# wb_stage

wb_stage/m4.png
Drawn at 3 px/um. Supply wires on this layer in gray.
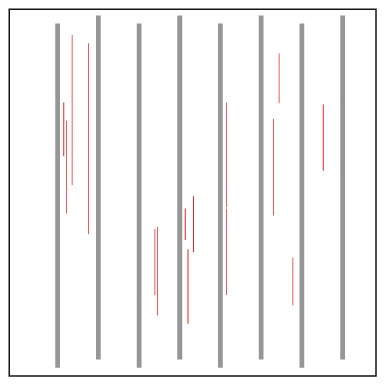

[src/rtl/cpu_pkg.sv]
// Shared CPU definitions: load-type codes, datapath width defaults, WB state encoding.
// No logic; pure types and constants.
// No flow control of its own.
package cpu_pkg;

  localparam int XLEN_DFLT    = 32;
  localparam int RADDR_W_DFLT = 5;

  localparam logic [2:0] LT_LB  = 3'b000;
  localparam logic [2:0] LT_LH  = 3'b001;
  localparam logic [2:0] LT_LW  = 3'b010;
  localparam logic [2:0] LT_LBU = 3'b100;
  localparam logic [2:0] LT_LHU = 3'b101;

  typedef enum logic [1:0] {
    EMPTY     = 2'd0,
    WAIT_LOAD = 2'd1,
    COMMIT    = 2'd2
  } wb_state_t;

endpackage

[src/rtl/load_extract.sv]
// Load data aligner: picks byte/half/word from a word-aligned read and extends it.
// Latency: purely combinational.
// Backpressure: none; output follows inputs.
module load_extract
  import cpu_pkg::*;
#(
  parameter int XLEN = XLEN_DFLT
) (
  input  logic [XLEN-1:0] rdata,
  input  logic [1:0]      off,
  input  logic [2:0]      load_type,
  output logic [XLEN-1:0] data
);

  logic [7:0]  byte_sel;
  logic [15:0] half_sel;

  // Halfword selection uses only the upper offset bit; misaligned halves are not supported.
  always_comb begin
    byte_sel = rdata[8*off +: 8];
    half_sel = rdata[16*off[1] +: 16];
    case (load_type)
      LT_LB:   data = {{(XLEN-8){byte_sel[7]}}, byte_sel};
      LT_LBU:  data = {{(XLEN-8){1'b0}}, byte_sel};
      LT_LH:   data = {{(XLEN-16){half_sel[15]}}, half_sel};
      LT_LHU:  data = {{(XLEN-16){1'b0}}, half_sel};
      default: data = rdata;  // LW and undefined codes pass the full word
    endcase
  end

endmodule

[src/rtl/wb_stage.sv]
// Write-back stage: registers the MEM-stage instruction, waits for late load data, drives RF write port.
// Latency: one cycle from capture to write (COMMIT), plus however long load data takes to arrive.
// Backpressure: wb_stall holds MEM and earlier stages while a load waits for dmem_rvalid.
module wb_stage
  import cpu_pkg::*;
#(
  parameter int XLEN    = XLEN_DFLT,
  parameter int RADDR_W = RADDR_W_DFLT
) (
  input  logic               clk,
  input  logic               reset,
  input  logic               m_valid,
  input  logic               m_reg_we,
  input  logic [RADDR_W-1:0] m_rd,
  input  logic [XLEN-1:0]    m_result,
  input  logic               m_is_load,
  input  logic [2:0]         m_load_type,
  input  logic [XLEN-1:0]    dmem_rdata,
  input  logic               dmem_rvalid,
  output logic               wb_stall,
  output logic               we3,
  output logic [RADDR_W-1:0] addr3,
  output logic [XLEN-1:0]    write3,
  output logic               fwd_valid,
  output logic [RADDR_W-1:0] fwd_rd,
  output logic [XLEN-1:0]    fwd_data,
  output logic [31:0]        instret
);

  wb_state_t          state;
  logic               reg_we_q;
  logic [RADDR_W-1:0] rd_q;
  logic [XLEN-1:0]    data_q;
  logic [1:0]         off_q;
  logic [2:0]         lt_q;
  logic [RADDR_W-1:0] addr3_q;
  logic [XLEN-1:0]    write3_q;
  logic [31:0]        instret_q;

  logic               capture;
  logic [1:0]         ext_off;
  logic [2:0]         ext_type;
  logic [XLEN-1:0]    ext_data;

  assign wb_stall = (state == WAIT_LOAD);
  assign capture  = m_valid && !wb_stall;

  // A waiting load uses its latched alignment; otherwise the incoming instruction's fields.
  always_comb begin
    ext_off  = m_result[1:0];
    ext_type = m_load_type;
    if (state == WAIT_LOAD) begin
      ext_off  = off_q;
      ext_type = lt_q;
    end
  end

  load_extract #(.XLEN(XLEN)) u_extract (
    .rdata     (dmem_rdata),
    .off       (ext_off),
    .load_type (ext_type),
    .data      (ext_data)
  );

  // Stage FSM, instruction registers, held write-port values and retire counter.
  always_ff @(posedge clk) begin
    if (reset) begin
      state     <= EMPTY;
      reg_we_q  <= 1'b0;
      rd_q      <= '0;
      data_q    <= '0;
      off_q     <= '0;
      lt_q      <= '0;
      addr3_q   <= '0;
      write3_q  <= '0;
      instret_q <= '0;
    end else begin
      if (state == COMMIT) begin
        instret_q <= instret_q + 32'd1;
        addr3_q   <= rd_q;
        write3_q  <= data_q;
      end
      case (state)
        EMPTY, COMMIT: begin
          if (capture) begin
            reg_we_q <= m_reg_we;
            rd_q     <= m_rd;
            off_q    <= m_result[1:0];
            lt_q     <= m_load_type;
            if (!m_is_load) begin
              data_q <= m_result;
              state  <= COMMIT;
            end else if (dmem_rvalid) begin
              data_q <= ext_data;
              state  <= COMMIT;
            end else begin
              state  <= WAIT_LOAD;
            end
          end else begin
            state <= EMPTY;
          end
        end
        WAIT_LOAD: begin
          if (dmem_rvalid) begin
            data_q <= ext_data;
            state  <= COMMIT;
          end
        end
        default: state <= EMPTY;
      endcase
    end
  end

  // Write port is live only in COMMIT; outside it the address/data hold the last commit.
  always_comb begin
    we3    = (state == COMMIT) && reg_we_q && (rd_q != '0);
    addr3  = addr3_q;
    write3 = write3_q;
    if (state == COMMIT) begin
      addr3  = rd_q;
      write3 = data_q;
    end
  end

  assign fwd_valid = (state != EMPTY) && reg_we_q && (rd_q != '0);
  assign fwd_rd    = rd_q;
  assign fwd_data  = data_q;
  assign instret   = instret_q;

endmodule

[config.mk]
export PLATFORM = sky130hd
export DESIGN_NAME = wb_stage
export DESIGN_NICKNAME = d
export VERILOG_FILES = /design/src/rtl/cpu_pkg.sv /design/src/rtl/load_extract.sv /design/src/rtl/wb_stage.sv
export SDC_FILE = /design/constraint.sdc
export NUM_CORES = 1
export LEC_CHECK = 0
export ABC_CLOCK_PERIOD_IN_PS = 3050
export CORE_MARGIN = 2
export CORE_UTILIZATION = 40
export DETAILED_ROUTE_END_ITERATION = 10
export GPL_ROUTABILITY_DRIVEN = 1
export MAX_ROUTING_LAYER = met4
export PLACE_DENSITY_LB_ADDON = 0.2
export SYNTH_ARGS = -nofsm -noshare
export SYNTH_HDL_FRONTEND = slang
export SYNTH_SLANG_ARGS = --single-unit
export TNS_END_PERCENT = 10
[constraint.sdc]
create_clock -name clk -period 3.05 [get_ports clk]
set_clock_uncertainty 0.2 [all_clocks]
set_input_delay 0.305 -clock clk [delete_from_list [all_inputs] [get_ports clk]]
set_output_delay 0.305 -clock clk [all_outputs]
set_load 0.01 [all_outputs]
# control_fd

<file path="config.mk">
export PLATFORM = sky130hd
export DESIGN_NAME = control_fd
export DESIGN_NICKNAME = d
export VERILOG_FILES = /design/src/rtl/control_fd_pkg.sv /design/src/rtl/fd_scoreboard.sv /design/src/rtl/control_fd.sv
export SDC_FILE = /design/constraint.sdc
export NUM_CORES = 1
export LEC_CHECK = 0
export CORE_ASPECT_RATIO = 0.7
export CORE_MARGIN = 2
export CORE_UTILIZATION = 36
export CTS_CLUSTER_SIZE = 30
export DETAILED_ROUTE_END_ITERATION = 8
export GPL_ROUTABILITY_DRIVEN = 1
export PLACE_DENSITY = 0.84
export SYNTH_ARGS = -nofsm -noshare
export SYNTH_HDL_FRONTEND = slang
export SYNTH_SLANG_ARGS = --single-unit
export TNS_END_PERCENT = 10
</file>
<file path="constraint.sdc">
create_clock -name clk_i -period 2 [get_ports clk_i]
set_clock_uncertainty 0.1 [all_clocks]
set_input_delay 0.3 -clock clk_i [delete_from_list [all_inputs] [get_ports clk_i]]
set_output_delay 0.3 -clock clk_i [all_outputs]
set_load 0.02 [all_outputs]
</file>
<file path="src/rtl/control_fd_pkg.sv">
// Shared decode constants, forward-select encoding and history entry type
// for the fetch/decode control block.
package control_fd_pkg;

    localparam logic [6:0] OP_OP     = 7'b0110011;
    localparam logic [6:0] OP_IMM    = 7'b0010011;
    localparam logic [6:0] OP_LOAD   = 7'b0000011;
    localparam logic [6:0] OP_STORE  = 7'b0100011;
    localparam logic [6:0] OP_BRANCH = 7'b1100011;
    localparam logic [6:0] OP_JALR   = 7'b1100111;
    localparam logic [6:0] OP_JAL    = 7'b1101111;
    localparam logic [6:0] OP_LUI    = 7'b0110111;
    localparam logic [6:0] OP_AUIPC  = 7'b0010111;

    // addi x0, x0, 0
    localparam logic [31:0] NOP_INST = 32'h0000_0013;

    typedef enum logic [1:0] {
        FWD_RF   = 2'b00,  // register file (includes write-through)
        FWD_M    = 2'b01,  // producer one ahead, ALU result in M
        FWD_WB   = 2'b10,  // producer two ahead, WB data
        FWD_RSVD = 2'b11   // never driven
    } fwd_sel_e;

    typedef struct packed {
        logic       valid;
        logic [4:0] rd;
        logic       regwen;
        logic       is_load;
    } hist_entry_t;

    function automatic logic uses_rs1(input logic [6:0] op);
        return (op == OP_OP) || (op == OP_IMM) || (op == OP_LOAD) ||
               (op == OP_STORE) || (op == OP_BRANCH) || (op == OP_JALR);
    endfunction

    function automatic logic uses_rs2(input logic [6:0] op);
        return (op == OP_OP) || (op == OP_STORE) || (op == OP_BRANCH);
    endfunction

    function automatic logic writes_rd(input logic [6:0] op);
        return (op == OP_OP) || (op == OP_IMM) || (op == OP_LOAD) ||
               (op == OP_JAL) || (op == OP_JALR) || (op == OP_LUI) ||
               (op == OP_AUIPC);
    endfunction

endpackage

</file>
<file path="src/rtl/fd_scoreboard.sv">
// Two-entry issue history (X slot, M slot) with source-register match logic.
module fd_scoreboard
    import control_fd_pkg::*;
(
    input  logic        clk_i,
    input  logic        rst_i,
    input  logic        insert_i,
    input  hist_entry_t entry_i,
    input  logic [4:0]  rs1_i,
    input  logic [4:0]  rs2_i,
    output fwd_sel_e    rs1_sel_o,
    output fwd_sel_e    rs2_sel_o,
    output logic        rs1_load_hit_o,
    output logic        rs2_load_hit_o
);

    hist_entry_t x_q;
    hist_entry_t m_q;

    function automatic logic hit(input hist_entry_t e, input logic [4:0] rs);
        return e.valid && e.regwen && (e.rd == rs) && (rs != 5'd0);
    endfunction

    function automatic fwd_sel_e pick(input hist_entry_t x, input hist_entry_t m,
                                      input logic [4:0] rs);
        if (hit(x, rs))      return FWD_M;
        else if (hit(m, rs)) return FWD_WB;
        else                 return FWD_RF;
    endfunction

    // Age history one slot per cycle; a bubble or dead D slot inserts an invalid entry.
    always_ff @(posedge clk_i) begin
        // NOTE: non-blocking so m_q captures the old x_q, not the newly inserted entry.
        if (rst_i) begin
            x_q <= '0;
            m_q <= '0;
        end else begin
            m_q <= x_q;
            x_q <= insert_i ? entry_i : '0;
        end
    end

    // Nearest producer wins; only an X-slot load can cause a load-use hazard.
    always_comb begin
        rs1_sel_o      = pick(x_q, m_q, rs1_i);
        rs2_sel_o      = pick(x_q, m_q, rs2_i);
        rs1_load_hit_o = hit(x_q, rs1_i) && x_q.is_load;
        rs2_load_hit_o = hit(x_q, rs2_i) && x_q.is_load;
    end

endmodule

</file>
<file path="src/rtl/control_fd.sv">
// F->D pipeline register with load-use stall, redirect flush and operand
// forwarding selects for the decode stage.
module control_fd
    import control_fd_pkg::*;
(
    input  logic        clk_i,
    input  logic        rst_i,
    input  logic [31:0] pc_F_i,
    input  logic [31:0] inst_F_i,
    input  logic        valid_F_i,
    input  logic        redirect_X_i,
    output logic [31:0] pc_D_o,
    output logic [31:0] inst_D_o,
    output logic        valid_D_o,
    output logic        stall_F_o,
    output logic        bubble_D_o,
    output logic [3:0]  opforward_D_o,
    output logic [1:0]  opforward_Dstore_o
);

    logic [6:0]  op;
    logic [4:0]  rs1;
    logic [4:0]  rs2;
    logic [4:0]  rd;
    logic        use1;
    logic        use2;
    logic        is_store;
    logic        insert;
    hist_entry_t entry;
    fwd_sel_e    rs1_sel;
    fwd_sel_e    rs2_sel;
    fwd_sel_e    sel1;
    fwd_sel_e    sel2;
    logic        rs1_load_hit;
    logic        rs2_load_hit;

    assign op  = inst_D_o[6:0];
    assign rs1 = inst_D_o[19:15];
    assign rs2 = inst_D_o[24:20];
    assign rd  = inst_D_o[11:7];

    fd_scoreboard u_scoreboard (
        .clk_i          (clk_i),
        .rst_i          (rst_i),
        .insert_i       (insert),
        .entry_i        (entry),
        .rs1_i          (rs1),
        .rs2_i          (rs2),
        .rs1_sel_o      (rs1_sel),
        .rs2_sel_o      (rs2_sel),
        .rs1_load_hit_o (rs1_load_hit),
        .rs2_load_hit_o (rs2_load_hit)
    );

    // Hazard, bubble and forward-select decode from the D register and history.
    always_comb begin
        // NOTE: every output gets a default first so no path can infer a latch.
        use1               = valid_D_o && uses_rs1(op);
        use2               = valid_D_o && uses_rs2(op);
        is_store           = (op == OP_STORE);
        sel1               = use1 ? rs1_sel : FWD_RF;
        sel2               = use2 ? rs2_sel : FWD_RF;
        stall_F_o          = 1'b0;
        bubble_D_o         = redirect_X_i;
        opforward_D_o      = {is_store ? FWD_RF : sel2, sel1};
        opforward_Dstore_o = is_store ? sel2 : FWD_RF;

        // Redirect kills D, so a load-use hazard under it never holds fetch.
        if (!redirect_X_i && ((use1 && rs1_load_hit) || (use2 && rs2_load_hit))) begin
            stall_F_o  = 1'b1;
            bubble_D_o = 1'b1;
        end

        entry.valid   = valid_D_o;
        entry.rd      = rd;
        entry.regwen  = writes_rd(op) && (rd != 5'd0);
        entry.is_load = (op == OP_LOAD);
        insert        = valid_D_o && !bubble_D_o;
    end

    // D register: reset, flush on redirect, hold on stall, else load fetch.
    always_ff @(posedge clk_i) begin
        if (rst_i) begin
            pc_D_o    <= 32'd0;
            inst_D_o  <= NOP_INST;
            valid_D_o <= 1'b0;
        end else if (redirect_X_i) begin
            pc_D_o    <= pc_F_i;
            inst_D_o  <= NOP_INST;
            valid_D_o <= 1'b0;
        end else if (!stall_F_o) begin
            pc_D_o    <= pc_F_i;
            inst_D_o  <= valid_F_i ? inst_F_i : NOP_INST;
            valid_D_o <= valid_F_i;
        end
    end

endmodule

</file>
# dup_range_n

## config.mk

```make
export PLATFORM = sky130hd
export DESIGN_NAME = dup_range_n
export DESIGN_NICKNAME = d
export VERILOG_FILES = /design/src/rtl/dup_range_pkg.sv /design/src/rtl/hrange_n.sv /design/src/rtl/dup_range_n.sv
export SDC_FILE = /design/constraint.sdc
export NUM_CORES = 1
export LEC_CHECK = 0
export ABC_AREA = 1
export CORE_UTILIZATION = 40
export CTS_CLUSTER_DIAMETER = 100
export DETAILED_ROUTE_END_ITERATION = 10
export PLACE_DENSITY = 0.65
export SYNTH_ARGS = -nofsm -noshare
export SYNTH_HDL_FRONTEND = slang
export SYNTH_SLANG_ARGS = --single-unit
```

## constraint.sdc

```tcl
create_clock -name _clock -period 4 [get_ports _clock]
set_input_delay 0.8 -clock _clock [delete_from_list [all_inputs] [get_ports _clock]]
set_output_delay 0.8 -clock _clock [all_outputs]
set_load 0.01 [all_outputs]
```

## src/rtl/dup_range_pkg.sv

```systemverilog
// Shared state encodings and helper functions for the repeating range generator.
package dup_range_pkg;

  localparam logic [1:0] StDone  = 2'd0;
  localparam logic [1:0] StFetch = 2'd1;
  localparam logic [1:0] StEmit  = 2'd2;
  localparam logic [1:0] StDrain = 2'd3;

  // Widest supported WIDTH; callers sign-extend their operands to this size.
  localparam int unsigned ArgW  = 64;
  localparam int unsigned ArgW1 = ArgW + 1;

  // Effective repeat count: the requested count limited to the configured maximum.
  function automatic logic [31:0] clamp_repeat(input logic [31:0] rep,
                                               input logic [31:0] max_rep);
    return (rep > max_rep) ? max_rep : rep;
  endfunction

  // True when val is still inside range(.., limit, step); step == 0 is an empty range.
  function automatic logic range_cont(input logic signed [ArgW:0]   val,
                                      input logic signed [ArgW-1:0] limit,
                                      input logic signed [ArgW-1:0] step);
    logic signed [ArgW:0] lim_x;
    logic                 step_pos;
    logic                 step_neg;
    lim_x    = {limit[ArgW-1], limit};
    step_neg = step[ArgW-1];
    step_pos = !step[ArgW-1] && (|step);
    if (step_pos) begin
      return val < lim_x;
    end else if (step_neg) begin
      return val > lim_x;
    end
    return 1'b0;
  endfunction

endpackage

```

## src/rtl/hrange_n.sv

```systemverilog
// Single-pass range generator: emits range(base, limit, step) over ready/valid.
module hrange_n
  import dup_range_pkg::*;
#(
  parameter int unsigned WIDTH = 32
) (
  input  logic                    _clock,
  input  logic                    _reset,
  input  logic                    _start,
  input  logic signed [WIDTH-1:0] base,
  input  logic signed [WIDTH-1:0] limit,
  input  logic signed [WIDTH-1:0] step,
  input  logic                    _ready,
  output logic                    _valid,
  output logic                    _done,
  output logic signed [WIDTH-1:0] _0
);

  logic signed [WIDTH-1:0] cur_q, cur_d;
  logic signed [WIDTH-1:0] lim_q, lim_d;
  logic signed [WIDTH-1:0] step_q, step_d;
  logic                    valid_q, valid_d;
  logic                    done_q, done_d;
  logic                    pend_q, pend_d;
  logic signed [WIDTH:0]   nxt;
  logic                    cont_cur;
  logic                    cont_nxt;

  // Next value at WIDTH+1 bits so an overflow ends the range instead of wrapping.
  always_comb begin
    nxt      = {cur_q[WIDTH-1], cur_q} + {step_q[WIDTH-1], step_q};
    cont_cur = range_cont(ArgW1'(cur_q), ArgW'(lim_q), ArgW'(step_q));
    cont_nxt = range_cont(ArgW1'(nxt), ArgW'(lim_q), ArgW'(step_q));
  end

  // Capture arguments on start, test the first value one cycle later, then step per handshake.
  always_comb begin
    cur_d   = cur_q;
    lim_d   = lim_q;
    step_d  = step_q;
    valid_d = valid_q;
    done_d  = done_q;
    pend_d  = 1'b0;
    if (_start) begin
      cur_d   = base;
      lim_d   = limit;
      step_d  = step;
      valid_d = 1'b0;
      done_d  = 1'b0;
      pend_d  = 1'b1;
    end else if (pend_q) begin
      valid_d = cont_cur;
      done_d  = !cont_cur;
    end else if (valid_q && _ready) begin
      if (cont_nxt) begin
        cur_d = nxt[WIDTH-1:0];
      end else begin
        valid_d = 1'b0;
        done_d  = 1'b1;
      end
    end
  end

  // State registers.
  always_ff @(posedge _clock or negedge _reset) begin
    if (!_reset) begin
      cur_q   <= '0;
      lim_q   <= '0;
      step_q  <= '0;
      valid_q <= 1'b0;
      done_q  <= 1'b1;
      pend_q  <= 1'b0;
    end else begin
      cur_q   <= cur_d;
      lim_q   <= lim_d;
      step_q  <= step_d;
      valid_q <= valid_d;
      done_q  <= done_d;
      pend_q  <= pend_d;
    end
  end

  assign _valid = valid_q;
  assign _done  = done_q;
  assign _0     = cur_q;

endmodule

```

## src/rtl/dup_range_n.sv

```systemverilog
// Repeating range generator: every value of an inner range is emitted R times with its index.
module dup_range_n
  import dup_range_pkg::*;
#(
  parameter int unsigned WIDTH      = 32,
  parameter int unsigned MAX_REPEAT = 2,
  parameter int unsigned RW         = $clog2(MAX_REPEAT + 1)
) (
  input  logic                    _clock,
  input  logic                    _reset,
  input  logic                    _start,
  input  logic signed [WIDTH-1:0] base,
  input  logic signed [WIDTH-1:0] limit,
  input  logic signed [WIDTH-1:0] step,
  input  logic [RW-1:0]           repeat_cnt,
  input  logic                    _ready,
  output logic                    _valid,
  output logic                    _done,
  output logic signed [WIDTH-1:0] _0,
  output logic [RW-1:0]           _1
);

  logic [1:0]              state_q, state_d;
  logic signed [WIDTH-1:0] base_q, base_d, limit_q, limit_d, step_q, step_d;
  logic [RW-1:0]           r_q, r_d, idx_q, idx_d;
  logic signed [WIDTH-1:0] val_q, val_d, pf_val_q, pf_val_d;
  logic                    valid_q, valid_d, pf_full_q, pf_full_d;
  logic                    inner_start_q, inner_start_d;
  logic                    in_ready, in_valid, in_done;
  logic signed [WIDTH-1:0] in_val;
  logic                    inner_hs, in_done_m, out_hs, last, exhausted;

  hrange_n #(
    .WIDTH(WIDTH)
  ) u_hrange (
    ._clock(_clock),
    ._reset(_reset),
    ._start(inner_start_q),
    .base  (base_q),
    .limit (limit_q),
    .step  (step_q),
    ._ready(in_ready),
    ._valid(in_valid),
    ._done (in_done),
    ._0    (in_val)
  );

  // FSM, repeat counter and prefetch register. While the inner start pulse is in flight the
  // inner outputs still describe the previous generation, so they are masked.
  always_comb begin
    state_d       = state_q;
    base_d        = base_q;
    limit_d       = limit_q;
    step_d        = step_q;
    r_d           = r_q;
    idx_d         = idx_q;
    val_d         = val_q;
    valid_d       = valid_q;
    pf_val_d      = pf_val_q;
    pf_full_d     = pf_full_q;
    inner_start_d = 1'b0;
    exhausted     = 1'b0;
    case (state_q)
      StFetch: in_ready = !inner_start_q;
      StEmit:  in_ready = !inner_start_q && !pf_full_q;
      default: in_ready = 1'b0;
    endcase
    inner_hs  = in_valid && in_ready;
    in_done_m = in_done && !inner_start_q;
    out_hs    = valid_q && _ready;
    last      = out_hs && (idx_q == r_q - RW'(1));
    if (_start) begin
      base_d    = base;
      limit_d   = limit;
      step_d    = step;
      r_d       = RW'(clamp_repeat(32'(repeat_cnt), 32'(MAX_REPEAT)));
      idx_d     = '0;
      valid_d   = 1'b0;
      pf_full_d = 1'b0;
      if (r_d == '0) begin
        state_d = StDone;
      end else begin
        state_d       = StFetch;
        inner_start_d = 1'b1;
      end
    end else begin
      case (state_q)
        StFetch: begin
          if (inner_hs) begin
            val_d   = in_val;
            valid_d = 1'b1;
            idx_d   = '0;
            state_d = StEmit;
          end else if (in_done_m) begin
            state_d = StDone;
          end
        end
        StEmit, StDrain: begin
          if (inner_hs) begin
            pf_val_d  = in_val;
            pf_full_d = 1'b1;
          end
          if (state_q == StEmit && in_done_m) begin
            state_d = StDrain;
          end
          exhausted = (state_q == StDrain) || in_done_m;
          if (out_hs && !last) begin
            idx_d = idx_q + RW'(1);
          end else if (last || !valid_q) begin
            // Last copy taken (or stalled): move to the next value if one is available.
            idx_d = '0;
            if (pf_full_q) begin
              val_d     = pf_val_q;
              pf_full_d = 1'b0;
              valid_d   = 1'b1;
            end else if (inner_hs) begin
              val_d     = in_val;
              pf_full_d = 1'b0;
              valid_d   = 1'b1;
            end else if (exhausted) begin
              valid_d = 1'b0;
              state_d = StDone;
            end else begin
              valid_d = 1'b0;
            end
          end
        end
        default: ;
      endcase
    end
  end

  // State registers.
  always_ff @(posedge _clock or negedge _reset) begin
    if (!_reset) begin
      state_q       <= StDone;
      base_q        <= '0;
      limit_q       <= '0;
      step_q        <= '0;
      r_q           <= '0;
      idx_q         <= '0;
      val_q         <= '0;
      valid_q       <= 1'b0;
      pf_val_q      <= '0;
      pf_full_q     <= 1'b0;
      inner_start_q <= 1'b0;
    end else begin
      state_q       <= state_d;
      base_q        <= base_d;
      limit_q       <= limit_d;
      step_q        <= step_d;
      r_q           <= r_d;
      idx_q         <= idx_d;
      val_q         <= val_d;
      valid_q       <= valid_d;
      pf_val_q      <= pf_val_d;
      pf_full_q     <= pf_full_d;
      inner_start_q <= inner_start_d;
    end
  end

  assign _valid = valid_q;
  assign _done  = (state_q == StDone);
  assign _0     = val_q;
  assign _1     = idx_q;

endmodule

```

# pipe_stage_reg

===== src/rtl/pipe_pkg.sv =====
// Shared types for CPU pipeline stage registers: skid FSM states, per-stage
// field bundles and their packed widths.
package pipe_pkg;

  typedef enum logic [1:0] {
    EMPTY = 2'd0,
    BUSY  = 2'd1,
    FULL  = 2'd2
  } skid_state_t;

  // EX/MEM bundle: control bits first, then wide datapath words.
  typedef struct packed {
    logic        MemRead;
    logic        MemWrite;
    logic        DataMemExtendSign;
    logic        RegWrite;
    logic        RegWriteSel;
    logic        Zero;
    logic [1:0]  BHW;
    logic [1:0]  MemToReg;
    logic [1:0]  RegDst;
    logic [4:0]  WriteRegAddress;
    logic [31:0] ReadData1;
    logic [31:0] ReadData2;
    logic [31:0] ALUResult;
    logic [31:0] NextInstruct;
    logic [31:0] Instruction;
  } ex_mem_fields_t;

  // IF/ID bundle: fetched instruction and its fall-through PC.
  typedef struct packed {
    logic [31:0] NextInstruct;
    logic [31:0] Instruction;
  } if_id_fields_t;

  localparam int unsigned EX_MEM_W = 177;
  localparam int unsigned IF_ID_W  = 64;

endpackage


===== src/rtl/pipe_stage_reg.sv =====
// Generic pipeline stage register with valid/ready handshake and flush.
// SKID=1: main+skid entries, registered in_ready (no out_ready->in_ready path).
// SKID=0: single entry, in_ready combinational from out_ready.
module pipe_stage_reg
  import pipe_pkg::*;
#(
  parameter int unsigned      WIDTH     = EX_MEM_W,
  parameter int unsigned      SKID      = 1,
  parameter logic [WIDTH-1:0] RESET_VAL = '0
) (
  input  logic             clk,
  input  logic             rst,
  input  logic             flush,
  input  logic             in_valid,
  output logic             in_ready,
  input  logic [WIDTH-1:0] in_data,
  output logic             out_valid,
  input  logic             out_ready,
  output logic [WIDTH-1:0] out_data,
  output logic [1:0]       occupancy
);

  logic in_fire;
  logic out_fire;

  assign in_fire  = in_valid & in_ready;
  assign out_fire = out_valid & out_ready;

  if (SKID != 0) begin : g_skid
    skid_state_t      state;
    logic [WIDTH-1:0] main_q;
    logic [WIDTH-1:0] skid_q;
    logic             rdy_q;
    logic             vld_q;
    logic [1:0]       occ_q;

    // Skid FSM; all handshake outputs are registered alongside the state.
    always_ff @(posedge clk) begin
      if (rst || flush) begin
        state  <= EMPTY;
        main_q <= RESET_VAL;
        skid_q <= RESET_VAL;
        rdy_q  <= 1'b1;
        vld_q  <= 1'b0;
        occ_q  <= '0;
      end else begin
        case (state)
          EMPTY: begin
            if (in_fire) begin
              state  <= BUSY;
              main_q <= in_data;
              vld_q  <= 1'b1;
              occ_q  <= 2'd1;
            end
          end
          BUSY: begin
            if (in_fire && !out_fire) begin
              state  <= FULL;
              skid_q <= in_data;
              rdy_q  <= 1'b0;
              occ_q  <= 2'd2;
            end else if (in_fire) begin
              main_q <= in_data;
            end else if (out_fire) begin
              state <= EMPTY;
              vld_q <= 1'b0;
              occ_q <= '0;
            end
          end
          FULL: begin
            if (out_fire) begin
              state  <= BUSY;
              main_q <= skid_q;
              rdy_q  <= 1'b1;
              occ_q  <= 2'd1;
            end
          end
          default: begin
            state  <= EMPTY;
            main_q <= RESET_VAL;
            skid_q <= RESET_VAL;
            rdy_q  <= 1'b1;
            vld_q  <= 1'b0;
            occ_q  <= '0;
          end
        endcase
      end
    end

    assign in_ready  = rdy_q;
    assign out_valid = vld_q;
    assign out_data  = main_q;
    assign occupancy = occ_q;

  end else begin : g_single
    logic [WIDTH-1:0] main_q;
    logic             vld_q;

    // Single entry: load on accept, clear when drained with nothing behind it.
    always_ff @(posedge clk) begin
      if (rst || flush) begin
        main_q <= RESET_VAL;
        vld_q  <= 1'b0;
      end else if (in_fire) begin
        main_q <= in_data;
        vld_q  <= 1'b1;
      end else if (out_fire) begin
        vld_q <= 1'b0;
      end
    end

    assign in_ready  = !vld_q | out_ready;
    assign out_valid = vld_q;
    assign out_data  = main_q;
    assign occupancy = {1'b0, vld_q};
  end

endmodule


===== config.mk =====
export PLATFORM = sky130hd
export DESIGN_NAME = pipe_stage_reg
export DESIGN_NICKNAME = d
export VERILOG_FILES = /design/src/rtl/pipe_pkg.sv /design/src/rtl/pipe_stage_reg.sv
export SDC_FILE = /design/constraint.sdc
export NUM_CORES = 1
export LEC_CHECK = 0
export CORE_MARGIN = 8
export CORE_UTILIZATION = 49
export DETAILED_ROUTE_END_ITERATION = 6
export MAX_ROUTING_LAYER = met4
export PLACE_DENSITY = 0.8
export SLEW_MARGIN = 10
export SYNTH_ARGS = -nofsm -noshare
export SYNTH_HDL_FRONTEND = slang
export SYNTH_SLANG_ARGS = --single-unit

===== constraint.sdc =====
create_clock -name clk -period 1.9 [get_ports clk]
set_input_delay 0.19 -clock clk [delete_from_list [all_inputs] [get_ports clk]]
set_output_delay 0.19 -clock clk [all_outputs]
set_load 0.005 [all_outputs]

pipe_stage_reg/m1.png
Drawn at 2 px/um. Supply wires on this layer in gray.
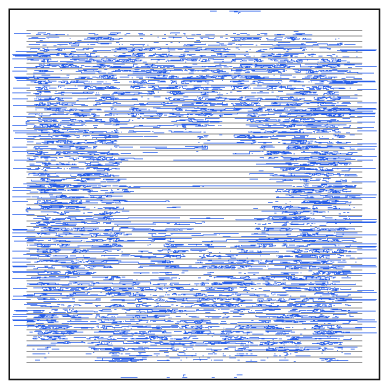
main direction = horizontal
share of all routed wire = 40%
longest straight run = 60.3 um

==> impl_metrics.json, pipe_stage_reg <==
{
  "status": "finished, final reports clean",
  "grtUsageMet2": 0.433,
  "comb_area_mm2": 0.00601,
  "edf_count": 0,
  "yosys-top-cells-count": "358 x dfxtp_1, 216 x nand2_1, 180 x nand3_1, 180 x nor2_1, 178 x o21ai_0",
  "port_buffers": 362,
  "ctsResizeCount": 2,
  "hold_buffers": 0,
  "die_h_um": 184,
  "switchingPower_mw": 4.19,
  "num-nonclk-buffers": 440,
  "viasPerCell": 5.91,
  "comb_power_share": 0.130,
  "wirelength_um": 46000,
  "cts_buffers": 37,
  "ys_seq_frac": 0.516,
  "synthMuxAreaShare": 0,
  "finalMaxSlewViolations": 0,
  "drt-met1-wl_um": 18200,
  "logic_gate_count": 1126,
  "whs_path_depth": 3
}
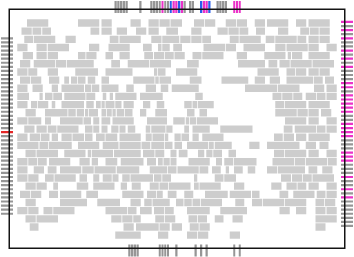
control_fd/pinout.png
Drawn at 3 px/um. Pins as bars across the die edge, other pins in gray.
magenta -> pc_D_o  # pins 32, direction output, edge 23 right, 9 top
blue -> opforward_D_o  # pins 4, direction output, edge top
red -> bubble_D_o  # pins 1, direction output, edge left

control_fd/m2.png
Drawn at 2 px/um.
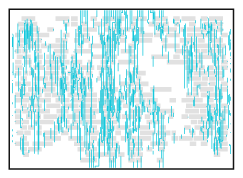
nets with wire on the layer = 454
longest straight run = 37.4 um
share of all routed wire = 44%
main direction = vertical

==> impl_metrics.json, control_fd <==
{
  "area_growth_pct": 80.0,
  "grt_remaining_overflow": 0,
  "grt_busiest_layer": "met2",
  "port_buffers": 140,
  "n_tap_cell": 101,
  "setup_viol": 81,
  "period_minus_slack_ps": 2320,
  "yosys.area_share.aoi": 0.203,
  "avgRoutedWirePerCell_um": 16.2,
  "violations": "setup timing",
  "lay_top_count": "clkdlybuf4s50_1",
  "ys_area_mm2": 0.00290,
  "ys_sh_simple": 0.131,
  "synthAdderAreaFrac": 0,
  "status": "complete, but fails checks",
  "p_seq_frac": 0.421,
  "num_antenna_cells": 0,
  "use_met1": 0.255,
  "place_area_mm2": 0.00472,
  "wirelength_um": 8720,
  "ys_types": 34,
  "min-delay-start": "u_scoreboard.x_q[1]",
  "r2r-start": "inst_D_o[23]",
  "setup_ws_ps": -324,
  "cellLeakagePower_nw": 2.19,
  "cts_root_buffer": "clkbuf_16"
}
dup_range_n/m2.png
Drawn at 1.5 px/um.
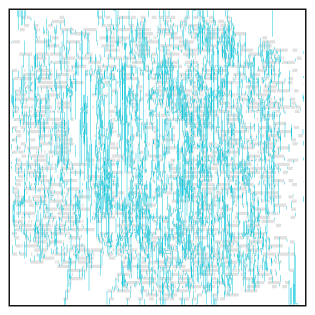
main direction = vertical
nets with wire on the layer = 1823

dup_range_n/m3.png
Drawn at 2 px/um.
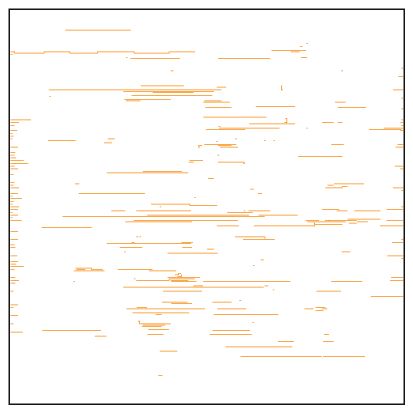
longest straight run = 101 um
share of all routed wire = 5.6%
nets with wire on the layer = 177
main direction = horizontal

==> impl_metrics.json, dup_range_n <==
{
  "vdd_drop_max_uv": 404,
  "setup_ws_ps": -62.5,
  "rsz0062_at_grt": "yes",
  "violations": "setup timing",
  "ys_types": 44,
  "final_cell_mix": "681 x nand2_1, 266 x dfrtp_1, 217 x o21ai_0, 176 x inv_1, 135 x clkdlybuf4s50_1",
  "period_used_share": 1.02,
  "fin_area_mm2": 0.0190,
  "switchingPower_mw": 4.30,
  "setup_viol": 28,
  "ys_area_mm2": 0.0152,
  "status": "complete, but fails checks",
  "lay_top_count": "nand2_1",
  "vias": 13400,
  "max-cap-violations": 0
}
wb_stage/m2.png
Drawn at 2 px/um.
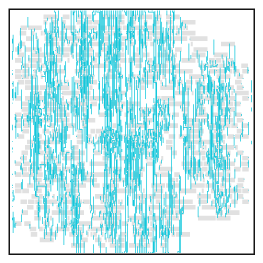
main direction = vertical
longest straight run = 45.9 um
wire length on this layer = 8840 um
nets with wire on the layer = 800

## Picture notes: wb_stage/m4.png
main direction = vertical
longest straight run = 63.2 um

==> impl_metrics.json, wb_stage <==
{
  "max-cap-violations": 0,
  "num-fill-cells": 1236,
  "yosys_warnings": 0,
  "fin_area_mm2": 0.00810,
  "synthArstFlopShare": 0,
  "worst_pin_slew_ps": 1160,
  "swShare": 0.245,
  "status": "finished, final reports clean",
  "die_h_um": 122,
  "cp_max_fo": 23,
  "rsz0062_at_grt": "no",
  "seq_share": 0.282,
  "maxPowerGroup": "the clock network",
  "antenna_found_initial": 0,
  "worstPathBufferInverterCount": 2,
  "crit_family": "buffers and inverters",
  "ys_sh_simple": 0.274,
  "powerDensity_mw_per_mm2": 518,
  "arrival_ps": 2300,
  "logic_gate_count": 504,
  "first_iter_violations": 540,
  "reg2regPathDepth": 5,
  "r2r_end": "fwd_data[24]",
  "grt_busiest_layer": "met2",
  "tritoncts": "built",
  "ys_seq_frac": 0.412,
  "num_rows": 43,
  "area_growth_pct": 46.1,
  "comb_power_share": 0.148,
  "ios": 187
}

==> gallery <==
Cell placement.
Plate I
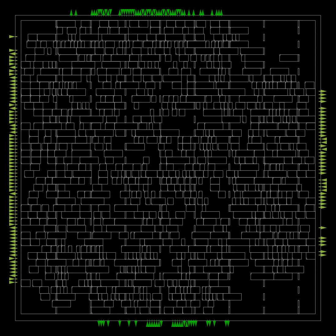
Plate II
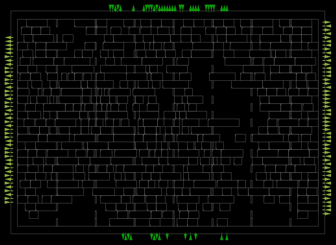
Plate III
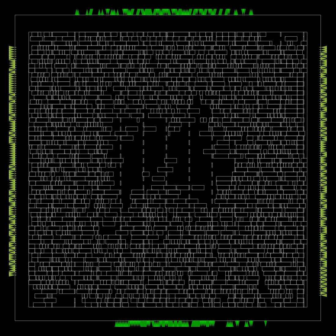
Plate IV
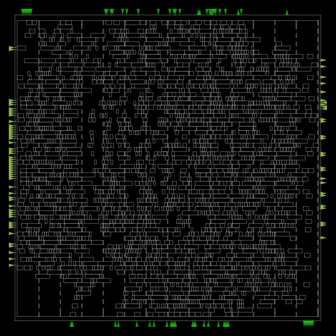
| from | picture |
|---|---|
| pipe_stage_reg | Plate III |
| control_fd | Plate II |
| dup_range_n | Plate IV |
| wb_stage | Plate I |


# fetch_unit

fetch_unit/m4.png
Drawn at 4 px/um. Supply wires on this layer in gray.
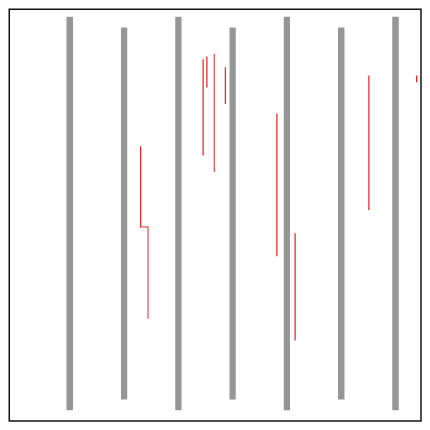

--- src/rtl/fetch_unit.sv ---
// Instruction fetch stage: PC, REQ/HOLD fetch FSM, stall hold buffer, branch redirect.
// Define IF_JUMP_EN to compile in J-type jump redirects from ID.
module fetch_unit (
    input  logic        clk,
    input  logic        reset,
    input  logic        stall,
    input  logic        PCSrc_ID,
    input  logic [31:0] BranchTarget_ID,
    input  logic        Jump_ID,
    input  logic [25:0] JumpAddr_ID,
    input  logic [31:0] PCplus4_ID,
    output logic        imem_req,
    output logic [31:0] imem_addr,
    input  logic        imem_ack,
    input  logic [31:0] imem_rdata,
    output logic [31:0] PCplus4_IF,
    output logic [31:0] Instr_IF,
    output logic        fetch_valid
);

    typedef enum logic {
        S_REQ  = 1'b0,
        S_HOLD = 1'b1
    } state_t;

    state_t      r_state;
    state_t      w_state_n;
    logic [31:0] r_pc;
    logic [31:0] r_buf;
    logic [31:0] w_pc_n;
    logic [31:0] w_buf_n;
    logic [31:0] w_pc4;
    logic [31:0] w_raw_target;
    logic [31:0] w_target;
    logic        w_redirect;
    logic        w_req;
    logic        w_valid;
    logic [31:0] w_instr;

`ifdef IF_JUMP_EN
    logic [31:0] w_jump_target;
    logic        w_unused_bits;

    assign w_jump_target = {PCplus4_ID[31:28], JumpAddr_ID, 2'b00};
    assign w_redirect    = ~stall & (PCSrc_ID | Jump_ID);
    assign w_raw_target  = PCSrc_ID ? BranchTarget_ID : w_jump_target;
    assign w_unused_bits = ^{PCplus4_ID[27:0], w_raw_target[1:0]};
`else
    logic w_unused_bits;

    assign w_redirect    = ~stall & PCSrc_ID;
    assign w_raw_target  = BranchTarget_ID;
    assign w_unused_bits = ^{Jump_ID, JumpAddr_ID, PCplus4_ID,
                             w_raw_target[1:0]};
`endif

    assign w_target = {w_raw_target[31:2], 2'b00};
    assign w_pc4    = r_pc + 32'd4;

    always_ff @(posedge clk or posedge reset) begin
        if (reset) begin
            r_state <= S_REQ;
            r_pc    <= 32'h0;
            r_buf   <= 32'h0;
        end else begin
            r_state <= w_state_n;
            r_pc    <= w_pc_n;
            r_buf   <= w_buf_n;
        end
    end

    // A redirect squashes whatever this stage would present and restarts in REQ
    always_comb begin
        w_state_n = r_state;
        w_pc_n    = r_pc;
        w_buf_n   = r_buf;
        w_req     = 1'b0;
        w_instr   = 32'h0;
        w_valid   = 1'b0;
        if (w_redirect) begin
            w_req     = (r_state == S_REQ);
            w_pc_n    = w_target;
            w_state_n = S_REQ;
        end else begin
            unique case (r_state)
                S_REQ: begin
                    w_req = 1'b1;
                    if (imem_ack) begin
                        w_instr = imem_rdata;
                        w_valid = 1'b1;
                        if (stall) begin
                            w_buf_n   = imem_rdata;
                            w_state_n = S_HOLD;
                        end else begin
                            w_pc_n = w_pc4;
                        end
                    end
                end
                S_HOLD: begin
                    w_instr = r_buf;
                    w_valid = 1'b1;
                    if (!stall) begin
                        w_pc_n    = w_pc4;
                        w_state_n = S_REQ;
                    end
                end
                default: begin
                    w_state_n = S_REQ;
                end
            endcase
        end
    end

    assign imem_req    = w_req & ~reset;
    assign imem_addr   = r_pc;
    assign PCplus4_IF  = w_pc4;
    assign Instr_IF    = reset ? 32'h0 : w_instr;
    assign fetch_valid = w_valid & ~reset;

endmodule

--- config.mk ---
export PLATFORM = sky130hd
export DESIGN_NAME = fetch_unit
export DESIGN_NICKNAME = d
export VERILOG_FILES = /design/src/rtl/fetch_unit.sv
export SDC_FILE = /design/constraint.sdc
export NUM_CORES = 1
export LEC_CHECK = 0
export CORE_UTILIZATION = 40
export CTS_BUF_LIST = sky130_fd_sc_hd__clkbuf_4 sky130_fd_sc_hd__clkbuf_8
export CTS_CLUSTER_SIZE = 28
export DETAILED_ROUTE_END_ITERATION = 8
export HOLD_SLACK_MARGIN = 0.03
export PLACE_DENSITY = 0.83
export SKIP_CTS_REPAIR_TIMING = 1
export SYNTH_ARGS = -nofsm -noshare
export SYNTH_HDL_FRONTEND = slang
export SYNTH_SLANG_ARGS = --single-unit
--- constraint.sdc ---
create_clock -name clk -period 4.2 [get_ports clk]
set_clock_uncertainty 0.05 [all_clocks]
set_input_delay 0.84 -clock clk [delete_from_list [all_inputs] [get_ports clk]]
set_output_delay 0.84 -clock clk [all_outputs]
set_load 0.01 [all_outputs]
# control_sequencer

## config.mk

```make
export PLATFORM = sky130hd
export DESIGN_NAME = control_sequencer
export DESIGN_NICKNAME = d
export VERILOG_FILES = /design/src/rtl/control_sequencer.sv
export SDC_FILE = /design/constraint.sdc
export NUM_CORES = 1
export LEC_CHECK = 0
export CAP_MARGIN = 20
export CORE_UTILIZATION = 45
export CTS_CLUSTER_DIAMETER = 30
export DETAILED_ROUTE_END_ITERATION = 6
export HOLD_SLACK_MARGIN = 0.05
export PLACE_DENSITY = 0.81
export SYNTH_ARGS = -nofsm -noshare
export SYNTH_HDL_FRONTEND = slang
export SYNTH_SLANG_ARGS = --single-unit
```

## constraint.sdc

```tcl
create_clock -name CLK -period 2.3 [get_ports CLK]
set_input_delay 0.23 -clock CLK [delete_from_list [all_inputs] [get_ports CLK]]
set_output_delay 0.23 -clock CLK [all_outputs]
set_load 0.01 [all_outputs]
```

## src/rtl/control_sequencer.sv

```systemverilog
// Multi-cycle control sequencer: fetches 16-bit instructions, decodes them
// into datapath control words, and sequences PC update, branches, stores
// and halt.  All outputs are decoded from registered state only.
module control_sequencer #(
  parameter int              PC_W     = 8,
  parameter int              EX_CYC   = 2,
  parameter logic [PC_W-1:0] RESET_PC = '0
) (
  input  logic            CLK,
  input  logic            RESET,
  input  logic [15:0]     Instr,
  input  logic            V,
  input  logic            C,
  input  logic            N,
  input  logic            Z,
  output logic [PC_W-1:0] Iaddr,
  output logic [15:0]     CTRWRD,
  output logic [15:0]     Cin,
  output logic            MW,
  output logic            Halted
);

  typedef enum logic [1:0] {S_FETCH, S_EXEC, S_WB, S_HALT} state_t;

  state_t          r_state, w_state_nxt;
  logic [PC_W-1:0] r_pc;
  logic [15:0]     r_ir;
  logic [3:0]      r_cnt;
  logic            r_zf, r_nf;

  logic [3:0]      w_op;
  logic [2:0]      w_dr, w_sa, w_sb;
  logic [15:0]     w_cw;
  logic            w_wr, w_st, w_taken, w_last;
  logic [8:0]      w_off9;
  logic [PC_W-1:0] w_off;

  // V and C are reserved flags; folded here so they are visibly consumed.
  logic w_unused_flags;
  assign w_unused_flags = ^{V, C};

  assign w_op   = r_ir[15:12];
  assign w_dr   = r_ir[11:9];
  assign w_sa   = r_ir[8:6];
  assign w_sb   = r_ir[5:3];
  assign w_off9 = {r_ir[11:9], r_ir[5:0]};
  assign w_off  = PC_W'($signed(w_off9));
  assign w_last = (r_cnt == 4'(EX_CYC - 1));
  assign Iaddr  = r_pc;

  // Decode IR into a control word (RW left clear) plus write/store/branch intent.
  always_comb begin
    w_cw    = '0;
    w_wr    = 1'b0;
    w_st    = 1'b0;
    w_taken = 1'b0;
    case (w_op)
      4'h1: begin w_cw = {w_dr, w_sa, w_sb, 1'b0, 4'b0000, 2'b00}; w_wr = 1'b1; end
      4'h2: begin w_cw = {w_dr, w_sa, w_sb, 1'b0, 4'b0010, 2'b00}; w_wr = 1'b1; end
      4'h3: begin w_cw = {w_dr, w_sa, w_sb, 1'b0, 4'b0101, 2'b00}; w_wr = 1'b1; end
      4'h4: begin w_cw = {w_dr, w_sa, w_sb, 1'b0, 4'b1000, 2'b00}; w_wr = 1'b1; end
      4'h5: begin w_cw = {w_dr, w_sa, w_sb, 1'b0, 4'b1001, 2'b00}; w_wr = 1'b1; end
      4'h6: begin w_cw = {w_dr, w_sa, w_sb, 1'b0, 4'b1010, 2'b00}; w_wr = 1'b1; end
      4'h7: begin w_cw = {w_dr, w_sa, w_sb, 1'b0, 4'b1011, 2'b00}; w_wr = 1'b1; end
      4'h8: begin w_cw = {w_dr, w_sa, 3'b000, 1'b1, 4'b0010, 2'b00}; w_wr = 1'b1; end
      4'h9: begin w_cw = {w_dr, w_sa, 3'b000, 1'b0, 4'b0000, 2'b10}; w_wr = 1'b1; end
      4'hA: begin w_cw = {3'b000, w_sa, w_sb, 1'b0, 4'b0000, 2'b00}; w_st = 1'b1; end
      4'hB: begin w_cw = {w_dr, 6'b000000, 1'b1, 4'b1100, 2'b00}; w_wr = 1'b1; end
      4'hC: begin w_cw = {3'b000, w_sa, 10'b0}; w_taken = r_zf; end
      4'hD: begin w_cw = {3'b000, w_sa, 10'b0}; w_taken = r_nf; end
      4'hE: w_taken = 1'b1;
      default: ;
    endcase
  end

  // State register.
  always_ff @(posedge CLK) begin
    if (!RESET) r_state <= S_FETCH;
    else        r_state <= w_state_nxt;
  end

  // Next state and registered-state-only output decode.
  always_comb begin
    w_state_nxt = r_state;
    CTRWRD      = '0;
    Cin         = '0;
    MW          = 1'b0;
    Halted      = 1'b0;
    case (r_state)
      S_FETCH: w_state_nxt = (Instr[15:12] == 4'hF) ? S_HALT : S_EXEC;
      S_EXEC: begin
        CTRWRD = w_cw;
        Cin    = {10'b0, r_ir[5:0]};
        if (w_last) w_state_nxt = S_WB;
      end
      S_WB: begin
        CTRWRD      = w_cw | {15'b0, w_wr};
        Cin         = {10'b0, r_ir[5:0]};
        MW          = w_st;
        w_state_nxt = S_FETCH;
      end
      S_HALT: Halted = 1'b1;
      default: w_state_nxt = S_FETCH;
    endcase
  end

  // IR latch, hold counter, flag capture on the last EXEC cycle, PC update in WB.
  always_ff @(posedge CLK) begin
    if (!RESET) begin
      r_pc  <= RESET_PC;
      r_ir  <= '0;
      r_cnt <= '0;
      r_zf  <= 1'b0;
      r_nf  <= 1'b0;
    end else begin
      case (r_state)
        S_FETCH: begin
          r_ir  <= Instr;
          r_cnt <= '0;
        end
        S_EXEC: begin
          r_cnt <= r_cnt + 4'd1;
          if (w_last) begin
            r_zf <= Z;
            r_nf <= N;
          end
        end
        S_WB: r_pc <= w_taken ? (r_pc + w_off) : (r_pc + PC_W'(1));
        default: ;
      endcase
    end
  end

endmodule

```

fetch_unit/placed.png
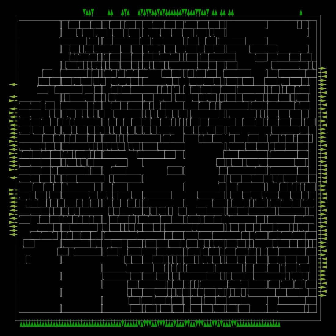
seq_cells: 63
Core ar.: 0.00977 mm2
fin util: 0.608
Seq/total area: 0.265
Filler Cells Inserted: 836

Notes on fetch_unit/m4.png above:
wire length on this layer = 211 um
longest straight run = 35.4 um
main direction = vertical
nets with wire on the layer = 8
share of all routed wire = 1.6%

==> impl_metrics.json, fetch_unit <==
{
  "viasPerCell": 5.67,
  "status": "finished, final reports clean",
  "path_cells": "ha_1, nand3_2, nor4_2, nand2_1, nor2_1, xnor2_1, clkdlybuf4s50_1",
  "cellLeakagePower_nw": 2.35,
  "synthMuxAreaShare": 0.0968,
  "grt_busiest_layer": "met2",
  "tool_warnings": 87,
  "wl_met3_um": 1040,
  "comb_power_share": 0.319,
  "synth.avg_cell_area_um2": 8.85,
  "port_buffers": 160,
  "num_rows": 36,
  "n_tap_cell": 133,
  "period_used_share": 0.919,
  "lay_top_count": "clkdlybuf4s50_1",
  "seq-power_mw": 0.828,
  "cts_buffers": 9,
  "yosys_warnings": 0
}
control_sequencer/m2.png
Drawn at 4 px/um.
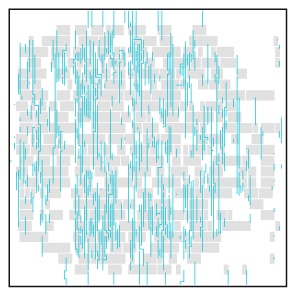
wire length on this layer = 2190 um
share of all routed wire = 46%
nets with wire on the layer = 288
longest straight run = 29.2 um
main direction = vertical

control_sequencer/pinout.png
Drawn at 6 px/um. Pins as bars across the die edge, other pins in gray.
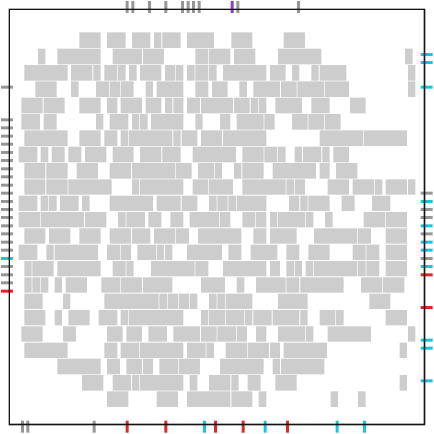
purple -> N  # pins 1, direction input, edge top
cyan -> Cin  # pins 16, direction output, edge 11 right, 4 bottom, 1 left
red -> Iaddr  # pins 8, direction output, edge 5 bottom, 2 right, 1 left

==> impl_metrics.json, control_sequencer <==
{
  "synthAdderAreaFrac": 0.0968,
  "r2r_end": "Iaddr[7]",
  "fin_util": 0.670,
  "ctsResizeCount": 21,
  "cts_buffers": 5,
  "powerDensity_mw_per_mm2": 877,
  "ys_seq_frac": 0.318,
  "ys_top_cells_by_area": "dfxtp_1 32%, mux2i_1 11%, ha_1 8.7%",
  "startpoint_type": "flop",
  "grt_use_met3": 0.0526,
  "powerClk_mw": 0.446,
  "relSlewSlack": 0.554,
  "use_met1": 0.258,
  "layout.cells.non_filler": 358,
  "lay_top_count": "nor2_1",
  "ys_area_mm2": 0.00202,
  "clkCellAreaFrac": 0.0325,
  "synth_cells": 248,
  "drt-met1-wl_um": 2190,
  "tritoncts": "built",
  "status": "finished, final reports clean",
  "largest-register": "r_ir",
  "crit_path_end": "CTRWRD[4]",
  "hold_end": "Iaddr[7]",
  "swShare": 0.387,
  "setup_ws_ps": 38.7,
  "grt.total_usage": 0.208,
  "p_seq_frac": 0.302,
  "cts_root_buffer": "clkbuf_8"
}

# des_round_ctrl_flat

des_round_ctrl_flat/m3.png
Drawn at 10 px/um.
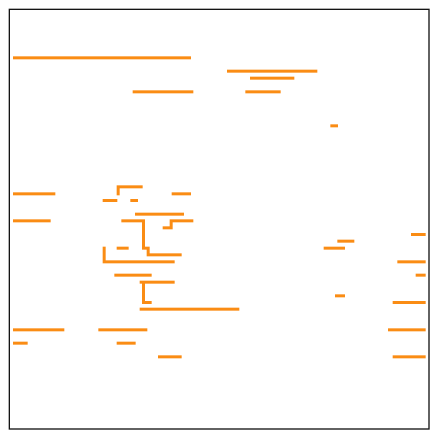

### src/rtl/des_pkg.sv
// Shared definitions for the DES round controller and the key-schedule block.
//   state_e    : controller FSM states
//   DES_ROUNDS : number of Feistel rounds
//   ENC_SHIFT  : per-round C/D rotate amount, encrypt (index = round)
//   DEC_SHIFT  : per-round C/D rotate amount, decrypt (round 0 uses the PC1 value directly)
//   shift_for  : table lookup by round index and direction
package des_pkg;

  typedef enum logic [2:0] {
    StIdle,
    StLoad,
    StIssue,
    StWait,
    StFinal,
    StDone
  } state_e;

  localparam int unsigned DES_ROUNDS = 16;

  // Element 0 is the rightmost entry.
  localparam logic [15:0][1:0] ENC_SHIFT = {2'd1, {6{2'd2}}, 2'd1, {6{2'd2}}, 2'd1, 2'd1};
  localparam logic [15:0][1:0] DEC_SHIFT = {2'd1, {6{2'd2}}, 2'd1, {6{2'd2}}, 2'd1, 2'd0};

  function automatic logic [1:0] shift_for(input logic [3:0] idx, input logic dir);
    return dir ? DEC_SHIFT[idx] : ENC_SHIFT[idx];
  endfunction

endpackage

### src/rtl/des_round_ctrl_if.sv
// Host/datapath handshake bundle of the DES round controller.
//   master : drives start, decrypt, abort, out_ready; observes status and enables
//   slave  : the controller side
interface des_round_ctrl_if;
  logic       start;
  logic       decrypt;
  logic       abort;
  logic       out_ready;
  logic       ready;
  logic       busy;
  logic       load_en;
  logic       sbox_issue;
  logic       round_commit;
  logic       final_en;
  logic       out_valid;
  logic [3:0] round_idx;
  logic [1:0] key_shift;
  logic       key_dir;

  modport master (
    output start, decrypt, abort, out_ready,
    input  ready, busy, load_en, sbox_issue, round_commit, final_en, out_valid,
    input  round_idx, key_shift, key_dir
  );

  modport slave (
    input  start, decrypt, abort, out_ready,
    output ready, busy, load_en, sbox_issue, round_commit, final_en, out_valid,
    output round_idx, key_shift, key_dir
  );
endinterface

### src/rtl/des_key_shift_lut.sv
// Combinational key-schedule rotate lookup.
//   i_round_idx : round 0..15
//   i_key_dir   : 0 = encrypt (rotate left), 1 = decrypt (rotate right)
//   o_key_shift : rotate amount 0..2
module des_key_shift_lut
  import des_pkg::*;
(
  input  logic [3:0] i_round_idx,
  input  logic       i_key_dir,
  output logic [1:0] o_key_shift
);

  assign o_key_shift = shift_for(i_round_idx, i_key_dir);

endmodule

### src/rtl/des_round_ctrl.sv
// Sequencing controller for the iterative DES datapath.
//   clk : rising-edge clock
//   rst : asynchronous active-high reset
//   bus : slave side of des_round_ctrl_if (start/decrypt/abort/out_ready in;
//         ready, busy, enable pulses, out_valid, round_idx, key_shift, key_dir out)
// Every output is a decode of registered state, so there is no input-to-output path.
module des_round_ctrl
  import des_pkg::*;
#(
  parameter int unsigned SBOX_LAT = 1  // legal 1..4
) (
  input  logic           clk,
  input  logic           rst,
  des_round_ctrl_if.slave bus
);

  localparam logic [1:0] LatInit   = 2'(SBOX_LAT - 1);
  localparam logic [3:0] LastRound = 4'(DES_ROUNDS - 1);

  state_e     r_state, w_state_d;
  logic [3:0] r_round, w_round_d;
  logic [1:0] r_lat,   w_lat_d;
  logic       r_dir,   w_dir_d;
  logic [1:0] w_lut_shift;

  always_ff @(posedge clk or posedge rst) begin
    if (rst) begin
      r_state <= StIdle;
      r_round <= 4'd0;
      r_lat   <= 2'd0;
      r_dir   <= 1'b0;
    end else begin
      r_state <= w_state_d;
      r_round <= w_round_d;
      r_lat   <= w_lat_d;
      r_dir   <= w_dir_d;
    end
  end

  always_comb begin
    w_state_d = r_state;
    w_round_d = r_round;
    w_lat_d   = r_lat;
    w_dir_d   = r_dir;
    if (bus.abort) begin
      // Abort beats everything, including a start in IDLE.
      w_state_d = StIdle;
      w_round_d = 4'd0;
      w_lat_d   = 2'd0;
    end else begin
      unique case (r_state)
        StIdle: begin
          if (bus.start) begin
            w_state_d = StLoad;
            w_dir_d   = bus.decrypt;
            w_round_d = 4'd0;
          end
        end
        StLoad:  w_state_d = StIssue;
        StIssue: begin
          w_lat_d   = LatInit;
          w_state_d = StWait;
        end
        StWait: begin
          if (r_lat == 2'd0) begin
            if (r_round == LastRound) begin
              w_state_d = StFinal;
            end else begin
              w_round_d = r_round + 4'd1;
              w_state_d = StIssue;
            end
          end else begin
            w_lat_d = r_lat - 2'd1;
          end
        end
        StFinal: w_state_d = StDone;
        StDone: begin
          // ready is low here, so a coincident start is dropped.
          if (bus.out_ready) w_state_d = StIdle;
        end
        default: w_state_d = StIdle;
      endcase
    end
  end

  des_key_shift_lut u_lut (
    .i_round_idx (r_round),
    .i_key_dir   (r_dir),
    .o_key_shift (w_lut_shift)
  );

  assign bus.ready        = (r_state == StIdle);
  assign bus.busy         = (r_state == StLoad) || (r_state == StIssue) ||
                            (r_state == StWait) || (r_state == StFinal);
  assign bus.load_en      = (r_state == StLoad);
  assign bus.sbox_issue   = (r_state == StIssue);
  assign bus.round_commit = (r_state == StWait) && (r_lat == 2'd0);
  assign bus.final_en     = (r_state == StFinal);
  assign bus.out_valid    = (r_state == StDone);
  assign bus.round_idx    = r_round;
  assign bus.key_shift    = (r_state == StIssue) ? w_lut_shift : 2'd0;
  assign bus.key_dir      = r_dir;

endmodule

### src/flat_wrapper.sv
// flat-port wrapper written by rule: the top's interface ports become plain ports
module des_round_ctrl_flat import des_pkg::*;
#(
  parameter int unsigned SBOX_LAT = 1               
)
  (clk, rst, bus_start, bus_decrypt, bus_abort, bus_out_ready, bus_ready, bus_busy, bus_load_en, bus_sbox_issue, bus_round_commit, bus_final_en, bus_out_valid, bus_round_idx, bus_key_shift, bus_key_dir);
  des_round_ctrl_if bus_i ();
  input  logic clk;
  input  logic rst;
  input wire logic [$bits(bus_i.start)-1:0] bus_start;
  input wire logic [$bits(bus_i.decrypt)-1:0] bus_decrypt;
  input wire logic [$bits(bus_i.abort)-1:0] bus_abort;
  input wire logic [$bits(bus_i.out_ready)-1:0] bus_out_ready;
  output wire logic [$bits(bus_i.ready)-1:0] bus_ready;
  output wire logic [$bits(bus_i.busy)-1:0] bus_busy;
  output wire logic [$bits(bus_i.load_en)-1:0] bus_load_en;
  output wire logic [$bits(bus_i.sbox_issue)-1:0] bus_sbox_issue;
  output wire logic [$bits(bus_i.round_commit)-1:0] bus_round_commit;
  output wire logic [$bits(bus_i.final_en)-1:0] bus_final_en;
  output wire logic [$bits(bus_i.out_valid)-1:0] bus_out_valid;
  output wire logic [$bits(bus_i.round_idx)-1:0] bus_round_idx;
  output wire logic [$bits(bus_i.key_shift)-1:0] bus_key_shift;
  output wire logic [$bits(bus_i.key_dir)-1:0] bus_key_dir;
  assign bus_i.start = bus_start;
  assign bus_i.decrypt = bus_decrypt;
  assign bus_i.abort = bus_abort;
  assign bus_i.out_ready = bus_out_ready;
  assign bus_ready = bus_i.ready;
  assign bus_busy = bus_i.busy;
  assign bus_load_en = bus_i.load_en;
  assign bus_sbox_issue = bus_i.sbox_issue;
  assign bus_round_commit = bus_i.round_commit;
  assign bus_final_en = bus_i.final_en;
  assign bus_out_valid = bus_i.out_valid;
  assign bus_round_idx = bus_i.round_idx;
  assign bus_key_shift = bus_i.key_shift;
  assign bus_key_dir = bus_i.key_dir;
  des_round_ctrl #(.SBOX_LAT(SBOX_LAT)) u_core (.clk(clk), .rst(rst), .bus(bus_i));
endmodule
### config.mk
export PLATFORM = sky130hd
export DESIGN_NAME = des_round_ctrl_flat
export DESIGN_NICKNAME = d
export VERILOG_FILES = /design/src/rtl/des_pkg.sv /design/src/rtl/des_round_ctrl_if.sv /design/src/rtl/des_key_shift_lut.sv /design/src/rtl/des_round_ctrl.sv /design/src/flat_wrapper.sv
export SDC_FILE = /design/constraint.sdc
export NUM_CORES = 1
export LEC_CHECK = 0
export ABC_AREA = 1
export ABC_CLOCK_PERIOD_IN_PS = 2250
export CAP_MARGIN = 20
export CORE_UTILIZATION = 50
export CTS_CLUSTER_SIZE = 12
export DETAILED_ROUTE_END_ITERATION = 7
export PLACE_DENSITY_LB_ADDON = 0.05
export SLEW_MARGIN = 20
export SYNTH_ARGS = -nofsm -noshare
export SYNTH_HDL_FRONTEND = slang
export SYNTH_SLANG_ARGS = --single-unit
### constraint.sdc
create_clock -name clk -period 2.25 [get_ports clk]
set_clock_uncertainty 0.15 [all_clocks]
set_input_delay 0.3375 -clock clk [delete_from_list [all_inputs] [get_ports clk]]
set_output_delay 0.3375 -clock clk [all_outputs]
set_load 0.01 [all_outputs]
# ex_seq

--- src/rtl/ex_seq.sv ---
// ex_seq: execute-stage sequencer holding one op on the ALU until done.
// Ports: decode in_* (valid/ready), ALU alu_* drive + alu_res_i/alu_done_i,
// writeback out_* (valid/ready), flush_i. Macro EX_PERF_CNT_EN adds
// perf_busy_o (cycles in EXEC/DRAIN) and perf_ops_o (results accepted).
module ex_seq #(
    parameter int XLEN = 32,
    parameter int RD_W = 5
) (
    input  logic            clk_i,
    input  logic            rst_ni,
    input  logic            in_valid_i,
    output logic            in_ready_o,
    input  logic [XLEN-1:0] in_arg1_i,
    input  logic [XLEN-1:0] in_arg2_i,
    input  logic [2:0]      in_funct3_i,
    input  logic            in_sub_sr_i,
    input  logic [RD_W-1:0] in_rd_i,
    input  logic            flush_i,
    output logic [XLEN-1:0] alu_arg1_o,
    output logic [XLEN-1:0] alu_arg2_o,
    output logic [2:0]      alu_funct3_o,
    output logic            alu_sub_sr_o,
    input  logic [XLEN-1:0] alu_res_i,
    input  logic            alu_done_i,
    output logic            out_valid_o,
    input  logic            out_ready_i,
    output logic [XLEN-1:0] out_res_o,
    output logic [RD_W-1:0] out_rd_o
`ifdef EX_PERF_CNT_EN
    ,
    output logic [31:0]     perf_busy_o,
    output logic [31:0]     perf_ops_o
`endif
);

    typedef enum logic [1:0] {
        IDLE,
        EXEC,
        DRAIN,
        HOLD
    } state_e;

    typedef struct packed {
        logic [XLEN-1:0] arg1;
        logic [XLEN-1:0] arg2;
        logic [2:0]      funct3;
        logic            sub_sr;
        logic [RD_W-1:0] rd;
    } op_t;

    state_e          state_q, state_d;
    op_t             op_q, op_d;
    logic [XLEN-1:0] res_q, res_d;
    logic [RD_W-1:0] rd_out_q, rd_out_d;
    logic            cap_in;
    logic            op_is_shift;
    logic            alu_drive;

    // funct3 001 (SLL) and 101 (SRL/SRA) go to the serial shifter,
    // which cannot be aborted once started.
    assign op_is_shift = (op_q.funct3[1:0] == 2'b01);

    always_comb begin
        state_d     = state_q;
        op_d        = op_q;
        res_d       = res_q;
        rd_out_d    = rd_out_q;
        in_ready_o  = 1'b0;
        out_valid_o = 1'b0;
        cap_in      = 1'b0;
        unique case (state_q)
            IDLE: begin
                in_ready_o = 1'b1;
                if (in_valid_i && !flush_i) begin
                    cap_in  = 1'b1;
                    state_d = EXEC;
                end
            end
            EXEC: begin
                if (flush_i) begin
                    state_d = (op_is_shift && !alu_done_i) ? DRAIN : IDLE;
                end else if (alu_done_i) begin
                    res_d    = alu_res_i;
                    rd_out_d = op_q.rd;
                    state_d  = HOLD;
                end
            end
            DRAIN: begin
                // Keep the shifter fed until it finishes; flush is moot here.
                if (alu_done_i) begin
                    state_d = IDLE;
                end
            end
            HOLD: begin
                out_valid_o = 1'b1;
                in_ready_o  = out_ready_i;
                if (flush_i) begin
                    state_d = IDLE;
                end else if (out_ready_i && in_valid_i) begin
                    cap_in  = 1'b1;
                    state_d = EXEC;
                end else if (out_ready_i) begin
                    state_d = IDLE;
                end
            end
            default: state_d = IDLE;
        endcase
        if (cap_in) begin
            op_d.arg1   = in_arg1_i;
            op_d.arg2   = in_arg2_i;
            op_d.funct3 = in_funct3_i;
            op_d.sub_sr = in_sub_sr_i;
            op_d.rd     = in_rd_i;
        end
    end

    always_ff @(posedge clk_i or negedge rst_ni) begin
        if (!rst_ni) begin
            state_q  <= IDLE;
            op_q     <= '0;
            res_q    <= '0;
            rd_out_q <= '0;
        end else begin
            state_q  <= state_d;
            op_q     <= op_d;
            res_q    <= res_d;
            rd_out_q <= rd_out_d;
        end
    end

    // Outside EXEC/DRAIN the ALU sees an all-zero ADD so a shift
    // funct3 never lingers and retriggers the shifter.
    assign alu_drive    = (state_q == EXEC) || (state_q == DRAIN);
    assign alu_arg1_o   = alu_drive ? op_q.arg1 : '0;
    assign alu_arg2_o   = alu_drive ? op_q.arg2 : '0;
    assign alu_funct3_o = alu_drive ? op_q.funct3 : 3'b000;
    assign alu_sub_sr_o = alu_drive ? op_q.sub_sr : 1'b0;

    assign out_res_o = res_q;
    assign out_rd_o  = rd_out_q;

`ifdef EX_PERF_CNT_EN
    logic [31:0] busy_q, busy_d;
    logic [31:0] ops_q, ops_d;

    always_comb begin
        busy_d = busy_q + {31'b0, alu_drive};
        ops_d  = ops_q + {31'b0, out_valid_o && out_ready_i};
    end

    always_ff @(posedge clk_i or negedge rst_ni) begin
        if (!rst_ni) begin
            busy_q <= '0;
            ops_q  <= '0;
        end else begin
            busy_q <= busy_d;
            ops_q  <= ops_d;
        end
    end

    assign perf_busy_o = busy_q;
    assign perf_ops_o  = ops_q;
`endif

endmodule

--- config.mk ---
export PLATFORM = sky130hd
export DESIGN_NAME = ex_seq
export DESIGN_NICKNAME = d
export VERILOG_FILES = /design/src/rtl/ex_seq.sv
export SDC_FILE = /design/constraint.sdc
export NUM_CORES = 1
export LEC_CHECK = 0
export CAP_MARGIN = 10
export CELL_PAD_IN_SITES_DETAIL_PLACEMENT = 0
export CELL_PAD_IN_SITES_GLOBAL_PLACEMENT = 2
export CORE_ASPECT_RATIO = 0.8
export CORE_MARGIN = 10
export CORE_UTILIZATION = 26
export DETAILED_ROUTE_END_ITERATION = 8
export GPL_ROUTABILITY_DRIVEN = 0
export PLACE_DENSITY = 0.81
export RECOVER_POWER = 100
export SETUP_SLACK_MARGIN = 0.2
export SLEW_MARGIN = 10
export SYNTH_ARGS = -nofsm -noshare
export SYNTH_HDL_FRONTEND = slang
export SYNTH_SLANG_ARGS = --single-unit
--- constraint.sdc ---
create_clock -name clk_i -period 2.4 [get_ports clk_i]
set_clock_uncertainty 0.1 [all_clocks]
set_input_delay 0.48 -clock clk_i [delete_from_list [all_inputs] [get_ports clk_i]]
set_output_delay 0.48 -clock clk_i [all_outputs]
set_load 0.01 [all_outputs]
# pipeline_hazard_ctrl

[src/rtl/pipe_pkg.sv]
// Shared types and constants for the 5-stage pipeline hazard sequencer:
// FSM state encodings, forward-select codes and register address width.
package pipe_pkg;

   localparam int REG_AW      = 3;
   localparam int MEM_TMO_DEF = 15;
   localparam int CNT_W_DEF   = 16;

   typedef enum logic [1:0] {
      ST_RUN      = 2'b00,
      ST_MEM_WAIT = 2'b01,
      ST_ERROR    = 2'b10
   } state_t;

   localparam logic [1:0] FWD_REGFILE = 2'b00;
   localparam logic [1:0] FWD_EXMEM   = 2'b01;
   localparam logic [1:0] FWD_MEMWB   = 2'b10;

   // The younger producer (EXE/MEM) holds the newer value, so it wins over MEM/WB.
   function automatic logic [1:0] fwd_pick(input logic from_mem, input logic from_wb);
      if (from_mem)
         return FWD_EXMEM;
      else if (from_wb)
         return FWD_MEMWB;
      else
         return FWD_REGFILE;
   endfunction

endpackage

[src/rtl/hazard_cmp.sv]
// Single source/destination register match, qualified by source use,
// destination write enable, and the hard-wired-zero R0.
module hazard_cmp
   import pipe_pkg::*;
(
   input  logic [REG_AW-1:0] src,
   input  logic              src_use,
   input  logic [REG_AW-1:0] dst,
   input  logic              dst_wr_en,
   output logic              hit
);

   assign hit = src_use & dst_wr_en & (dst != '0) & (src == dst);

endmodule

[src/rtl/pipeline_hazard_ctrl.sv]
// Pipeline buffer sequencer: enables/flushes, forward selects, mem-wait freeze and timeout.
// Build option HAZARD_FWD_EN: operand forwarding (load-use stall only); otherwise RAW stalls.
module pipeline_hazard_ctrl
   import pipe_pkg::*;
#(
   parameter int MEM_TMO = MEM_TMO_DEF,
   parameter int CNT_W   = CNT_W_DEF
) (
   input  logic              clock,
   input  logic              reset,
   input  logic [REG_AW-1:0] id_rs1,
   input  logic [REG_AW-1:0] id_rs2,
   input  logic              id_rs1_use,
   input  logic              id_rs2_use,
   input  logic [REG_AW-1:0] ex_rs1,
   input  logic [REG_AW-1:0] ex_rs2,
   input  logic [REG_AW-1:0] ex_rd,
   input  logic              ex_wr_en,
   input  logic              ex_is_load,
   input  logic [REG_AW-1:0] mem_rd,
   input  logic              mem_wr_en,
   input  logic [REG_AW-1:0] wb_rd,
   input  logic              wb_wr_en,
   input  logic              ex_br_taken,
   input  logic              mem_req,
   input  logic              mem_ready,
   output logic              pc_en,
   output logic              ifid_en,
   output logic              idex_en,
   output logic              exmem_en,
   output logic              memwb_en,
   output logic              ifid_flush,
   output logic              idex_flush,
   output logic [1:0]        fwd_a_sel,
   output logic [1:0]        fwd_b_sel,
   output logic [1:0]        state,
   output logic              mem_timeout,
   output logic [CNT_W-1:0]  stall_cycles
);

   localparam int WAIT_W = $clog2(MEM_TMO + 1);

   state_t            state_q, state_d;
   logic [WAIT_W-1:0] wait_cnt_q, wait_cnt_d;
   logic              mem_timeout_q, mem_timeout_d;
   logic [CNT_W-1:0]  stall_q, stall_d;

   logic       stall_hz;
   logic [1:0] fwd_a_raw, fwd_b_raw;
   logic       hold, run_ok;

`ifdef HAZARD_FWD_EN
   logic ld_a, ld_b, fa_mem, fa_wb, fb_mem, fb_wb;

   hazard_cmp u_ld_a  (.src(id_rs1), .src_use(id_rs1_use), .dst(ex_rd),  .dst_wr_en(ex_wr_en),  .hit(ld_a));
   hazard_cmp u_ld_b  (.src(id_rs2), .src_use(id_rs2_use), .dst(ex_rd),  .dst_wr_en(ex_wr_en),  .hit(ld_b));
   hazard_cmp u_fa_mem(.src(ex_rs1), .src_use(1'b1),       .dst(mem_rd), .dst_wr_en(mem_wr_en), .hit(fa_mem));
   hazard_cmp u_fa_wb (.src(ex_rs1), .src_use(1'b1),       .dst(wb_rd),  .dst_wr_en(wb_wr_en),  .hit(fa_wb));
   hazard_cmp u_fb_mem(.src(ex_rs2), .src_use(1'b1),       .dst(mem_rd), .dst_wr_en(mem_wr_en), .hit(fb_mem));
   hazard_cmp u_fb_wb (.src(ex_rs2), .src_use(1'b1),       .dst(wb_rd),  .dst_wr_en(wb_wr_en),  .hit(fb_wb));

   assign stall_hz  = ex_is_load & (ld_a | ld_b);
   assign fwd_a_raw = fwd_pick(fa_mem, fa_wb);
   assign fwd_b_raw = fwd_pick(fb_mem, fb_wb);
`else
   logic ex_a, ex_b, mem_a, mem_b;
   logic unused_fwd_inputs;

   hazard_cmp u_ex_a (.src(id_rs1), .src_use(id_rs1_use), .dst(ex_rd),  .dst_wr_en(ex_wr_en),  .hit(ex_a));
   hazard_cmp u_ex_b (.src(id_rs2), .src_use(id_rs2_use), .dst(ex_rd),  .dst_wr_en(ex_wr_en),  .hit(ex_b));
   hazard_cmp u_mem_a(.src(id_rs1), .src_use(id_rs1_use), .dst(mem_rd), .dst_wr_en(mem_wr_en), .hit(mem_a));
   hazard_cmp u_mem_b(.src(id_rs2), .src_use(id_rs2_use), .dst(mem_rd), .dst_wr_en(mem_wr_en), .hit(mem_b));

   // Without forwarding every in-flight producer must drain before ID can read it.
   assign stall_hz          = ex_a | ex_b | mem_a | mem_b;
   assign fwd_a_raw         = FWD_REGFILE;
   assign fwd_b_raw         = FWD_REGFILE;
   assign unused_fwd_inputs = ^{ex_rs1, ex_rs2, wb_rd, wb_wr_en, ex_is_load};
`endif

   always_ff @(posedge clock) begin
      state_q       <= state_d;
      wait_cnt_q    <= wait_cnt_d;
      mem_timeout_q <= mem_timeout_d;
      stall_q       <= stall_d;
   end

   // mem_req/mem_ready: the MEM access completes in the cycle both are high;
   // mem_req with mem_ready low freezes the whole pipe until mem_ready rises.
   // The cycle mem_ready rises is a normal RUN cycle, so a branch held in EXE
   // during the wait is flushed then.
   always_comb begin
      state_d       = state_q;
      wait_cnt_d    = wait_cnt_q;
      mem_timeout_d = mem_timeout_q;
      hold          = 1'b0;
      run_ok        = 1'b0;

      case (state_q)
         ST_RUN: begin
            if (mem_req && !mem_ready) begin
               hold       = 1'b1;
               state_d    = ST_MEM_WAIT;
               wait_cnt_d = WAIT_W'(1);
            end else begin
               run_ok = 1'b1;
            end
         end
         ST_MEM_WAIT: begin
            if (mem_ready) begin
               run_ok     = 1'b1;
               state_d    = ST_RUN;
               wait_cnt_d = '0;
            end else begin
               hold = 1'b1;
               if (wait_cnt_q == WAIT_W'(MEM_TMO)) begin
                  state_d       = ST_ERROR;
                  mem_timeout_d = 1'b1;
               end else begin
                  wait_cnt_d = wait_cnt_q + WAIT_W'(1);
               end
            end
         end
         default: hold = 1'b1;
      endcase

      pc_en      = !hold;
      ifid_en    = !hold;
      idex_en    = !hold;
      exmem_en   = !hold;
      memwb_en   = !hold;
      ifid_flush = 1'b0;
      idex_flush = 1'b0;
      if (run_ok && ex_br_taken) begin
         ifid_flush = 1'b1;
         idex_flush = 1'b1;
      end else if (run_ok && stall_hz) begin
         pc_en      = 1'b0;
         ifid_en    = 1'b0;
         idex_flush = 1'b1;
      end
      fwd_a_sel = fwd_a_raw;
      fwd_b_sel = fwd_b_raw;

      stall_d = stall_q;
      if (!pc_en && (stall_q != {CNT_W{1'b1}}))
         stall_d = stall_q + CNT_W'(1);

      if (reset) begin
         pc_en         = 1'b1;
         ifid_en       = 1'b1;
         idex_en       = 1'b1;
         exmem_en      = 1'b1;
         memwb_en      = 1'b1;
         ifid_flush    = 1'b1;
         idex_flush    = 1'b1;
         fwd_a_sel     = FWD_REGFILE;
         fwd_b_sel     = FWD_REGFILE;
         state_d       = ST_RUN;
         wait_cnt_d    = '0;
         mem_timeout_d = 1'b0;
         stall_d       = '0;
      end
   end

   assign state        = state_q;
   assign mem_timeout  = mem_timeout_q;
   assign stall_cycles = stall_q;

endmodule

[config.mk]
export PLATFORM = sky130hd
export DESIGN_NAME = pipeline_hazard_ctrl
export DESIGN_NICKNAME = d
export VERILOG_FILES = /design/src/rtl/pipe_pkg.sv /design/src/rtl/hazard_cmp.sv /design/src/rtl/pipeline_hazard_ctrl.sv
export SDC_FILE = /design/constraint.sdc
export NUM_CORES = 1
export LEC_CHECK = 0
export CAP_MARGIN = 30
export CORE_MARGIN = 5
export CORE_UTILIZATION = 48
export DETAILED_ROUTE_END_ITERATION = 6
export GPL_ROUTABILITY_DRIVEN = 0
export GPL_TIMING_DRIVEN = 1
export PLACE_DENSITY_LB_ADDON = 0.05
export SETUP_SLACK_MARGIN = 0.15
export SKIP_LAST_GASP = 1
export SLEW_MARGIN = 20
export SYNTH_ARGS = -nofsm -noshare
export SYNTH_HDL_FRONTEND = slang
export SYNTH_SLANG_ARGS = --single-unit
[constraint.sdc]
create_clock -name clock -period 4.98 [get_ports clock]
set_clock_uncertainty 0.05 [all_clocks]
set_input_delay 0.747 -clock clock [delete_from_list [all_inputs] [get_ports clock]]
set_output_delay 0.747 -clock clock [all_outputs]
set_load 0.005 [all_outputs]
des_round_ctrl_flat/pinout.png
Drawn at 10 px/um. Pins as bars across the die edge, other pins in gray.
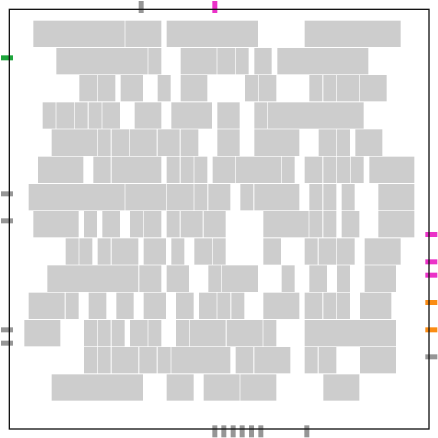
orange -> bus_key_shift  # pins 2, direction output, edge right
magenta -> bus_round_idx  # pins 4, direction output, edge 3 right, 1 top
green -> clk  # pins 1, direction input, edge left
all pins by edge = 7 bottom, 6 right, 5 left, 2 top

des_round_ctrl_flat/m2.png
Drawn at 6 px/um.
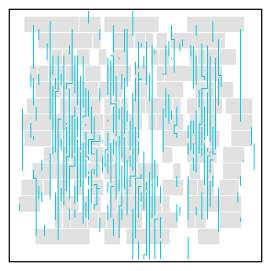
nets with wire on the layer = 125
share of all routed wire = 49%

Notes on des_round_ctrl_flat/m3.png above:
main direction = horizontal
nets with wire on the layer = 25
longest straight run = 17.5 um
wire length on this layer = 131 um
share of all routed wire = 6.5%

==> impl_metrics.json, des_round_ctrl_flat <==
{
  "fin_tns_setup_ps": -5.78,
  "wl_met3_um": 130,
  "r2r_end": "u_core.bus.round_idx[0]",
  "wirelength_um": 2010,
  "crit_slowest_cell": "clkdlybuf4s50_1",
  "setup_viol": 1,
  "synth_cells": 117,
  "startpoint_type": "flop",
  "violations": "setup timing",
  "setup_ws_ps": -5.78,
  "dp_hpwl_um": 1350,
  "lay_top_count": "nand2_1",
  "status": "complete, but fails checks",
  "hold_buffers": 0,
  "fin_area_mm2": 0.00110,
  "grtUsageMet2": 0.381
}
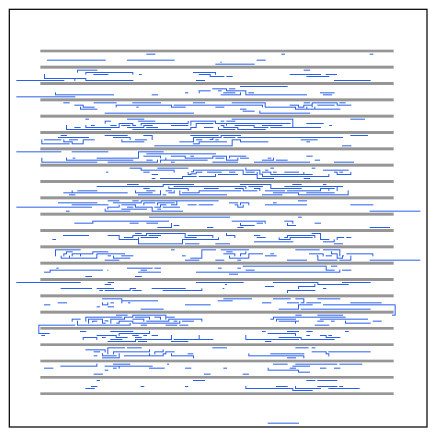
pipeline_hazard_ctrl/m1.png
Drawn at 6 px/um. Supply wires on this layer in gray.
share of all routed wire = 46%
nets with wire on the layer = 227
wire length on this layer = 1800 um
longest straight run = 23.9 um

pipeline_hazard_ctrl/m2.png
Drawn at 4 px/um.
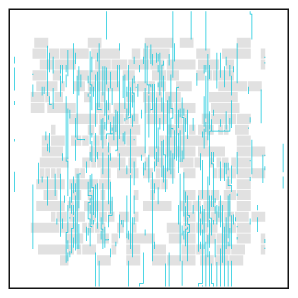
nets with wire on the layer = 228
share of all routed wire = 48%

==> impl_metrics.json, pipeline_hazard_ctrl <==
{
  "status": "finished, final reports clean",
  "drive_above_1_share": 0.157,
  "crit_family": "buffers and inverters",
  "topRoutingLayerUsed": "met4",
  "cts_buffers": 3,
  "synth.most_common_cell": "nor2_1",
  "ctsResizeCount": 0,
  "htreeDepth": 1,
  "yosys-top-cells-count": "31 x nor2_1, 23 x dfxtp_1, 14 x nor2b_1",
  "die_h_um": 69.4,
  "min_path_type": "reg2reg",
  "synthArstFlopShare": 0,
  "nonClockInverterCount": 5,
  "yosys.area_share.aoi": 0.198,
  "logic_gate_count": 156,
  "cts_sinks": 23,
  "p_seq_frac": 0.540,
  "worstPathBufferInverterCount": 2,
  "powerDensity_mw_per_mm2": 165,
  "setup_ws_ps": 1540
}
ex_seq/m1.png
Drawn at 2 px/um. Supply wires on this layer in gray.
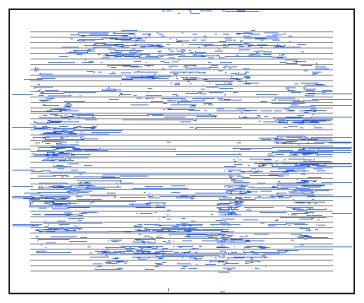
longest straight run = 69.0 um
nets with wire on the layer = 604
share of all routed wire = 43%
main direction = horizontal

==> impl_metrics.json, ex_seq <==
{
  "yosys-top-cells-count": "112 x dfrtp_1, 68 x and2_1, 58 x mux2_1",
  "synthMuxAreaShare": 0.258,
  "port_buffers": 217,
  "status": "finished, final reports clean",
  "syn-num-nets": 451,
  "cts_setup_buffers": 6,
  "synth.largest_area_cell": "dfrtp_1",
  "fmax_ghz": 0.441,
  "register_area_mm2": 0.00280,
  "startpoint_type": "flop",
  "die_h_um": 141,
  "synthAdderAreaFrac": 0.0131,
  "grtUsageMet2": 0.191,
  "grt_use_met3": 0.0518,
  "setup_viol": 0,
  "max-cap-violations": 0,
  "powerClk_mw": 1.46,
  "grt.total_usage": 0.121,
  "fin_tns_setup_ps": 0,
  "drtPass1Iterations": 4,
  "dr_wl_met2_um": 7490,
  "xor_share": 0
}

# switch_allocator

==> config.mk <==
export PLATFORM = sky130hd
export DESIGN_NAME = switch_allocator
export DESIGN_NICKNAME = d
export VERILOG_FILES = /design/src/rtl/switch_allocator_pkg.sv /design/src/rtl/switch_allocator_rr.sv /design/src/rtl/switch_allocator.sv
export SDC_FILE = /design/constraint.sdc
export NUM_CORES = 1
export LEC_CHECK = 0
export ABC_AREA = 0
export CORE_MARGIN = 5
export CORE_UTILIZATION = 61
export DETAILED_ROUTE_END_ITERATION = 12
export PLACE_DENSITY_LB_ADDON = 0.2
export SYNTH_ARGS = -nofsm -noshare
export SYNTH_HDL_FRONTEND = slang
export SYNTH_SLANG_ARGS = --single-unit
==> constraint.sdc <==
create_clock -name clk -period 8.95 [get_ports clk]
set_input_delay 0.895 -clock clk [delete_from_list [all_inputs] [get_ports clk]]
set_output_delay 0.895 -clock clk [all_outputs]
set_load 0.02 [all_outputs]
==> src/rtl/switch_allocator_pkg.sv <==
// Router-wide NoC parameters and the port identifier type shared by the
// allocator and its testbench.
package noc_params;

  typedef enum logic [2:0] {
    LOCAL = 3'd0,
    NORTH = 3'd1,
    SOUTH = 3'd2,
    WEST  = 3'd3,
    EAST  = 3'd4
  } port_t;

  localparam int PORT_NUM = 5;
  localparam int VC_NUM   = 2;
  localparam int VC_SIZE  = $clog2(VC_NUM);

endpackage

==> src/rtl/switch_allocator_rr.sv <==
// Round-robin arbiter with its own registered priority pointer; the pointer
// moves past the winner only when the caller confirms the grant was used.
module round_robin_arbiter #(
  parameter int AGENTS_NUM = 2,
  localparam int IDX_W = (AGENTS_NUM > 1) ? $clog2(AGENTS_NUM) : 1
) (
  input  logic                  clk,
  input  logic                  rst,
  input  logic [AGENTS_NUM-1:0] requests,
  input  logic                  update_en,
  output logic [AGENTS_NUM-1:0] grant,
  output logic [IDX_W-1:0]      grant_idx,
  output logic                  any_grant
);

  logic [IDX_W-1:0] ptr;
  logic [IDX_W-1:0] cand_idx;
  int               cand;

  // Scan starting at the pointer, first requester found wins.
  always_comb begin
    grant     = '0;
    grant_idx = '0;
    any_grant = 1'b0;
    cand      = 0;
    cand_idx  = '0;
    for (int k = 0; k < AGENTS_NUM; k++) begin
      cand     = (int'(ptr) + k) % AGENTS_NUM;
      cand_idx = IDX_W'(cand);
      if (!any_grant && requests[cand_idx]) begin
        any_grant       = 1'b1;
        grant_idx       = cand_idx;
        grant[cand_idx] = 1'b1;
      end
    end
  end

  always_ff @(posedge clk) begin
    if (rst)
      ptr <= '0;
    else if (update_en && any_grant)
      ptr <= (grant_idx == IDX_W'(AGENTS_NUM - 1)) ? '0 : grant_idx + 1'b1;
  end

endmodule

==> src/rtl/switch_allocator.sv <==
// Separable input-first switch allocator: per-input VC arbitration followed by
// per-output input arbitration, with pointers advancing only on full grants.
module switch_allocator
  import noc_params::*;
(
  input  logic                                       clk,
  input  logic                                       rst,
  input  logic  [PORT_NUM-1:0][VC_NUM-1:0]           sa_ready_i,
  input  port_t [PORT_NUM-1:0][VC_NUM-1:0]           out_port_i,
  input  logic  [PORT_NUM-1:0][VC_NUM-1:0][VC_SIZE-1:0] downstream_vc_i,
  input  logic  [PORT_NUM-1:0][VC_NUM-1:0]           on_off_i,
  output logic  [PORT_NUM-1:0][VC_NUM-1:0]           read_o,
  output logic  [PORT_NUM-1:0][VC_SIZE-1:0]          in_vc_sel_o,
  output port_t [PORT_NUM-1:0]                       xb_sel_o,
  output logic  [PORT_NUM-1:0]                       valid_o
);

  localparam int PORT_W = $bits(port_t);

  logic  [PORT_NUM-1:0][VC_NUM-1:0]   s1_req;
  logic  [PORT_NUM-1:0][VC_NUM-1:0]   s1_grant;
  logic  [PORT_NUM-1:0][VC_SIZE-1:0]  w1;
  logic  [PORT_NUM-1:0]               s1_any;
  logic  [PORT_NUM-1:0]               in_win;
  port_t [PORT_NUM-1:0]               target;
  logic  [PORT_NUM-1:0][PORT_NUM-1:0] s2_req;
  logic  [PORT_NUM-1:0][PORT_NUM-1:0] s2_grant;
  logic  [PORT_NUM-1:0][PORT_W-1:0]   w2;
  logic  [PORT_NUM-1:0]               s2_any;

  for (genvar i = 0; i < PORT_NUM; i++) begin : g_in
    // A VC is eligible only if its downstream VC has credit; reset masks all.
    for (genvar v = 0; v < VC_NUM; v++) begin : g_vc
      assign s1_req[i][v] = !rst && sa_ready_i[i][v]
                            && on_off_i[out_port_i[i][v]][downstream_vc_i[i][v]];
    end

    round_robin_arbiter #(.AGENTS_NUM(VC_NUM)) u_vc_arb (
      .clk       (clk),
      .rst       (rst),
      .requests  (s1_req[i]),
      .update_en (in_win[i]),
      .grant     (s1_grant[i]),
      .grant_idx (w1[i]),
      .any_grant (s1_any[i])
    );

    assign target[i]      = out_port_i[i][w1[i]];
    assign in_win[i]      = s1_any[i] && s2_any[target[i]] && (w2[target[i]] == PORT_W'(i));
    assign read_o[i]      = in_win[i] ? s1_grant[i] : '0;
    assign in_vc_sel_o[i] = in_win[i] ? w1[i] : '0;
  end

  for (genvar o = 0; o < PORT_NUM; o++) begin : g_out
    for (genvar i = 0; i < PORT_NUM; i++) begin : g_req
      assign s2_req[o][i] = s1_any[i] && (target[i] == port_t'(o));
    end

    // Every stage-2 winner is by construction a full grant.
    round_robin_arbiter #(.AGENTS_NUM(PORT_NUM)) u_port_arb (
      .clk       (clk),
      .rst       (rst),
      .requests  (s2_req[o]),
      .update_en (s2_any[o]),
      .grant     (s2_grant[o]),
      .grant_idx (w2[o]),
      .any_grant (s2_any[o])
    );

    assign valid_o[o]  = s2_any[o];
    assign xb_sel_o[o] = s2_any[o] ? port_t'(w2[o]) : LOCAL;
  end

endmodule

# fetch_queue

File: src/rtl/fetch_queue.sv
// fetch_queue: fetch stage holding the PC plus a DEPTH-entry queue of
// {pc, instr} pairs that decode drains over a valid/ready handshake.
module fetch_queue #(
  parameter int          N        = 64,
  parameter int          IW       = 32,
  parameter int          DEPTH    = 4,
  parameter logic [N-1:0] RESET_PC = '0,
  parameter int          INC      = 4
) (
  input  logic                       clk,
  input  logic                       reset,
  input  logic                       PCSrc_F,
  input  logic [N-1:0]               PCBranch_F,
  output logic [N-1:0]               imem_addr_F,
  input  logic [IW-1:0]              imem_data_F,
  input  logic                       imem_ready_F,
  output logic                       imem_en_F,
  output logic                       valid_D,
  input  logic                       ready_D,
  output logic [IW-1:0]              instr_D,
  output logic [N-1:0]               pc_D,
  output logic [$clog2(DEPTH+1)-1:0] count_F
);

  localparam int PW = (DEPTH > 1) ? $clog2(DEPTH) : 1;
  localparam int CW = $clog2(DEPTH + 1);
  localparam logic [PW-1:0] LAST = PW'(DEPTH - 1);
  localparam logic [CW-1:0] FULL = CW'(DEPTH);

  if (DEPTH < 1 || DEPTH > 16) begin : g_bad_depth
    $error("fetch_queue: DEPTH must be in 1..16");
  end

  logic [N-1:0]  pc_q, pc_d;
  logic [PW-1:0] head_q, head_d;
  logic [PW-1:0] tail_q, tail_d;
  logic [CW-1:0] count_q, count_d;

  logic [N-1:0]  ent_pc   [DEPTH];
  logic [IW-1:0] ent_instr[DEPTH];

  logic push;
  logic pop;
  logic has_room;

  // explicit wrap so non-power-of-two depths stay in range
  function automatic logic [PW-1:0] ptr_inc(
    input logic [PW-1:0] p
  );
    return (p == LAST) ? '0 : p + PW'(1);
  endfunction

  assign has_room = (count_q != FULL);

  // gated by PCSrc_F so decode never takes a wrong-path entry
  assign valid_D = (count_q != '0) & ~PCSrc_F;
  assign pop     = valid_D & ready_D;
  assign push    = ~PCSrc_F & imem_ready_F
                 & (has_room | pop);

  assign imem_en_F   = push;
  assign imem_addr_F = pc_q;
  assign count_F     = count_q;
  assign instr_D     = ent_instr[head_q];
  assign pc_D        = ent_pc[head_q];

  always_comb begin
    pc_d    = pc_q;
    head_d  = head_q;
    tail_d  = tail_q;
    count_d = count_q;
    if (PCSrc_F) begin
      pc_d    = PCBranch_F;
      head_d  = tail_q;
      count_d = '0;
    end else begin
      if (push) begin
        pc_d   = pc_q + N'(INC);
        tail_d = ptr_inc(tail_q);
      end
      if (pop) begin
        head_d = ptr_inc(head_q);
      end
      case ({push, pop})
        2'b10:   count_d = count_q + CW'(1);
        2'b01:   count_d = count_q - CW'(1);
        default: count_d = count_q;
      endcase
    end
  end

  always_ff @(posedge clk) begin
    if (reset) begin
      pc_q    <= RESET_PC;
      head_q  <= '0;
      tail_q  <= '0;
      count_q <= '0;
    end else begin
      pc_q    <= pc_d;
      head_q  <= head_d;
      tail_q  <= tail_d;
      count_q <= count_d;
    end
  end

  always_ff @(posedge clk) begin
    if (!reset && push) begin
      ent_pc[tail_q]    <= pc_q;
      ent_instr[tail_q] <= imem_data_F;
    end
  end

`ifndef SYNTHESIS
  always_ff @(posedge clk) begin
    if (!reset) begin
      assert (count_q <= FULL);
      assert (!(pop && count_q == '0));
      assert (!(push && !pop && !has_room));
    end
  end
`endif

endmodule

File: config.mk
export PLATFORM = sky130hd
export DESIGN_NAME = fetch_queue
export DESIGN_NICKNAME = d
export VERILOG_FILES = /design/src/rtl/fetch_queue.sv
export SDC_FILE = /design/constraint.sdc
export NUM_CORES = 1
export LEC_CHECK = 0
export ABC_AREA = 1
export CORE_MARGIN = 3
export CORE_UTILIZATION = 25
export CTS_CLUSTER_SIZE = 10
export DETAILED_ROUTE_END_ITERATION = 8
export HOLD_SLACK_MARGIN = 0.05
export PLACE_DENSITY_LB_ADDON = 0.1
export SLEW_MARGIN = 30
export SYNTH_ARGS = -nofsm -noshare
export SYNTH_HDL_FRONTEND = slang
export SYNTH_SLANG_ARGS = --single-unit
File: constraint.sdc
create_clock -name clk -period 7.9 [get_ports clk]
set_input_delay 1.185 -clock clk [delete_from_list [all_inputs] [get_ports clk]]
set_output_delay 1.185 -clock clk [all_outputs]
set_load 0.05 [all_outputs]
# uart_rx_fifo

`config.mk`:
```
export PLATFORM = sky130hd
export DESIGN_NAME = uart_rx_fifo
export DESIGN_NICKNAME = d
export VERILOG_FILES = /design/src/rtl/uart_rx_fifo.sv
export SDC_FILE = /design/constraint.sdc
export NUM_CORES = 1
export LEC_CHECK = 0
export ABC_AREA = 1
export ABC_CLOCK_PERIOD_IN_PS = 3300
export CAP_MARGIN = 10
export CORE_UTILIZATION = 35
export CTS_CLUSTER_DIAMETER = 100
export DETAILED_ROUTE_END_ITERATION = 12
export PLACE_DENSITY_LB_ADDON = 0.15
export SLEW_MARGIN = 25
export SYNTH_ARGS = -nofsm -noshare
export SYNTH_HDL_FRONTEND = slang
export SYNTH_SLANG_ARGS = --single-unit
```
`constraint.sdc`:
```
create_clock -name clk_i -period 3.3 [get_ports clk_i]
set_input_delay 0.33 -clock clk_i [delete_from_list [all_inputs] [get_ports clk_i]]
set_output_delay 0.33 -clock clk_i [all_outputs]
set_load 0.01 [all_outputs]
```
`src/rtl/uart_rx_fifo.sv`:
```
// UART receiver for the host command link: synchronised, 3-sample voted bits, configurable
// framing, and a show-ahead receive FIFO carrying per-byte parity/frame error flags.
module uart_rx_fifo #(
   parameter int CLK_FREQ    = 40_000_000,
   parameter int BAUD_RATE   = 1_000_000,
   parameter int DATA_BITS   = 8,
   parameter int PARITY_MODE = 0,
   parameter int STOP_BITS   = 1,
   parameter int FIFO_DEPTH  = 16
) (
   input  logic                        clk_i,
   input  logic                        rst_n_i,
   input  logic                        rx_i,
   input  logic                        data_ack_i,
   input  logic                        err_clr_i,
   output logic [7:0]                  data_o,
   output logic                        data_valid_o,
   output logic                        parity_err_o,
   output logic                        frame_err_o,
   output logic                        overflow_o,
   output logic [$clog2(FIFO_DEPTH):0] fifo_count_o
);
   localparam int CPB = CLK_FREQ / BAUD_RATE;
   localparam int CW  = $clog2(CPB);
   localparam int AW  = $clog2(FIFO_DEPTH);
   localparam logic [CW-1:0] C_HALF = CW'(CPB / 2 - 1);
   localparam logic [CW-1:0] C_S1   = CW'(CPB - 3);
   localparam logic [CW-1:0] C_S2   = CW'(CPB - 2);
   localparam logic [CW-1:0] C_LAST = CW'(CPB - 1);
   localparam logic [AW:0]   FULL_CNT = (AW+1)'(FIFO_DEPTH);

   typedef enum logic [2:0] {S_IDLE, S_START, S_DATA, S_PARITY, S_STOP, S_WAIT} state_t;

   typedef struct packed {
      logic       p_err;
      logic       f_err;
      logic [7:0] data;
   } entry_t;

   state_t          state_q, state_d;
   logic [1:0]      sync_q;
   logic [CW-1:0]   cnt_q, cnt_d;
   logic [2:0]      bit_q, bit_d;
   logic [7:0]      sh_q, sh_d;
   logic            perr_q, perr_d, ferr_q, ferr_d;
   logic [1:0]      smp_q, smp_d;
   logic            rx_s, vote, bit_end, push;
   entry_t          push_ent;

   entry_t          mem_q [FIFO_DEPTH];
   logic [AW-1:0]   rd_q, rd_d, wr_q, wr_d;
   logic [AW:0]     fcnt_q, fcnt_d;
   logic            ovf_q, ovf_d;
   logic            pop, full, wr_en, drop;
   entry_t          head;

   assign rx_s    = sync_q[1];
   assign bit_end = (cnt_q == C_LAST);
   // the third vote is the live sample taken at the bit centre
   assign vote    = (smp_q[0] & smp_q[1]) | (smp_q[0] & rx_s) | (smp_q[1] & rx_s);

   always_comb begin
      state_d  = state_q;
      cnt_d    = cnt_q;
      bit_d    = bit_q;
      sh_d     = sh_q;
      perr_d   = perr_q;
      ferr_d   = ferr_q;
      smp_d    = smp_q;
      push     = 1'b0;
      if (cnt_q == C_S1) smp_d[0] = rx_s;
      if (cnt_q == C_S2) smp_d[1] = rx_s;
      case (state_q)
         S_IDLE: begin
            if (!rx_s) begin
               state_d = S_START;
               cnt_d   = '0;
            end
         end
         S_START: begin
            if (cnt_q == C_HALF) begin
               cnt_d = '0;
               if (rx_s) begin
                  state_d = S_IDLE;
               end else begin
                  state_d = S_DATA;
                  bit_d   = '0;
                  sh_d    = '0;
                  perr_d  = 1'b0;
                  ferr_d  = 1'b0;
               end
            end else begin
               cnt_d = cnt_q + 1'b1;
            end
         end
         S_DATA: begin
            if (bit_end) begin
               cnt_d       = '0;
               sh_d[bit_q] = vote;
               if (bit_q == 3'(DATA_BITS - 1)) begin
                  bit_d   = '0;
                  state_d = (PARITY_MODE != 0) ? S_PARITY : S_STOP;
               end else begin
                  bit_d = bit_q + 3'd1;
               end
            end else begin
               cnt_d = cnt_q + 1'b1;
            end
         end
         S_PARITY: begin
            if (bit_end) begin
               cnt_d   = '0;
               bit_d   = '0;
               perr_d  = (PARITY_MODE == 1) ? ~(^sh_q ^ vote) : (^sh_q ^ vote);
               state_d = S_STOP;
            end else begin
               cnt_d = cnt_q + 1'b1;
            end
         end
         S_STOP: begin
            if (bit_end) begin
               cnt_d = '0;
               if (!vote) ferr_d = 1'b1;
               if (bit_q == 3'(STOP_BITS - 1)) begin
                  push    = 1'b1;
                  state_d = ferr_d ? S_WAIT : S_IDLE;
               end else begin
                  bit_d = bit_q + 3'd1;
               end
            end else begin
               cnt_d = cnt_q + 1'b1;
            end
         end
         S_WAIT: begin
            // a held-low line (break) yields a single entry, not a stream of them
            if (rx_s) state_d = S_IDLE;
         end
         default: state_d = S_IDLE;
      endcase
   end

   assign push_ent = '{p_err: perr_q, f_err: ferr_d, data: sh_q};

   always_comb begin
      pop    = data_ack_i && (fcnt_q != '0);
      full   = (fcnt_q == FULL_CNT);
      wr_en  = push && (!full || pop);
      drop   = push && full && !pop;
      rd_d   = pop   ? rd_q + 1'b1 : rd_q;
      wr_d   = wr_en ? wr_q + 1'b1 : wr_q;
      fcnt_d = fcnt_q;
      if (wr_en && !pop)      fcnt_d = fcnt_q + 1'b1;
      else if (!wr_en && pop) fcnt_d = fcnt_q - 1'b1;
      ovf_d  = drop ? 1'b1 : (err_clr_i ? 1'b0 : ovf_q);
   end

   always_ff @(posedge clk_i) begin
      if (!rst_n_i) begin
         sync_q  <= 2'b11;
         state_q <= S_IDLE;
         cnt_q   <= '0;
         bit_q   <= '0;
         sh_q    <= '0;
         perr_q  <= 1'b0;
         ferr_q  <= 1'b0;
         smp_q   <= '0;
         rd_q    <= '0;
         wr_q    <= '0;
         fcnt_q  <= '0;
         ovf_q   <= 1'b0;
      end else begin
         sync_q  <= {sync_q[0], rx_i};
         state_q <= state_d;
         cnt_q   <= cnt_d;
         bit_q   <= bit_d;
         sh_q    <= sh_d;
         perr_q  <= perr_d;
         ferr_q  <= ferr_d;
         smp_q   <= smp_d;
         rd_q    <= rd_d;
         wr_q    <= wr_d;
         fcnt_q  <= fcnt_d;
         ovf_q   <= ovf_d;
      end
   end

   always_ff @(posedge clk_i) begin
      if (rst_n_i && wr_en) mem_q[wr_q] <= push_ent;
   end

   assign head         = mem_q[rd_q];
   assign data_valid_o = (fcnt_q != '0);
   assign data_o       = data_valid_o ? head.data  : 8'h00;
   assign parity_err_o = data_valid_o ? head.p_err : 1'b0;
   assign frame_err_o  = data_valid_o ? head.f_err : 1'b0;
   assign overflow_o   = ovf_q;
   assign fifo_count_o = fcnt_q;

endmodule

```
uart_rx_fifo/m4.png
Drawn at 2 px/um. Supply wires on this layer in gray.
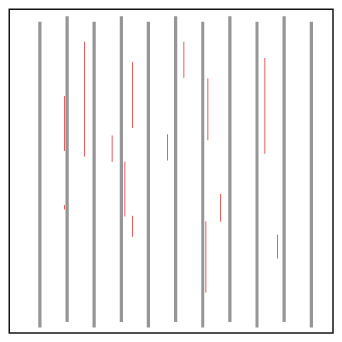
share of all routed wire = 1.6%
wire length on this layer = 339 um
main direction = vertical
longest straight run = 57.1 um
nets with wire on the layer = 4

uart_rx_fifo/m1.png
Drawn at 2 px/um. Supply wires on this layer in gray.
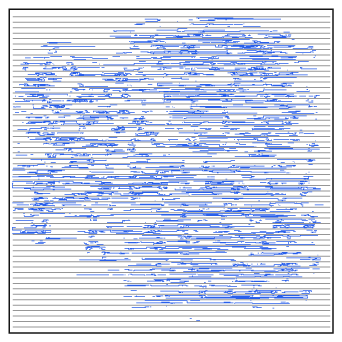
share of all routed wire = 48%
nets with wire on the layer = 860
longest straight run = 48.8 um

==> impl_metrics.json, uart_rx_fifo <==
{
  "status": "finished, final reports clean",
  "skew_ps": 16.6,
  "r2r-start": "fifo_count_o[0]",
  "relSlewSlack": 0.429,
  "min_path_type": "in2reg",
  "startpoint_type": "flop",
  "dp_slack_ps": 351,
  "top_logic_kind": "simple AND/OR/NAND/NOR gates",
  "largest-register": "mem_q",
  "switchingPower_mw": 2.60,
  "syn_area_mm2": 0.00887,
  "dr_wl_met2_um": 10100,
  "antenna_left": 0,
  "whs_path_depth": 2,
  "worstPathBufferInverterCount": 3,
  "comb_power_share": 0.297,
  "grt_pass1_vias": 5830,
  "grt.total_usage": 0.171,
  "r2r_end": "fifo_count_o[4]",
  "synthAdderAreaFrac": 0.0234
}
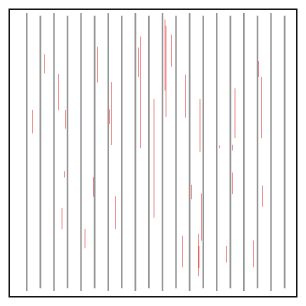
fetch_queue/m4.png
Drawn at 1 px/um. Supply wires on this layer in gray.
longest straight run = 118 um
share of all routed wire = 1.9%

fetch_queue/m1.png
Drawn at 1 px/um. Supply wires on this layer in gray.
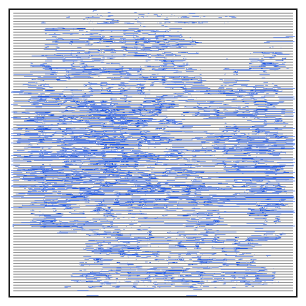
main direction = horizontal
longest straight run = 91.1 um
nets with wire on the layer = 2064

==> impl_metrics.json, fetch_queue <==
{
  "crit_path_end": "imem_en_F",
  "r2r_slack_ps": 4430,
  "yosys_warnings": 0,
  "ys_top_cells_by_area": "edfxtp_1 59%, dfxtp_1 7.4%, nor2_1 6.0%",
  "grt_remaining_overflow": 0,
  "ys_types": 41,
  "pwr-share-clk": 0.382,
  "status": "finished, final reports clean",
  "die_h_um": 286,
  "largest_cell_class": "sequential cells",
  "synthMuxAreaShare": 0,
  "crit_required_ps": 6710,
  "crit_slowest_cell": "clkdlybuf4s50_1",
  "vdd_drop_max_uv": 136,
  "num_antenna_cells": 2,
  "antenna_found_initial": 3,
  "holdWs_ps": 531,
  "grt_pass1_vias": 14000,
  "worst_pin_slew_ps": 838,
  "place_area_mm2": 0.0234,
  "grt_max_degree": 122,
  "topRoutingLayerUsed": "met5",
  "grt_first_pass_wirelength_um": 96300,
  "core_area_mm2": 0.0776,
  "drtPass1Iterations": 5,
  "finalMaxSlewViolations": 0,
  "yosys_most_used_dff": "edfxtp_1"
}
switch_allocator/m3.png
Drawn at 3 px/um.
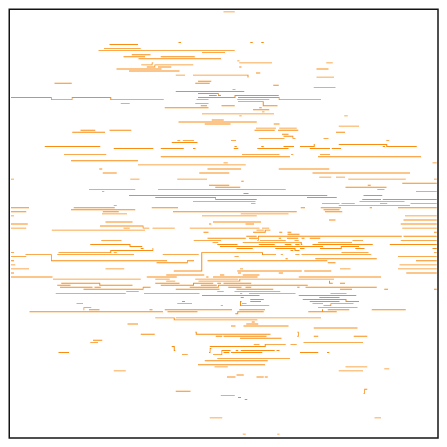
longest straight run = 65.8 um
wire length on this layer = 3460 um
share of all routed wire = 9.7%
main direction = horizontal
nets with wire on the layer = 256

switch_allocator/m4.png
Drawn at 3 px/um. Supply wires on this layer in gray.
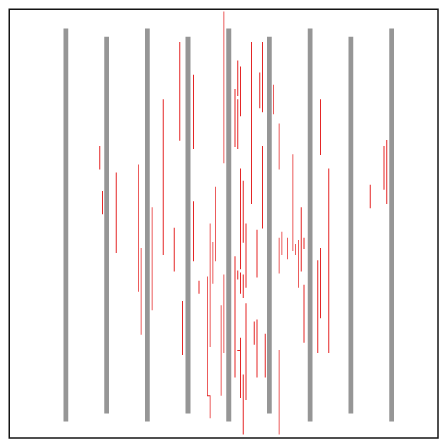
main direction = vertical
longest straight run = 61.2 um

==> impl_metrics.json, switch_allocator <==
{
  "status": "finished, final reports clean",
  "power_mw": 4.39,
  "nonClockInverterCount": 102,
  "powerDensity_mw_per_mm2": 372,
  "largest_cell_class": "logic gates",
  "die_w_um": 142,
  "hold_viol_final": 0,
  "fin_tns_setup_ps": 0,
  "ys_seq_frac": 0.0374,
  "core_area_mm2": 0.0172,
  "place.gp.congestion": 1.02,
  "relSlewSlack": 0.205,
  "drive_above_1_share": 0.0756,
  "worst_pin_slew_ps": 1160,
  "holdWs_ps": 492,
  "critPathLaunch": "g_out[4].u_port_arb.ptr[0]",
  "die_area_mm2": 0.0203,
  "grt_remaining_overflow": 0,
  "synthAdderAreaFrac": 0.117,
  "swShare": 0.594,
  "maxPowerGroup": "combinational cells",
  "synth_cells": 1531
}

==> gallery <==
Cell placement.
shot_01.png
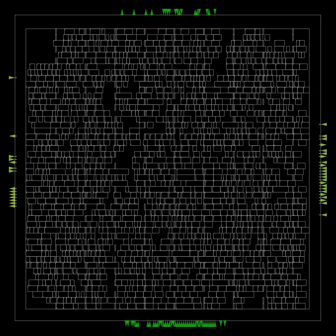
shot_02.png
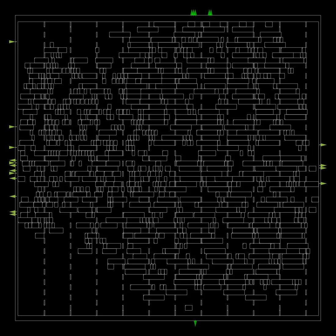
shot_03.png
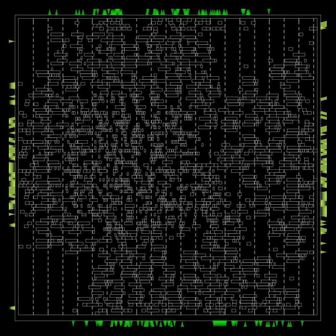
fetch_queue: shot_03.png
switch_allocator: shot_01.png
uart_rx_fifo: shot_02.png
The one with the fewest cells is shot_02.png.


# iterative_divider

**config.mk**
```make
export PLATFORM = sky130hd
export DESIGN_NAME = iterative_divider
export DESIGN_NICKNAME = d
export VERILOG_FILES = /design/src/rtl/div_pkg.sv /design/src/rtl/carry_lookahead_adder.sv /design/src/rtl/iterative_divider.sv
export SDC_FILE = /design/constraint.sdc
export NUM_CORES = 1
export LEC_CHECK = 0
export ABC_CLOCK_PERIOD_IN_PS = 11070
export CAP_MARGIN = 20
export CORE_AREA = 2 2 143 145
export DETAILED_ROUTE_END_ITERATION = 10
export DIE_AREA = 0 0 145 147
export GPL_TIMING_DRIVEN = 0
export HOLD_SLACK_MARGIN = 0.1
export PLACE_DENSITY = 0.71
export SYNTH_ARGS = -nofsm -noshare
export SYNTH_HDL_FRONTEND = slang
export SYNTH_SLANG_ARGS = --single-unit
```
**constraint.sdc**
```tcl
create_clock -name clk -period 11.07 [get_ports clk]
set_input_delay 1.107 -clock clk [delete_from_list [all_inputs] [get_ports clk]]
set_output_delay 1.107 -clock clk [all_outputs]
set_load 0.1 [all_outputs]
```
**src/rtl/div_pkg.sv**
```systemverilog
// Shared types and constants for the iterative divider.
// Latency: n/a (declarations only).
// Backpressure: n/a.
package div_pkg;

    typedef enum logic [1:0] {
        IDLE = 2'd0,
        CALC = 2'd1,
        FIX  = 2'd2,
        DONE = 2'd3
    } div_state_t;

    localparam int DIV_ITERS = 32;
    localparam int DIV_CNT_W = $clog2(DIV_ITERS);

    // Absolute value for two's-complement operands; unsigned operands pass through.
    function automatic logic [31:0] abs_mag(input logic [31:0] x, input logic sgn);
        abs_mag = (sgn && x[31]) ? (~x + 32'd1) : x;
    endfunction

endpackage

```
**src/rtl/carry_lookahead_adder.sv**
```systemverilog
// 32-bit two-level carry-lookahead adder: 4-bit lookahead groups, group carries chained.
// Latency: combinational.
// Backpressure: none.
module carry_lookahead_adder (
    input  logic [31:0] a,
    input  logic [31:0] b,
    input  logic        cin,
    output logic [31:0] sum,
    output logic        cout
);

    logic [31:0] g;
    logic [31:0] p;
    logic [31:0] c;
    logic [8:0]  gc;

    // Bit generate/propagate, in-group lookahead carries and group carry chain.
    always_comb begin
        g     = a & b;
        p     = a ^ b;
        c     = '0;
        gc    = '0;
        gc[0] = cin;
        for (int i = 0; i < 8; i++) begin
            int  b0;
            logic grp_g;
            logic grp_p;
            b0 = 4 * i;
            c[b0]     = gc[i];
            c[b0 + 1] = g[b0] | (p[b0] & gc[i]);
            c[b0 + 2] = g[b0 + 1] | (p[b0 + 1] & g[b0]) | (p[b0 + 1] & p[b0] & gc[i]);
            c[b0 + 3] = g[b0 + 2] | (p[b0 + 2] & g[b0 + 1]) | (p[b0 + 2] & p[b0 + 1] & g[b0])
                      | (p[b0 + 2] & p[b0 + 1] & p[b0] & gc[i]);
            grp_g = g[b0 + 3] | (p[b0 + 3] & g[b0 + 2]) | (p[b0 + 3] & p[b0 + 2] & g[b0 + 1])
                  | (p[b0 + 3] & p[b0 + 2] & p[b0 + 1] & g[b0]);
            grp_p = &p[b0 +: 4];
            gc[i + 1] = grp_g | (grp_p & gc[i]);
        end
        sum  = p ^ c;
        cout = gc[8];
    end

endmodule

```
**src/rtl/iterative_divider.sv**
```systemverilog
// Restoring radix-2 32-bit divider (DIV/DIVU/REM/REMU), one quotient bit per cycle.
// Latency: result valid 34 cycles after accept (32 CALC + FIX), 1 cycle for divide-by-zero.
// Backpressure: in_ready only when idle; result held in DONE until out_ready.
module iterative_divider
    import div_pkg::*;
#(
    parameter int WIDTH = 32,
    parameter int ITERS = DIV_ITERS
) (
    input  logic             clk,
    input  logic             rst,
    input  logic             in_valid,
    output logic             in_ready,
    input  logic [WIDTH-1:0] dividend,
    input  logic [WIDTH-1:0] divisor,
    input  logic             is_signed,
    input  logic             want_rem,
    output logic             out_valid,
    input  logic             out_ready,
    output logic [WIDTH-1:0] result,
    output logic             busy
);

    div_state_t           state;
    div_state_t           state_nxt;
    logic [DIV_CNT_W-1:0] count;
    logic [31:0]          rem_q;
    logic [31:0]          quo_q;
    logic [31:0]          dvs_q;
    logic                 neg_q;
    logic                 neg_r;
    logic                 want_rem_q;

    logic                 accept;
    logic [32:0]          shifted;
    logic [31:0]          sel;
    logic                 neg_sel;
    logic [31:0]          cla_a;
    logic [31:0]          cla_b;
    logic [31:0]          cla_sum;
    logic                 cla_cout;
    logic                 ok;

    assign in_ready  = (state == IDLE);
    assign out_valid = (state == DONE);
    assign busy      = (state != IDLE);
    assign accept    = in_valid && in_ready;

    assign shifted = {rem_q, quo_q[31]};
    assign sel     = want_rem_q ? rem_q : quo_q;
    assign neg_sel = want_rem_q ? neg_r : neg_q;
    assign ok      = shifted[32] | cla_cout;

    // Share the adder: trial subtraction in CALC, negation of the selected result in FIX.
    always_comb begin
        cla_a = shifted[31:0];
        cla_b = ~dvs_q;
        if (state == FIX) begin
            cla_a = '0;
            cla_b = ~sel;
        end
    end

    carry_lookahead_adder u_cla (
        .a    (cla_a),
        .b    (cla_b),
        .cin  (1'b1),
        .sum  (cla_sum),
        .cout (cla_cout)
    );

    // State register.
    always_ff @(posedge clk or posedge rst) begin
        if (rst) state <= IDLE;
        else     state <= state_nxt;
    end

    // Next-state logic.
    always_comb begin
        state_nxt = state;
        case (state)
            IDLE: if (accept) state_nxt = (divisor == '0) ? DONE : CALC;
            CALC: if (count == DIV_CNT_W'(ITERS - 1)) state_nxt = FIX;
            FIX:  state_nxt = DONE;
            DONE: if (out_ready) state_nxt = IDLE;
            default: state_nxt = IDLE;
        endcase
    end

    // Datapath: operand capture, one restoring step per CALC cycle, sign fix-up into result.
    always_ff @(posedge clk or posedge rst) begin
        if (rst) begin
            count      <= '0;
            rem_q      <= '0;
            quo_q      <= '0;
            dvs_q      <= '0;
            neg_q      <= 1'b0;
            neg_r      <= 1'b0;
            want_rem_q <= 1'b0;
            result     <= '0;
        end else begin
            case (state)
                IDLE: if (accept) begin
                    want_rem_q <= want_rem;
                    neg_q      <= is_signed & (dividend[31] ^ divisor[31]);
                    neg_r      <= is_signed & dividend[31];
                    rem_q      <= '0;
                    quo_q      <= abs_mag(dividend, is_signed);
                    dvs_q      <= abs_mag(divisor, is_signed);
                    count      <= '0;
                    // Divide-by-zero skips iteration; remainder is the raw dividend.
                    if (divisor == '0) result <= want_rem ? dividend : '1;
                end
                CALC: begin
                    rem_q <= ok ? cla_sum : shifted[31:0];
                    quo_q <= {quo_q[30:0], ok};
                    count <= count + 1'b1;
                end
                FIX: result <= neg_sel ? cla_sum : sel;
                default: ;
            endcase
        end
    end

endmodule

```
# poly_fir_interp_flat

### config.mk
export PLATFORM = sky130hd
export DESIGN_NAME = poly_fir_interp_flat
export DESIGN_NICKNAME = d
export VERILOG_FILES = /design/src/rtl/poly_fir_interp_pkg.sv /design/src/rtl/poly_fir_interp_if.sv /design/src/rtl/poly_fir_coeff_bank.sv /design/src/rtl/poly_fir_interp.sv /design/src/flat_wrapper.sv
export SDC_FILE = /design/constraint.sdc
export NUM_CORES = 1
export LEC_CHECK = 0
export CAP_MARGIN = 10
export CORE_UTILIZATION = 50
export DETAILED_ROUTE_END_ITERATION = 6
export PLACE_DENSITY = 0.75
export SYNTH_ARGS = -nofsm -noshare
export SYNTH_HDL_FRONTEND = slang
export SYNTH_SLANG_ARGS = --single-unit
### constraint.sdc
create_clock -name clk -period 7.3 [get_ports clk]
set_clock_uncertainty 0.05 [all_clocks]
set_input_delay 1.095 -clock clk [delete_from_list [all_inputs] [get_ports clk]]
set_output_delay 1.095 -clock clk [all_outputs]
set_load 0.05 [all_outputs]
### src/rtl/poly_fir_interp_pkg.sv
// Shared constants and helpers for the polyphase interpolating FIR: default
// raised-cosine table (Q1.7, index = p + 4k) and derived-width functions.
package poly_fir_pkg;

  localparam int DEF_N_PHASES = 4;
  localparam int DEF_N_TAPS   = 6;
  localparam int DEF_N_COEFF  = DEF_N_PHASES * DEF_N_TAPS;

  localparam logic signed [7:0] DEF_COEFF [DEF_N_COEFF] = '{
    8'sd0,   8'sd2,   8'sd2,   8'sd0,
    -8'sd8,  -8'sd16, -8'sd16, -8'sd1,
    8'sd33,  8'sd76,  8'sd113, 8'sd127,
    8'sd113, 8'sd76,  8'sd33,  8'sd0,
    -8'sd16, -8'sd16, -8'sd8,  -8'sd1,
    8'sd2,   8'sd2,   8'sd0,   8'sd0
  };

  function automatic int acc_width(input int nb_coeff, input int n_taps);
    return nb_coeff + 1 + $clog2(n_taps);
  endfunction

  function automatic int addr_width(input int n_phases, input int n_taps);
    return (n_phases * n_taps > 1) ? $clog2(n_phases * n_taps) : 1;
  endfunction

  function automatic bit is_default_geometry(input int n_phases, input int n_taps);
    return (n_phases == DEF_N_PHASES) && (n_taps == DEF_N_TAPS);
  endfunction

  // Out-of-table indices read as zero so callers never select past the table.
  function automatic logic signed [7:0] def_coeff(input int idx);
    if ((idx >= 0) && (idx < DEF_N_COEFF)) begin
      return DEF_COEFF[idx];
    end else begin
      return 8'sd0;
    end
  endfunction

endpackage

### src/rtl/poly_fir_interp_if.sv
// Symbol-in / sample-out bus of poly_fir_interp: ready/valid symbol input and
// tagged output samples.
interface poly_fir_interp_if #(
  parameter int N_CH      = 2,
  parameter int NB_OUTPUT = 8,
  parameter int N_PHASES  = 4
);
  logic                        i_valid;
  logic                        o_ready;
  logic [N_CH-1:0]             i_data;
  logic [N_CH*NB_OUTPUT-1:0]   o_data;
  logic                        o_valid;
  logic [$clog2(N_PHASES)-1:0] o_phase;

  modport master (output i_valid, i_data, input o_ready, o_data, o_valid, o_phase);
  modport slave  (input i_valid, i_data, output o_ready, o_data, o_valid, o_phase);
endinterface

### src/rtl/poly_fir_coeff_bank.sv
// Coefficient storage: writable register file with POLY_FIR_COEFF_LOAD_EN,
// otherwise the constant package table. Presents the taps of phase `ph`.
module poly_fir_coeff_bank
  import poly_fir_pkg::*;
#(
  parameter int NB_COEFF = 8,
  parameter int N_PHASES = 4,
  parameter int N_TAPS   = 6
) (
`ifdef POLY_FIR_COEFF_LOAD_EN
  input  logic                                        clk,
  input  logic                                        i_rst_n,
  input  logic                                        i_coeff_we,
  input  logic [addr_width(N_PHASES, N_TAPS)-1:0]     i_coeff_addr,
  input  logic [NB_COEFF-1:0]                         i_coeff_data,
`endif
  input  logic [$clog2(N_PHASES)-1:0]                 ph,
  output logic [N_TAPS*NB_COEFF-1:0]                  coeffs
);

  localparam int N_COEFF = N_PHASES * N_TAPS;
  localparam int NB_ADDR = addr_width(N_PHASES, N_TAPS);
  localparam bit IS_DEF  = is_default_geometry(N_PHASES, N_TAPS);

`ifdef POLY_FIR_COEFF_LOAD_EN
  logic [NB_COEFF-1:0] coeff_r [N_COEFF];

  // Coefficient register file; writes ignore i_en and out-of-range addresses.
  always_ff @(posedge clk or negedge i_rst_n) begin
    if (!i_rst_n) begin
      for (int i = 0; i < N_COEFF; i++) begin
        coeff_r[i] <= IS_DEF ? NB_COEFF'(def_coeff(i)) : {NB_COEFF{1'b0}};
      end
    end else begin
      for (int i = 0; i < N_COEFF; i++) begin
        if (i_coeff_we && (i_coeff_addr == NB_ADDR'(i))) begin
          coeff_r[i] <= i_coeff_data;
        end
      end
    end
  end

  // Tap k of phase ph lives at index ph + k*N_PHASES.
  always_comb begin
    coeffs = '0;
    for (int k = 0; k < N_TAPS; k++) begin
      coeffs[k*NB_COEFF +: NB_COEFF] = coeff_r[NB_ADDR'(int'(ph) + k * N_PHASES)];
    end
  end
`else
  if (!IS_DEF) begin : g_no_table
    $error("poly_fir_coeff_bank: no constant coefficient table for this geometry");
  end

  // Tap k of phase ph lives at index ph + k*N_PHASES.
  always_comb begin
    coeffs = '0;
    for (int k = 0; k < N_TAPS; k++) begin
      coeffs[k*NB_COEFF +: NB_COEFF] = NB_COEFF'(def_coeff(int'(ph) + k * N_PHASES));
    end
  end
`endif

endmodule

### src/rtl/poly_fir_interp.sv
// Polyphase interpolating FIR for N_CH BPSK channels, N_PHASES samples per symbol.
// Define POLY_FIR_COEFF_LOAD_EN to add the runtime coefficient write port.
module poly_fir_interp
  import poly_fir_pkg::*;
#(
  parameter int NB_COEFF   = 8,
  parameter int NBF_COEFF  = 7,
  parameter int NB_OUTPUT  = 8,
  parameter int NBF_OUTPUT = 7,
  parameter int N_PHASES   = 4,
  parameter int N_TAPS     = 6,
  parameter int N_CH       = 2
) (
  input  logic                                    clk,
  input  logic                                    i_rst_n,
  input  logic                                    i_en,
`ifdef POLY_FIR_COEFF_LOAD_EN
  input  logic                                    i_coeff_we,
  input  logic [addr_width(N_PHASES, N_TAPS)-1:0] i_coeff_addr,
  input  logic [NB_COEFF-1:0]                     i_coeff_data,
`endif
  poly_fir_interp_if.slave                        bus
);

  localparam int NB_PH   = $clog2(N_PHASES);
  localparam int NB_TERM = NB_COEFF + 1;
  localparam int NB_ACC  = acc_width(NB_COEFF, N_TAPS);
  localparam int DROP    = NBF_COEFF - NBF_OUTPUT;
  localparam int NB_CMP  = ((NB_ACC > NB_OUTPUT) ? NB_ACC : NB_OUTPUT) + 1;
  localparam logic signed [NB_CMP-1:0] SAT_MAX = NB_CMP'((64'sd1 <<< (NB_OUTPUT - 1)) - 64'sd1);
  localparam logic signed [NB_CMP-1:0] SAT_MIN = NB_CMP'(-(64'sd1 <<< (NB_OUTPUT - 1)));
  localparam logic [NB_PH-1:0]         PH_LAST = NB_PH'(N_PHASES - 1);

  logic                        busy_r;
  logic [NB_PH-1:0]            ph_r;
  logic [N_TAPS-1:0]           sr_r [N_CH];
  logic [N_CH*NB_OUTPUT-1:0]   o_data_r;
  logic                        o_valid_r;
  logic [NB_PH-1:0]            o_phase_r;
  logic                        ready_s;
  logic                        accept_s;
  logic [N_TAPS*NB_COEFF-1:0]  coeffs_s;
  logic [N_CH*NB_OUTPUT-1:0]   sample_s;
  logic signed [NB_TERM-1:0]   term_s;
  logic signed [NB_ACC-1:0]    acc_s;
  logic signed [NB_CMP-1:0]    scaled_s;

  poly_fir_coeff_bank #(
    .NB_COEFF (NB_COEFF),
    .N_PHASES (N_PHASES),
    .N_TAPS   (N_TAPS)
  ) u_coeff_bank (
`ifdef POLY_FIR_COEFF_LOAD_EN
    .clk          (clk),
    .i_rst_n      (i_rst_n),
    .i_coeff_we   (i_coeff_we),
    .i_coeff_addr (i_coeff_addr),
    .i_coeff_data (i_coeff_data),
`endif
    .ph           (ph_r),
    .coeffs       (coeffs_s)
  );

  // Ready on the last phase too, so a new symbol chains on with no bubble.
  assign ready_s  = i_en & (~busy_r | (ph_r == PH_LAST));
  assign accept_s = ready_s & bus.i_valid;

  // Signed MAC per channel, truncate fractional LSBs, clamp to output range.
  always_comb begin
    sample_s = '0;
    term_s   = '0;
    acc_s    = '0;
    scaled_s = '0;
    for (int c = 0; c < N_CH; c++) begin
      acc_s = '0;
      for (int k = 0; k < N_TAPS; k++) begin
        // Widen before negating so the most negative coefficient negates exactly.
        term_s = NB_TERM'(signed'(coeffs_s[k*NB_COEFF +: NB_COEFF]));
        if (sr_r[c][k]) begin
          acc_s = acc_s - NB_ACC'(term_s);
        end else begin
          acc_s = acc_s + NB_ACC'(term_s);
        end
      end
      scaled_s = NB_CMP'(acc_s >>> DROP);
      if (scaled_s > SAT_MAX) begin
        sample_s[c*NB_OUTPUT +: NB_OUTPUT] = SAT_MAX[NB_OUTPUT-1:0];
      end else if (scaled_s < SAT_MIN) begin
        sample_s[c*NB_OUTPUT +: NB_OUTPUT] = SAT_MIN[NB_OUTPUT-1:0];
      end else begin
        sample_s[c*NB_OUTPUT +: NB_OUTPUT] = scaled_s[NB_OUTPUT-1:0];
      end
    end
  end

  // Phase sequencing, delay lines and registered output sample.
  always_ff @(posedge clk or negedge i_rst_n) begin
    if (!i_rst_n) begin
      busy_r    <= 1'b0;
      ph_r      <= '0;
      o_data_r  <= '0;
      o_valid_r <= 1'b0;
      o_phase_r <= '0;
      for (int c = 0; c < N_CH; c++) begin
        sr_r[c] <= '0;
      end
    end else if (i_en) begin
      o_valid_r <= busy_r;
      if (busy_r) begin
        o_data_r  <= sample_s;
        o_phase_r <= ph_r;
      end
      if (accept_s) begin
        busy_r <= 1'b1;
        ph_r   <= '0;
        for (int c = 0; c < N_CH; c++) begin
          sr_r[c] <= N_TAPS'({sr_r[c], bus.i_data[c]});
        end
      end else if (busy_r) begin
        busy_r <= (ph_r != PH_LAST);
        ph_r   <= ph_r + NB_PH'(1'b1);
      end
    end else begin
      o_valid_r <= 1'b0;
    end
  end

  assign bus.o_ready = ready_s;
  assign bus.o_data  = o_data_r;
  assign bus.o_valid = o_valid_r & i_en;
  assign bus.o_phase = o_phase_r;

endmodule

### src/flat_wrapper.sv
// flat-port wrapper written by rule: the top's interface ports become plain ports
module poly_fir_interp_flat import poly_fir_pkg::*;
#(
  parameter int NB_COEFF   = 8,
  parameter int NBF_COEFF  = 7,
  parameter int NB_OUTPUT  = 8,
  parameter int NBF_OUTPUT = 7,
  parameter int N_PHASES   = 4,
  parameter int N_TAPS     = 6,
  parameter int N_CH       = 2
)
  (clk, i_rst_n, i_en, bus_i_valid, bus_i_data, bus_o_ready, bus_o_data, bus_o_valid, bus_o_phase);
  poly_fir_interp_if #(.N_CH(N_CH), .NB_OUTPUT(NB_OUTPUT), .N_PHASES(N_PHASES)) bus_i ();
  input  logic clk;
  input  logic i_rst_n;
  input  logic i_en;
  input wire logic [$bits(bus_i.i_valid)-1:0] bus_i_valid;
  input wire logic [$bits(bus_i.i_data)-1:0] bus_i_data;
  output wire logic [$bits(bus_i.o_ready)-1:0] bus_o_ready;
  output wire logic [$bits(bus_i.o_data)-1:0] bus_o_data;
  output wire logic [$bits(bus_i.o_valid)-1:0] bus_o_valid;
  output wire logic [$bits(bus_i.o_phase)-1:0] bus_o_phase;
  assign bus_i.i_valid = bus_i_valid;
  assign bus_i.i_data = bus_i_data;
  assign bus_o_ready = bus_i.o_ready;
  assign bus_o_data = bus_i.o_data;
  assign bus_o_valid = bus_i.o_valid;
  assign bus_o_phase = bus_i.o_phase;
  poly_fir_interp #(.NB_COEFF(NB_COEFF), .NBF_COEFF(NBF_COEFF), .NB_OUTPUT(NB_OUTPUT), .NBF_OUTPUT(NBF_OUTPUT), .N_PHASES(N_PHASES), .N_TAPS(N_TAPS), .N_CH(N_CH)) u_core (.clk(clk), .i_rst_n(i_rst_n), .i_en(i_en), .bus(bus_i));
endmodule
# hovalaag_input_queue

**config.mk**
```make
export PLATFORM = sky130hd
export DESIGN_NAME = hovalaag_input_queue
export DESIGN_NICKNAME = d
export VERILOG_FILES = /design/src/rtl/hovalaag_input_queue.sv
export SDC_FILE = /design/constraint.sdc
export NUM_CORES = 1
export LEC_CHECK = 0
export ABC_AREA = 1
export CORE_ASPECT_RATIO = 1.75
export CORE_MARGIN = 2
export CORE_UTILIZATION = 55
export DETAILED_ROUTE_END_ITERATION = 8
export GPL_ROUTABILITY_DRIVEN = 0
export MAX_ROUTING_LAYER = met4
export PLACE_DENSITY = 0.78
export SYNTH_ARGS = -nofsm -noshare
export SYNTH_HDL_FRONTEND = slang
export SYNTH_SLANG_ARGS = --single-unit
```
**constraint.sdc**
```tcl
create_clock -name clk -period 5.8 [get_ports clk]
set_input_delay 0.87 -clock clk [delete_from_list [all_inputs] [get_ports clk]]
set_output_delay 0.87 -clock clk [all_outputs]
set_load 0.005 [all_outputs]
```
**src/rtl/hovalaag_input_queue.sv**
```systemverilog
// Twin first-word-fall-through input queues feeding the Hovalaag CPU IN1/IN2 ports.
// Underflow (pop of an empty queue) is flagged sticky rather than prevented.

module hovalaag_iq_lane #(
  parameter int          DEPTH       = 16,
  parameter int          ADDR_W      = 4,
  parameter int          W           = 12,
  parameter logic [11:0] EMPTY_VALUE = 12'h000
) (
  input  logic              clk,
  input  logic              rst,
  input  logic              push_i,
  input  logic [W-1:0]      data_i,
  input  logic              pop_i,
  output logic              full_o,
  output logic [W-1:0]      head_o,
  output logic [ADDR_W:0]   count_o,
  output logic              underflow_o
);
  logic [DEPTH-1:0][W-1:0] mem_q;
  logic [ADDR_W-1:0]       wr_ptr_q, rd_ptr_q;
  logic [ADDR_W:0]         count_q, count_d;
  logic                    uflow_q;
  logic                    empty, full, push_ok, pop_ok;

  assign empty   = (count_q == '0);
  assign full    = (count_q == (ADDR_W+1)'(DEPTH));
  assign push_ok = push_i & ~full;
  assign pop_ok  = pop_i & ~empty;
  assign count_d = count_q + (ADDR_W+1)'(push_ok) - (ADDR_W+1)'(pop_ok);

  // Storage needs no reset: emptiness gates the head, so stale words are never seen.
  always_ff @(posedge clk) begin
    if (push_ok) mem_q[wr_ptr_q] <= data_i;
  end

  always_ff @(posedge clk) begin
    if (rst) begin
      wr_ptr_q <= '0;
      rd_ptr_q <= '0;
      count_q  <= '0;
      uflow_q  <= 1'b0;
    end else begin
      if (push_ok) wr_ptr_q <= wr_ptr_q + ADDR_W'(1);
      if (pop_ok)  rd_ptr_q <= rd_ptr_q + ADDR_W'(1);
      if (pop_i & empty) uflow_q <= 1'b1;
      count_q <= count_d;
    end
  end

  assign full_o      = full;
  assign head_o      = empty ? W'(EMPTY_VALUE) : mem_q[rd_ptr_q];
  assign count_o     = count_q;
  assign underflow_o = uflow_q;
endmodule

module hovalaag_input_queue #(
  parameter int          DEPTH       = 16,
  parameter int          ADDR_W      = 4,
  parameter logic [11:0] EMPTY_VALUE = 12'h000
) (
  input  logic              clk,
  input  logic              rst,
  input  logic [11:0]       wr_data,
  input  logic              wr_sel,
  input  logic              wr_valid,
  output logic              wr_ready,
  output logic [11:0]       IN1,
  input  logic              IN1_adv,
  output logic [11:0]       IN2,
  input  logic              IN2_adv,
  output logic [ADDR_W:0]   in1_count,
  output logic [ADDR_W:0]   in2_count,
  output logic [1:0]        underflow
);
  localparam int NUM_LANES = 2;

  logic [NUM_LANES-1:0]             push, pop, full, uflow;
  logic [NUM_LANES-1:0][11:0]       head;
  logic [NUM_LANES-1:0][ADDR_W:0]   cnt;

  assign push = {wr_valid & wr_sel, wr_valid & ~wr_sel};
  assign pop  = {IN2_adv, IN1_adv};

  genvar g;
  for (g = 0; g < NUM_LANES; g++) begin : g_q
    hovalaag_iq_lane #(
      .DEPTH(DEPTH), .ADDR_W(ADDR_W), .W(12), .EMPTY_VALUE(EMPTY_VALUE)
    ) u_lane (
      .clk        (clk),
      .rst        (rst),
      .push_i     (push[g]),
      .data_i     (wr_data),
      .pop_i      (pop[g]),
      .full_o     (full[g]),
      .head_o     (head[g]),
      .count_o    (cnt[g]),
      .underflow_o(uflow[g])
    );
  end

  // Ready looks only at the selected queue's registered fullness.
  assign wr_ready  = ~full[wr_sel];
  assign IN1       = head[0];
  assign IN2       = head[1];
  assign in1_count = cnt[0];
  assign in2_count = cnt[1];
  assign underflow = uflow;
endmodule

```
# matrix_transpose_seq

### src/rtl/mtx_pkg.sv
// Shared types and constants for the 2x2 matrix transpose sequencer.
package mtx_pkg;

  localparam int MTX_W = 3;
  localparam int MTX_N = 4;

  typedef logic [1:0] idx_t;

  typedef enum logic {
    LOAD = 1'b0,
    EMIT = 1'b1
  } state_t;

  function automatic idx_t idx_inc(input idx_t i);
    return i + idx_t'(1);
  endfunction

endpackage

### src/rtl/matrix_transpose_2x2.sv
// Combinational 2x2 transpose: swaps the off-diagonal elements.
module matrix_transpose_2x2 #(
  parameter int W = 3
) (
  input  logic [W-1:0] a11,
  input  logic [W-1:0] a12,
  input  logic [W-1:0] a21,
  input  logic [W-1:0] a22,
  output logic [W-1:0] t11,
  output logic [W-1:0] t12,
  output logic [W-1:0] t21,
  output logic [W-1:0] t22
);

  assign t11 = a11;
  assign t12 = a21;
  assign t21 = a12;
  assign t22 = a22;

endmodule

### src/rtl/matrix_transpose_seq.sv
// Serial 2x2 matrix transpose sequencer: loads four elements, emits the transpose.
// Optional macro MTX_BYPASS_EN adds a per-matrix bypass (original order) input.
//
// state | meaning
// LOAD  | accepting elements a11..a22 into the bank, idx = write slot
// EMIT  | presenting transposed elements, idx = read slot
module matrix_transpose_seq
  import mtx_pkg::*;
#(
  parameter int W = MTX_W
) (
  input  logic         clk,
  input  logic         rst,
  input  logic         in_valid,
  input  logic [W-1:0] in_data,
  output logic         in_ready,
  output logic         out_valid,
  output logic [W-1:0] out_data,
  output logic         out_last,
  input  logic         out_ready,
`ifdef MTX_BYPASS_EN
  input  logic         bypass,
`endif
  output logic         busy
);

  state_t       state;
  state_t       state_nxt;
  idx_t         idx;
  logic [W-1:0] bank [MTX_N];
  logic [W-1:0] t11, t12, t21, t22;
  logic [W-1:0] sel [MTX_N];
  logic         last_idx;
  logic         in_fire;
  logic         out_fire;
`ifdef MTX_BYPASS_EN
  logic         mode;
`endif

  assign last_idx = (idx == idx_t'(MTX_N - 1));
  assign in_fire  = in_valid & in_ready;
  assign out_fire = out_valid & out_ready;

  always_ff @(posedge clk) begin
    if (rst) begin
      state <= LOAD;
    end else begin
      state <= state_nxt;
    end
  end

  always_comb begin
    state_nxt = state;
    in_ready  = 1'b0;
    out_valid = 1'b0;
    case (state)
      LOAD: begin
        in_ready = 1'b1;
        if (in_valid && last_idx) state_nxt = EMIT;
      end
      EMIT: begin
        out_valid = 1'b1;
        if (out_ready && last_idx) state_nxt = LOAD;
      end
    endcase
  end

  // idx wraps 3->0 on its own, which lands exactly on the final handshake of each phase.
  always_ff @(posedge clk) begin
    if (rst) begin
      idx <= '0;
      for (int i = 0; i < MTX_N; i++) bank[i] <= '0;
`ifdef MTX_BYPASS_EN
      mode <= 1'b0;
`endif
    end else if (in_fire) begin
      bank[idx] <= in_data;
      idx       <= idx_inc(idx);
`ifdef MTX_BYPASS_EN
      if (idx == '0) mode <= bypass;
`endif
    end else if (out_fire) begin
      idx <= idx_inc(idx);
    end
  end

  matrix_transpose_2x2 #(.W(W)) u_transpose (
    .a11 (bank[0]),
    .a12 (bank[1]),
    .a21 (bank[2]),
    .a22 (bank[3]),
    .t11 (t11),
    .t12 (t12),
    .t21 (t21),
    .t22 (t22)
  );

  always_comb begin
    sel[0] = t11;
    sel[1] = t12;
    sel[2] = t21;
    sel[3] = t22;
`ifdef MTX_BYPASS_EN
    if (mode) begin
      for (int i = 0; i < MTX_N; i++) sel[i] = bank[i];
    end
`endif
  end

  // Output is forced to zero outside EMIT so idle/reset shows a clean bus.
  assign out_data = (state == EMIT) ? sel[idx] : '0;
  assign out_last = out_valid & last_idx;
  assign busy     = (state != LOAD) || (idx != '0);

endmodule

### config.mk
export PLATFORM = sky130hd
export DESIGN_NAME = matrix_transpose_seq
export DESIGN_NICKNAME = d
export VERILOG_FILES = /design/src/rtl/mtx_pkg.sv /design/src/rtl/matrix_transpose_2x2.sv /design/src/rtl/matrix_transpose_seq.sv
export SDC_FILE = /design/constraint.sdc
export NUM_CORES = 1
export LEC_CHECK = 0
export CAP_MARGIN = 20
export CORE_MARGIN = 2
export CORE_UTILIZATION = 44
export CTS_BUF_LIST = sky130_fd_sc_hd__clkbuf_16
export CTS_CLUSTER_SIZE = 8
export DETAILED_ROUTE_END_ITERATION = 16
export HOLD_SLACK_MARGIN = 0.15
export PLACE_DENSITY = 0.68
export REMOVE_ABC_BUFFERS = 1
export SLEW_MARGIN = 20
export SYNTH_ARGS = -nofsm -noshare
export SYNTH_HDL_FRONTEND = slang
export SYNTH_SLANG_ARGS = --single-unit
### constraint.sdc
create_clock -name clk -period 3.5 [get_ports clk]
set_input_delay 0.35 -clock clk [delete_from_list [all_inputs] [get_ports clk]]
set_output_delay 0.35 -clock clk [all_outputs]
set_load 0.02 [all_outputs]
poly_fir_interp_flat/placed.png
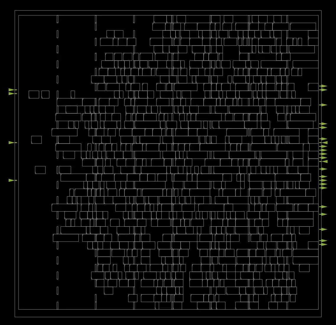
Core ar.: 0.0115 mm2
Rows: 39
fin util: 0.571
Filler Cells Inserted: 1011

==> impl_metrics.json, poly_fir_interp_flat <==
{
  "status": "finished, final reports clean",
  "ctsResizeCount": 0,
  "yosys_warnings": 0,
  "fp_util": 0.514,
  "finalMaxSlewViolations": 0,
  "hold_buffers": 0,
  "drtPass1Iterations": 5,
  "clock_latency_ps": 280,
  "arrival_ps": 6950,
  "ys_seq_frac": 0.144,
  "ys_area_mm2": 0.00589,
  "crit_slowest_cell": "dfrtp_1",
  "cts_root_buffer": "clkbuf_16",
  "grt_pass1_vias": 5208,
  "grt.total_usage": 0.219,
  "holdWs_ps": 425
}
hovalaag_input_queue/placed.png
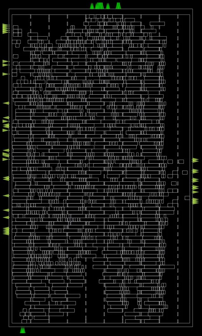
Rows: 85
# Taps: 391

==> impl_metrics.json, hovalaag_input_queue <==
{
  "cts_sinks": 412,
  "status": "finished, final reports clean",
  "r2r_slack_ps": 2280,
  "grt.total_usage": 0.267,
  "period_minus_slack_ps": 4170,
  "cp_max_fo": 54,
  "final-nonclk-buf-share": 0.0377,
  "yosys_most_used_dff": "edfxtp_1",
  "fin_area_mm2": 0.0191,
  "drtPass1Iterations": 5,
  "drt-met1-wl_um": 13800,
  "cts_root_buffer": "clkbuf_16",
  "layout.cells.non_filler": 2034,
  "dp_hpwl_um": 26500,
  "hold_buffers": 0,
  "crit_path_end": "IN2[7]",
  "whs_path_depth": 1,
  "seq_share": 0.635,
  "max-cap-violations": 0,
  "grt_max_degree": 99,
  "largest-register": "g_q.u_lane.mem_q",
  "edf_count": 384,
  "synthArstFlopShare": 0,
  "largest_reg_flops": 384,
  "crit_slowest_cell": "inv_2",
  "cts_buffers": 35,
  "ios": 55
}
iterative_divider/m1.png
Drawn at 2 px/um. Supply wires on this layer in gray.
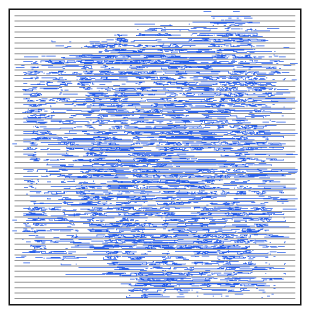
wire length on this layer = 13800 um
longest straight run = 51.1 um
main direction = horizontal
nets with wire on the layer = 1250

iterative_divider/placed.png
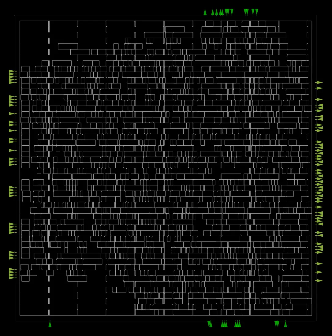
Core ar.: 0.0198 mm2
Rows: 52
Seq/total area: 0.294
Filler Cells Inserted: 1802
seq_cells: 138

==> impl_metrics.json, iterative_divider <==
{
  "grtUsageMet2": 0.452,
  "wl_met3_um": 2720,
  "drtPass1Iterations": 6,
  "dr_wl_met2_um": 13700,
  "comb_share": 0.504,
  "largest_cell_class": "logic gates",
  "cts_root_buffer": "clkbuf_16",
  "status": "finished, final reports clean",
  "hold_end": "result[6]",
  "r2r-start": "state[0]",
  "dp_hpwl_um": 24100,
  "antenna_found_initial": 0,
  "fin_tns_setup_ps": 0,
  "startpoint_type": "flop",
  "viasPerCell": 6.00,
  "grt.total_usage": 0.292,
  "grt_max_degree": 73,
  "tool_warnings": 31,
  "die_h_um": 147,
  "setup_ws_ps": 5420,
  "crit_path_end_kind": "flop",
  "ys_types": 67,
  "num_antenna_cells": 0,
  "period_used_share": 0.511,
  "yosys_most_used_dff": "dfrtp_1"
}
matrix_transpose_seq/m1.png
Drawn at 8 px/um. Supply wires on this layer in gray.
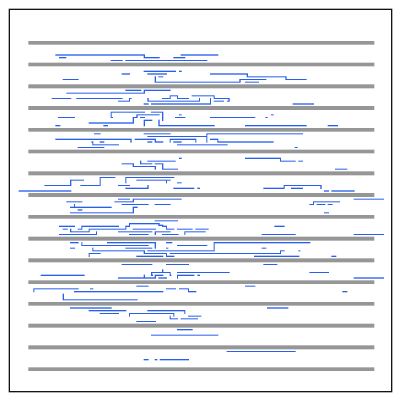
wire length on this layer = 616 um
main direction = horizontal

==> impl_metrics.json, matrix_transpose_seq <==
{
  "max-cap-violations": 0,
  "fmax_ghz": 0.406,
  "crit_required_ps": 3150,
  "critPathLaunch": "idx[0]",
  "antenna_found_initial": 0,
  "holdWs_ps": 683,
  "whs_path_depth": 2,
  "synthMuxAreaShare": 0.123,
  "num-fill-cells": 158,
  "clkbuf_count": 3,
  "nonClockInverterCount": 6,
  "clockBufferDepth": 2,
  "status": "finished, final reports clean",
  "ios": 14,
  "ys_sh_simple": 0.209,
  "skew_ps": 7.01,
  "area_growth_pct": 24.5,
  "xor_share": 0
}

==> screenshots <==
Met3 routing.
image #1
Drawn at 2 px/um.
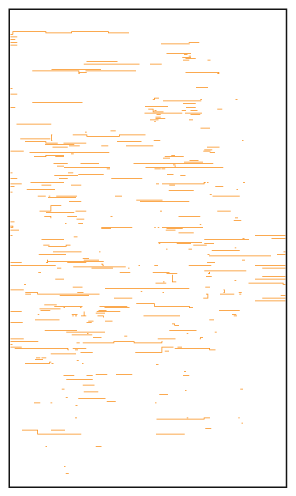
image #2
Drawn at 2 px/um.
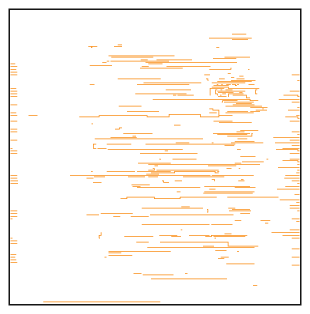
image #3
Drawn at 3 px/um.
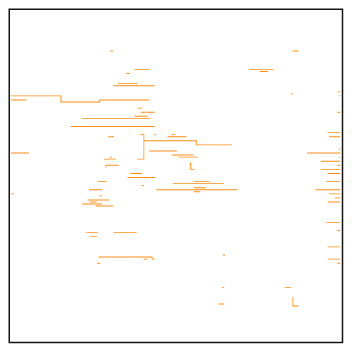
image #4
Drawn at 8 px/um.
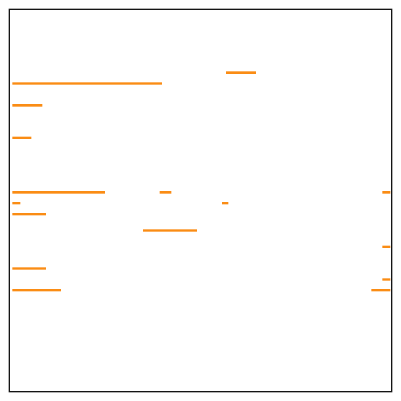
- image #3 = poly_fir_interp_flat
- image #2 = iterative_divider
- image #4 = matrix_transpose_seq
- image #1 = hovalaag_input_queue
Of these, largest die: image #1
Of these, smallest die: image #4


# param_seq_divider

**src/rtl/param_seq_divider.sv**
```systemverilog
// Iterative unsigned restoring divider: one quotient bit per clock.
// The trial subtraction R - D is formed as R + ~D + 1 with a two-half
// carry-select adder. A valid/ready handshake is used on the operand side
// and on the result side.
module param_seq_divider #(
    parameter int WIDTH = 8,
    parameter int SPLIT = 4
) (
    input  logic             clk,
    input  logic             rst_n,
    input  logic             in_valid,
    output logic             in_ready,
    input  logic [WIDTH-1:0] dividend,
    input  logic [WIDTH-1:0] divisor,
    output logic             out_valid,
    input  logic             out_ready,
    output logic [WIDTH-1:0] quotient,
    output logic [WIDTH-1:0] remainder,
    output logic             div_by_zero
);

    // Width of the trial subtractor, its upper half, and the bit counter.
    localparam int W1 = WIDTH + 1;
    localparam int UW = W1 - SPLIT;
    localparam int CW = $clog2(WIDTH);

    typedef enum logic [1:0] {
        IDLE = 2'd0,
        CALC = 2'd1,
        DONE = 2'd2
    } state_t;

    state_t state;
    state_t state_nx;

    // Working registers: q shifts the dividend out while quotient bits
    // shift in; r is the partial remainder; d is the captured divisor.
    logic [WIDTH-1:0] q;
    logic [WIDTH-1:0] r;
    logic [WIDTH-1:0] d;
    logic [CW-1:0]    cnt;
    logic             dbz;

    logic             div_zero;

    // Trial subtractor signals.
    logic [W1-1:0]    a_sub;
    logic [W1-1:0]    nb_sub;
    logic [SPLIT:0]   lo_sum;
    logic [UW:0]      hi_c0;
    logic [UW:0]      hi_c1;
    logic [UW:0]      hi_sel;
    logic [W1-1:0]    diff;
    logic             no_borrow;
    logic [WIDTH-1:0] r_nx;
    logic [WIDTH-1:0] q_nx;
    logic             unused_diff_msb;

    assign div_zero = (divisor == '0);

    // Shift {R,Q} left by one, then subtract the divisor with a carry-select
    // adder: low SPLIT bits ripple with carry-in 1, the upper bits are
    // precomputed for both carry-ins and picked by the low carry-out.
    always_comb begin
        a_sub     = {r, q[WIDTH-1]};
        nb_sub    = ~{1'b0, d};
        lo_sum    = {1'b0, a_sub[SPLIT-1:0]} + {1'b0, nb_sub[SPLIT-1:0]}
                  + {{SPLIT{1'b0}}, 1'b1};
        hi_c0     = {1'b0, a_sub[W1-1:SPLIT]} + {1'b0, nb_sub[W1-1:SPLIT]};
        hi_c1     = {1'b0, a_sub[W1-1:SPLIT]} + {1'b0, nb_sub[W1-1:SPLIT]}
                  + {{UW{1'b0}}, 1'b1};
        hi_sel    = lo_sum[SPLIT] ? hi_c1 : hi_c0;
        no_borrow = hi_sel[UW];
        diff      = {hi_sel[UW-1:0], lo_sum[SPLIT-1:0]};
        // A set top bit of the shifted remainder always means no borrow, so
        // the kept remainder fits in WIDTH bits either way.
        r_nx      = no_borrow ? diff[WIDTH-1:0] : a_sub[WIDTH-1:0];
        q_nx      = {q[WIDTH-2:0], no_borrow};
    end

    assign unused_diff_msb = diff[WIDTH];

    // State register.
    always_ff @(posedge clk or negedge rst_n) begin
        if (!rst_n) begin
            state <= IDLE;
        end else begin
            state <= state_nx;
        end
    end

    // Next-state and handshake outputs.
    always_comb begin
        state_nx  = state;
        in_ready  = 1'b0;
        out_valid = 1'b0;
        case (state)
            IDLE: begin
                in_ready = 1'b1;
                if (in_valid) begin
                    state_nx = div_zero ? DONE : CALC;
                end
            end
            CALC: begin
                if (cnt == '0) begin
                    state_nx = DONE;
                end
            end
            DONE: begin
                out_valid = 1'b1;
                if (out_ready) begin
                    state_nx = IDLE;
                end
            end
            default: begin
                state_nx = IDLE;
            end
        endcase
    end

    // Operand capture and one restoring iteration per CALC cycle; results
    // stay frozen outside IDLE acceptance and CALC.
    always_ff @(posedge clk or negedge rst_n) begin
        if (!rst_n) begin
            q   <= '0;
            r   <= '0;
            d   <= '0;
            cnt <= '0;
            dbz <= 1'b0;
        end else begin
            case (state)
                IDLE: begin
                    if (in_valid) begin
                        if (div_zero) begin
                            q   <= '1;
                            r   <= dividend;
                            dbz <= 1'b1;
                        end else begin
                            q   <= dividend;
                            r   <= '0;
                            d   <= divisor;
                            cnt <= CW'(WIDTH - 1);
                            dbz <= 1'b0;
                        end
                    end
                end
                CALC: begin
                    q   <= q_nx;
                    r   <= r_nx;
                    cnt <= cnt - 1'b1;
                end
                default: begin
                end
            endcase
        end
    end

    assign quotient    = q;
    assign remainder   = r;
    assign div_by_zero = dbz;

endmodule
```
**config.mk**
```make
export PLATFORM = sky130hd
export DESIGN_NAME = param_seq_divider
export DESIGN_NICKNAME = d
export VERILOG_FILES = /design/src/rtl/param_seq_divider.sv
export SDC_FILE = /design/constraint.sdc
export NUM_CORES = 1
export LEC_CHECK = 0
export ABC_AREA = 0
export CORE_MARGIN = 5
export CORE_UTILIZATION = 46
export DETAILED_ROUTE_END_ITERATION = 6
export PLACE_DENSITY = 0.76
export SLEW_MARGIN = 20
export SYNTH_ARGS = -nofsm -noshare
export SYNTH_HDL_FRONTEND = slang
export SYNTH_SLANG_ARGS = --single-unit
export TNS_END_PERCENT = 10
```
**constraint.sdc**
```tcl
create_clock -name clk -period 2.3 [get_ports clk]
set_input_delay 0.345 -clock clk [delete_from_list [all_inputs] [get_ports clk]]
set_output_delay 0.345 -clock clk [all_outputs]
set_load 0.02 [all_outputs]
```
# pcie_trans_nvc

===== src/rtl/pcie_trans_nvc_pkg.sv =====
// Shared types and constants for the pcie_trans_nvc transaction-layer datapath.
package pcie_trans_nvc_pkg;

    typedef enum logic [2:0] {
        StReset,
        StInit,
        StIdle,
        StActive,
        StError
    } state_e;

    // Bit positions inside error_src; VC bits follow ErrVcBase, dest bits follow the VC bits.
    localparam int unsigned ErrUnderflow  = 0;
    localparam int unsigned ErrMf         = 1;
    localparam int unsigned ErrVcBase     = 2;

    localparam int unsigned ArbRoundRobin = 1;

endpackage


===== src/rtl/pcie_trans_nvc_fifo_fwft.sv =====
// First-word-fall-through FIFO with almost-full pause threshold and overflow flag.
module pcie_trans_nvc_fifo_fwft #(
    parameter int unsigned DATA_W = 6,
    parameter int unsigned DEPTH  = 4,
    localparam int unsigned AW    = $clog2(DEPTH),
    localparam int unsigned CW    = AW + 1
) (
    input  logic              clk,
    input  logic              reset_L,
    input  logic              push,
    input  logic              pop,
    input  logic [AW-1:0]     umbral,
    input  logic [DATA_W-1:0] data_in,
    output logic [DATA_W-1:0] data_out,
    output logic              empty,
    output logic              pause,
    output logic              error
);

    logic [DATA_W-1:0] mem_q [DEPTH];
    logic [AW-1:0]     wr_ptr_q, wr_ptr_d, rd_ptr_q, rd_ptr_d;
    logic [CW-1:0]     count_q, count_d;
    logic              full, do_push, do_pop;

    always_comb begin
        empty    = (count_q == '0);
        full     = (count_q == CW'(DEPTH));
        do_pop   = pop && !empty;
        // A pop in the same cycle frees the slot, so push into a full FIFO is legal then.
        do_push  = push && (!full || do_pop);
        error    = push && full && !do_pop;
        wr_ptr_d = wr_ptr_q + AW'(do_push);
        rd_ptr_d = rd_ptr_q + AW'(do_pop);
        count_d  = count_q + CW'(do_push) - CW'(do_pop);
        pause    = (count_q >= (CW'(DEPTH) - CW'(umbral)));
        data_out = empty ? '0 : mem_q[rd_ptr_q];
    end

    always_ff @(posedge clk or negedge reset_L) begin
        if (!reset_L) begin
            wr_ptr_q <= '0;
            rd_ptr_q <= '0;
            count_q  <= '0;
        end else begin
            wr_ptr_q <= wr_ptr_d;
            rd_ptr_q <= rd_ptr_d;
            count_q  <= count_d;
        end
    end

    always_ff @(posedge clk) begin
        if (do_push) begin
            mem_q[wr_ptr_q] <= data_in;
        end
    end

endmodule


===== src/rtl/pcie_trans_nvc.sv =====
// Transaction-layer datapath: main FIFO -> per-VC FIFOs -> arbiter -> per-destination FIFOs,
// with threshold back-pressure and a control FSM that latches sticky error sources.
module pcie_trans_nvc
    import pcie_trans_nvc_pkg::*;
#(
    parameter int unsigned DATA_W   = 6,
    parameter int unsigned NUM_VC   = 2,
    parameter int unsigned NUM_DEST = 2,
    parameter int unsigned MF_DEPTH = 4,
    parameter int unsigned VC_DEPTH = 16,
    parameter int unsigned D_DEPTH  = 4,
    parameter int unsigned ARB_MODE = 0,
    localparam int unsigned VC_W    = $clog2(NUM_VC),
    localparam int unsigned DST_W   = $clog2(NUM_DEST),
    localparam int unsigned MF_AW   = $clog2(MF_DEPTH),
    localparam int unsigned VC_AW   = $clog2(VC_DEPTH),
    localparam int unsigned D_AW    = $clog2(D_DEPTH),
    localparam int unsigned ERR_W   = 2 + NUM_VC + NUM_DEST
) (
    input  logic                       clk,
    input  logic                       reset_L,
    input  logic                       init,
    input  logic [MF_AW-1:0]           umbral_MF,
    input  logic [NUM_VC*VC_AW-1:0]    umbral_VC,
    input  logic [NUM_DEST*D_AW-1:0]   umbral_D,
    input  logic [DATA_W-1:0]          data_in,
    input  logic                       push,
    input  logic [NUM_DEST-1:0]        pop_D,
    output logic [NUM_DEST*DATA_W-1:0] data_out,
    output logic [NUM_DEST-1:0]        valid_out,
    output logic                       pause_out,
    output logic                       active_out,
    output logic                       idle_out,
    output logic                       error_out,
    output logic [ERR_W-1:0]           error_src
);

    state_e                    state_q, state_d;
    logic [MF_AW-1:0]          umb_mf_q, umb_mf_d;
    logic [NUM_VC*VC_AW-1:0]   umb_vc_q, umb_vc_d;
    logic [NUM_DEST*D_AW-1:0]  umb_d_q, umb_d_d;
    logic [VC_W-1:0]           rr_q, rr_d;
    logic [ERR_W-1:0]          err_q, err_d, err_set;
    logic                      active_q, idle_q, error_q;

    logic                      run, push_en, any_busy, underflow;
    logic [DATA_W-1:0]         mf_dout;
    logic                      mf_empty, mf_pop, mf_err;
    logic [VC_W-1:0]           mf_vc;
    logic [DATA_W-1:0]         vc_dout [NUM_VC];
    logic [DST_W-1:0]          vc_dst [NUM_VC];
    logic [NUM_VC-1:0]         vc_empty, vc_pause, vc_push, vc_pop, vc_err, vc_elig;
    logic [NUM_DEST-1:0]       d_empty, d_pause, d_push, d_pop, d_err;
    logic                      gnt_valid;
    logic [VC_W-1:0]           gnt, arb_base, arb_idx;

    assign run     = (state_q == StIdle) || (state_q == StActive) || (state_q == StError);
    assign push_en = (state_q != StReset);

    pcie_trans_nvc_fifo_fwft #(.DATA_W(DATA_W), .DEPTH(MF_DEPTH)) u_mf (
        .clk      (clk),
        .reset_L  (reset_L),
        .push     (push && push_en),
        .pop      (mf_pop),
        .umbral   (umb_mf_q),
        .data_in  (data_in),
        .data_out (mf_dout),
        .empty    (mf_empty),
        .pause    (pause_out),
        .error    (mf_err)
    );

    assign mf_vc   = mf_dout[DATA_W-1-DST_W -: VC_W];
    assign mf_pop  = run && !mf_empty && !vc_pause[mf_vc];
    assign vc_push = mf_pop ? (NUM_VC'(1) << mf_vc) : '0;

    for (genvar i = 0; i < NUM_VC; i++) begin : g_vc
        pcie_trans_nvc_fifo_fwft #(.DATA_W(DATA_W), .DEPTH(VC_DEPTH)) u_fifo (
            .clk      (clk),
            .reset_L  (reset_L),
            .push     (vc_push[i]),
            .pop      (vc_pop[i]),
            .umbral   (umb_vc_q[i*VC_AW +: VC_AW]),
            .data_in  (mf_dout),
            .data_out (vc_dout[i]),
            .empty    (vc_empty[i]),
            .pause    (vc_pause[i]),
            .error    (vc_err[i])
        );
        assign vc_dst[i]  = vc_dout[i][DATA_W-1 -: DST_W];
        assign vc_elig[i] = run && !vc_empty[i] && !d_pause[vc_dst[i]];
    end

    // Scan from the base index; strict priority always starts at VC0.
    always_comb begin
        gnt_valid = 1'b0;
        gnt       = '0;
        arb_idx   = '0;
        arb_base  = (ARB_MODE == ArbRoundRobin) ? rr_q : '0;
        for (int k = 0; k < NUM_VC; k++) begin
            arb_idx = arb_base + VC_W'(k);
            if (!gnt_valid && vc_elig[arb_idx]) begin
                gnt_valid = 1'b1;
                gnt       = arb_idx;
            end
        end
    end

    assign vc_pop    = gnt_valid ? (NUM_VC'(1) << gnt) : '0;
    assign d_push    = gnt_valid ? (NUM_DEST'(1) << vc_dst[gnt]) : '0;
    assign d_pop     = run ? pop_D : '0;
    assign underflow = run && |(pop_D & d_empty);

    for (genvar j = 0; j < NUM_DEST; j++) begin : g_dest
        pcie_trans_nvc_fifo_fwft #(.DATA_W(DATA_W), .DEPTH(D_DEPTH)) u_fifo (
            .clk      (clk),
            .reset_L  (reset_L),
            .push     (d_push[j]),
            .pop      (d_pop[j]),
            .umbral   (umb_d_q[j*D_AW +: D_AW]),
            .data_in  (vc_dout[gnt]),
            .data_out (data_out[j*DATA_W +: DATA_W]),
            .empty    (d_empty[j]),
            .pause    (d_pause[j]),
            .error    (d_err[j])
        );
    end

    assign valid_out = ~d_empty;
    assign any_busy  = !mf_empty || !(&vc_empty) || !(&d_empty);

    always_comb begin
        err_set                               = '0;
        err_set[ErrUnderflow]                 = underflow;
        err_set[ErrMf]                        = mf_err;
        err_set[ErrVcBase +: NUM_VC]          = vc_err;
        err_set[ErrVcBase + NUM_VC +: NUM_DEST] = d_err;

        state_d = state_q;
        unique case (state_q)
            StReset:  state_d = StInit;
            StInit:   if (!init) state_d = StIdle;
            StIdle:   if (any_busy) state_d = StActive;
            StActive: if (!any_busy) state_d = StIdle;
            StError:  state_d = StError;
            default:  state_d = StReset;
        endcase
        if (state_q != StReset) begin
            if (init) begin
                state_d = StInit;
            end else if (|err_q) begin
                state_d = StError;
            end
        end

        umb_mf_d = umb_mf_q;
        umb_vc_d = umb_vc_q;
        umb_d_d  = umb_d_q;
        if (state_q == StInit && init) begin
            umb_mf_d = umbral_MF;
            umb_vc_d = umbral_VC;
            umb_d_d  = umbral_D;
        end

        err_d = (state_q == StError && init) ? '0 : (err_q | err_set);
        rr_d  = gnt_valid ? (gnt + VC_W'(1)) : rr_q;
    end

    always_ff @(posedge clk or negedge reset_L) begin
        if (!reset_L) begin
            state_q  <= StReset;
            umb_mf_q <= '0;
            umb_vc_q <= '0;
            umb_d_q  <= '0;
            rr_q     <= '0;
            err_q    <= '0;
            active_q <= 1'b0;
            idle_q   <= 1'b0;
            error_q  <= 1'b0;
        end else begin
            state_q  <= state_d;
            umb_mf_q <= umb_mf_d;
            umb_vc_q <= umb_vc_d;
            umb_d_q  <= umb_d_d;
            rr_q     <= rr_d;
            err_q    <= err_d;
            active_q <= (state_d == StActive);
            idle_q   <= (state_d == StIdle);
            error_q  <= (state_d == StError);
        end
    end

    assign active_out = active_q;
    assign idle_out   = idle_q;
    assign error_out  = error_q;
    assign error_src  = err_q;

endmodule


===== config.mk =====
export PLATFORM = sky130hd
export DESIGN_NAME = pcie_trans_nvc
export DESIGN_NICKNAME = d
export VERILOG_FILES = /design/src/rtl/pcie_trans_nvc_pkg.sv /design/src/rtl/pcie_trans_nvc_fifo_fwft.sv /design/src/rtl/pcie_trans_nvc.sv
export SDC_FILE = /design/constraint.sdc
export NUM_CORES = 1
export LEC_CHECK = 0
export CAP_MARGIN = 10
export CELL_PAD_IN_SITES_DETAIL_PLACEMENT = 1
export CELL_PAD_IN_SITES_GLOBAL_PLACEMENT = 2
export CORE_MARGIN = 2
export CORE_UTILIZATION = 47
export CTS_BUF_LIST = sky130_fd_sc_hd__clkbuf_16
export DETAILED_ROUTE_END_ITERATION = 6
export PLACE_DENSITY = 0.89
export SETUP_SLACK_MARGIN = 0.4
export SYNTH_ARGS = -nofsm -noshare
export SYNTH_HDL_FRONTEND = slang
export SYNTH_HIERARCHICAL = 1
export SYNTH_SLANG_ARGS = --single-unit

===== constraint.sdc =====
create_clock -name clk -period 4.7 [get_ports clk]
set_input_delay 0.705 -clock clk [delete_from_list [all_inputs] [get_ports clk]]
set_output_delay 0.705 -clock clk [all_outputs]
set_load 0.005 [all_outputs]

# video_capture

File: src/rtl/scv_pkg.sv
// Shared types and CRC-32 helpers for the video capture block.
// The CRC is the reflected form (poly 0xEDB88320), as used by zip/ethernet.
package scv_pkg;

   typedef enum logic [1:0] {
      VCAP_IDLE,
      VCAP_WAIT_VS,
      VCAP_CAPTURE
   } vcap_state_t;

   localparam logic [31:0] CRC32_POLY = 32'hEDB88320;
   localparam logic [31:0] CRC32_INIT = 32'hFFFFFFFF;

   function automatic logic [31:0] crc32_byte(input logic [31:0] crc, input logic [7:0] b);
      logic [31:0] c;
      c = crc ^ {24'd0, b};
      for (int i = 0; i < 8; i++)
         c = c[0] ? ((c >> 1) ^ CRC32_POLY) : (c >> 1);
      return c;
   endfunction

endpackage

File: src/rtl/video_capture_crc.sv
// Combinational next-CRC over one DW-bit pixel, bytes folded in MSB first.
module crc32_par
   import scv_pkg::*;
#(
   parameter int DW = 24
) (
   input  logic [31:0]   crc_in,
   input  logic [DW-1:0] data,
   output logic [31:0]   crc_out
);

   localparam int NB = DW / 8;

   logic [NB:0][31:0] chain;

   assign chain[0] = crc_in;

   for (genvar b = 0; b < NB; b++) begin : g_byte
      assign chain[b+1] = crc32_byte(chain[b], data[DW-1-8*b -: 8]);
   end

   assign crc_out = chain[NB];

endmodule

File: src/rtl/video_capture.sv
// Pixel-stream capture: frame geometry, linear capture-memory writes and
// a per-frame CRC-32, all qualified by the pixel clock enable CE.
module video_capture
   import scv_pkg::*;
#(
   parameter int DW    = 24,
   parameter int MAX_W = 512,
   parameter int MAX_H = 512,
   parameter int AW    = $clog2(MAX_W*MAX_H)
) (
   input  logic                       CLK,
   input  logic                       RES,
   input  logic                       CE,
   input  logic                       DE,
   input  logic                       HS,
   input  logic                       VS,
   input  logic [DW-1:0]              RGB,
   input  logic                       ARM,
   input  logic                       ABORT,
   input  logic [7:0]                 NFRAMES,
   output logic                       WR,
   output logic [AW-1:0]              WA,
   output logic [DW-1:0]              WD,
   output logic                       BUSY,
   output logic                       DONE,
   output logic [$clog2(MAX_W+1)-1:0] LINE_W,
   output logic [$clog2(MAX_H+1)-1:0] LINES,
   output logic [31:0]                CRC,
   output logic                       CRC_VALID,
   output logic                       ERR_LEN,
   output logic                       ERR_OVF
);

   localparam int          XW      = $clog2(MAX_W+1);
   localparam int          YW      = $clog2(MAX_H+1);
   localparam logic [AW:0] MAX_PIX = (AW+1)'(MAX_W*MAX_H);

   vcap_state_t   state, state_nx;
   logic          vs_q, de_q;
   logic          fb, le, pix;
   logic [XW-1:0] x, x_b, first_len, first_len_eff;
   logic [YW-1:0] y, y_b, y_le;
   logic [AW:0]   addr, addr_b;
   logic [31:0]   crc_r, crc_b, crc_nx;
   logic [7:0]    frame_cnt, nf_target;
   logic          last_frame, start, cap_pix, len_err;
   logic          unused_hs;

   assign unused_hs = HS;
   assign BUSY      = (state != VCAP_IDLE);

   // The *_b values are the counters a pixel on this sample sees: a pixel on
   // the boundary sample belongs to the freshly initialised frame.
   always_comb begin
      fb            = CE & VS & ~vs_q;
      le            = CE & ~DE & de_q;
      pix           = CE & DE;
      nf_target     = (NFRAMES == 8'd0) ? 8'd1 : NFRAMES;
      last_frame    = ((frame_cnt + 8'd1) == nf_target);
      start         = ~ABORT & fb & ((state == VCAP_WAIT_VS) | ((state == VCAP_CAPTURE) & ~last_frame));
      cap_pix       = ~ABORT & pix & (start | ((state == VCAP_CAPTURE) & ~fb));
      x_b           = start ? '0 : x;
      y_b           = start ? '0 : y;
      addr_b        = start ? '0 : addr;
      crc_b         = start ? CRC32_INIT : crc_r;
      first_len_eff = (le && (y == '0)) ? x : first_len;
      len_err       = le && (y != '0) && (x != first_len);
      y_le          = (le && (y != YW'(MAX_H))) ? y + 1'b1 : y;
   end

   crc32_par #(.DW(DW)) u_crc (
      .crc_in (crc_b),
      .data   (RGB),
      .crc_out(crc_nx)
   );

   always_ff @(posedge CLK) begin
      if (RES) state <= VCAP_IDLE;
      else     state <= state_nx;
   end

   always_comb begin
      state_nx = state;
      unique case (state)
         VCAP_IDLE:    if (ARM) state_nx = VCAP_WAIT_VS;
         VCAP_WAIT_VS: if (fb) state_nx = VCAP_CAPTURE;
         VCAP_CAPTURE: if (fb && last_frame) state_nx = VCAP_IDLE;
         default:      state_nx = VCAP_IDLE;
      endcase
      if (ABORT) state_nx = VCAP_IDLE;
   end

   always_ff @(posedge CLK) begin
      if (RES) begin
         vs_q      <= 1'b0;
         de_q      <= 1'b0;
         x         <= '0;
         y         <= '0;
         addr      <= '0;
         first_len <= '0;
         crc_r     <= '0;
         frame_cnt <= '0;
         WR        <= 1'b0;
         WA        <= '0;
         WD        <= '0;
         DONE      <= 1'b0;
         LINE_W    <= '0;
         LINES     <= '0;
         CRC       <= '0;
         CRC_VALID <= 1'b0;
         ERR_LEN   <= 1'b0;
         ERR_OVF   <= 1'b0;
      end else begin
         WR        <= 1'b0;
         CRC_VALID <= 1'b0;
         if (CE) begin
            vs_q <= VS;
            de_q <= DE;
         end
         if (!ABORT && (state == VCAP_IDLE) && ARM) begin
            DONE      <= 1'b0;
            ERR_LEN   <= 1'b0;
            ERR_OVF   <= 1'b0;
            frame_cnt <= '0;
         end
         // A line end coinciding with the boundary still closes the old frame.
         if (!ABORT && (state == VCAP_CAPTURE) && fb) begin
            CRC       <= crc_r ^ CRC32_INIT;
            LINES     <= y_le;
            LINE_W    <= first_len_eff;
            CRC_VALID <= 1'b1;
            frame_cnt <= frame_cnt + 8'd1;
            if (len_err)    ERR_LEN <= 1'b1;
            if (last_frame) DONE    <= 1'b1;
         end
         if (start) begin
            x         <= '0;
            y         <= '0;
            addr      <= '0;
            first_len <= '0;
            crc_r     <= CRC32_INIT;
         end
         if (!ABORT && (state == VCAP_CAPTURE) && !fb && le) begin
            if (y == '0) first_len <= x;
            if (len_err) ERR_LEN <= 1'b1;
            x <= '0;
            y <= y_le;
         end
         // Overflowed pixels still feed the CRC; only the write is dropped.
         if (cap_pix) begin
            crc_r <= crc_nx;
            if (x_b != XW'(MAX_W)) x <= x_b + 1'b1;
            if ((addr_b == MAX_PIX) || (y_b == YW'(MAX_H))) begin
               ERR_OVF <= 1'b1;
            end else begin
               WR   <= 1'b1;
               WA   <= addr_b[AW-1:0];
               WD   <= RGB;
               addr <= addr_b + 1'b1;
            end
         end
      end
   end

endmodule

File: config.mk
export PLATFORM = sky130hd
export DESIGN_NAME = video_capture
export DESIGN_NICKNAME = d
export VERILOG_FILES = /design/src/rtl/scv_pkg.sv /design/src/rtl/video_capture_crc.sv /design/src/rtl/video_capture.sv
export SDC_FILE = /design/constraint.sdc
export NUM_CORES = 1
export LEC_CHECK = 0
export ABC_AREA = 1
export CAP_MARGIN = 20
export CORE_MARGIN = 2
export CORE_UTILIZATION = 52
export CTS_CLUSTER_SIZE = 8
export DETAILED_ROUTE_END_ITERATION = 10
export PLACE_DENSITY_LB_ADDON = 0.2
export SYNTH_ARGS = -nofsm -noshare
export SYNTH_HDL_FRONTEND = slang
export SYNTH_SLANG_ARGS = --single-unit
File: constraint.sdc
create_clock -name CLK -period 4 [get_ports CLK]
set_input_delay 0.8 -clock CLK [delete_from_list [all_inputs] [get_ports CLK]]
set_output_delay 0.8 -clock CLK [all_outputs]
set_load 0.02 [all_outputs]
param_seq_divider/m3.png
Drawn at 4 px/um.
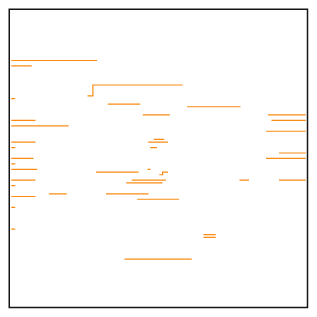
share of all routed wire = 5.2%
main direction = horizontal
nets with wire on the layer = 35
wire length on this layer = 269 um

==> impl_metrics.json, param_seq_divider <==
{
  "clockBufferDepth": 2,
  "grt_pass1_vias": 1853,
  "setup_viol": 7,
  "cts_sinks": 30,
  "crit_slowest_cell": "dfrtp_2",
  "largest_cell_class": "logic gates",
  "arrival_ps": 2570,
  "status": "complete, but fails checks",
  "finalMaxSlewViolations": 0,
  "fp_util": 0.474,
  "violations": "setup timing",
  "critPathLaunch": "remainder[3]",
  "path_class": "reg2reg",
  "crit_path_end": "remainder[3]",
  "rsz0062_at_grt": "yes",
  "setup_ws_ps": -92.7,
  "cp.depth": 8,
  "cts_setup_buffers": 1
}
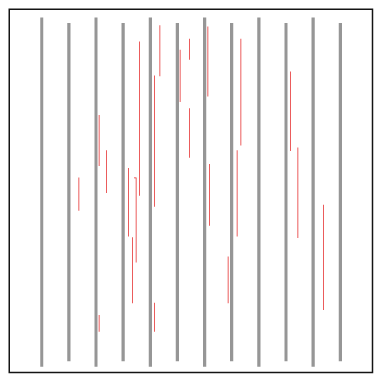
pcie_trans_nvc/m4.png
Drawn at 2 px/um. Supply wires on this layer in gray.
main direction = vertical
nets with wire on the layer = 15

==> impl_metrics.json, pcie_trans_nvc <==
{
  "status": "finished, final reports clean",
  "register_area_mm2": 0.00976,
  "critPathLaunch": "g_vc[0].u_fifo/rd_ptr_q[0]",
  "wirelength_um": 30900,
  "rsz0062_at_grt": "no",
  "fp_util": 0.479,
  "yosys_cells": 850,
  "ys_top_cells_by_area": "edfxtp_1 54%, dfrtp_1 12%, mux4_2 7.4%",
  "hold_viol_final": 0,
  "fin_area_mm2": 0.0169,
  "yosysTopAreaCellShare": 0.540,
  "comb_area_mm2": 0.00448,
  "place.gp.congestion": 0.758,
  "path_class": "reg2reg",
  "crit_required_ps": 5130,
  "die_area_mm2": 0.0327,
  "largestRegisters": "g_vc.u_fifo/mem_q: 192 flops, g_dest.u_fifo/mem_q: 48 flops, u_mf/mem_q: 24 flops",
  "place_area_mm2": 0.0157,
  "num_rows": 64
}
video_capture/m2.png
Drawn at 2 px/um.
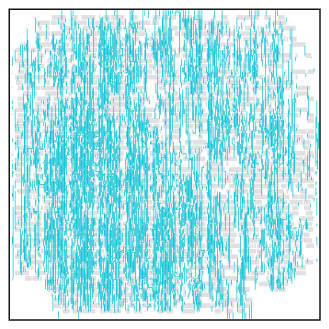
wire length on this layer = 19100 um
share of all routed wire = 46%

video_capture/placed.png
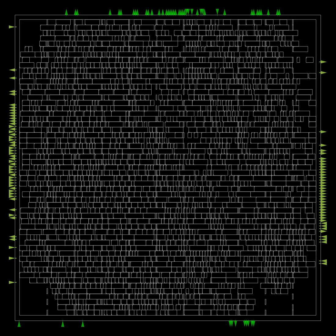
Non-Filler Instances: 2424
Core ar.: 0.0224 mm2

==> impl_metrics.json, video_capture <==
{
  "violations": "setup timing",
  "setup_viol": 4,
  "grt_pass1_vias": 11700,
  "grt.total_usage": 0.305,
  "clockBufferDepth": 2,
  "drtPass1Iterations": 8,
  "period_used_share": 1.02,
  "fin_area_mm2": 0.0173,
  "r2r-start": "frame_cnt[1]",
  "synthArstFlopShare": 0,
  "yosys.area_share.aoi": 0.148,
  "die_area_mm2": 0.0239,
  "die_h_um": 155,
  "ys_sh_simple": 0.325,
  "tool_warnings": 32,
  "r2r_end": "crc_r[22]",
  "status": "complete, but fails checks",
  "yosys_cells": 1784,
  "cts_sinks": 192,
  "setup_ws_ps": -74.9,
  "relSlewSlack": 0.433,
  "grt_use_met3": 0.0608,
  "yosys_most_used_dff": "dfxtp_1",
  "startpoint_type": "flop"
}

==> screenshots <==
M1 wires.
(a)
Drawn at 2 px/um. Supply wires on this layer in gray.
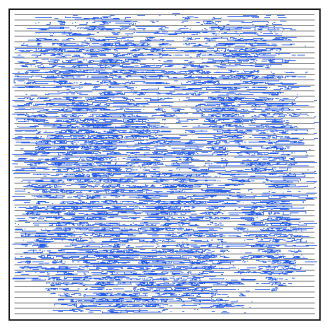
(b)
Drawn at 4 px/um. Supply wires on this layer in gray.
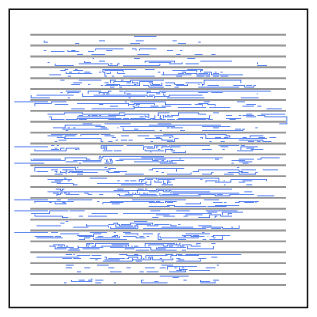
(c)
Drawn at 2 px/um. Supply wires on this layer in gray.
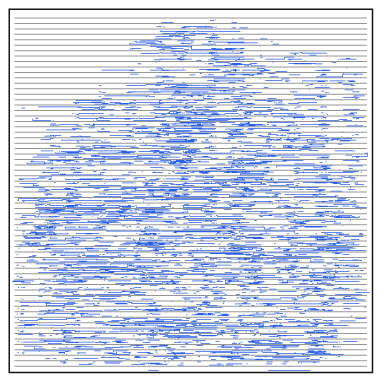
(c): pcie_trans_nvc
(b): param_seq_divider
(a): video_capture
The one with the smallest die is (b).


# ram_1rw1r_ctrl

ram_1rw1r_ctrl/m1.png
Drawn at 4 px/um. Supply wires on this layer in gray.
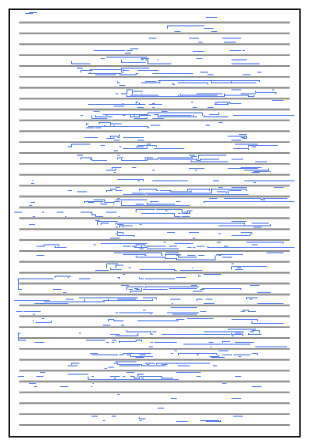

[config.mk]
export PLATFORM = sky130hd
export DESIGN_NAME = ram_1rw1r_ctrl
export DESIGN_NICKNAME = d
export VERILOG_FILES = /design/src/rtl/ram_ctrl_pkg.sv /design/src/rtl/ram_1rw1r_ctrl_rr_arb2.sv /design/src/rtl/ram_1rw1r_ctrl.sv
export SDC_FILE = /design/constraint.sdc
export NUM_CORES = 1
export LEC_CHECK = 0
export ABC_AREA = 1
export CELL_PAD_IN_SITES_DETAIL_PLACEMENT = 1
export CELL_PAD_IN_SITES_GLOBAL_PLACEMENT = 1
export CORE_ASPECT_RATIO = 1.5
export CORE_MARGIN = 2
export CORE_UTILIZATION = 20
export DETAILED_ROUTE_END_ITERATION = 7
export PLACE_DENSITY_LB_ADDON = 0.1
export SLEW_MARGIN = 15
export SYNTH_ARGS = -nofsm -noshare
export SYNTH_HDL_FRONTEND = slang
export SYNTH_HIERARCHICAL = 1
export SYNTH_SLANG_ARGS = --single-unit
[constraint.sdc]
create_clock -name clk -period 2.8 [get_ports clk]
set_clock_uncertainty 0.15 [all_clocks]
set_input_delay 0.56 -clock clk [delete_from_list [all_inputs] [get_ports clk]]
set_output_delay 0.56 -clock clk [all_outputs]
set_load 0.1 [all_outputs]
[src/rtl/ram_ctrl_pkg.sv]
// Shared encodings for the 1RW+1R RAM controller: FSM states and port-0 priority.
package ram_ctrl_pkg;

  typedef enum logic {
    ST_CLEAR = 1'b0,
    ST_RUN   = 1'b1
  } state_t;

  typedef enum logic {
    PRIO_WR = 1'b0,
    PRIO_RD = 1'b1
  } prio_t;

endpackage

[src/rtl/ram_1rw1r_ctrl_rr_arb2.sv]
// Two-way round-robin arbiter (write vs read) with a single priority flop.
module rr_arb2
  import ram_ctrl_pkg::*;
(
  input  logic clk,
  input  logic rst_n,
  input  logic en,
  input  logic req_wr,
  input  logic req_rd,
  output logic gnt_wr,
  output logic gnt_rd
);

  prio_t prio;
  logic  contended;

  assign contended = en & req_wr & req_rd;

  always_comb begin
    gnt_wr = en & req_wr & (~req_rd | (prio == PRIO_WR));
    gnt_rd = en & req_rd & (~req_wr | (prio == PRIO_RD));
  end

  // Priority only rotates when both requesters actually competed.
  always_ff @(posedge clk or negedge rst_n) begin
    if (!rst_n) begin
      prio <= PRIO_WR;
    end else if (contended) begin
      prio <= (prio == PRIO_WR) ? PRIO_RD : PRIO_WR;
    end
  end

endmodule

[src/rtl/ram_1rw1r_ctrl.sv]
// Controller sharing a 1RW+1R RAM between write/read (port 0) and lookup (port 1),
// with a clear walk after reset/flush. Optional RAM_CTRL_LK_BYPASS_EN forwards same-cycle writes to lookups.
module ram_1rw1r_ctrl
  import ram_ctrl_pkg::*;
#(
  parameter int DBITS = 8,
  parameter int ABITS = 12
) (
  input  logic             clk,
  input  logic             rst_n,
  input  logic             flush_req,
  output logic             busy,
  input  logic             wr_valid,
  output logic             wr_ready,
  input  logic [ABITS-1:0] wr_addr,
  input  logic [DBITS-1:0] wr_data,
  input  logic             rd_valid,
  output logic             rd_ready,
  input  logic [ABITS-1:0] rd_addr,
  output logic             rd_rvalid,
  output logic [DBITS-1:0] rd_rdata,
  input  logic             lk_valid,
  output logic             lk_ready,
  input  logic [ABITS-1:0] lk_addr,
  output logic             lk_rvalid,
  output logic [DBITS-1:0] lk_rdata,
  output logic [ABITS-1:0] ram_addr0,
  output logic             ram_re0,
  output logic             ram_we0,
  output logic [DBITS-1:0] ram_wr0,
  input  logic [DBITS-1:0] ram_rd0,
  output logic [ABITS-1:0] ram_addr1,
  output logic             ram_re1,
  input  logic [DBITS-1:0] ram_rd1
);

  state_t           state, state_nxt;
  logic [ABITS-1:0] clr_cnt, clr_cnt_nxt;
  logic             grant_en;
  logic             wr_gnt, rd_gnt;
  logic             lk_hs;

  // Nothing is granted in the cycle a flush is sampled.
  assign grant_en = (state == ST_RUN) & ~flush_req;
  assign lk_hs    = lk_valid & grant_en;

  rr_arb2 u_arb (
    .clk    (clk),
    .rst_n  (rst_n),
    .en     (grant_en),
    .req_wr (wr_valid),
    .req_rd (rd_valid),
    .gnt_wr (wr_gnt),
    .gnt_rd (rd_gnt)
  );

  always_ff @(posedge clk or negedge rst_n) begin
    if (!rst_n) begin
      state   <= ST_CLEAR;
      clr_cnt <= '0;
    end else begin
      state   <= state_nxt;
      clr_cnt <= clr_cnt_nxt;
    end
  end

  always_comb begin
    state_nxt   = state;
    clr_cnt_nxt = clr_cnt;
    case (state)
      ST_CLEAR: begin
        clr_cnt_nxt = clr_cnt + ABITS'(1);
        if (clr_cnt == '1) begin
          state_nxt   = ST_RUN;
          clr_cnt_nxt = '0;
        end
      end
      ST_RUN: begin
        if (flush_req) begin
          state_nxt   = ST_CLEAR;
          clr_cnt_nxt = '0;
        end
      end
      default: begin
        state_nxt   = ST_CLEAR;
        clr_cnt_nxt = '0;
      end
    endcase
  end

  always_comb begin
    busy      = (state == ST_CLEAR);
    wr_ready  = wr_gnt;
    rd_ready  = rd_gnt;
    lk_ready  = grant_en;
    ram_addr0 = '0;
    ram_re0   = 1'b0;
    ram_we0   = 1'b0;
    ram_wr0   = '0;
    ram_addr1 = lk_addr;
    ram_re1   = lk_hs;
    if (state == ST_CLEAR) begin
      ram_we0   = 1'b1;
      ram_addr0 = clr_cnt;
    end else if (wr_gnt) begin
      ram_we0   = 1'b1;
      ram_addr0 = wr_addr;
      ram_wr0   = wr_data;
    end else if (rd_gnt) begin
      ram_re0   = 1'b1;
      ram_addr0 = rd_addr;
    end
  end

  always_ff @(posedge clk or negedge rst_n) begin
    if (!rst_n) begin
      rd_rvalid <= 1'b0;
      lk_rvalid <= 1'b0;
    end else begin
      rd_rvalid <= rd_gnt;
      lk_rvalid <= lk_hs;
    end
  end

  assign rd_rdata = ram_rd0;

`ifdef RAM_CTRL_LK_BYPASS_EN
  logic             byp_hit;
  logic [DBITS-1:0] byp_data;

  // The RAM returns old contents on a same-cycle collision; remember the write instead.
  always_ff @(posedge clk or negedge rst_n) begin
    if (!rst_n) begin
      byp_hit  <= 1'b0;
      byp_data <= '0;
    end else begin
      byp_hit <= lk_hs & wr_gnt & (lk_addr == wr_addr);
      if (lk_hs & wr_gnt) begin
        byp_data <= wr_data;
      end
    end
  end

  assign lk_rdata = byp_hit ? byp_data : ram_rd1;
`else
  assign lk_rdata = ram_rd1;
`endif

endmodule

# pc_sequencer

## src/rtl/pc_sequencer.sv

```systemverilog
// pc_sequencer: fetch-stage program counter with branch, jump and call/return.
// Optional return-address stack is built when PC_SEQ_RAS_EN is defined.
module pc_sequencer #(
  parameter int              PC_W      = 16,
  parameter int              OFF_W     = 8,
  parameter int              RAS_DEPTH = 4,
  parameter logic [PC_W-1:0] RESET_VEC = '0
) (
  input  logic                         clk,
  input  logic                         rst,
  input  logic                         pc_e,
  input  logic                         stall,
  input  logic                         j_flag,
  input  logic [PC_W-1:0]              j_addr,
  input  logic                         br_flag,
  input  logic [OFF_W-1:0]             br_off,
  input  logic                         call_flag,
  input  logic                         ret_flag,
  output logic [PC_W-1:0]              pc_out,
  output logic [$clog2(RAS_DEPTH):0]   ras_cnt,
  output logic                         ras_empty,
  output logic                         ras_full,
  output logic                         ras_err
);

  logic [PC_W-1:0] pc_q, pc_d;
  logic [PC_W-1:0] pc_inc;
  logic [PC_W-1:0] j_tgt;
  logic [PC_W-1:0] br_tgt;
  logic [PC_W-1:0] off_sx;
  logic            upd;

  assign upd    = pc_e & ~stall;
  assign pc_inc = pc_q + 1'b1;
  assign j_tgt  = j_addr + 1'b1;
  assign off_sx = PC_W'($signed(br_off));
  assign br_tgt = pc_q + off_sx + 1'b1;
  assign pc_out = pc_q;

`ifdef PC_SEQ_RAS_EN

  localparam int CNT_W = $clog2(RAS_DEPTH) + 1;
  localparam int PTR_W = $clog2(RAS_DEPTH);
  localparam logic [CNT_W-1:0] FULL_CNT = CNT_W'(RAS_DEPTH);

  logic [PTR_W-1:0] sp_q, sp_d;
  logic [PTR_W-1:0] top;
  logic [CNT_W-1:0] cnt_q, cnt_d;
  logic             err_q, err_d;
  logic             push;
  logic [PC_W-1:0]  stk_q [RAS_DEPTH];

  // sp_q is the next write slot; top is the newest entry
  assign top       = sp_q - 1'b1;
  assign ras_cnt   = cnt_q;
  assign ras_empty = (cnt_q == '0);
  assign ras_full  = (cnt_q == FULL_CNT);
  assign ras_err   = err_q;

  // next-state: ret > call > jump > branch > increment
  always_comb begin
    pc_d  = pc_q;
    sp_d  = sp_q;
    cnt_d = cnt_q;
    err_d = err_q;
    push  = 1'b0;
    if (upd) begin
      if (ret_flag) begin
        if (cnt_q != '0) begin
          pc_d  = stk_q[top];
          sp_d  = top;
          cnt_d = cnt_q - 1'b1;
        end else begin
          pc_d  = pc_inc;
          err_d = 1'b1;
        end
      end else if (call_flag) begin
        push = 1'b1;
        pc_d = j_tgt;
        sp_d = sp_q + 1'b1;
        if (cnt_q == FULL_CNT) err_d = 1'b1;
        else                   cnt_d = cnt_q + 1'b1;
      end else if (j_flag) begin
        pc_d = j_tgt;
      end else if (br_flag) begin
        pc_d = br_tgt;
      end else begin
        pc_d = pc_inc;
      end
    end
  end

  // PC and stack bookkeeping registers
  always_ff @(posedge clk) begin
    if (rst) begin
      pc_q  <= RESET_VEC;
      sp_q  <= '0;
      cnt_q <= '0;
      err_q <= 1'b0;
    end else begin
      pc_q  <= pc_d;
      sp_q  <= sp_d;
      cnt_q <= cnt_d;
      err_q <= err_d;
    end
  end

  // stack storage; full stack overwrites the oldest slot
  always_ff @(posedge clk) begin
    if (push && !rst) stk_q[sp_q] <= pc_inc;
  end

`else

  assign ras_cnt   = '0;
  assign ras_empty = 1'b1;
  assign ras_full  = 1'b0;
  assign ras_err   = 1'b0;

  // next PC: ret acts as increment, call acts as jump
  always_comb begin
    pc_d = pc_q;
    if (upd) begin
      if (ret_flag)                 pc_d = pc_inc;
      else if (call_flag || j_flag) pc_d = j_tgt;
      else if (br_flag)             pc_d = br_tgt;
      else                          pc_d = pc_inc;
    end
  end

  // PC register
  always_ff @(posedge clk) begin
    if (rst) pc_q <= RESET_VEC;
    else     pc_q <= pc_d;
  end

`endif

endmodule

```

## config.mk

```make
export PLATFORM = sky130hd
export DESIGN_NAME = pc_sequencer
export DESIGN_NICKNAME = d
export VERILOG_FILES = /design/src/rtl/pc_sequencer.sv
export SDC_FILE = /design/constraint.sdc
export NUM_CORES = 1
export LEC_CHECK = 0
export ABC_AREA = 1
export CELL_PAD_IN_SITES_DETAIL_PLACEMENT = 1
export CELL_PAD_IN_SITES_GLOBAL_PLACEMENT = 1
export CORE_UTILIZATION = 35
export DETAILED_ROUTE_END_ITERATION = 10
export GPL_ROUTABILITY_DRIVEN = 0
export GPL_TIMING_DRIVEN = 1
export PLACE_DENSITY = 0.9
export SYNTH_ARGS = -nofsm -noshare
export SYNTH_HDL_FRONTEND = slang
export SYNTH_SLANG_ARGS = --single-unit
```

## constraint.sdc

```tcl
create_clock -name clk -period 2.15 [get_ports clk]
set_input_delay 0.5375 -clock clk [delete_from_list [all_inputs] [get_ports clk]]
set_output_delay 0.5375 -clock clk [all_outputs]
set_load 0.05 [all_outputs]
```

# ram_display_controller

## src/rtl/ram_display_controller.sv

```systemverilog
// ram_display_controller
// Shares one RAM address/write port between a user write requester and a
// paced playback scheduler. Each playback step fetches one RAM word, waits
// for the RAM and ROM read latencies, then pulses the shift-register enable.
// All outputs come straight from registers loaded from the next-state decode.

module ram_display_controller #(
    parameter int ADDR_W    = 5,
    parameter int DATA_W    = 5,
    parameter int LAST_ADDR = 31,
    parameter int TICK_DIV  = 50_000_000
) (
    input  logic              clock,
    input  logic              Reset,
    input  logic              wr_req,
    input  logic [ADDR_W-1:0] wr_addr,
    input  logic [DATA_W-1:0] wr_data,
    input  logic              play,
    output logic              ram_we,
    output logic [ADDR_W-1:0] ram_addr,
    output logic [DATA_W-1:0] ram_wdata,
    output logic              shift_en,
    output logic              wr_ack,
    output logic              busy,
    output logic [ADDR_W-1:0] play_ptr
);

    typedef enum logic [2:0] {
        IDLE     = 3'd0,
        WRITE    = 3'd1,
        FETCH    = 3'd2,
        WAIT_RAM = 3'd3,
        WAIT_ROM = 3'd4,
        SHIFT    = 3'd5
    } state_t;

    localparam int                PRESC_W    = (TICK_DIV > 1) ? $clog2(TICK_DIV) : 1;
    localparam logic [PRESC_W-1:0] PRESC_LAST = PRESC_W'(TICK_DIV - 1);
    localparam logic [ADDR_W-1:0]  PTR_LAST   = ADDR_W'(LAST_ADDR);

    state_t              state_r;
    state_t              state_next_s;
    logic                fetch_start_s;
    logic                tick_s;
    logic [PRESC_W-1:0]  presc_r;
    logic                tick_pend_r;
    logic [ADDR_W-1:0]   play_ptr_r;
    logic [ADDR_W-1:0]   play_ptr_next_s;
    logic                ram_we_r;
    logic [ADDR_W-1:0]   ram_addr_r;
    logic [DATA_W-1:0]   ram_wdata_r;
    logic                shift_en_r;
    logic                wr_ack_r;
    logic                busy_r;

    // The prescaler only advances while playing, so a paused tick is held.
    assign tick_s = play && (presc_r == PRESC_LAST);

    // Next-state decode: writes win over a pending tick; a fetch always runs to SHIFT.
    always_comb begin
        state_next_s  = state_r;
        fetch_start_s = 1'b0;
        case (state_r)
            IDLE: begin
                if (wr_req) begin
                    state_next_s = WRITE;
                end else if (tick_pend_r) begin
                    state_next_s  = FETCH;
                    fetch_start_s = 1'b1;
                end else begin
                    state_next_s = IDLE;
                end
            end
            WRITE:    state_next_s = IDLE;
            FETCH:    state_next_s = WAIT_RAM;
            WAIT_RAM: state_next_s = WAIT_ROM;
            WAIT_ROM: state_next_s = SHIFT;
            SHIFT:    state_next_s = IDLE;
            default:  state_next_s = IDLE;
        endcase
    end

    // Playback pointer advances (with wrap) as the SHIFT cycle completes.
    always_comb begin
        play_ptr_next_s = play_ptr_r;
        if (state_r == SHIFT) begin
            if (play_ptr_r == PTR_LAST) begin
                play_ptr_next_s = {ADDR_W{1'b0}};
            end else begin
                play_ptr_next_s = play_ptr_r + ADDR_W'(1'b1);
            end
        end else begin
            play_ptr_next_s = play_ptr_r;
        end
    end

    // State register.
    always_ff @(posedge clock or negedge Reset) begin
        if (!Reset) begin
            state_r <= IDLE;
        end else begin
            state_r <= state_next_s;
        end
    end

    // Playback prescaler: wraps at terminal count, frozen while paused.
    always_ff @(posedge clock or negedge Reset) begin
        if (!Reset) begin
            presc_r <= {PRESC_W{1'b0}};
        end else if (tick_s) begin
            presc_r <= {PRESC_W{1'b0}};
        end else if (play) begin
            presc_r <= presc_r + PRESC_W'(1'b1);
        end else begin
            presc_r <= presc_r;
        end
    end

    // Single pending-tick flag; a fresh tick wins over the clear so none is dropped.
    always_ff @(posedge clock or negedge Reset) begin
        if (!Reset) begin
            tick_pend_r <= 1'b0;
        end else if (tick_s) begin
            tick_pend_r <= 1'b1;
        end else if (fetch_start_s) begin
            tick_pend_r <= 1'b0;
        end else begin
            tick_pend_r <= tick_pend_r;
        end
    end

    // Playback pointer register.
    always_ff @(posedge clock or negedge Reset) begin
        if (!Reset) begin
            play_ptr_r <= {ADDR_W{1'b0}};
        end else begin
            play_ptr_r <= play_ptr_next_s;
        end
    end

    // Output registers loaded from the state being entered, so each output is
    // valid for exactly the cycle spent in that state.
    always_ff @(posedge clock or negedge Reset) begin
        if (!Reset) begin
            ram_we_r    <= 1'b0;
            ram_addr_r  <= {ADDR_W{1'b0}};
            ram_wdata_r <= {DATA_W{1'b0}};
            shift_en_r  <= 1'b0;
            wr_ack_r    <= 1'b0;
            busy_r      <= 1'b0;
        end else begin
            ram_we_r    <= (state_next_s == WRITE);
            wr_ack_r    <= (state_next_s == WRITE);
            ram_addr_r  <= (state_next_s == WRITE) ? wr_addr : play_ptr_next_s;
            ram_wdata_r <= (state_next_s == WRITE) ? wr_data : {DATA_W{1'b0}};
            shift_en_r  <= (state_next_s == SHIFT);
            busy_r      <= (state_next_s != IDLE);
        end
    end

    assign ram_we    = ram_we_r;
    assign ram_addr  = ram_addr_r;
    assign ram_wdata = ram_wdata_r;
    assign shift_en  = shift_en_r;
    assign wr_ack    = wr_ack_r;
    assign busy      = busy_r;
    assign play_ptr  = play_ptr_r;

endmodule
```

## config.mk

```make
export PLATFORM = sky130hd
export DESIGN_NAME = ram_display_controller
export DESIGN_NICKNAME = d
export VERILOG_FILES = /design/src/rtl/ram_display_controller.sv
export SDC_FILE = /design/constraint.sdc
export NUM_CORES = 1
export LEC_CHECK = 0
export CORE_MARGIN = 4
export CORE_UTILIZATION = 58
export DETAILED_ROUTE_END_ITERATION = 7
export HOLD_SLACK_MARGIN = 0.1
export PLACE_DENSITY = 0.88
export SYNTH_ARGS = -nofsm -noshare
export SYNTH_HDL_FRONTEND = slang
export SYNTH_SLANG_ARGS = --single-unit
```

## constraint.sdc

```tcl
create_clock -name clock -period 3.6 [get_ports clock]
set_input_delay 0.9 -clock clock [delete_from_list [all_inputs] [get_ports clock]]
set_output_delay 0.9 -clock clock [all_outputs]
set_load 0.1 [all_outputs]
```

# uart_tx

[src/rtl/uart_tx.sv]
`default_nettype none
// ============================================================================
// Module      : uart_tx
// Description : Byte-stream to asynchronous serial transmitter. Accepts a byte
//               on a valid/ready handshake and sends it LSB first as
//               start + 8 data (+ optional even parity) + stop, advancing one
//               bit per i_txpulse strobe from a shared baud generator.
//               Optional feature macro: UART_TX_PARITY_EN (adds an even-parity
//               bit between the last data bit and the stop bit).
// Revision    : 1.0 - initial release
// ============================================================================
module uart_tx (
    input  logic       i_clk,
    input  logic       i_rst,
    input  logic [7:0] i_data,
    input  logic       i_valid,
    output logic       o_ready,
    input  logic       i_txpulse,
    output logic       o_txd,
    output logic       o_busy,
    output logic       o_txdone
);

    // Frame sequencer states. S_SYNC waits for the first strobe after
    // acceptance so that the start bit always lasts a full pulse period.
    typedef enum logic [2:0] {
        S_IDLE   = 3'd0,
        S_SYNC   = 3'd1,
        S_START  = 3'd2,
        S_DATA   = 3'd3,
`ifdef UART_TX_PARITY_EN
        S_PARITY = 3'd4,
`endif
        S_STOP   = 3'd5
    } state_t;

    // Index of the final data bit; the bit counter wraps to zero after it.
    localparam logic [2:0] c_last_bit = 3'd7;

    state_t     r_state;
    state_t     w_state_nxt;
    logic [2:0] r_bit_cnt;
    logic [2:0] w_bit_cnt_nxt;
    logic [7:0] r_shift;
    logic [7:0] w_shift_nxt;
    logic       r_txd;
    logic       w_txd_nxt;
    logic       w_txdone;

`ifdef UART_TX_PARITY_EN
    // Parity is captured at acceptance because the shift register is
    // consumed while the data bits go out.
    logic       r_parity;
    logic       w_parity_nxt;
`endif

    // State, counter, shift register and line register; async reset returns
    // the line high immediately and abandons any frame in progress.
    always_ff @(posedge i_clk or posedge i_rst) begin
        if (i_rst) begin
            r_state   <= S_IDLE;
            r_bit_cnt <= 3'd0;
            r_shift   <= 8'd0;
            r_txd     <= 1'b1;
        end else begin
            r_state   <= w_state_nxt;
            r_bit_cnt <= w_bit_cnt_nxt;
            r_shift   <= w_shift_nxt;
            r_txd     <= w_txd_nxt;
        end
    end

`ifdef UART_TX_PARITY_EN
    // Parity bit storage for the current frame.
    always_ff @(posedge i_clk or posedge i_rst) begin
        if (i_rst) begin
            r_parity <= 1'b0;
        end else begin
            r_parity <= w_parity_nxt;
        end
    end
`endif

    // Next-state logic. The line register is loaded with the value of the
    // bit being entered, so o_txd changes the cycle after each strobe.
    always_comb begin
        w_state_nxt   = r_state;
        w_bit_cnt_nxt = r_bit_cnt;
        w_shift_nxt   = r_shift;
        w_txd_nxt     = r_txd;
        w_txdone      = 1'b0;
`ifdef UART_TX_PARITY_EN
        w_parity_nxt  = r_parity;
`endif

        case (r_state)
            S_IDLE: begin
                w_txd_nxt = 1'b1;
                // A strobe coinciding with acceptance is deliberately not
                // used; the frame begins at the following strobe.
                if (i_valid) begin
                    w_shift_nxt   = i_data;
                    w_bit_cnt_nxt = 3'd0;
                    w_state_nxt   = S_SYNC;
`ifdef UART_TX_PARITY_EN
                    w_parity_nxt  = ^i_data;
`endif
                end
            end

            S_SYNC: begin
                w_txd_nxt = 1'b1;
                if (i_txpulse) begin
                    w_state_nxt = S_START;
                    w_txd_nxt   = 1'b0;
                end
            end

            S_START: begin
                if (i_txpulse) begin
                    w_state_nxt = S_DATA;
                    w_txd_nxt   = r_shift[0];
                end
            end

            S_DATA: begin
                if (i_txpulse) begin
                    w_shift_nxt = {1'b0, r_shift[7:1]};
                    if (r_bit_cnt == c_last_bit) begin
                        w_bit_cnt_nxt = 3'd0;
`ifdef UART_TX_PARITY_EN
                        w_state_nxt   = S_PARITY;
                        w_txd_nxt     = r_parity;
`else
                        w_state_nxt   = S_STOP;
                        w_txd_nxt     = 1'b1;
`endif
                    end else begin
                        w_bit_cnt_nxt = r_bit_cnt + 3'd1;
                        w_txd_nxt     = r_shift[1];
                    end
                end
            end

`ifdef UART_TX_PARITY_EN
            S_PARITY: begin
                if (i_txpulse) begin
                    w_state_nxt = S_STOP;
                    w_txd_nxt   = 1'b1;
                end
            end
`endif

            S_STOP: begin
                w_txd_nxt = 1'b1;
                if (i_txpulse) begin
                    w_state_nxt = S_IDLE;
                    w_txdone    = 1'b1;
                end
            end

            default: begin
                w_state_nxt   = S_IDLE;
                w_bit_cnt_nxt = 3'd0;
                w_txd_nxt     = 1'b1;
            end
        endcase
    end

    assign o_ready  = (r_state == S_IDLE);
    assign o_busy   = ~o_ready;
    assign o_txd    = r_txd;
    assign o_txdone = w_txdone;

endmodule
`default_nettype wire

[config.mk]
export PLATFORM = sky130hd
export DESIGN_NAME = uart_tx
export DESIGN_NICKNAME = d
export VERILOG_FILES = /design/src/rtl/uart_tx.sv
export SDC_FILE = /design/constraint.sdc
export NUM_CORES = 1
export LEC_CHECK = 0
export CAP_MARGIN = 10
export CORE_ASPECT_RATIO = 1.5
export CORE_UTILIZATION = 25
export CTS_BUF_LIST = sky130_fd_sc_hd__clkbuf_8
export DETAILED_ROUTE_END_ITERATION = 10
export GPL_TIMING_DRIVEN = 0
export SLEW_MARGIN = 10
export SYNTH_ARGS = -nofsm -noshare
export SYNTH_HDL_FRONTEND = slang
export SYNTH_SLANG_ARGS = --single-unit
[constraint.sdc]
create_clock -name i_clk -period 1.5 [get_ports i_clk]
set_clock_uncertainty 0.15 [all_clocks]
set_input_delay 0.3 -clock i_clk [delete_from_list [all_inputs] [get_ports i_clk]]
set_output_delay 0.3 -clock i_clk [all_outputs]
set_load 0.05 [all_outputs]
# password_check_12bit

File: config.mk
export PLATFORM = sky130hd
export DESIGN_NAME = password_check_12bit
export DESIGN_NICKNAME = d
export VERILOG_FILES = /design/src/rtl/password_check_12bit.sv
export SDC_FILE = /design/constraint.sdc
export NUM_CORES = 1
export LEC_CHECK = 0
export CELL_PAD_IN_SITES_DETAIL_PLACEMENT = 0
export CELL_PAD_IN_SITES_GLOBAL_PLACEMENT = 2
export CORE_MARGIN = 3
export CORE_UTILIZATION = 39
export CTS_BUF_LIST = sky130_fd_sc_hd__clkbuf_8
export DETAILED_ROUTE_END_ITERATION = 6
export GPL_TIMING_DRIVEN = 0
export HOLD_SLACK_MARGIN = 0.1
export PLACE_DENSITY_LB_ADDON = 0.1
export SLEW_MARGIN = 10
export SYNTH_ARGS = -nofsm -noshare
export SYNTH_HDL_FRONTEND = slang
export SYNTH_SLANG_ARGS = --single-unit
File: constraint.sdc
create_clock -name clk -period 4.9 [get_ports clk]
set_clock_uncertainty 0.1 [all_clocks]
set_input_delay 0.98 -clock clk [delete_from_list [all_inputs] [get_ports clk]]
set_output_delay 0.98 -clock clk [all_outputs]
set_load 0.03 [all_outputs]
File: src/rtl/password_check_12bit.sv
// Reader side of the three-digit password bank: collects BCD digits, checks them, unlocks or locks out.
// Optional PASSWORD_BCD_CHECK_EN: ignore confirm rises while mod10 holds a non-BCD value.
module password_check_12bit #(
    parameter int          MAX_TRIES   = 3,
    parameter logic [15:0] OPEN_CYCLES = 16'd50000,
    parameter logic [15:0] LOCK_CYCLES = 16'd60000
) (
    input  logic        clk,
    input  logic        rst,
    input  logic        mode,
    input  logic [3:0]  mod10,
    input  logic        confirm,
    input  logic [11:0] password,
    output logic        unlock,
    output logic        alarm,
    output logic        fail_pulse,
    output logic [1:0]  digit_idx,
    output logic [1:0]  fail_cnt
);

    typedef enum logic [1:0] {ENTER, CHECK, OPEN, LOCK} state_t;

    localparam logic [1:0] MAX_T = 2'(MAX_TRIES);

    state_t      state, state_n;
    logic        confirm_prev;
    logic [3:0]  entry0, entry1, entry2;
    logic [3:0]  entry0_n, entry1_n, entry2_n;
    logic [15:0] timer, timer_n;
    logic [1:0]  digit_idx_n, fail_cnt_n;
    logic        fail_pulse_n;
    logic        rise, digit_ok;

    assign rise = confirm & ~confirm_prev;

`ifdef PASSWORD_BCD_CHECK_EN
    assign digit_ok = (mod10 <= 4'd9);
`else
    assign digit_ok = 1'b1;
`endif

    always_comb begin
        state_n      = state;
        digit_idx_n  = digit_idx;
        fail_cnt_n   = fail_cnt;
        entry0_n     = entry0;
        entry1_n     = entry1;
        entry2_n     = entry2;
        timer_n      = timer;
        fail_pulse_n = 1'b0;
        case (state)
            ENTER: begin
                if (mode) begin
                    digit_idx_n = 2'd0;
                end else if (rise && digit_ok) begin
                    case (digit_idx)
                        2'd0:    entry0_n = mod10;
                        2'd1:    entry1_n = mod10;
                        default: entry2_n = mod10;
                    endcase
                    if (digit_idx >= 2'd2) begin
                        digit_idx_n = 2'd0;
                        state_n     = CHECK;
                    end else begin
                        digit_idx_n = digit_idx + 2'd1;
                    end
                end
            end
            CHECK: begin
                if ({entry0, entry1, entry2} == password) begin
                    fail_cnt_n = 2'd0;
                    timer_n    = OPEN_CYCLES - 16'd1;
                    state_n    = OPEN;
                end else begin
                    fail_pulse_n = 1'b1;
                    fail_cnt_n   = fail_cnt + 2'd1;
                    if (fail_cnt + 2'd1 == MAX_T) begin
                        timer_n = LOCK_CYCLES - 16'd1;
                        state_n = LOCK;
                    end else begin
                        state_n = ENTER;
                    end
                end
            end
            OPEN: begin
                if (timer == 16'd0) state_n = ENTER;
                else                timer_n = timer - 16'd1;
            end
            LOCK: begin
                // Lockout is only left by timeout; the miss count restarts with it.
                if (timer == 16'd0) begin
                    fail_cnt_n = 2'd0;
                    state_n    = ENTER;
                end else begin
                    timer_n = timer - 16'd1;
                end
            end
            default: state_n = ENTER;
        endcase
    end

    always_ff @(posedge clk or negedge rst) begin
        if (!rst) begin
            state        <= ENTER;
            confirm_prev <= 1'b0;
            entry0       <= 4'd0;
            entry1       <= 4'd0;
            entry2       <= 4'd0;
            timer        <= 16'd0;
            digit_idx    <= 2'd0;
            fail_cnt     <= 2'd0;
            fail_pulse   <= 1'b0;
            unlock       <= 1'b0;
            alarm        <= 1'b0;
        end else begin
            state        <= state_n;
            confirm_prev <= confirm;
            entry0       <= entry0_n;
            entry1       <= entry1_n;
            entry2       <= entry2_n;
            timer        <= timer_n;
            digit_idx    <= digit_idx_n;
            fail_cnt     <= fail_cnt_n;
            fail_pulse   <= fail_pulse_n;
            unlock       <= (state_n == OPEN);
            alarm        <= (state_n == LOCK);
        end
    end

endmodule

pc_sequencer/m2.png
Drawn at 3 px/um.
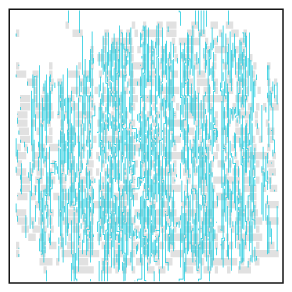
share of all routed wire = 51%
main direction = vertical
wire length on this layer = 6770 um
nets with wire on the layer = 604

pc_sequencer/m1.png
Drawn at 4 px/um. Supply wires on this layer in gray.
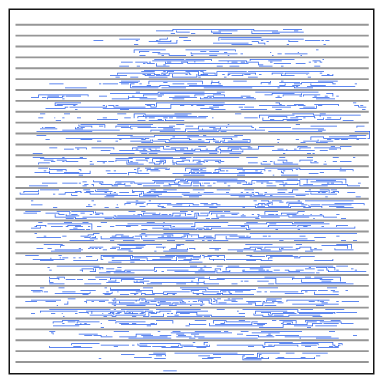
wire length on this layer = 5100 um
main direction = horizontal
nets with wire on the layer = 605

==> impl_metrics.json, pc_sequencer <==
{
  "clkbuf_count": 4,
  "top_logic_kind": "simple AND/OR/NAND/NOR gates",
  "grt_max_degree": 13,
  "grt.total_usage": 0.292,
  "drive_above_1_share": 0.264,
  "swShare": 0.451,
  "min-delay-start": "pc_out[15]",
  "cellLeakagePower_nw": 2.17,
  "ios": 54,
  "crit_family": "simple AND/OR/NAND/NOR gates",
  "place_area_mm2": 0.00370,
  "arrival_ps": 2380,
  "setup_viol": 1,
  "grt_pass1_vias": 3926,
  "setup_ws_ps": -30.5,
  "wl_met3_um": 700,
  "crit_slowest_cell": "dfxtp_1",
  "worstPathBufferInverterCount": 1,
  "fp_util": 0.370,
  "pwr-share-clk": 0.202,
  "status": "complete, but fails checks",
  "violations": "setup timing",
  "synth.largest_area_cell": "nand2_1"
}
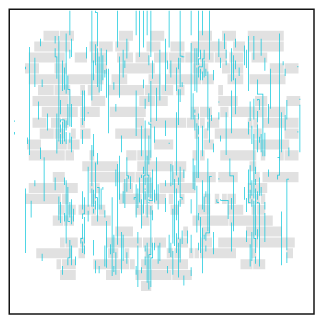
password_check_12bit/m2.png
Drawn at 4 px/um.
longest straight run = 35.4 um
main direction = vertical
wire length on this layer = 1950 um
share of all routed wire = 46%

==> impl_metrics.json, password_check_12bit <==
{
  "status": "finished, final reports clean",
  "nonClockInverterCount": 10,
  "yosysTopAreaCellShare": 0.501,
  "fmax_ghz": 0.316,
  "ys_top_cells_by_area": "dfrtp_1 50%, mux2_2 7.1%, xor2_1 5.5%",
  "arrival_ps": 3270,
  "tool_warnings": 26,
  "vdd_drop_max_uv": 204,
  "die_w_um": 75.8,
  "synth.largest_area_cell": "dfrtp_1",
  "path_cells": "clkdlybuf4s50_1, xor2_1, nor4_1, and4_1, clkbuf_1, nor3_4, inv_2, buf_6, a2bb2oi_1",
  "vias": 1473,
  "synthArstFlopShare": 1.00,
  "drt-met1-wl_um": 2040,
  "clkbuf_count": 5,
  "num-nonclk-buffers": 31,
  "comb_power_share": 0.146,
  "r2r_end": "timer[11]",
  "crit_family": "buffers and inverters",
  "maxPowerGroup": "sequential cells",
  "swShare": 0.243,
  "critPathMaxStageDelay_ps": 510,
  "lay_top_count": "dfrtp_1",
  "setup_viol": 0,
  "largest_cell_class": "sequential cells",
  "ys_seq_frac": 0.501,
  "comb_share": 0.375,
  "final_cell_mix": "38 x dfrtp_1, 25 x clkdlybuf4s50_1, 13 x nand2_1, 12 x xor2_1, 12 x mux2_2",
  "largest_reg_flops": 16
}
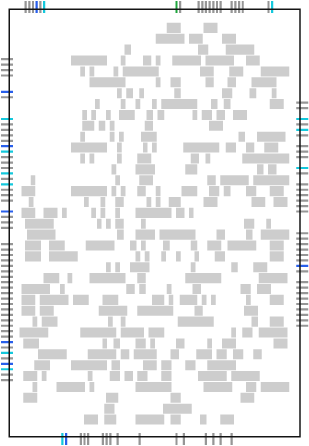
ram_1rw1r_ctrl/pinout.png
Drawn at 4 px/um. Pins as bars across the die edge, other pins in gray.
cyan -> ram_addr1  # pins 12, direction output, edge 6 left, 3 right, 2 top, 1 bottom
blue -> rd_rdata  # pins 8, direction output, edge 5 left, 1 right, 1 top, 1 bottom
green -> clk  # pins 1, direction input, edge top
all pins by edge = 52 left, 34 right, 21 top, 16 bottom

## Picture notes: ram_1rw1r_ctrl/m1.png
nets with wire on the layer = 238
wire length on this layer = 1810 um

==> impl_metrics.json, ram_1rw1r_ctrl <==
{
  "dr_wl_met2_um": 2760,
  "seq_share": 0.157,
  "yosys-top-cells-count": "49 x nand2_1, 28 x buf_4, 28 x inv_1",
  "path_class": "in2out",
  "largest-register": "clr_cnt",
  "period_minus_slack_ps": 2690,
  "first_iter_violations": 32,
  "min_path_type": "reg2reg",
  "ff_count": 16,
  "yosys_most_used_dff": "dfrtp_1",
  "syn-num-nets": 275,
  "powerDensity_mw_per_mm2": 661,
  "setup_ws_ps": 111,
  "comb_share": 0.319,
  "logic_gate_count": 129,
  "final-nonclk-buf-share": 0.417,
  "seq-power_mw": 0.380,
  "synth.most_common_cell": "nand2_1",
  "hold_buffers": 0,
  "cts_buffers": 3,
  "finalNetCount": 326,
  "period_used_share": 0.960,
  "status": "finished, final reports clean",
  "maxPowerGroup": "combinational cells",
  "yosys_cells": 208,
  "die_w_um": 72.3,
  "ys_types": 23,
  "antenna_found_initial": 0,
  "setup_viol": 0,
  "tritoncts": "built"
}
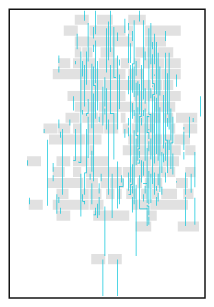
uart_tx/m2.png
Drawn at 4 px/um.
share of all routed wire = 53%
nets with wire on the layer = 123

uart_tx/m1.png
Drawn at 4 px/um. Supply wires on this layer in gray.
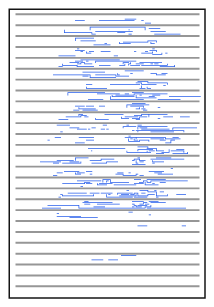
nets with wire on the layer = 124
wire length on this layer = 865 um
main direction = horizontal

==> impl_metrics.json, uart_tx <==
{
  "port_buffers": 15,
  "synth.avg_cell_area_um2": 9.67,
  "num_antenna_cells": 0,
  "pwr-share-clk": 0.101,
  "setup_ws_ps": -316,
  "synth.largest_area_cell": "dfrtp_1",
  "tritoncts": "built",
  "setup_viol": 14,
  "hold_viol_final": 0,
  "status": "complete, but fails checks",
  "r2r_slack_ps": -200,
  "swShare": 0.392,
  "p_int_mw": 1.92,
  "violations": "setup timing",
  "holdWs_ps": 286,
  "comb_area_um2": 478,
  "clock_latency_ps": 240,
  "min_path_type": "in2async"
}
ram_display_controller/m1.png
Drawn at 6 px/um. Supply wires on this layer in gray.
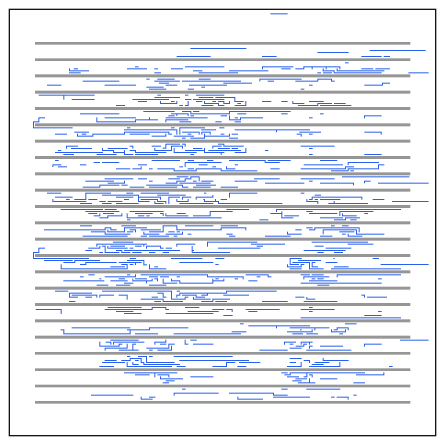
main direction = horizontal
longest straight run = 20.7 um
share of all routed wire = 45%
nets with wire on the layer = 241

==> impl_metrics.json, ram_display_controller <==
{
  "tritoncts": "built",
  "status": "finished, final reports clean",
  "arrival_ps": 1780,
  "r2r_end": "ram_addr[2]",
  "synth_cells": 221,
  "min-delay-start": "tick_pend_r",
  "largest-register": "presc_r",
  "drc_errors": 0,
  "num_rows": 22,
  "reg2regPathDepth": 5,
  "min_path_type": "reg2reg",
  "htreeDepth": 2,
  "grtUsageMet2": 0.323,
  "pg_comb_mw": 0.172,
  "clockBufferDepth": 2
}

==> layout pictures side by side <==
Cell placement.
picture 1
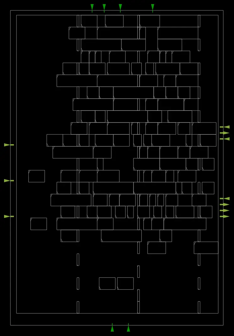
picture 2
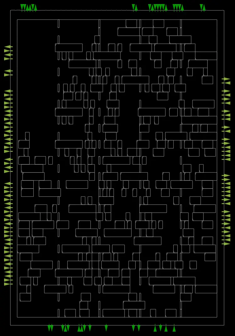
picture 3
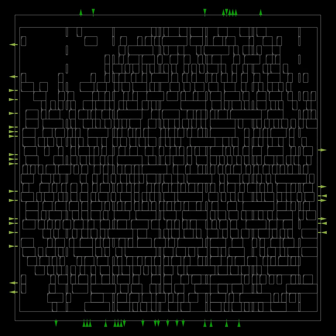
- most cells: picture 3
- fewest cells: picture 1
Picture 2 comes from ram_1rw1r_ctrl.
Picture 3 comes from pc_sequencer.
Picture 1 comes from uart_tx.


# bldc_commutator

## src/rtl/bldc_commutator.sv

```systemverilog
// Six-step BLDC commutator: PWM generation, Hall decode and enable/coast/brake/fault
// sequencing, producing registered per-phase high/low drive requests.
//
// state  | meaning
// IDLE   | drive disabled, all outputs off
// COAST  | all phases off for COAST_CYC cycles before driving
// RUN    | six-step commutation from Hall code and latched direction
// BRAKE  | all low sides on
// FAULT  | Hall fault latched, all off until drv_en drops
module bldc_commutator #(
    parameter int PWM_W        = 11,
    parameter int COAST_CYC    = 64,
    parameter int HALL_ERR_MAX = 4
) (
    input  logic             clk,
    input  logic             rst_n,
    input  logic             drv_en,
    input  logic [PWM_W-1:0] duty,
    input  logic             dir,
    input  logic             brake_n,
    input  logic [2:0]       hall,
    output logic             highA,
    output logic             lowA,
    output logic             highB,
    output logic             lowB,
    output logic             highC,
    output logic             lowC,
    output logic             pwm_synch,
    output logic             hall_fault
);

    localparam int CW = $clog2(COAST_CYC);
    localparam int EW = $clog2(HALL_ERR_MAX + 1);

    typedef enum logic [2:0] {S_IDLE, S_COAST, S_RUN, S_BRAKE, S_FAULT} state_t;

    state_t           state_q;
    logic [PWM_W-1:0] cnt_q;
    logic [PWM_W-1:0] duty_lat_q;
    logic             pwm_synch_q;
    logic [2:0]       hall_s1_q;
    logic [2:0]       hall_s_q;
    logic             dir_lat_q;
    logic [CW-1:0]    coast_cnt_q;
    logic [EW-1:0]    hall_err_q;
    logic             hall_fault_q;
    logic [2:0]       high_q;
    logic [2:0]       low_q;

    logic [2:0]    fwd_pwm;
    logic [2:0]    fwd_low;
    logic [2:0]    pwm_ph;
    logic [2:0]    low_ph;
    logic          pwm;
    logic          hall_ok;
    logic [EW-1:0] hall_err_d;
    logic          fault_hit;
    logic [2:0]    high_d;
    logic [2:0]    low_d;

    always_ff @(posedge clk or negedge rst_n) begin
        if (!rst_n) begin
            cnt_q       <= '0;
            duty_lat_q  <= '0;
            pwm_synch_q <= 1'b0;
            hall_s1_q   <= 3'b000;
            hall_s_q    <= 3'b000;
        end else begin
            cnt_q       <= cnt_q + PWM_W'(1);
            pwm_synch_q <= (cnt_q == '1);
            if (cnt_q == '1) duty_lat_q <= duty;
            hall_s1_q   <= hall;
            hall_s_q    <= hall_s1_q;
        end
    end

    // One-hot phase masks (bit0=A, bit1=B, bit2=C); illegal codes give empty masks.
    always_comb begin
        fwd_pwm = 3'b000;
        fwd_low = 3'b000;
        case (hall_s_q)
            3'b101: begin fwd_pwm = 3'b001; fwd_low = 3'b010; end
            3'b100: begin fwd_pwm = 3'b001; fwd_low = 3'b100; end
            3'b110: begin fwd_pwm = 3'b010; fwd_low = 3'b100; end
            3'b010: begin fwd_pwm = 3'b010; fwd_low = 3'b001; end
            3'b011: begin fwd_pwm = 3'b100; fwd_low = 3'b001; end
            3'b001: begin fwd_pwm = 3'b100; fwd_low = 3'b010; end
            default: ;
        endcase
        pwm_ph  = dir_lat_q ? fwd_pwm : fwd_low;
        low_ph  = dir_lat_q ? fwd_low : fwd_pwm;
        pwm     = cnt_q < duty_lat_q;
        hall_ok = |fwd_pwm;

        if (hall_ok)
            hall_err_d = '0;
        else if (hall_err_q >= EW'(HALL_ERR_MAX))
            hall_err_d = EW'(HALL_ERR_MAX);
        else
            hall_err_d = hall_err_q + EW'(1);
        fault_hit = !hall_ok && (hall_err_d >= EW'(HALL_ERR_MAX));

        high_d = 3'b000;
        low_d  = 3'b000;
        case (state_q)
            S_RUN: begin
                high_d = pwm_ph & {3{pwm}};
                low_d  = (pwm_ph & {3{~pwm}}) | low_ph;
            end
            S_BRAKE: low_d = 3'b111;
            default: ;
        endcase
    end

    always_ff @(posedge clk or negedge rst_n) begin
        if (!rst_n) begin
            state_q      <= S_IDLE;
            dir_lat_q    <= 1'b1;
            coast_cnt_q  <= '0;
            hall_err_q   <= '0;
            hall_fault_q <= 1'b0;
            high_q       <= 3'b000;
            low_q        <= 3'b000;
        end else begin
            high_q <= high_d;
            low_q  <= low_d;
            if (!drv_en) begin
                state_q      <= S_IDLE;
                hall_fault_q <= 1'b0;
                hall_err_q   <= '0;
            end else begin
                case (state_q)
                    S_IDLE: begin
                        state_q     <= S_COAST;
                        dir_lat_q   <= dir;
                        coast_cnt_q <= '0;
                    end
                    S_COAST: begin
                        coast_cnt_q <= coast_cnt_q + CW'(1);
                        if (coast_cnt_q == CW'(COAST_CYC - 1))
                            state_q <= brake_n ? S_RUN : S_BRAKE;
                    end
                    S_RUN: begin
                        hall_err_q <= hall_err_d;
                        if (fault_hit) begin
                            state_q      <= S_FAULT;
                            hall_fault_q <= 1'b1;
                            hall_err_q   <= '0;
                        end else if (!brake_n) begin
                            state_q    <= S_BRAKE;
                            hall_err_q <= '0;
                        end else if (dir != dir_lat_q) begin
                            state_q     <= S_COAST;
                            dir_lat_q   <= dir;
                            coast_cnt_q <= '0;
                            hall_err_q  <= '0;
                        end
                    end
                    S_BRAKE: begin
                        if (brake_n) begin
                            state_q     <= S_COAST;
                            dir_lat_q   <= dir;
                            coast_cnt_q <= '0;
                        end
                    end
                    S_FAULT: ;
                    default: state_q <= S_IDLE;
                endcase
            end
        end
    end

    assign highA      = high_q[0];
    assign highB      = high_q[1];
    assign highC      = high_q[2];
    assign lowA       = low_q[0];
    assign lowB       = low_q[1];
    assign lowC       = low_q[2];
    assign pwm_synch  = pwm_synch_q;
    assign hall_fault = hall_fault_q;

endmodule

```

## config.mk

```make
export PLATFORM = sky130hd
export DESIGN_NAME = bldc_commutator
export DESIGN_NICKNAME = d
export VERILOG_FILES = /design/src/rtl/bldc_commutator.sv
export SDC_FILE = /design/constraint.sdc
export NUM_CORES = 1
export LEC_CHECK = 0
export CORE_ASPECT_RATIO = 0.75
export CORE_MARGIN = 2
export CORE_UTILIZATION = 30
export DETAILED_ROUTE_END_ITERATION = 12
export PLACE_DENSITY = 0.45
export SLEW_MARGIN = 20
export SYNTH_ARGS = -nofsm -noshare
export SYNTH_HDL_FRONTEND = slang
export SYNTH_SLANG_ARGS = --single-unit
```

## constraint.sdc

```tcl
create_clock -name clk -period 5.2 [get_ports clk]
set_input_delay 0.78 -clock clk [delete_from_list [all_inputs] [get_ports clk]]
set_output_delay 0.78 -clock clk [all_outputs]
set_load 0.005 [all_outputs]
```

# alarm_melody

### config.mk
export PLATFORM = sky130hd
export DESIGN_NAME = alarm_melody
export DESIGN_NICKNAME = d
export VERILOG_FILES = /design/src/rtl/alarm_pkg.sv /design/src/rtl/tone_gen.sv /design/src/rtl/alarm_melody.sv
export SDC_FILE = /design/constraint.sdc
export NUM_CORES = 1
export LEC_CHECK = 0
export CORE_MARGIN = 5
export CORE_UTILIZATION = 55
export DETAILED_ROUTE_END_ITERATION = 6
export GPL_TIMING_DRIVEN = 0
export PLACE_DENSITY = 0.73
export RECOVER_POWER = 50
export SLEW_MARGIN = 20
export SYNTH_ARGS = -nofsm -noshare
export SYNTH_HDL_FRONTEND = slang
export SYNTH_SLANG_ARGS = --single-unit
### constraint.sdc
create_clock -name CLK -period 4.1 [get_ports CLK]
set_input_delay 0.41 -clock CLK [delete_from_list [all_inputs] [get_ports CLK]]
set_output_delay 0.41 -clock CLK [all_outputs]
set_load 0.02 [all_outputs]
### src/rtl/alarm_pkg.sv
// ============================================================================
// Module      : alarm_pkg
// Description : Shared state encoding, melody half-period table and snooze
//               length for the alarm melody player (ALARM_SNOOZE_EN aware).
// Revision    : 1.0 - initial release
// ============================================================================
`default_nettype none

package alarm_pkg;

    typedef enum logic [2:0] {
        ST_IDLE   = 3'd0,
        ST_TONE   = 3'd1,
        ST_GAP    = 3'd2,
        ST_HOLD   = 3'd3,
        ST_SNOOZE = 3'd4
    } state_t;

    // Half-period of each note in CLK cycles; 0 marks a rest.
    localparam logic [0:15][15:0] MEL_HALF = {
        16'd47801, 16'd37936, 16'd31888, 16'd23889,
        16'd0,     16'd23889, 16'd31888, 16'd37936,
        16'd47801, 16'd0,     16'd31888, 16'd31888,
        16'd37936, 16'd42589, 16'd47801, 16'd0
    };

    localparam int SNOOZE_TICKS = 1000000;

endpackage

`default_nettype wire

### src/rtl/tone_gen.sv
// ============================================================================
// Module      : tone_gen
// Description : Half-period divider producing the square wave for one note.
// Revision    : 1.0 - initial release
// ============================================================================
`default_nettype none

module tone_gen (
    input  logic        RESETN,
    input  logic        CLK,
    input  logic        CLR,
    input  logic [15:0] HALF,
    output logic        WAVE
);

    logic [15:0] r_cnt;
    logic        r_wave;

    // A zero half-period is a rest: the wave stays low.
    always_ff @(posedge CLK or negedge RESETN) begin
        if (!RESETN) begin
            r_cnt  <= '0;
            r_wave <= 1'b0;
        end else if (CLR || (HALF == 16'd0)) begin
            r_cnt  <= '0;
            r_wave <= 1'b0;
        end else if (r_cnt == (HALF - 16'd1)) begin
            r_cnt  <= '0;
            r_wave <= ~r_wave;
        end else begin
            r_cnt  <= r_cnt + 16'd1;
        end
    end

    assign WAVE = r_wave;

endmodule

`default_nettype wire

### src/rtl/alarm_melody.sv
// ============================================================================
// Module      : alarm_melody
// Description : Plays a looping melody on the piezo while the alarm matches.
//               Optional snooze on STOP when ALARM_SNOOZE_EN is defined.
// Revision    : 1.0 - initial release
// ============================================================================
`default_nettype none

module alarm_melody
    import alarm_pkg::*;
#(
    parameter int               NOTE_TICKS = 50000,
    parameter int               GAP_TICKS  = 10000,
    parameter int               MEL_LEN    = 8,
`ifdef ALARM_SNOOZE_EN
    parameter int               SNOOZE_LEN = SNOOZE_TICKS,
`endif
    parameter logic [0:15][15:0] HALF_TAB  = MEL_HALF
) (
    input  logic       CLK,
    input  logic       RESETN,
    input  logic       START,
    input  logic       ALR_ONOFF,
    input  logic       SW_STOP,
    output logic       PIEZO,
    output logic       PLAYING,
    output logic [3:0] NOTE_IDX
);

    localparam int DUR_MAX = (NOTE_TICKS > GAP_TICKS) ? NOTE_TICKS : GAP_TICKS;
    localparam int DUR_W   = (DUR_MAX > 1) ? $clog2(DUR_MAX) : 1;
    localparam logic [DUR_W-1:0] NOTE_LAST = DUR_W'(NOTE_TICKS - 1);
    localparam logic [DUR_W-1:0] GAP_LAST  = DUR_W'(GAP_TICKS - 1);
    localparam logic [3:0]       IDX_LAST  = 4'(MEL_LEN - 1);
`ifdef ALARM_SNOOZE_EN
    localparam int SNZ_W = (SNOOZE_LEN > 1) ? $clog2(SNOOZE_LEN) : 1;
    localparam logic [SNZ_W-1:0] SNZ_LAST = SNZ_W'(SNOOZE_LEN - 1);
`endif

    state_t           r_state, w_state_nxt;
    logic             r_start_last, r_start_en;
    logic             r_stop_last, r_stop_en;
    logic             r_acked, w_acked_nxt;
    logic [DUR_W-1:0] r_dur, w_dur_nxt;
    logic [3:0]       r_note_idx, w_note_idx_nxt;
    logic             w_tone_clr;
    logic             w_wave;
`ifdef ALARM_SNOOZE_EN
    logic [SNZ_W-1:0] r_snz, w_snz_nxt;
`endif

    always_ff @(posedge CLK or negedge RESETN) begin
        if (!RESETN) begin
            r_start_last <= 1'b0;
            r_start_en   <= 1'b0;
            r_stop_last  <= 1'b0;
            r_stop_en    <= 1'b0;
        end else begin
            r_start_last <= START;
            r_start_en   <= START & ~r_start_last;
            r_stop_last  <= SW_STOP;
            r_stop_en    <= SW_STOP & ~r_stop_last;
        end
    end

    always_ff @(posedge CLK or negedge RESETN) begin
        if (!RESETN) begin
            r_state    <= ST_IDLE;
            r_dur      <= '0;
            r_note_idx <= '0;
            r_acked    <= 1'b0;
`ifdef ALARM_SNOOZE_EN
            r_snz      <= '0;
`endif
        end else begin
            r_state    <= w_state_nxt;
            r_dur      <= w_dur_nxt;
            r_note_idx <= w_note_idx_nxt;
            r_acked    <= w_acked_nxt;
`ifdef ALARM_SNOOZE_EN
            r_snz      <= w_snz_nxt;
`endif
        end
    end

    // Disarm and end-of-minute outrank STOP, which outranks note timing.
    always_comb begin
        w_state_nxt    = r_state;
        w_dur_nxt      = r_dur;
        w_note_idx_nxt = r_note_idx;
        w_acked_nxt    = r_acked;
`ifdef ALARM_SNOOZE_EN
        w_snz_nxt      = r_snz;
`endif
        if (!ALR_ONOFF || !START) begin
            w_state_nxt = ST_IDLE;
            w_acked_nxt = 1'b0;
            w_dur_nxt   = '0;
        end else begin
            case (r_state)
                ST_IDLE: begin
                    if (r_start_en && !r_acked) begin
                        w_state_nxt    = ST_TONE;
                        w_note_idx_nxt = '0;
                        w_dur_nxt      = '0;
                    end
                end
                ST_TONE, ST_GAP: begin
                    if (r_stop_en) begin
                        w_dur_nxt = '0;
`ifdef ALARM_SNOOZE_EN
                        w_state_nxt = ST_SNOOZE;
                        w_snz_nxt   = '0;
`else
                        w_state_nxt = ST_HOLD;
                        w_acked_nxt = 1'b1;
`endif
                    end else if (r_state == ST_TONE) begin
                        if (r_dur == NOTE_LAST) begin
                            w_state_nxt = ST_GAP;
                            w_dur_nxt   = '0;
                        end else begin
                            w_dur_nxt   = r_dur + DUR_W'(1);
                        end
                    end else begin
                        if (r_dur == GAP_LAST) begin
                            w_state_nxt    = ST_TONE;
                            w_dur_nxt      = '0;
                            w_note_idx_nxt = (r_note_idx == IDX_LAST) ? 4'd0 : r_note_idx + 4'd1;
                        end else begin
                            w_dur_nxt      = r_dur + DUR_W'(1);
                        end
                    end
                end
                ST_HOLD: begin
                    w_state_nxt = ST_HOLD;
                end
`ifdef ALARM_SNOOZE_EN
                ST_SNOOZE: begin
                    if (r_stop_en) begin
                        w_state_nxt = ST_HOLD;
                        w_acked_nxt = 1'b1;
                    end else if (r_snz == SNZ_LAST) begin
                        w_state_nxt    = ST_TONE;
                        w_note_idx_nxt = '0;
                        w_dur_nxt      = '0;
                    end else begin
                        w_snz_nxt      = r_snz + SNZ_W'(1);
                    end
                end
`endif
                default: begin
                    w_state_nxt = ST_IDLE;
                end
            endcase
        end
    end

    // Clearing on both the entry and exit edge makes every note start low
    // and silences the piezo in the same edge that leaves TONE.
    assign w_tone_clr = (r_state != ST_TONE) || (w_state_nxt != ST_TONE);

    tone_gen u_tone_gen (
        .RESETN (RESETN),
        .CLK    (CLK),
        .CLR    (w_tone_clr),
        .HALF   (HALF_TAB[r_note_idx]),
        .WAVE   (w_wave)
    );

    assign PIEZO    = w_wave;
    assign PLAYING  = (r_state == ST_TONE) || (r_state == ST_GAP);
    assign NOTE_IDX = r_note_idx;

endmodule

`default_nettype wire

# ball_datapath_flat

### src/rtl/ball_datapath_if.sv
// Control/status bundle between the ball controller and ball_datapath,
// together with the VGA pixel write port the datapath drives.
interface ball_datapath_if;
    logic       plot;
    logic       ld_x_out;
    logic       ld_y_out;
    logic       enable_posCounter_W;
    logic       enable_posCounter_B;
    logic       enable_delayCounter;
    logic       sel_col;
    logic       doneW;
    logic       doneB;
    logic       waited;
    logic [7:0] x_out;
    logic [6:0] y_out;
    logic [2:0] colour;
    logic       writeEn;

    modport master (
        output plot, ld_x_out, ld_y_out, enable_posCounter_W, enable_posCounter_B,
               enable_delayCounter, sel_col,
        input  doneW, doneB, waited, x_out, y_out, colour, writeEn
    );

    modport slave (
        input  plot, ld_x_out, ld_y_out, enable_posCounter_W, enable_posCounter_B,
               enable_delayCounter, sel_col,
        output doneW, doneB, waited, x_out, y_out, colour, writeEn
    );
endinterface

### src/rtl/ball_datapath.sv
// Bouncing 4x4 ball datapath: position/direction registers, pixel sweep
// counter for draw/erase passes, and a frame-delay counter.
module ball_datapath #(
    parameter logic [7:0]  START_X      = 8'd78,
    parameter logic [6:0]  START_Y      = 7'd58,
    parameter logic [19:0] DELAY_CYCLES = 20'd833333,
    parameter logic [2:0]  BALL_COLOUR  = 3'b111
) (
    input  logic           clock,
    input  logic           reset,
    ball_datapath_if.slave bus
);
    localparam logic [7:0] X_MAX = 8'd156;
    localparam logic [6:0] Y_MAX = 7'd116;

    logic [7:0]  ballX_q, ballX_d;
    logic [6:0]  ballY_q, ballY_d;
    logic        dirX_q, dirX_d;
    logic        dirY_q, dirY_d;
    logic [3:0]  pixCnt_q, pixCnt_d;
    logic [19:0] delayCnt_q, delayCnt_d;
    logic        lastPix, drawDone, eraseDone, delayDone, pixEn;

    always_comb begin
        pixEn     = bus.enable_posCounter_W || bus.enable_posCounter_B;
        lastPix   = (pixCnt_q == 4'd15);
        drawDone  = bus.enable_posCounter_W && lastPix;
        eraseDone = bus.enable_posCounter_B && !bus.enable_posCounter_W && lastPix;
        delayDone = bus.enable_delayCounter && (delayCnt_q == DELAY_CYCLES - 20'd1);

        pixCnt_d   = pixEn ? pixCnt_q + 4'd1 : 4'd0;
        delayCnt_d = (bus.enable_delayCounter && !delayDone) ? delayCnt_q + 20'd1 : 20'd0;

        ballX_d = ballX_q;
        dirX_d  = dirX_q;
        ballY_d = ballY_q;
        dirY_d  = dirY_q;

        // The ball only moves at the end of an erase pass, so the next draw
        // lands on the new position; a load always wins over that step.
        if (bus.ld_x_out) begin
            ballX_d = START_X;
            dirX_d  = 1'b1;
        end else if (eraseDone) begin
            if (dirX_q && ballX_q == X_MAX) begin
                ballX_d = X_MAX - 8'd1;
                dirX_d  = 1'b0;
            end else if (!dirX_q && ballX_q == 8'd0) begin
                ballX_d = 8'd1;
                dirX_d  = 1'b1;
            end else begin
                ballX_d = dirX_q ? ballX_q + 8'd1 : ballX_q - 8'd1;
            end
        end

        if (bus.ld_y_out) begin
            ballY_d = START_Y;
            dirY_d  = 1'b1;
        end else if (eraseDone) begin
            if (dirY_q && ballY_q == Y_MAX) begin
                ballY_d = Y_MAX - 7'd1;
                dirY_d  = 1'b0;
            end else if (!dirY_q && ballY_q == 7'd0) begin
                ballY_d = 7'd1;
                dirY_d  = 1'b1;
            end else begin
                ballY_d = dirY_q ? ballY_q + 7'd1 : ballY_q - 7'd1;
            end
        end
    end

    always_ff @(posedge clock) begin
        if (reset) begin
            ballX_q    <= START_X;
            ballY_q    <= START_Y;
            dirX_q     <= 1'b1;
            dirY_q     <= 1'b1;
            pixCnt_q   <= 4'd0;
            delayCnt_q <= 20'd0;
        end else begin
            ballX_q    <= ballX_d;
            ballY_q    <= ballY_d;
            dirX_q     <= dirX_d;
            dirY_q     <= dirY_d;
            pixCnt_q   <= pixCnt_d;
            delayCnt_q <= delayCnt_d;
        end
    end

    // Strobes are suppressed during reset and the start position is shown
    // even before the first reset edge has loaded the registers.
    assign bus.x_out   = reset ? START_X : ballX_q + {6'd0, pixCnt_q[1:0]};
    assign bus.y_out   = reset ? START_Y : ballY_q + {5'd0, pixCnt_q[3:2]};
    assign bus.doneW   = !reset && drawDone;
    assign bus.doneB   = !reset && eraseDone;
    assign bus.waited  = !reset && delayDone;
    assign bus.writeEn = !reset && bus.plot;
    assign bus.colour  = bus.sel_col ? 3'b000 : BALL_COLOUR;
endmodule
### src/flat_wrapper.sv
// flat-port wrapper written by rule: the top's interface ports become plain ports
module ball_datapath_flat 
#(
    parameter logic [7:0]  START_X      = 8'd78,
    parameter logic [6:0]  START_Y      = 7'd58,
    parameter logic [19:0] DELAY_CYCLES = 20'd833333,
    parameter logic [2:0]  BALL_COLOUR  = 3'b111
)
  (clock, reset, bus_plot, bus_ld_x_out, bus_ld_y_out, bus_enable_posCounter_W, bus_enable_posCounter_B, bus_enable_delayCounter, bus_sel_col, bus_doneW, bus_doneB, bus_waited, bus_x_out, bus_y_out, bus_colour, bus_writeEn);
  ball_datapath_if bus_i ();
  input  logic clock;
  input  logic reset;
  input wire logic [$bits(bus_i.plot)-1:0] bus_plot;
  input wire logic [$bits(bus_i.ld_x_out)-1:0] bus_ld_x_out;
  input wire logic [$bits(bus_i.ld_y_out)-1:0] bus_ld_y_out;
  input wire logic [$bits(bus_i.enable_posCounter_W)-1:0] bus_enable_posCounter_W;
  input wire logic [$bits(bus_i.enable_posCounter_B)-1:0] bus_enable_posCounter_B;
  input wire logic [$bits(bus_i.enable_delayCounter)-1:0] bus_enable_delayCounter;
  input wire logic [$bits(bus_i.sel_col)-1:0] bus_sel_col;
  output wire logic [$bits(bus_i.doneW)-1:0] bus_doneW;
  output wire logic [$bits(bus_i.doneB)-1:0] bus_doneB;
  output wire logic [$bits(bus_i.waited)-1:0] bus_waited;
  output wire logic [$bits(bus_i.x_out)-1:0] bus_x_out;
  output wire logic [$bits(bus_i.y_out)-1:0] bus_y_out;
  output wire logic [$bits(bus_i.colour)-1:0] bus_colour;
  output wire logic [$bits(bus_i.writeEn)-1:0] bus_writeEn;
  assign bus_i.plot = bus_plot;
  assign bus_i.ld_x_out = bus_ld_x_out;
  assign bus_i.ld_y_out = bus_ld_y_out;
  assign bus_i.enable_posCounter_W = bus_enable_posCounter_W;
  assign bus_i.enable_posCounter_B = bus_enable_posCounter_B;
  assign bus_i.enable_delayCounter = bus_enable_delayCounter;
  assign bus_i.sel_col = bus_sel_col;
  assign bus_doneW = bus_i.doneW;
  assign bus_doneB = bus_i.doneB;
  assign bus_waited = bus_i.waited;
  assign bus_x_out = bus_i.x_out;
  assign bus_y_out = bus_i.y_out;
  assign bus_colour = bus_i.colour;
  assign bus_writeEn = bus_i.writeEn;
  ball_datapath #(.START_X(START_X), .START_Y(START_Y), .DELAY_CYCLES(DELAY_CYCLES), .BALL_COLOUR(BALL_COLOUR)) u_core (.clock(clock), .reset(reset), .bus(bus_i));
endmodule
### config.mk
export PLATFORM = sky130hd
export DESIGN_NAME = ball_datapath_flat
export DESIGN_NICKNAME = d
export VERILOG_FILES = /design/src/rtl/ball_datapath_if.sv /design/src/rtl/ball_datapath.sv /design/src/flat_wrapper.sv
export SDC_FILE = /design/constraint.sdc
export NUM_CORES = 1
export LEC_CHECK = 0
export CORE_MARGIN = 3
export CORE_UTILIZATION = 35
export CTS_BUF_LIST = sky130_fd_sc_hd__clkbuf_8
export CTS_CLUSTER_SIZE = 8
export DETAILED_ROUTE_END_ITERATION = 10
export GPL_ROUTABILITY_DRIVEN = 0
export SLEW_MARGIN = 30
export SYNTH_ARGS = -nofsm -noshare
export SYNTH_HDL_FRONTEND = slang
export SYNTH_SLANG_ARGS = --single-unit
### constraint.sdc
create_clock -name clock -period 3.3 [get_ports clock]
set_input_delay 0.66 -clock clock [delete_from_list [all_inputs] [get_ports clock]]
set_output_delay 0.66 -clock clock [all_outputs]
set_load 0.05 [all_outputs]
# led_driver

===== config.mk =====
export PLATFORM = sky130hd
export DESIGN_NAME = led_driver
export DESIGN_NICKNAME = d
export VERILOG_FILES = /design/src/rtl/led_driver.sv
export SDC_FILE = /design/constraint.sdc
export NUM_CORES = 1
export LEC_CHECK = 0
export CAP_MARGIN = 10
export CORE_MARGIN = 2
export CORE_UTILIZATION = 55
export DETAILED_ROUTE_END_ITERATION = 10
export PLACE_DENSITY = 0.74
export SETUP_SLACK_MARGIN = 0.5
export SKIP_LAST_GASP = 1
export SLEW_MARGIN = 30
export SYNTH_ARGS = -nofsm -noshare
export SYNTH_HDL_FRONTEND = slang
export SYNTH_SLANG_ARGS = --single-unit

===== constraint.sdc =====
create_clock -name clk -period 2.1 [get_ports clk]
set_input_delay 0.63 -clock clk [delete_from_list [all_inputs] [get_ports clk]]
set_output_delay 0.63 -clock clk [all_outputs]
set_load 0.05 [all_outputs]

===== src/rtl/led_driver.sv =====
// Five-LED pattern generator: static, blink, chase and bounce animations
// advanced by a clock prescaler; LEDs decode from registered state only.
module led_driver #(
    parameter int         DIV     = 12000000,
    parameter logic [4:0] PATTERN = 5'b11111
) (
    input  logic       clk,
    input  logic       rst,
    input  logic [1:0] mode,
    output logic       LED0,
    output logic       LED1,
    output logic       LED2,
    output logic       LED3,
    output logic       LED4
);

    localparam int             CW      = (DIV > 1) ? $clog2(DIV) : 1;
    localparam logic [CW-1:0]  CNT_MAX = CW'(DIV - 1);

    typedef enum logic { UP = 1'b0, DOWN = 1'b1 } dir_t;

    typedef struct packed {
        logic [1:0]    mode;
        logic [CW-1:0] cnt;
        logic          phase;
        logic [2:0]    pos;
        dir_t          dir;
    } state_t;

    localparam state_t ST_INIT = '{mode: 2'd0, cnt: '0, phase: 1'b1, pos: 3'd0, dir: UP};

    state_t     st_q, st_d;
    logic       tick;
    logic [4:0] leds;

    always_ff @(posedge clk) begin
        if (rst) st_q <= ST_INIT;
        else     st_q <= st_d;
    end

    always_comb begin
        tick     = (st_q.cnt == CNT_MAX);
        st_d     = st_q;
        st_d.cnt = tick ? '0 : st_q.cnt + CW'(1);
        // A fresh mode sample restarts the animation and prescaler, overriding any tick.
        if (mode != st_q.mode) begin
            st_d      = ST_INIT;
            st_d.mode = mode;
        end else if (tick) begin
            case (st_q.mode)
                2'd1: st_d.phase = ~st_q.phase;
                2'd2: st_d.pos   = (st_q.pos == 3'd4) ? 3'd0 : st_q.pos + 3'd1;
                2'd3: begin
                    if (st_q.dir == UP) begin
                        if (st_q.pos == 3'd4) begin
                            st_d.dir = DOWN;
                            st_d.pos = 3'd3;
                        end else begin
                            st_d.pos = st_q.pos + 3'd1;
                        end
                    end else begin
                        if (st_q.pos == 3'd0) begin
                            st_d.dir = UP;
                            st_d.pos = 3'd1;
                        end else begin
                            st_d.pos = st_q.pos - 3'd1;
                        end
                    end
                end
                default: ;
            endcase
        end
    end

    always_comb begin
        leds = '0;
        case (st_q.mode)
            2'd0:    leds = PATTERN;
            2'd1:    leds = {5{st_q.phase}};
            default: leds = 5'b00001 << st_q.pos;
        endcase
    end

    assign LED0 = leds[0];
    assign LED1 = leds[1];
    assign LED2 = leds[2];
    assign LED3 = leds[3];
    assign LED4 = leds[4];

endmodule


ball_datapath_flat/pinout.png
Drawn at 4 px/um. Pins as bars across the die edge, other pins in gray.
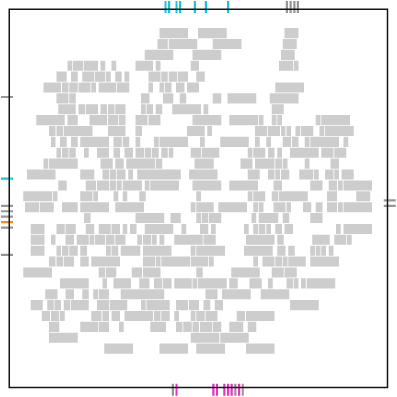
orange -> bus_enable_posCounter_W  # pins 1, direction input, edge left
magenta -> bus_y_out  # pins 7, direction output, edge bottom
cyan -> bus_x_out  # pins 8, direction output, edge 7 top, 1 left
all pins by edge = 11 top, 10 bottom, 8 left, 2 right

ball_datapath_flat/m3.png
Drawn at 4 px/um.
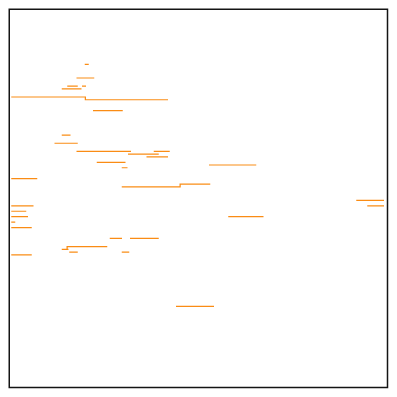
main direction = horizontal
share of all routed wire = 3.5%

==> impl_metrics.json, ball_datapath_flat <==
{
  "status": "finished, final reports clean",
  "numSynthFlops": 41,
  "synthAdderAreaFrac": 0.112,
  "worstPathBufferInverterCount": 2,
  "r2r_end": "u_core.ballY_q[5]",
  "topRoutingLayerUsed": "met4",
  "pwr-share-clk": 0.452,
  "path_class": "reg2out",
  "crit_required_ps": 2640,
  "synthMuxAreaShare": 0.00414,
  "use_met1": 0.200,
  "powerClk_mw": 0.486,
  "largest_reg_flops": 20,
  "port_buffers": 30,
  "holdWs_ps": 477,
  "pg_comb_mw": 0.0871,
  "wirelength_um": 6300,
  "fin_util": 0.464,
  "die_w_um": 94.2
}
led_driver/m2.png
Drawn at 4 px/um.
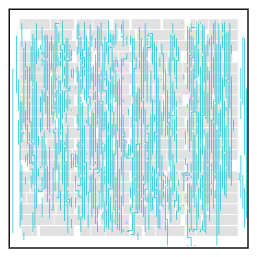
main direction = vertical
nets with wire on the layer = 245
share of all routed wire = 52%
longest straight run = 41.0 um

==> impl_metrics.json, led_driver <==
{
  "ios": 9,
  "synthArstFlopShare": 0,
  "cellLeakagePower_nw": 0.963,
  "num-nonclk-buffers": 53,
  "status": "complete, but fails checks",
  "maxPowerGroup": "sequential cells",
  "wirelength_um": 7070,
  "nonClockInverterCount": 8,
  "swShare": 0.267,
  "rsz0062_at_grt": "yes",
  "final_cell_mix": "35 x buf_4, 17 x nor2_1, 17 x dfxtp_4, 12 x nand2_1, 11 x a21oi_2",
  "violations": "DRC",
  "die_h_um": 59.3,
  "avgRoutedWirePerCell_um": 24.6,
  "hold_viol_final": 0,
  "setup_ws_ps": 73.5,
  "clockBufferDepth": 2,
  "drc_errors": 1,
  "cts_setup_buffers": 28,
  "yosys_cells": 198,
  "core_area_mm2": 0.00298,
  "finalMaxSlewViolations": 0,
  "edf_count": 0,
  "port_buffers": 8,
  "cp.depth": 5
}
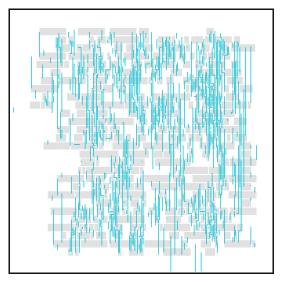
alarm_melody/m2.png
Drawn at 3 px/um.
wire length on this layer = 3170 um
share of all routed wire = 45%
main direction = vertical

==> impl_metrics.json, alarm_melody <==
{
  "status": "complete, but fails checks",
  "violations": "capacitance limit, slew limit",
  "yosysTopAreaCellShare": 0.341,
  "drtPass1Iterations": 4,
  "num_rows": 28,
  "swShare": 0.234,
  "fin_tns_setup_ps": 0,
  "r2r-start": "NOTE_IDX[2]",
  "r2r_end": "u_tone_gen.r_cnt[7]",
  "max-cap-violations": 1,
  "comb_power_share": 0.044,
  "dp_hpwl_um": 5350,
  "finalMaxSlewViolations": 31,
  "n_tap_cell": 75,
  "yosys_warnings": 0,
  "synth.most_common_cell": "dfrtp_1",
  "synth.largest_area_cell": "dfrtp_1",
  "period_minus_slack_ps": 3720,
  "yosys_cells": 367,
  "tritoncts": "built",
  "vdd_drop_max_uv": 167,
  "comb_area_mm2": 0.00204
}
bldc_commutator/placed.png
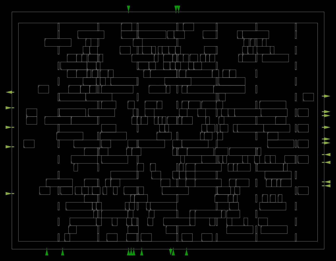
# Taps: 105
Filler Cells Inserted: 784
Seq/total area: 0.414

==> impl_metrics.json, bldc_commutator <==
{
  "worst_pin_slew_ps": 628,
  "top_logic_kind": "simple AND/OR/NAND/NOR gates",
  "r2r_slack_ps": 3150,
  "worstPathBufferInverterCount": 2,
  "dr_wl_met2_um": 1840,
  "use_met1": 0.192,
  "grtUsageMet2": 0.154,
  "dp_slack_ps": 2720,
  "num_antenna_cells": 0,
  "cp_max_fo": 8,
  "drt-met1-wl_um": 2700,
  "first_iter_violations": 109,
  "fin_area_mm2": 0.00296,
  "seq-power_mw": 0.456,
  "status": "finished, final reports clean"
}


==> notes/layouts.md <==
Pictures saved along the way, in no particular order.

M1 wires.
panel A
Drawn at 4 px/um. Supply wires on this layer in gray.
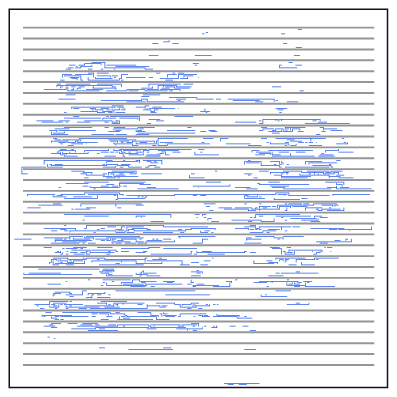
panel B
Drawn at 3 px/um. Supply wires on this layer in gray.
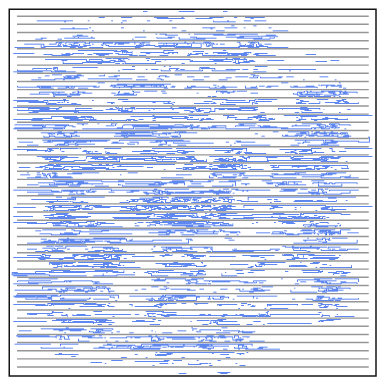
panel C
Drawn at 4 px/um. Supply wires on this layer in gray.
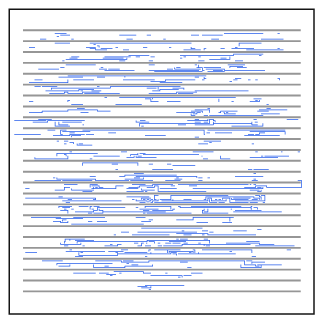
panel D
Drawn at 6 px/um. Supply wires on this layer in gray.
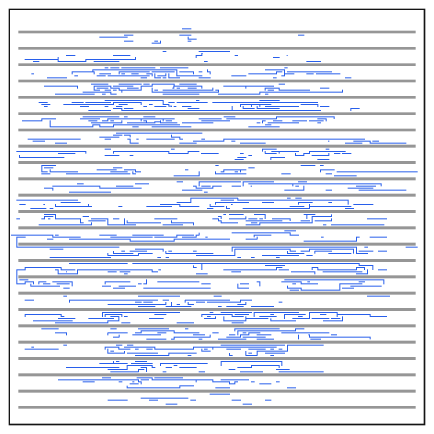
panel E
Drawn at 10 px/um. Supply wires on this layer in gray.
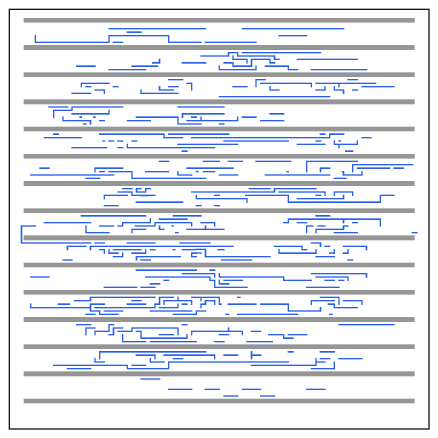
panel F
Drawn at 4 px/um. Supply wires on this layer in gray.
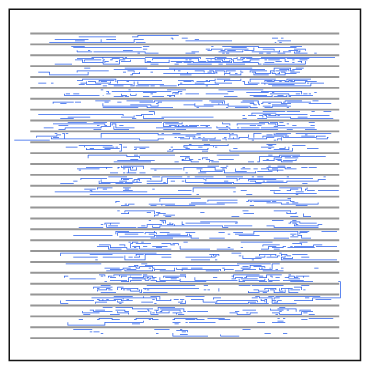
- smallest die: panel E
- panel E = des_round_ctrl_flat
- panel A = ball_datapath_flat
- panel F = alarm_melody
- panel D = control_sequencer
- panel C = password_check_12bit
- panel B = wb_stage


==> gallery <==
Pin map.
shot_01.png
Drawn at 4 px/um. Pins as bars across the die edge, other pins in gray.
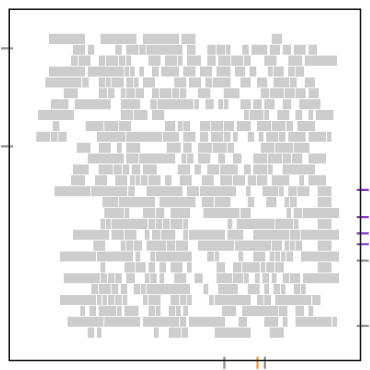
shot_02.png
Drawn at 2 px/um. Pins as bars across the die edge, other pins in gray.
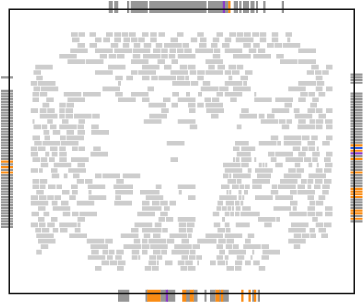
shot_03.png
Drawn at 6 px/um. Pins as bars across the die edge, other pins in gray.
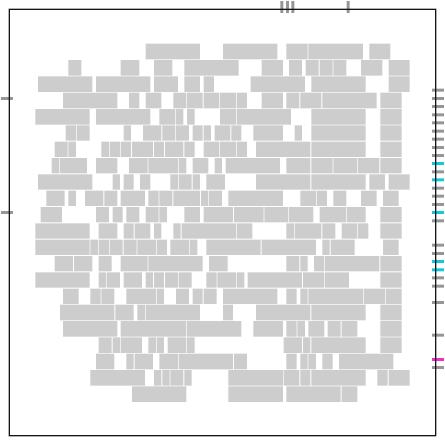
shot_04.png
Drawn at 6 px/um. Pins as bars across the die edge, other pins in gray.
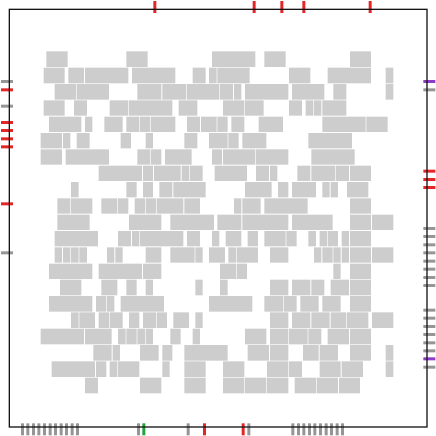
shot_05.png
Drawn at 4 px/um. Pins as bars across the die edge, other pins in gray.
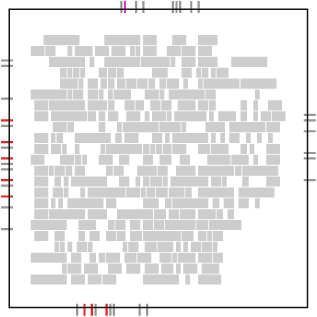
shot_06.png
Drawn at 4 px/um. Pins as bars across the die edge, other pins in gray.
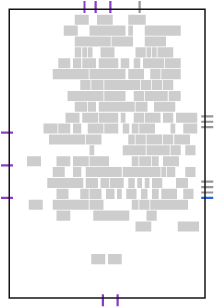
- alarm_melody = shot_01.png
- ex_seq = shot_02.png
- pipeline_hazard_ctrl = shot_04.png
- param_seq_divider = shot_05.png
- uart_tx = shot_06.png
- ram_display_controller = shot_03.png
- fewest pins: shot_01.png

Key to shot_01.png:
orange -> START  # pins 1, direction input, edge bottom
purple -> NOTE_IDX  # pins 4, direction output, edge right
all pins by edge = 6 right, 3 bottom, 2 left

Power figures rest on the tool's default switching activity, not on a simulated workload.
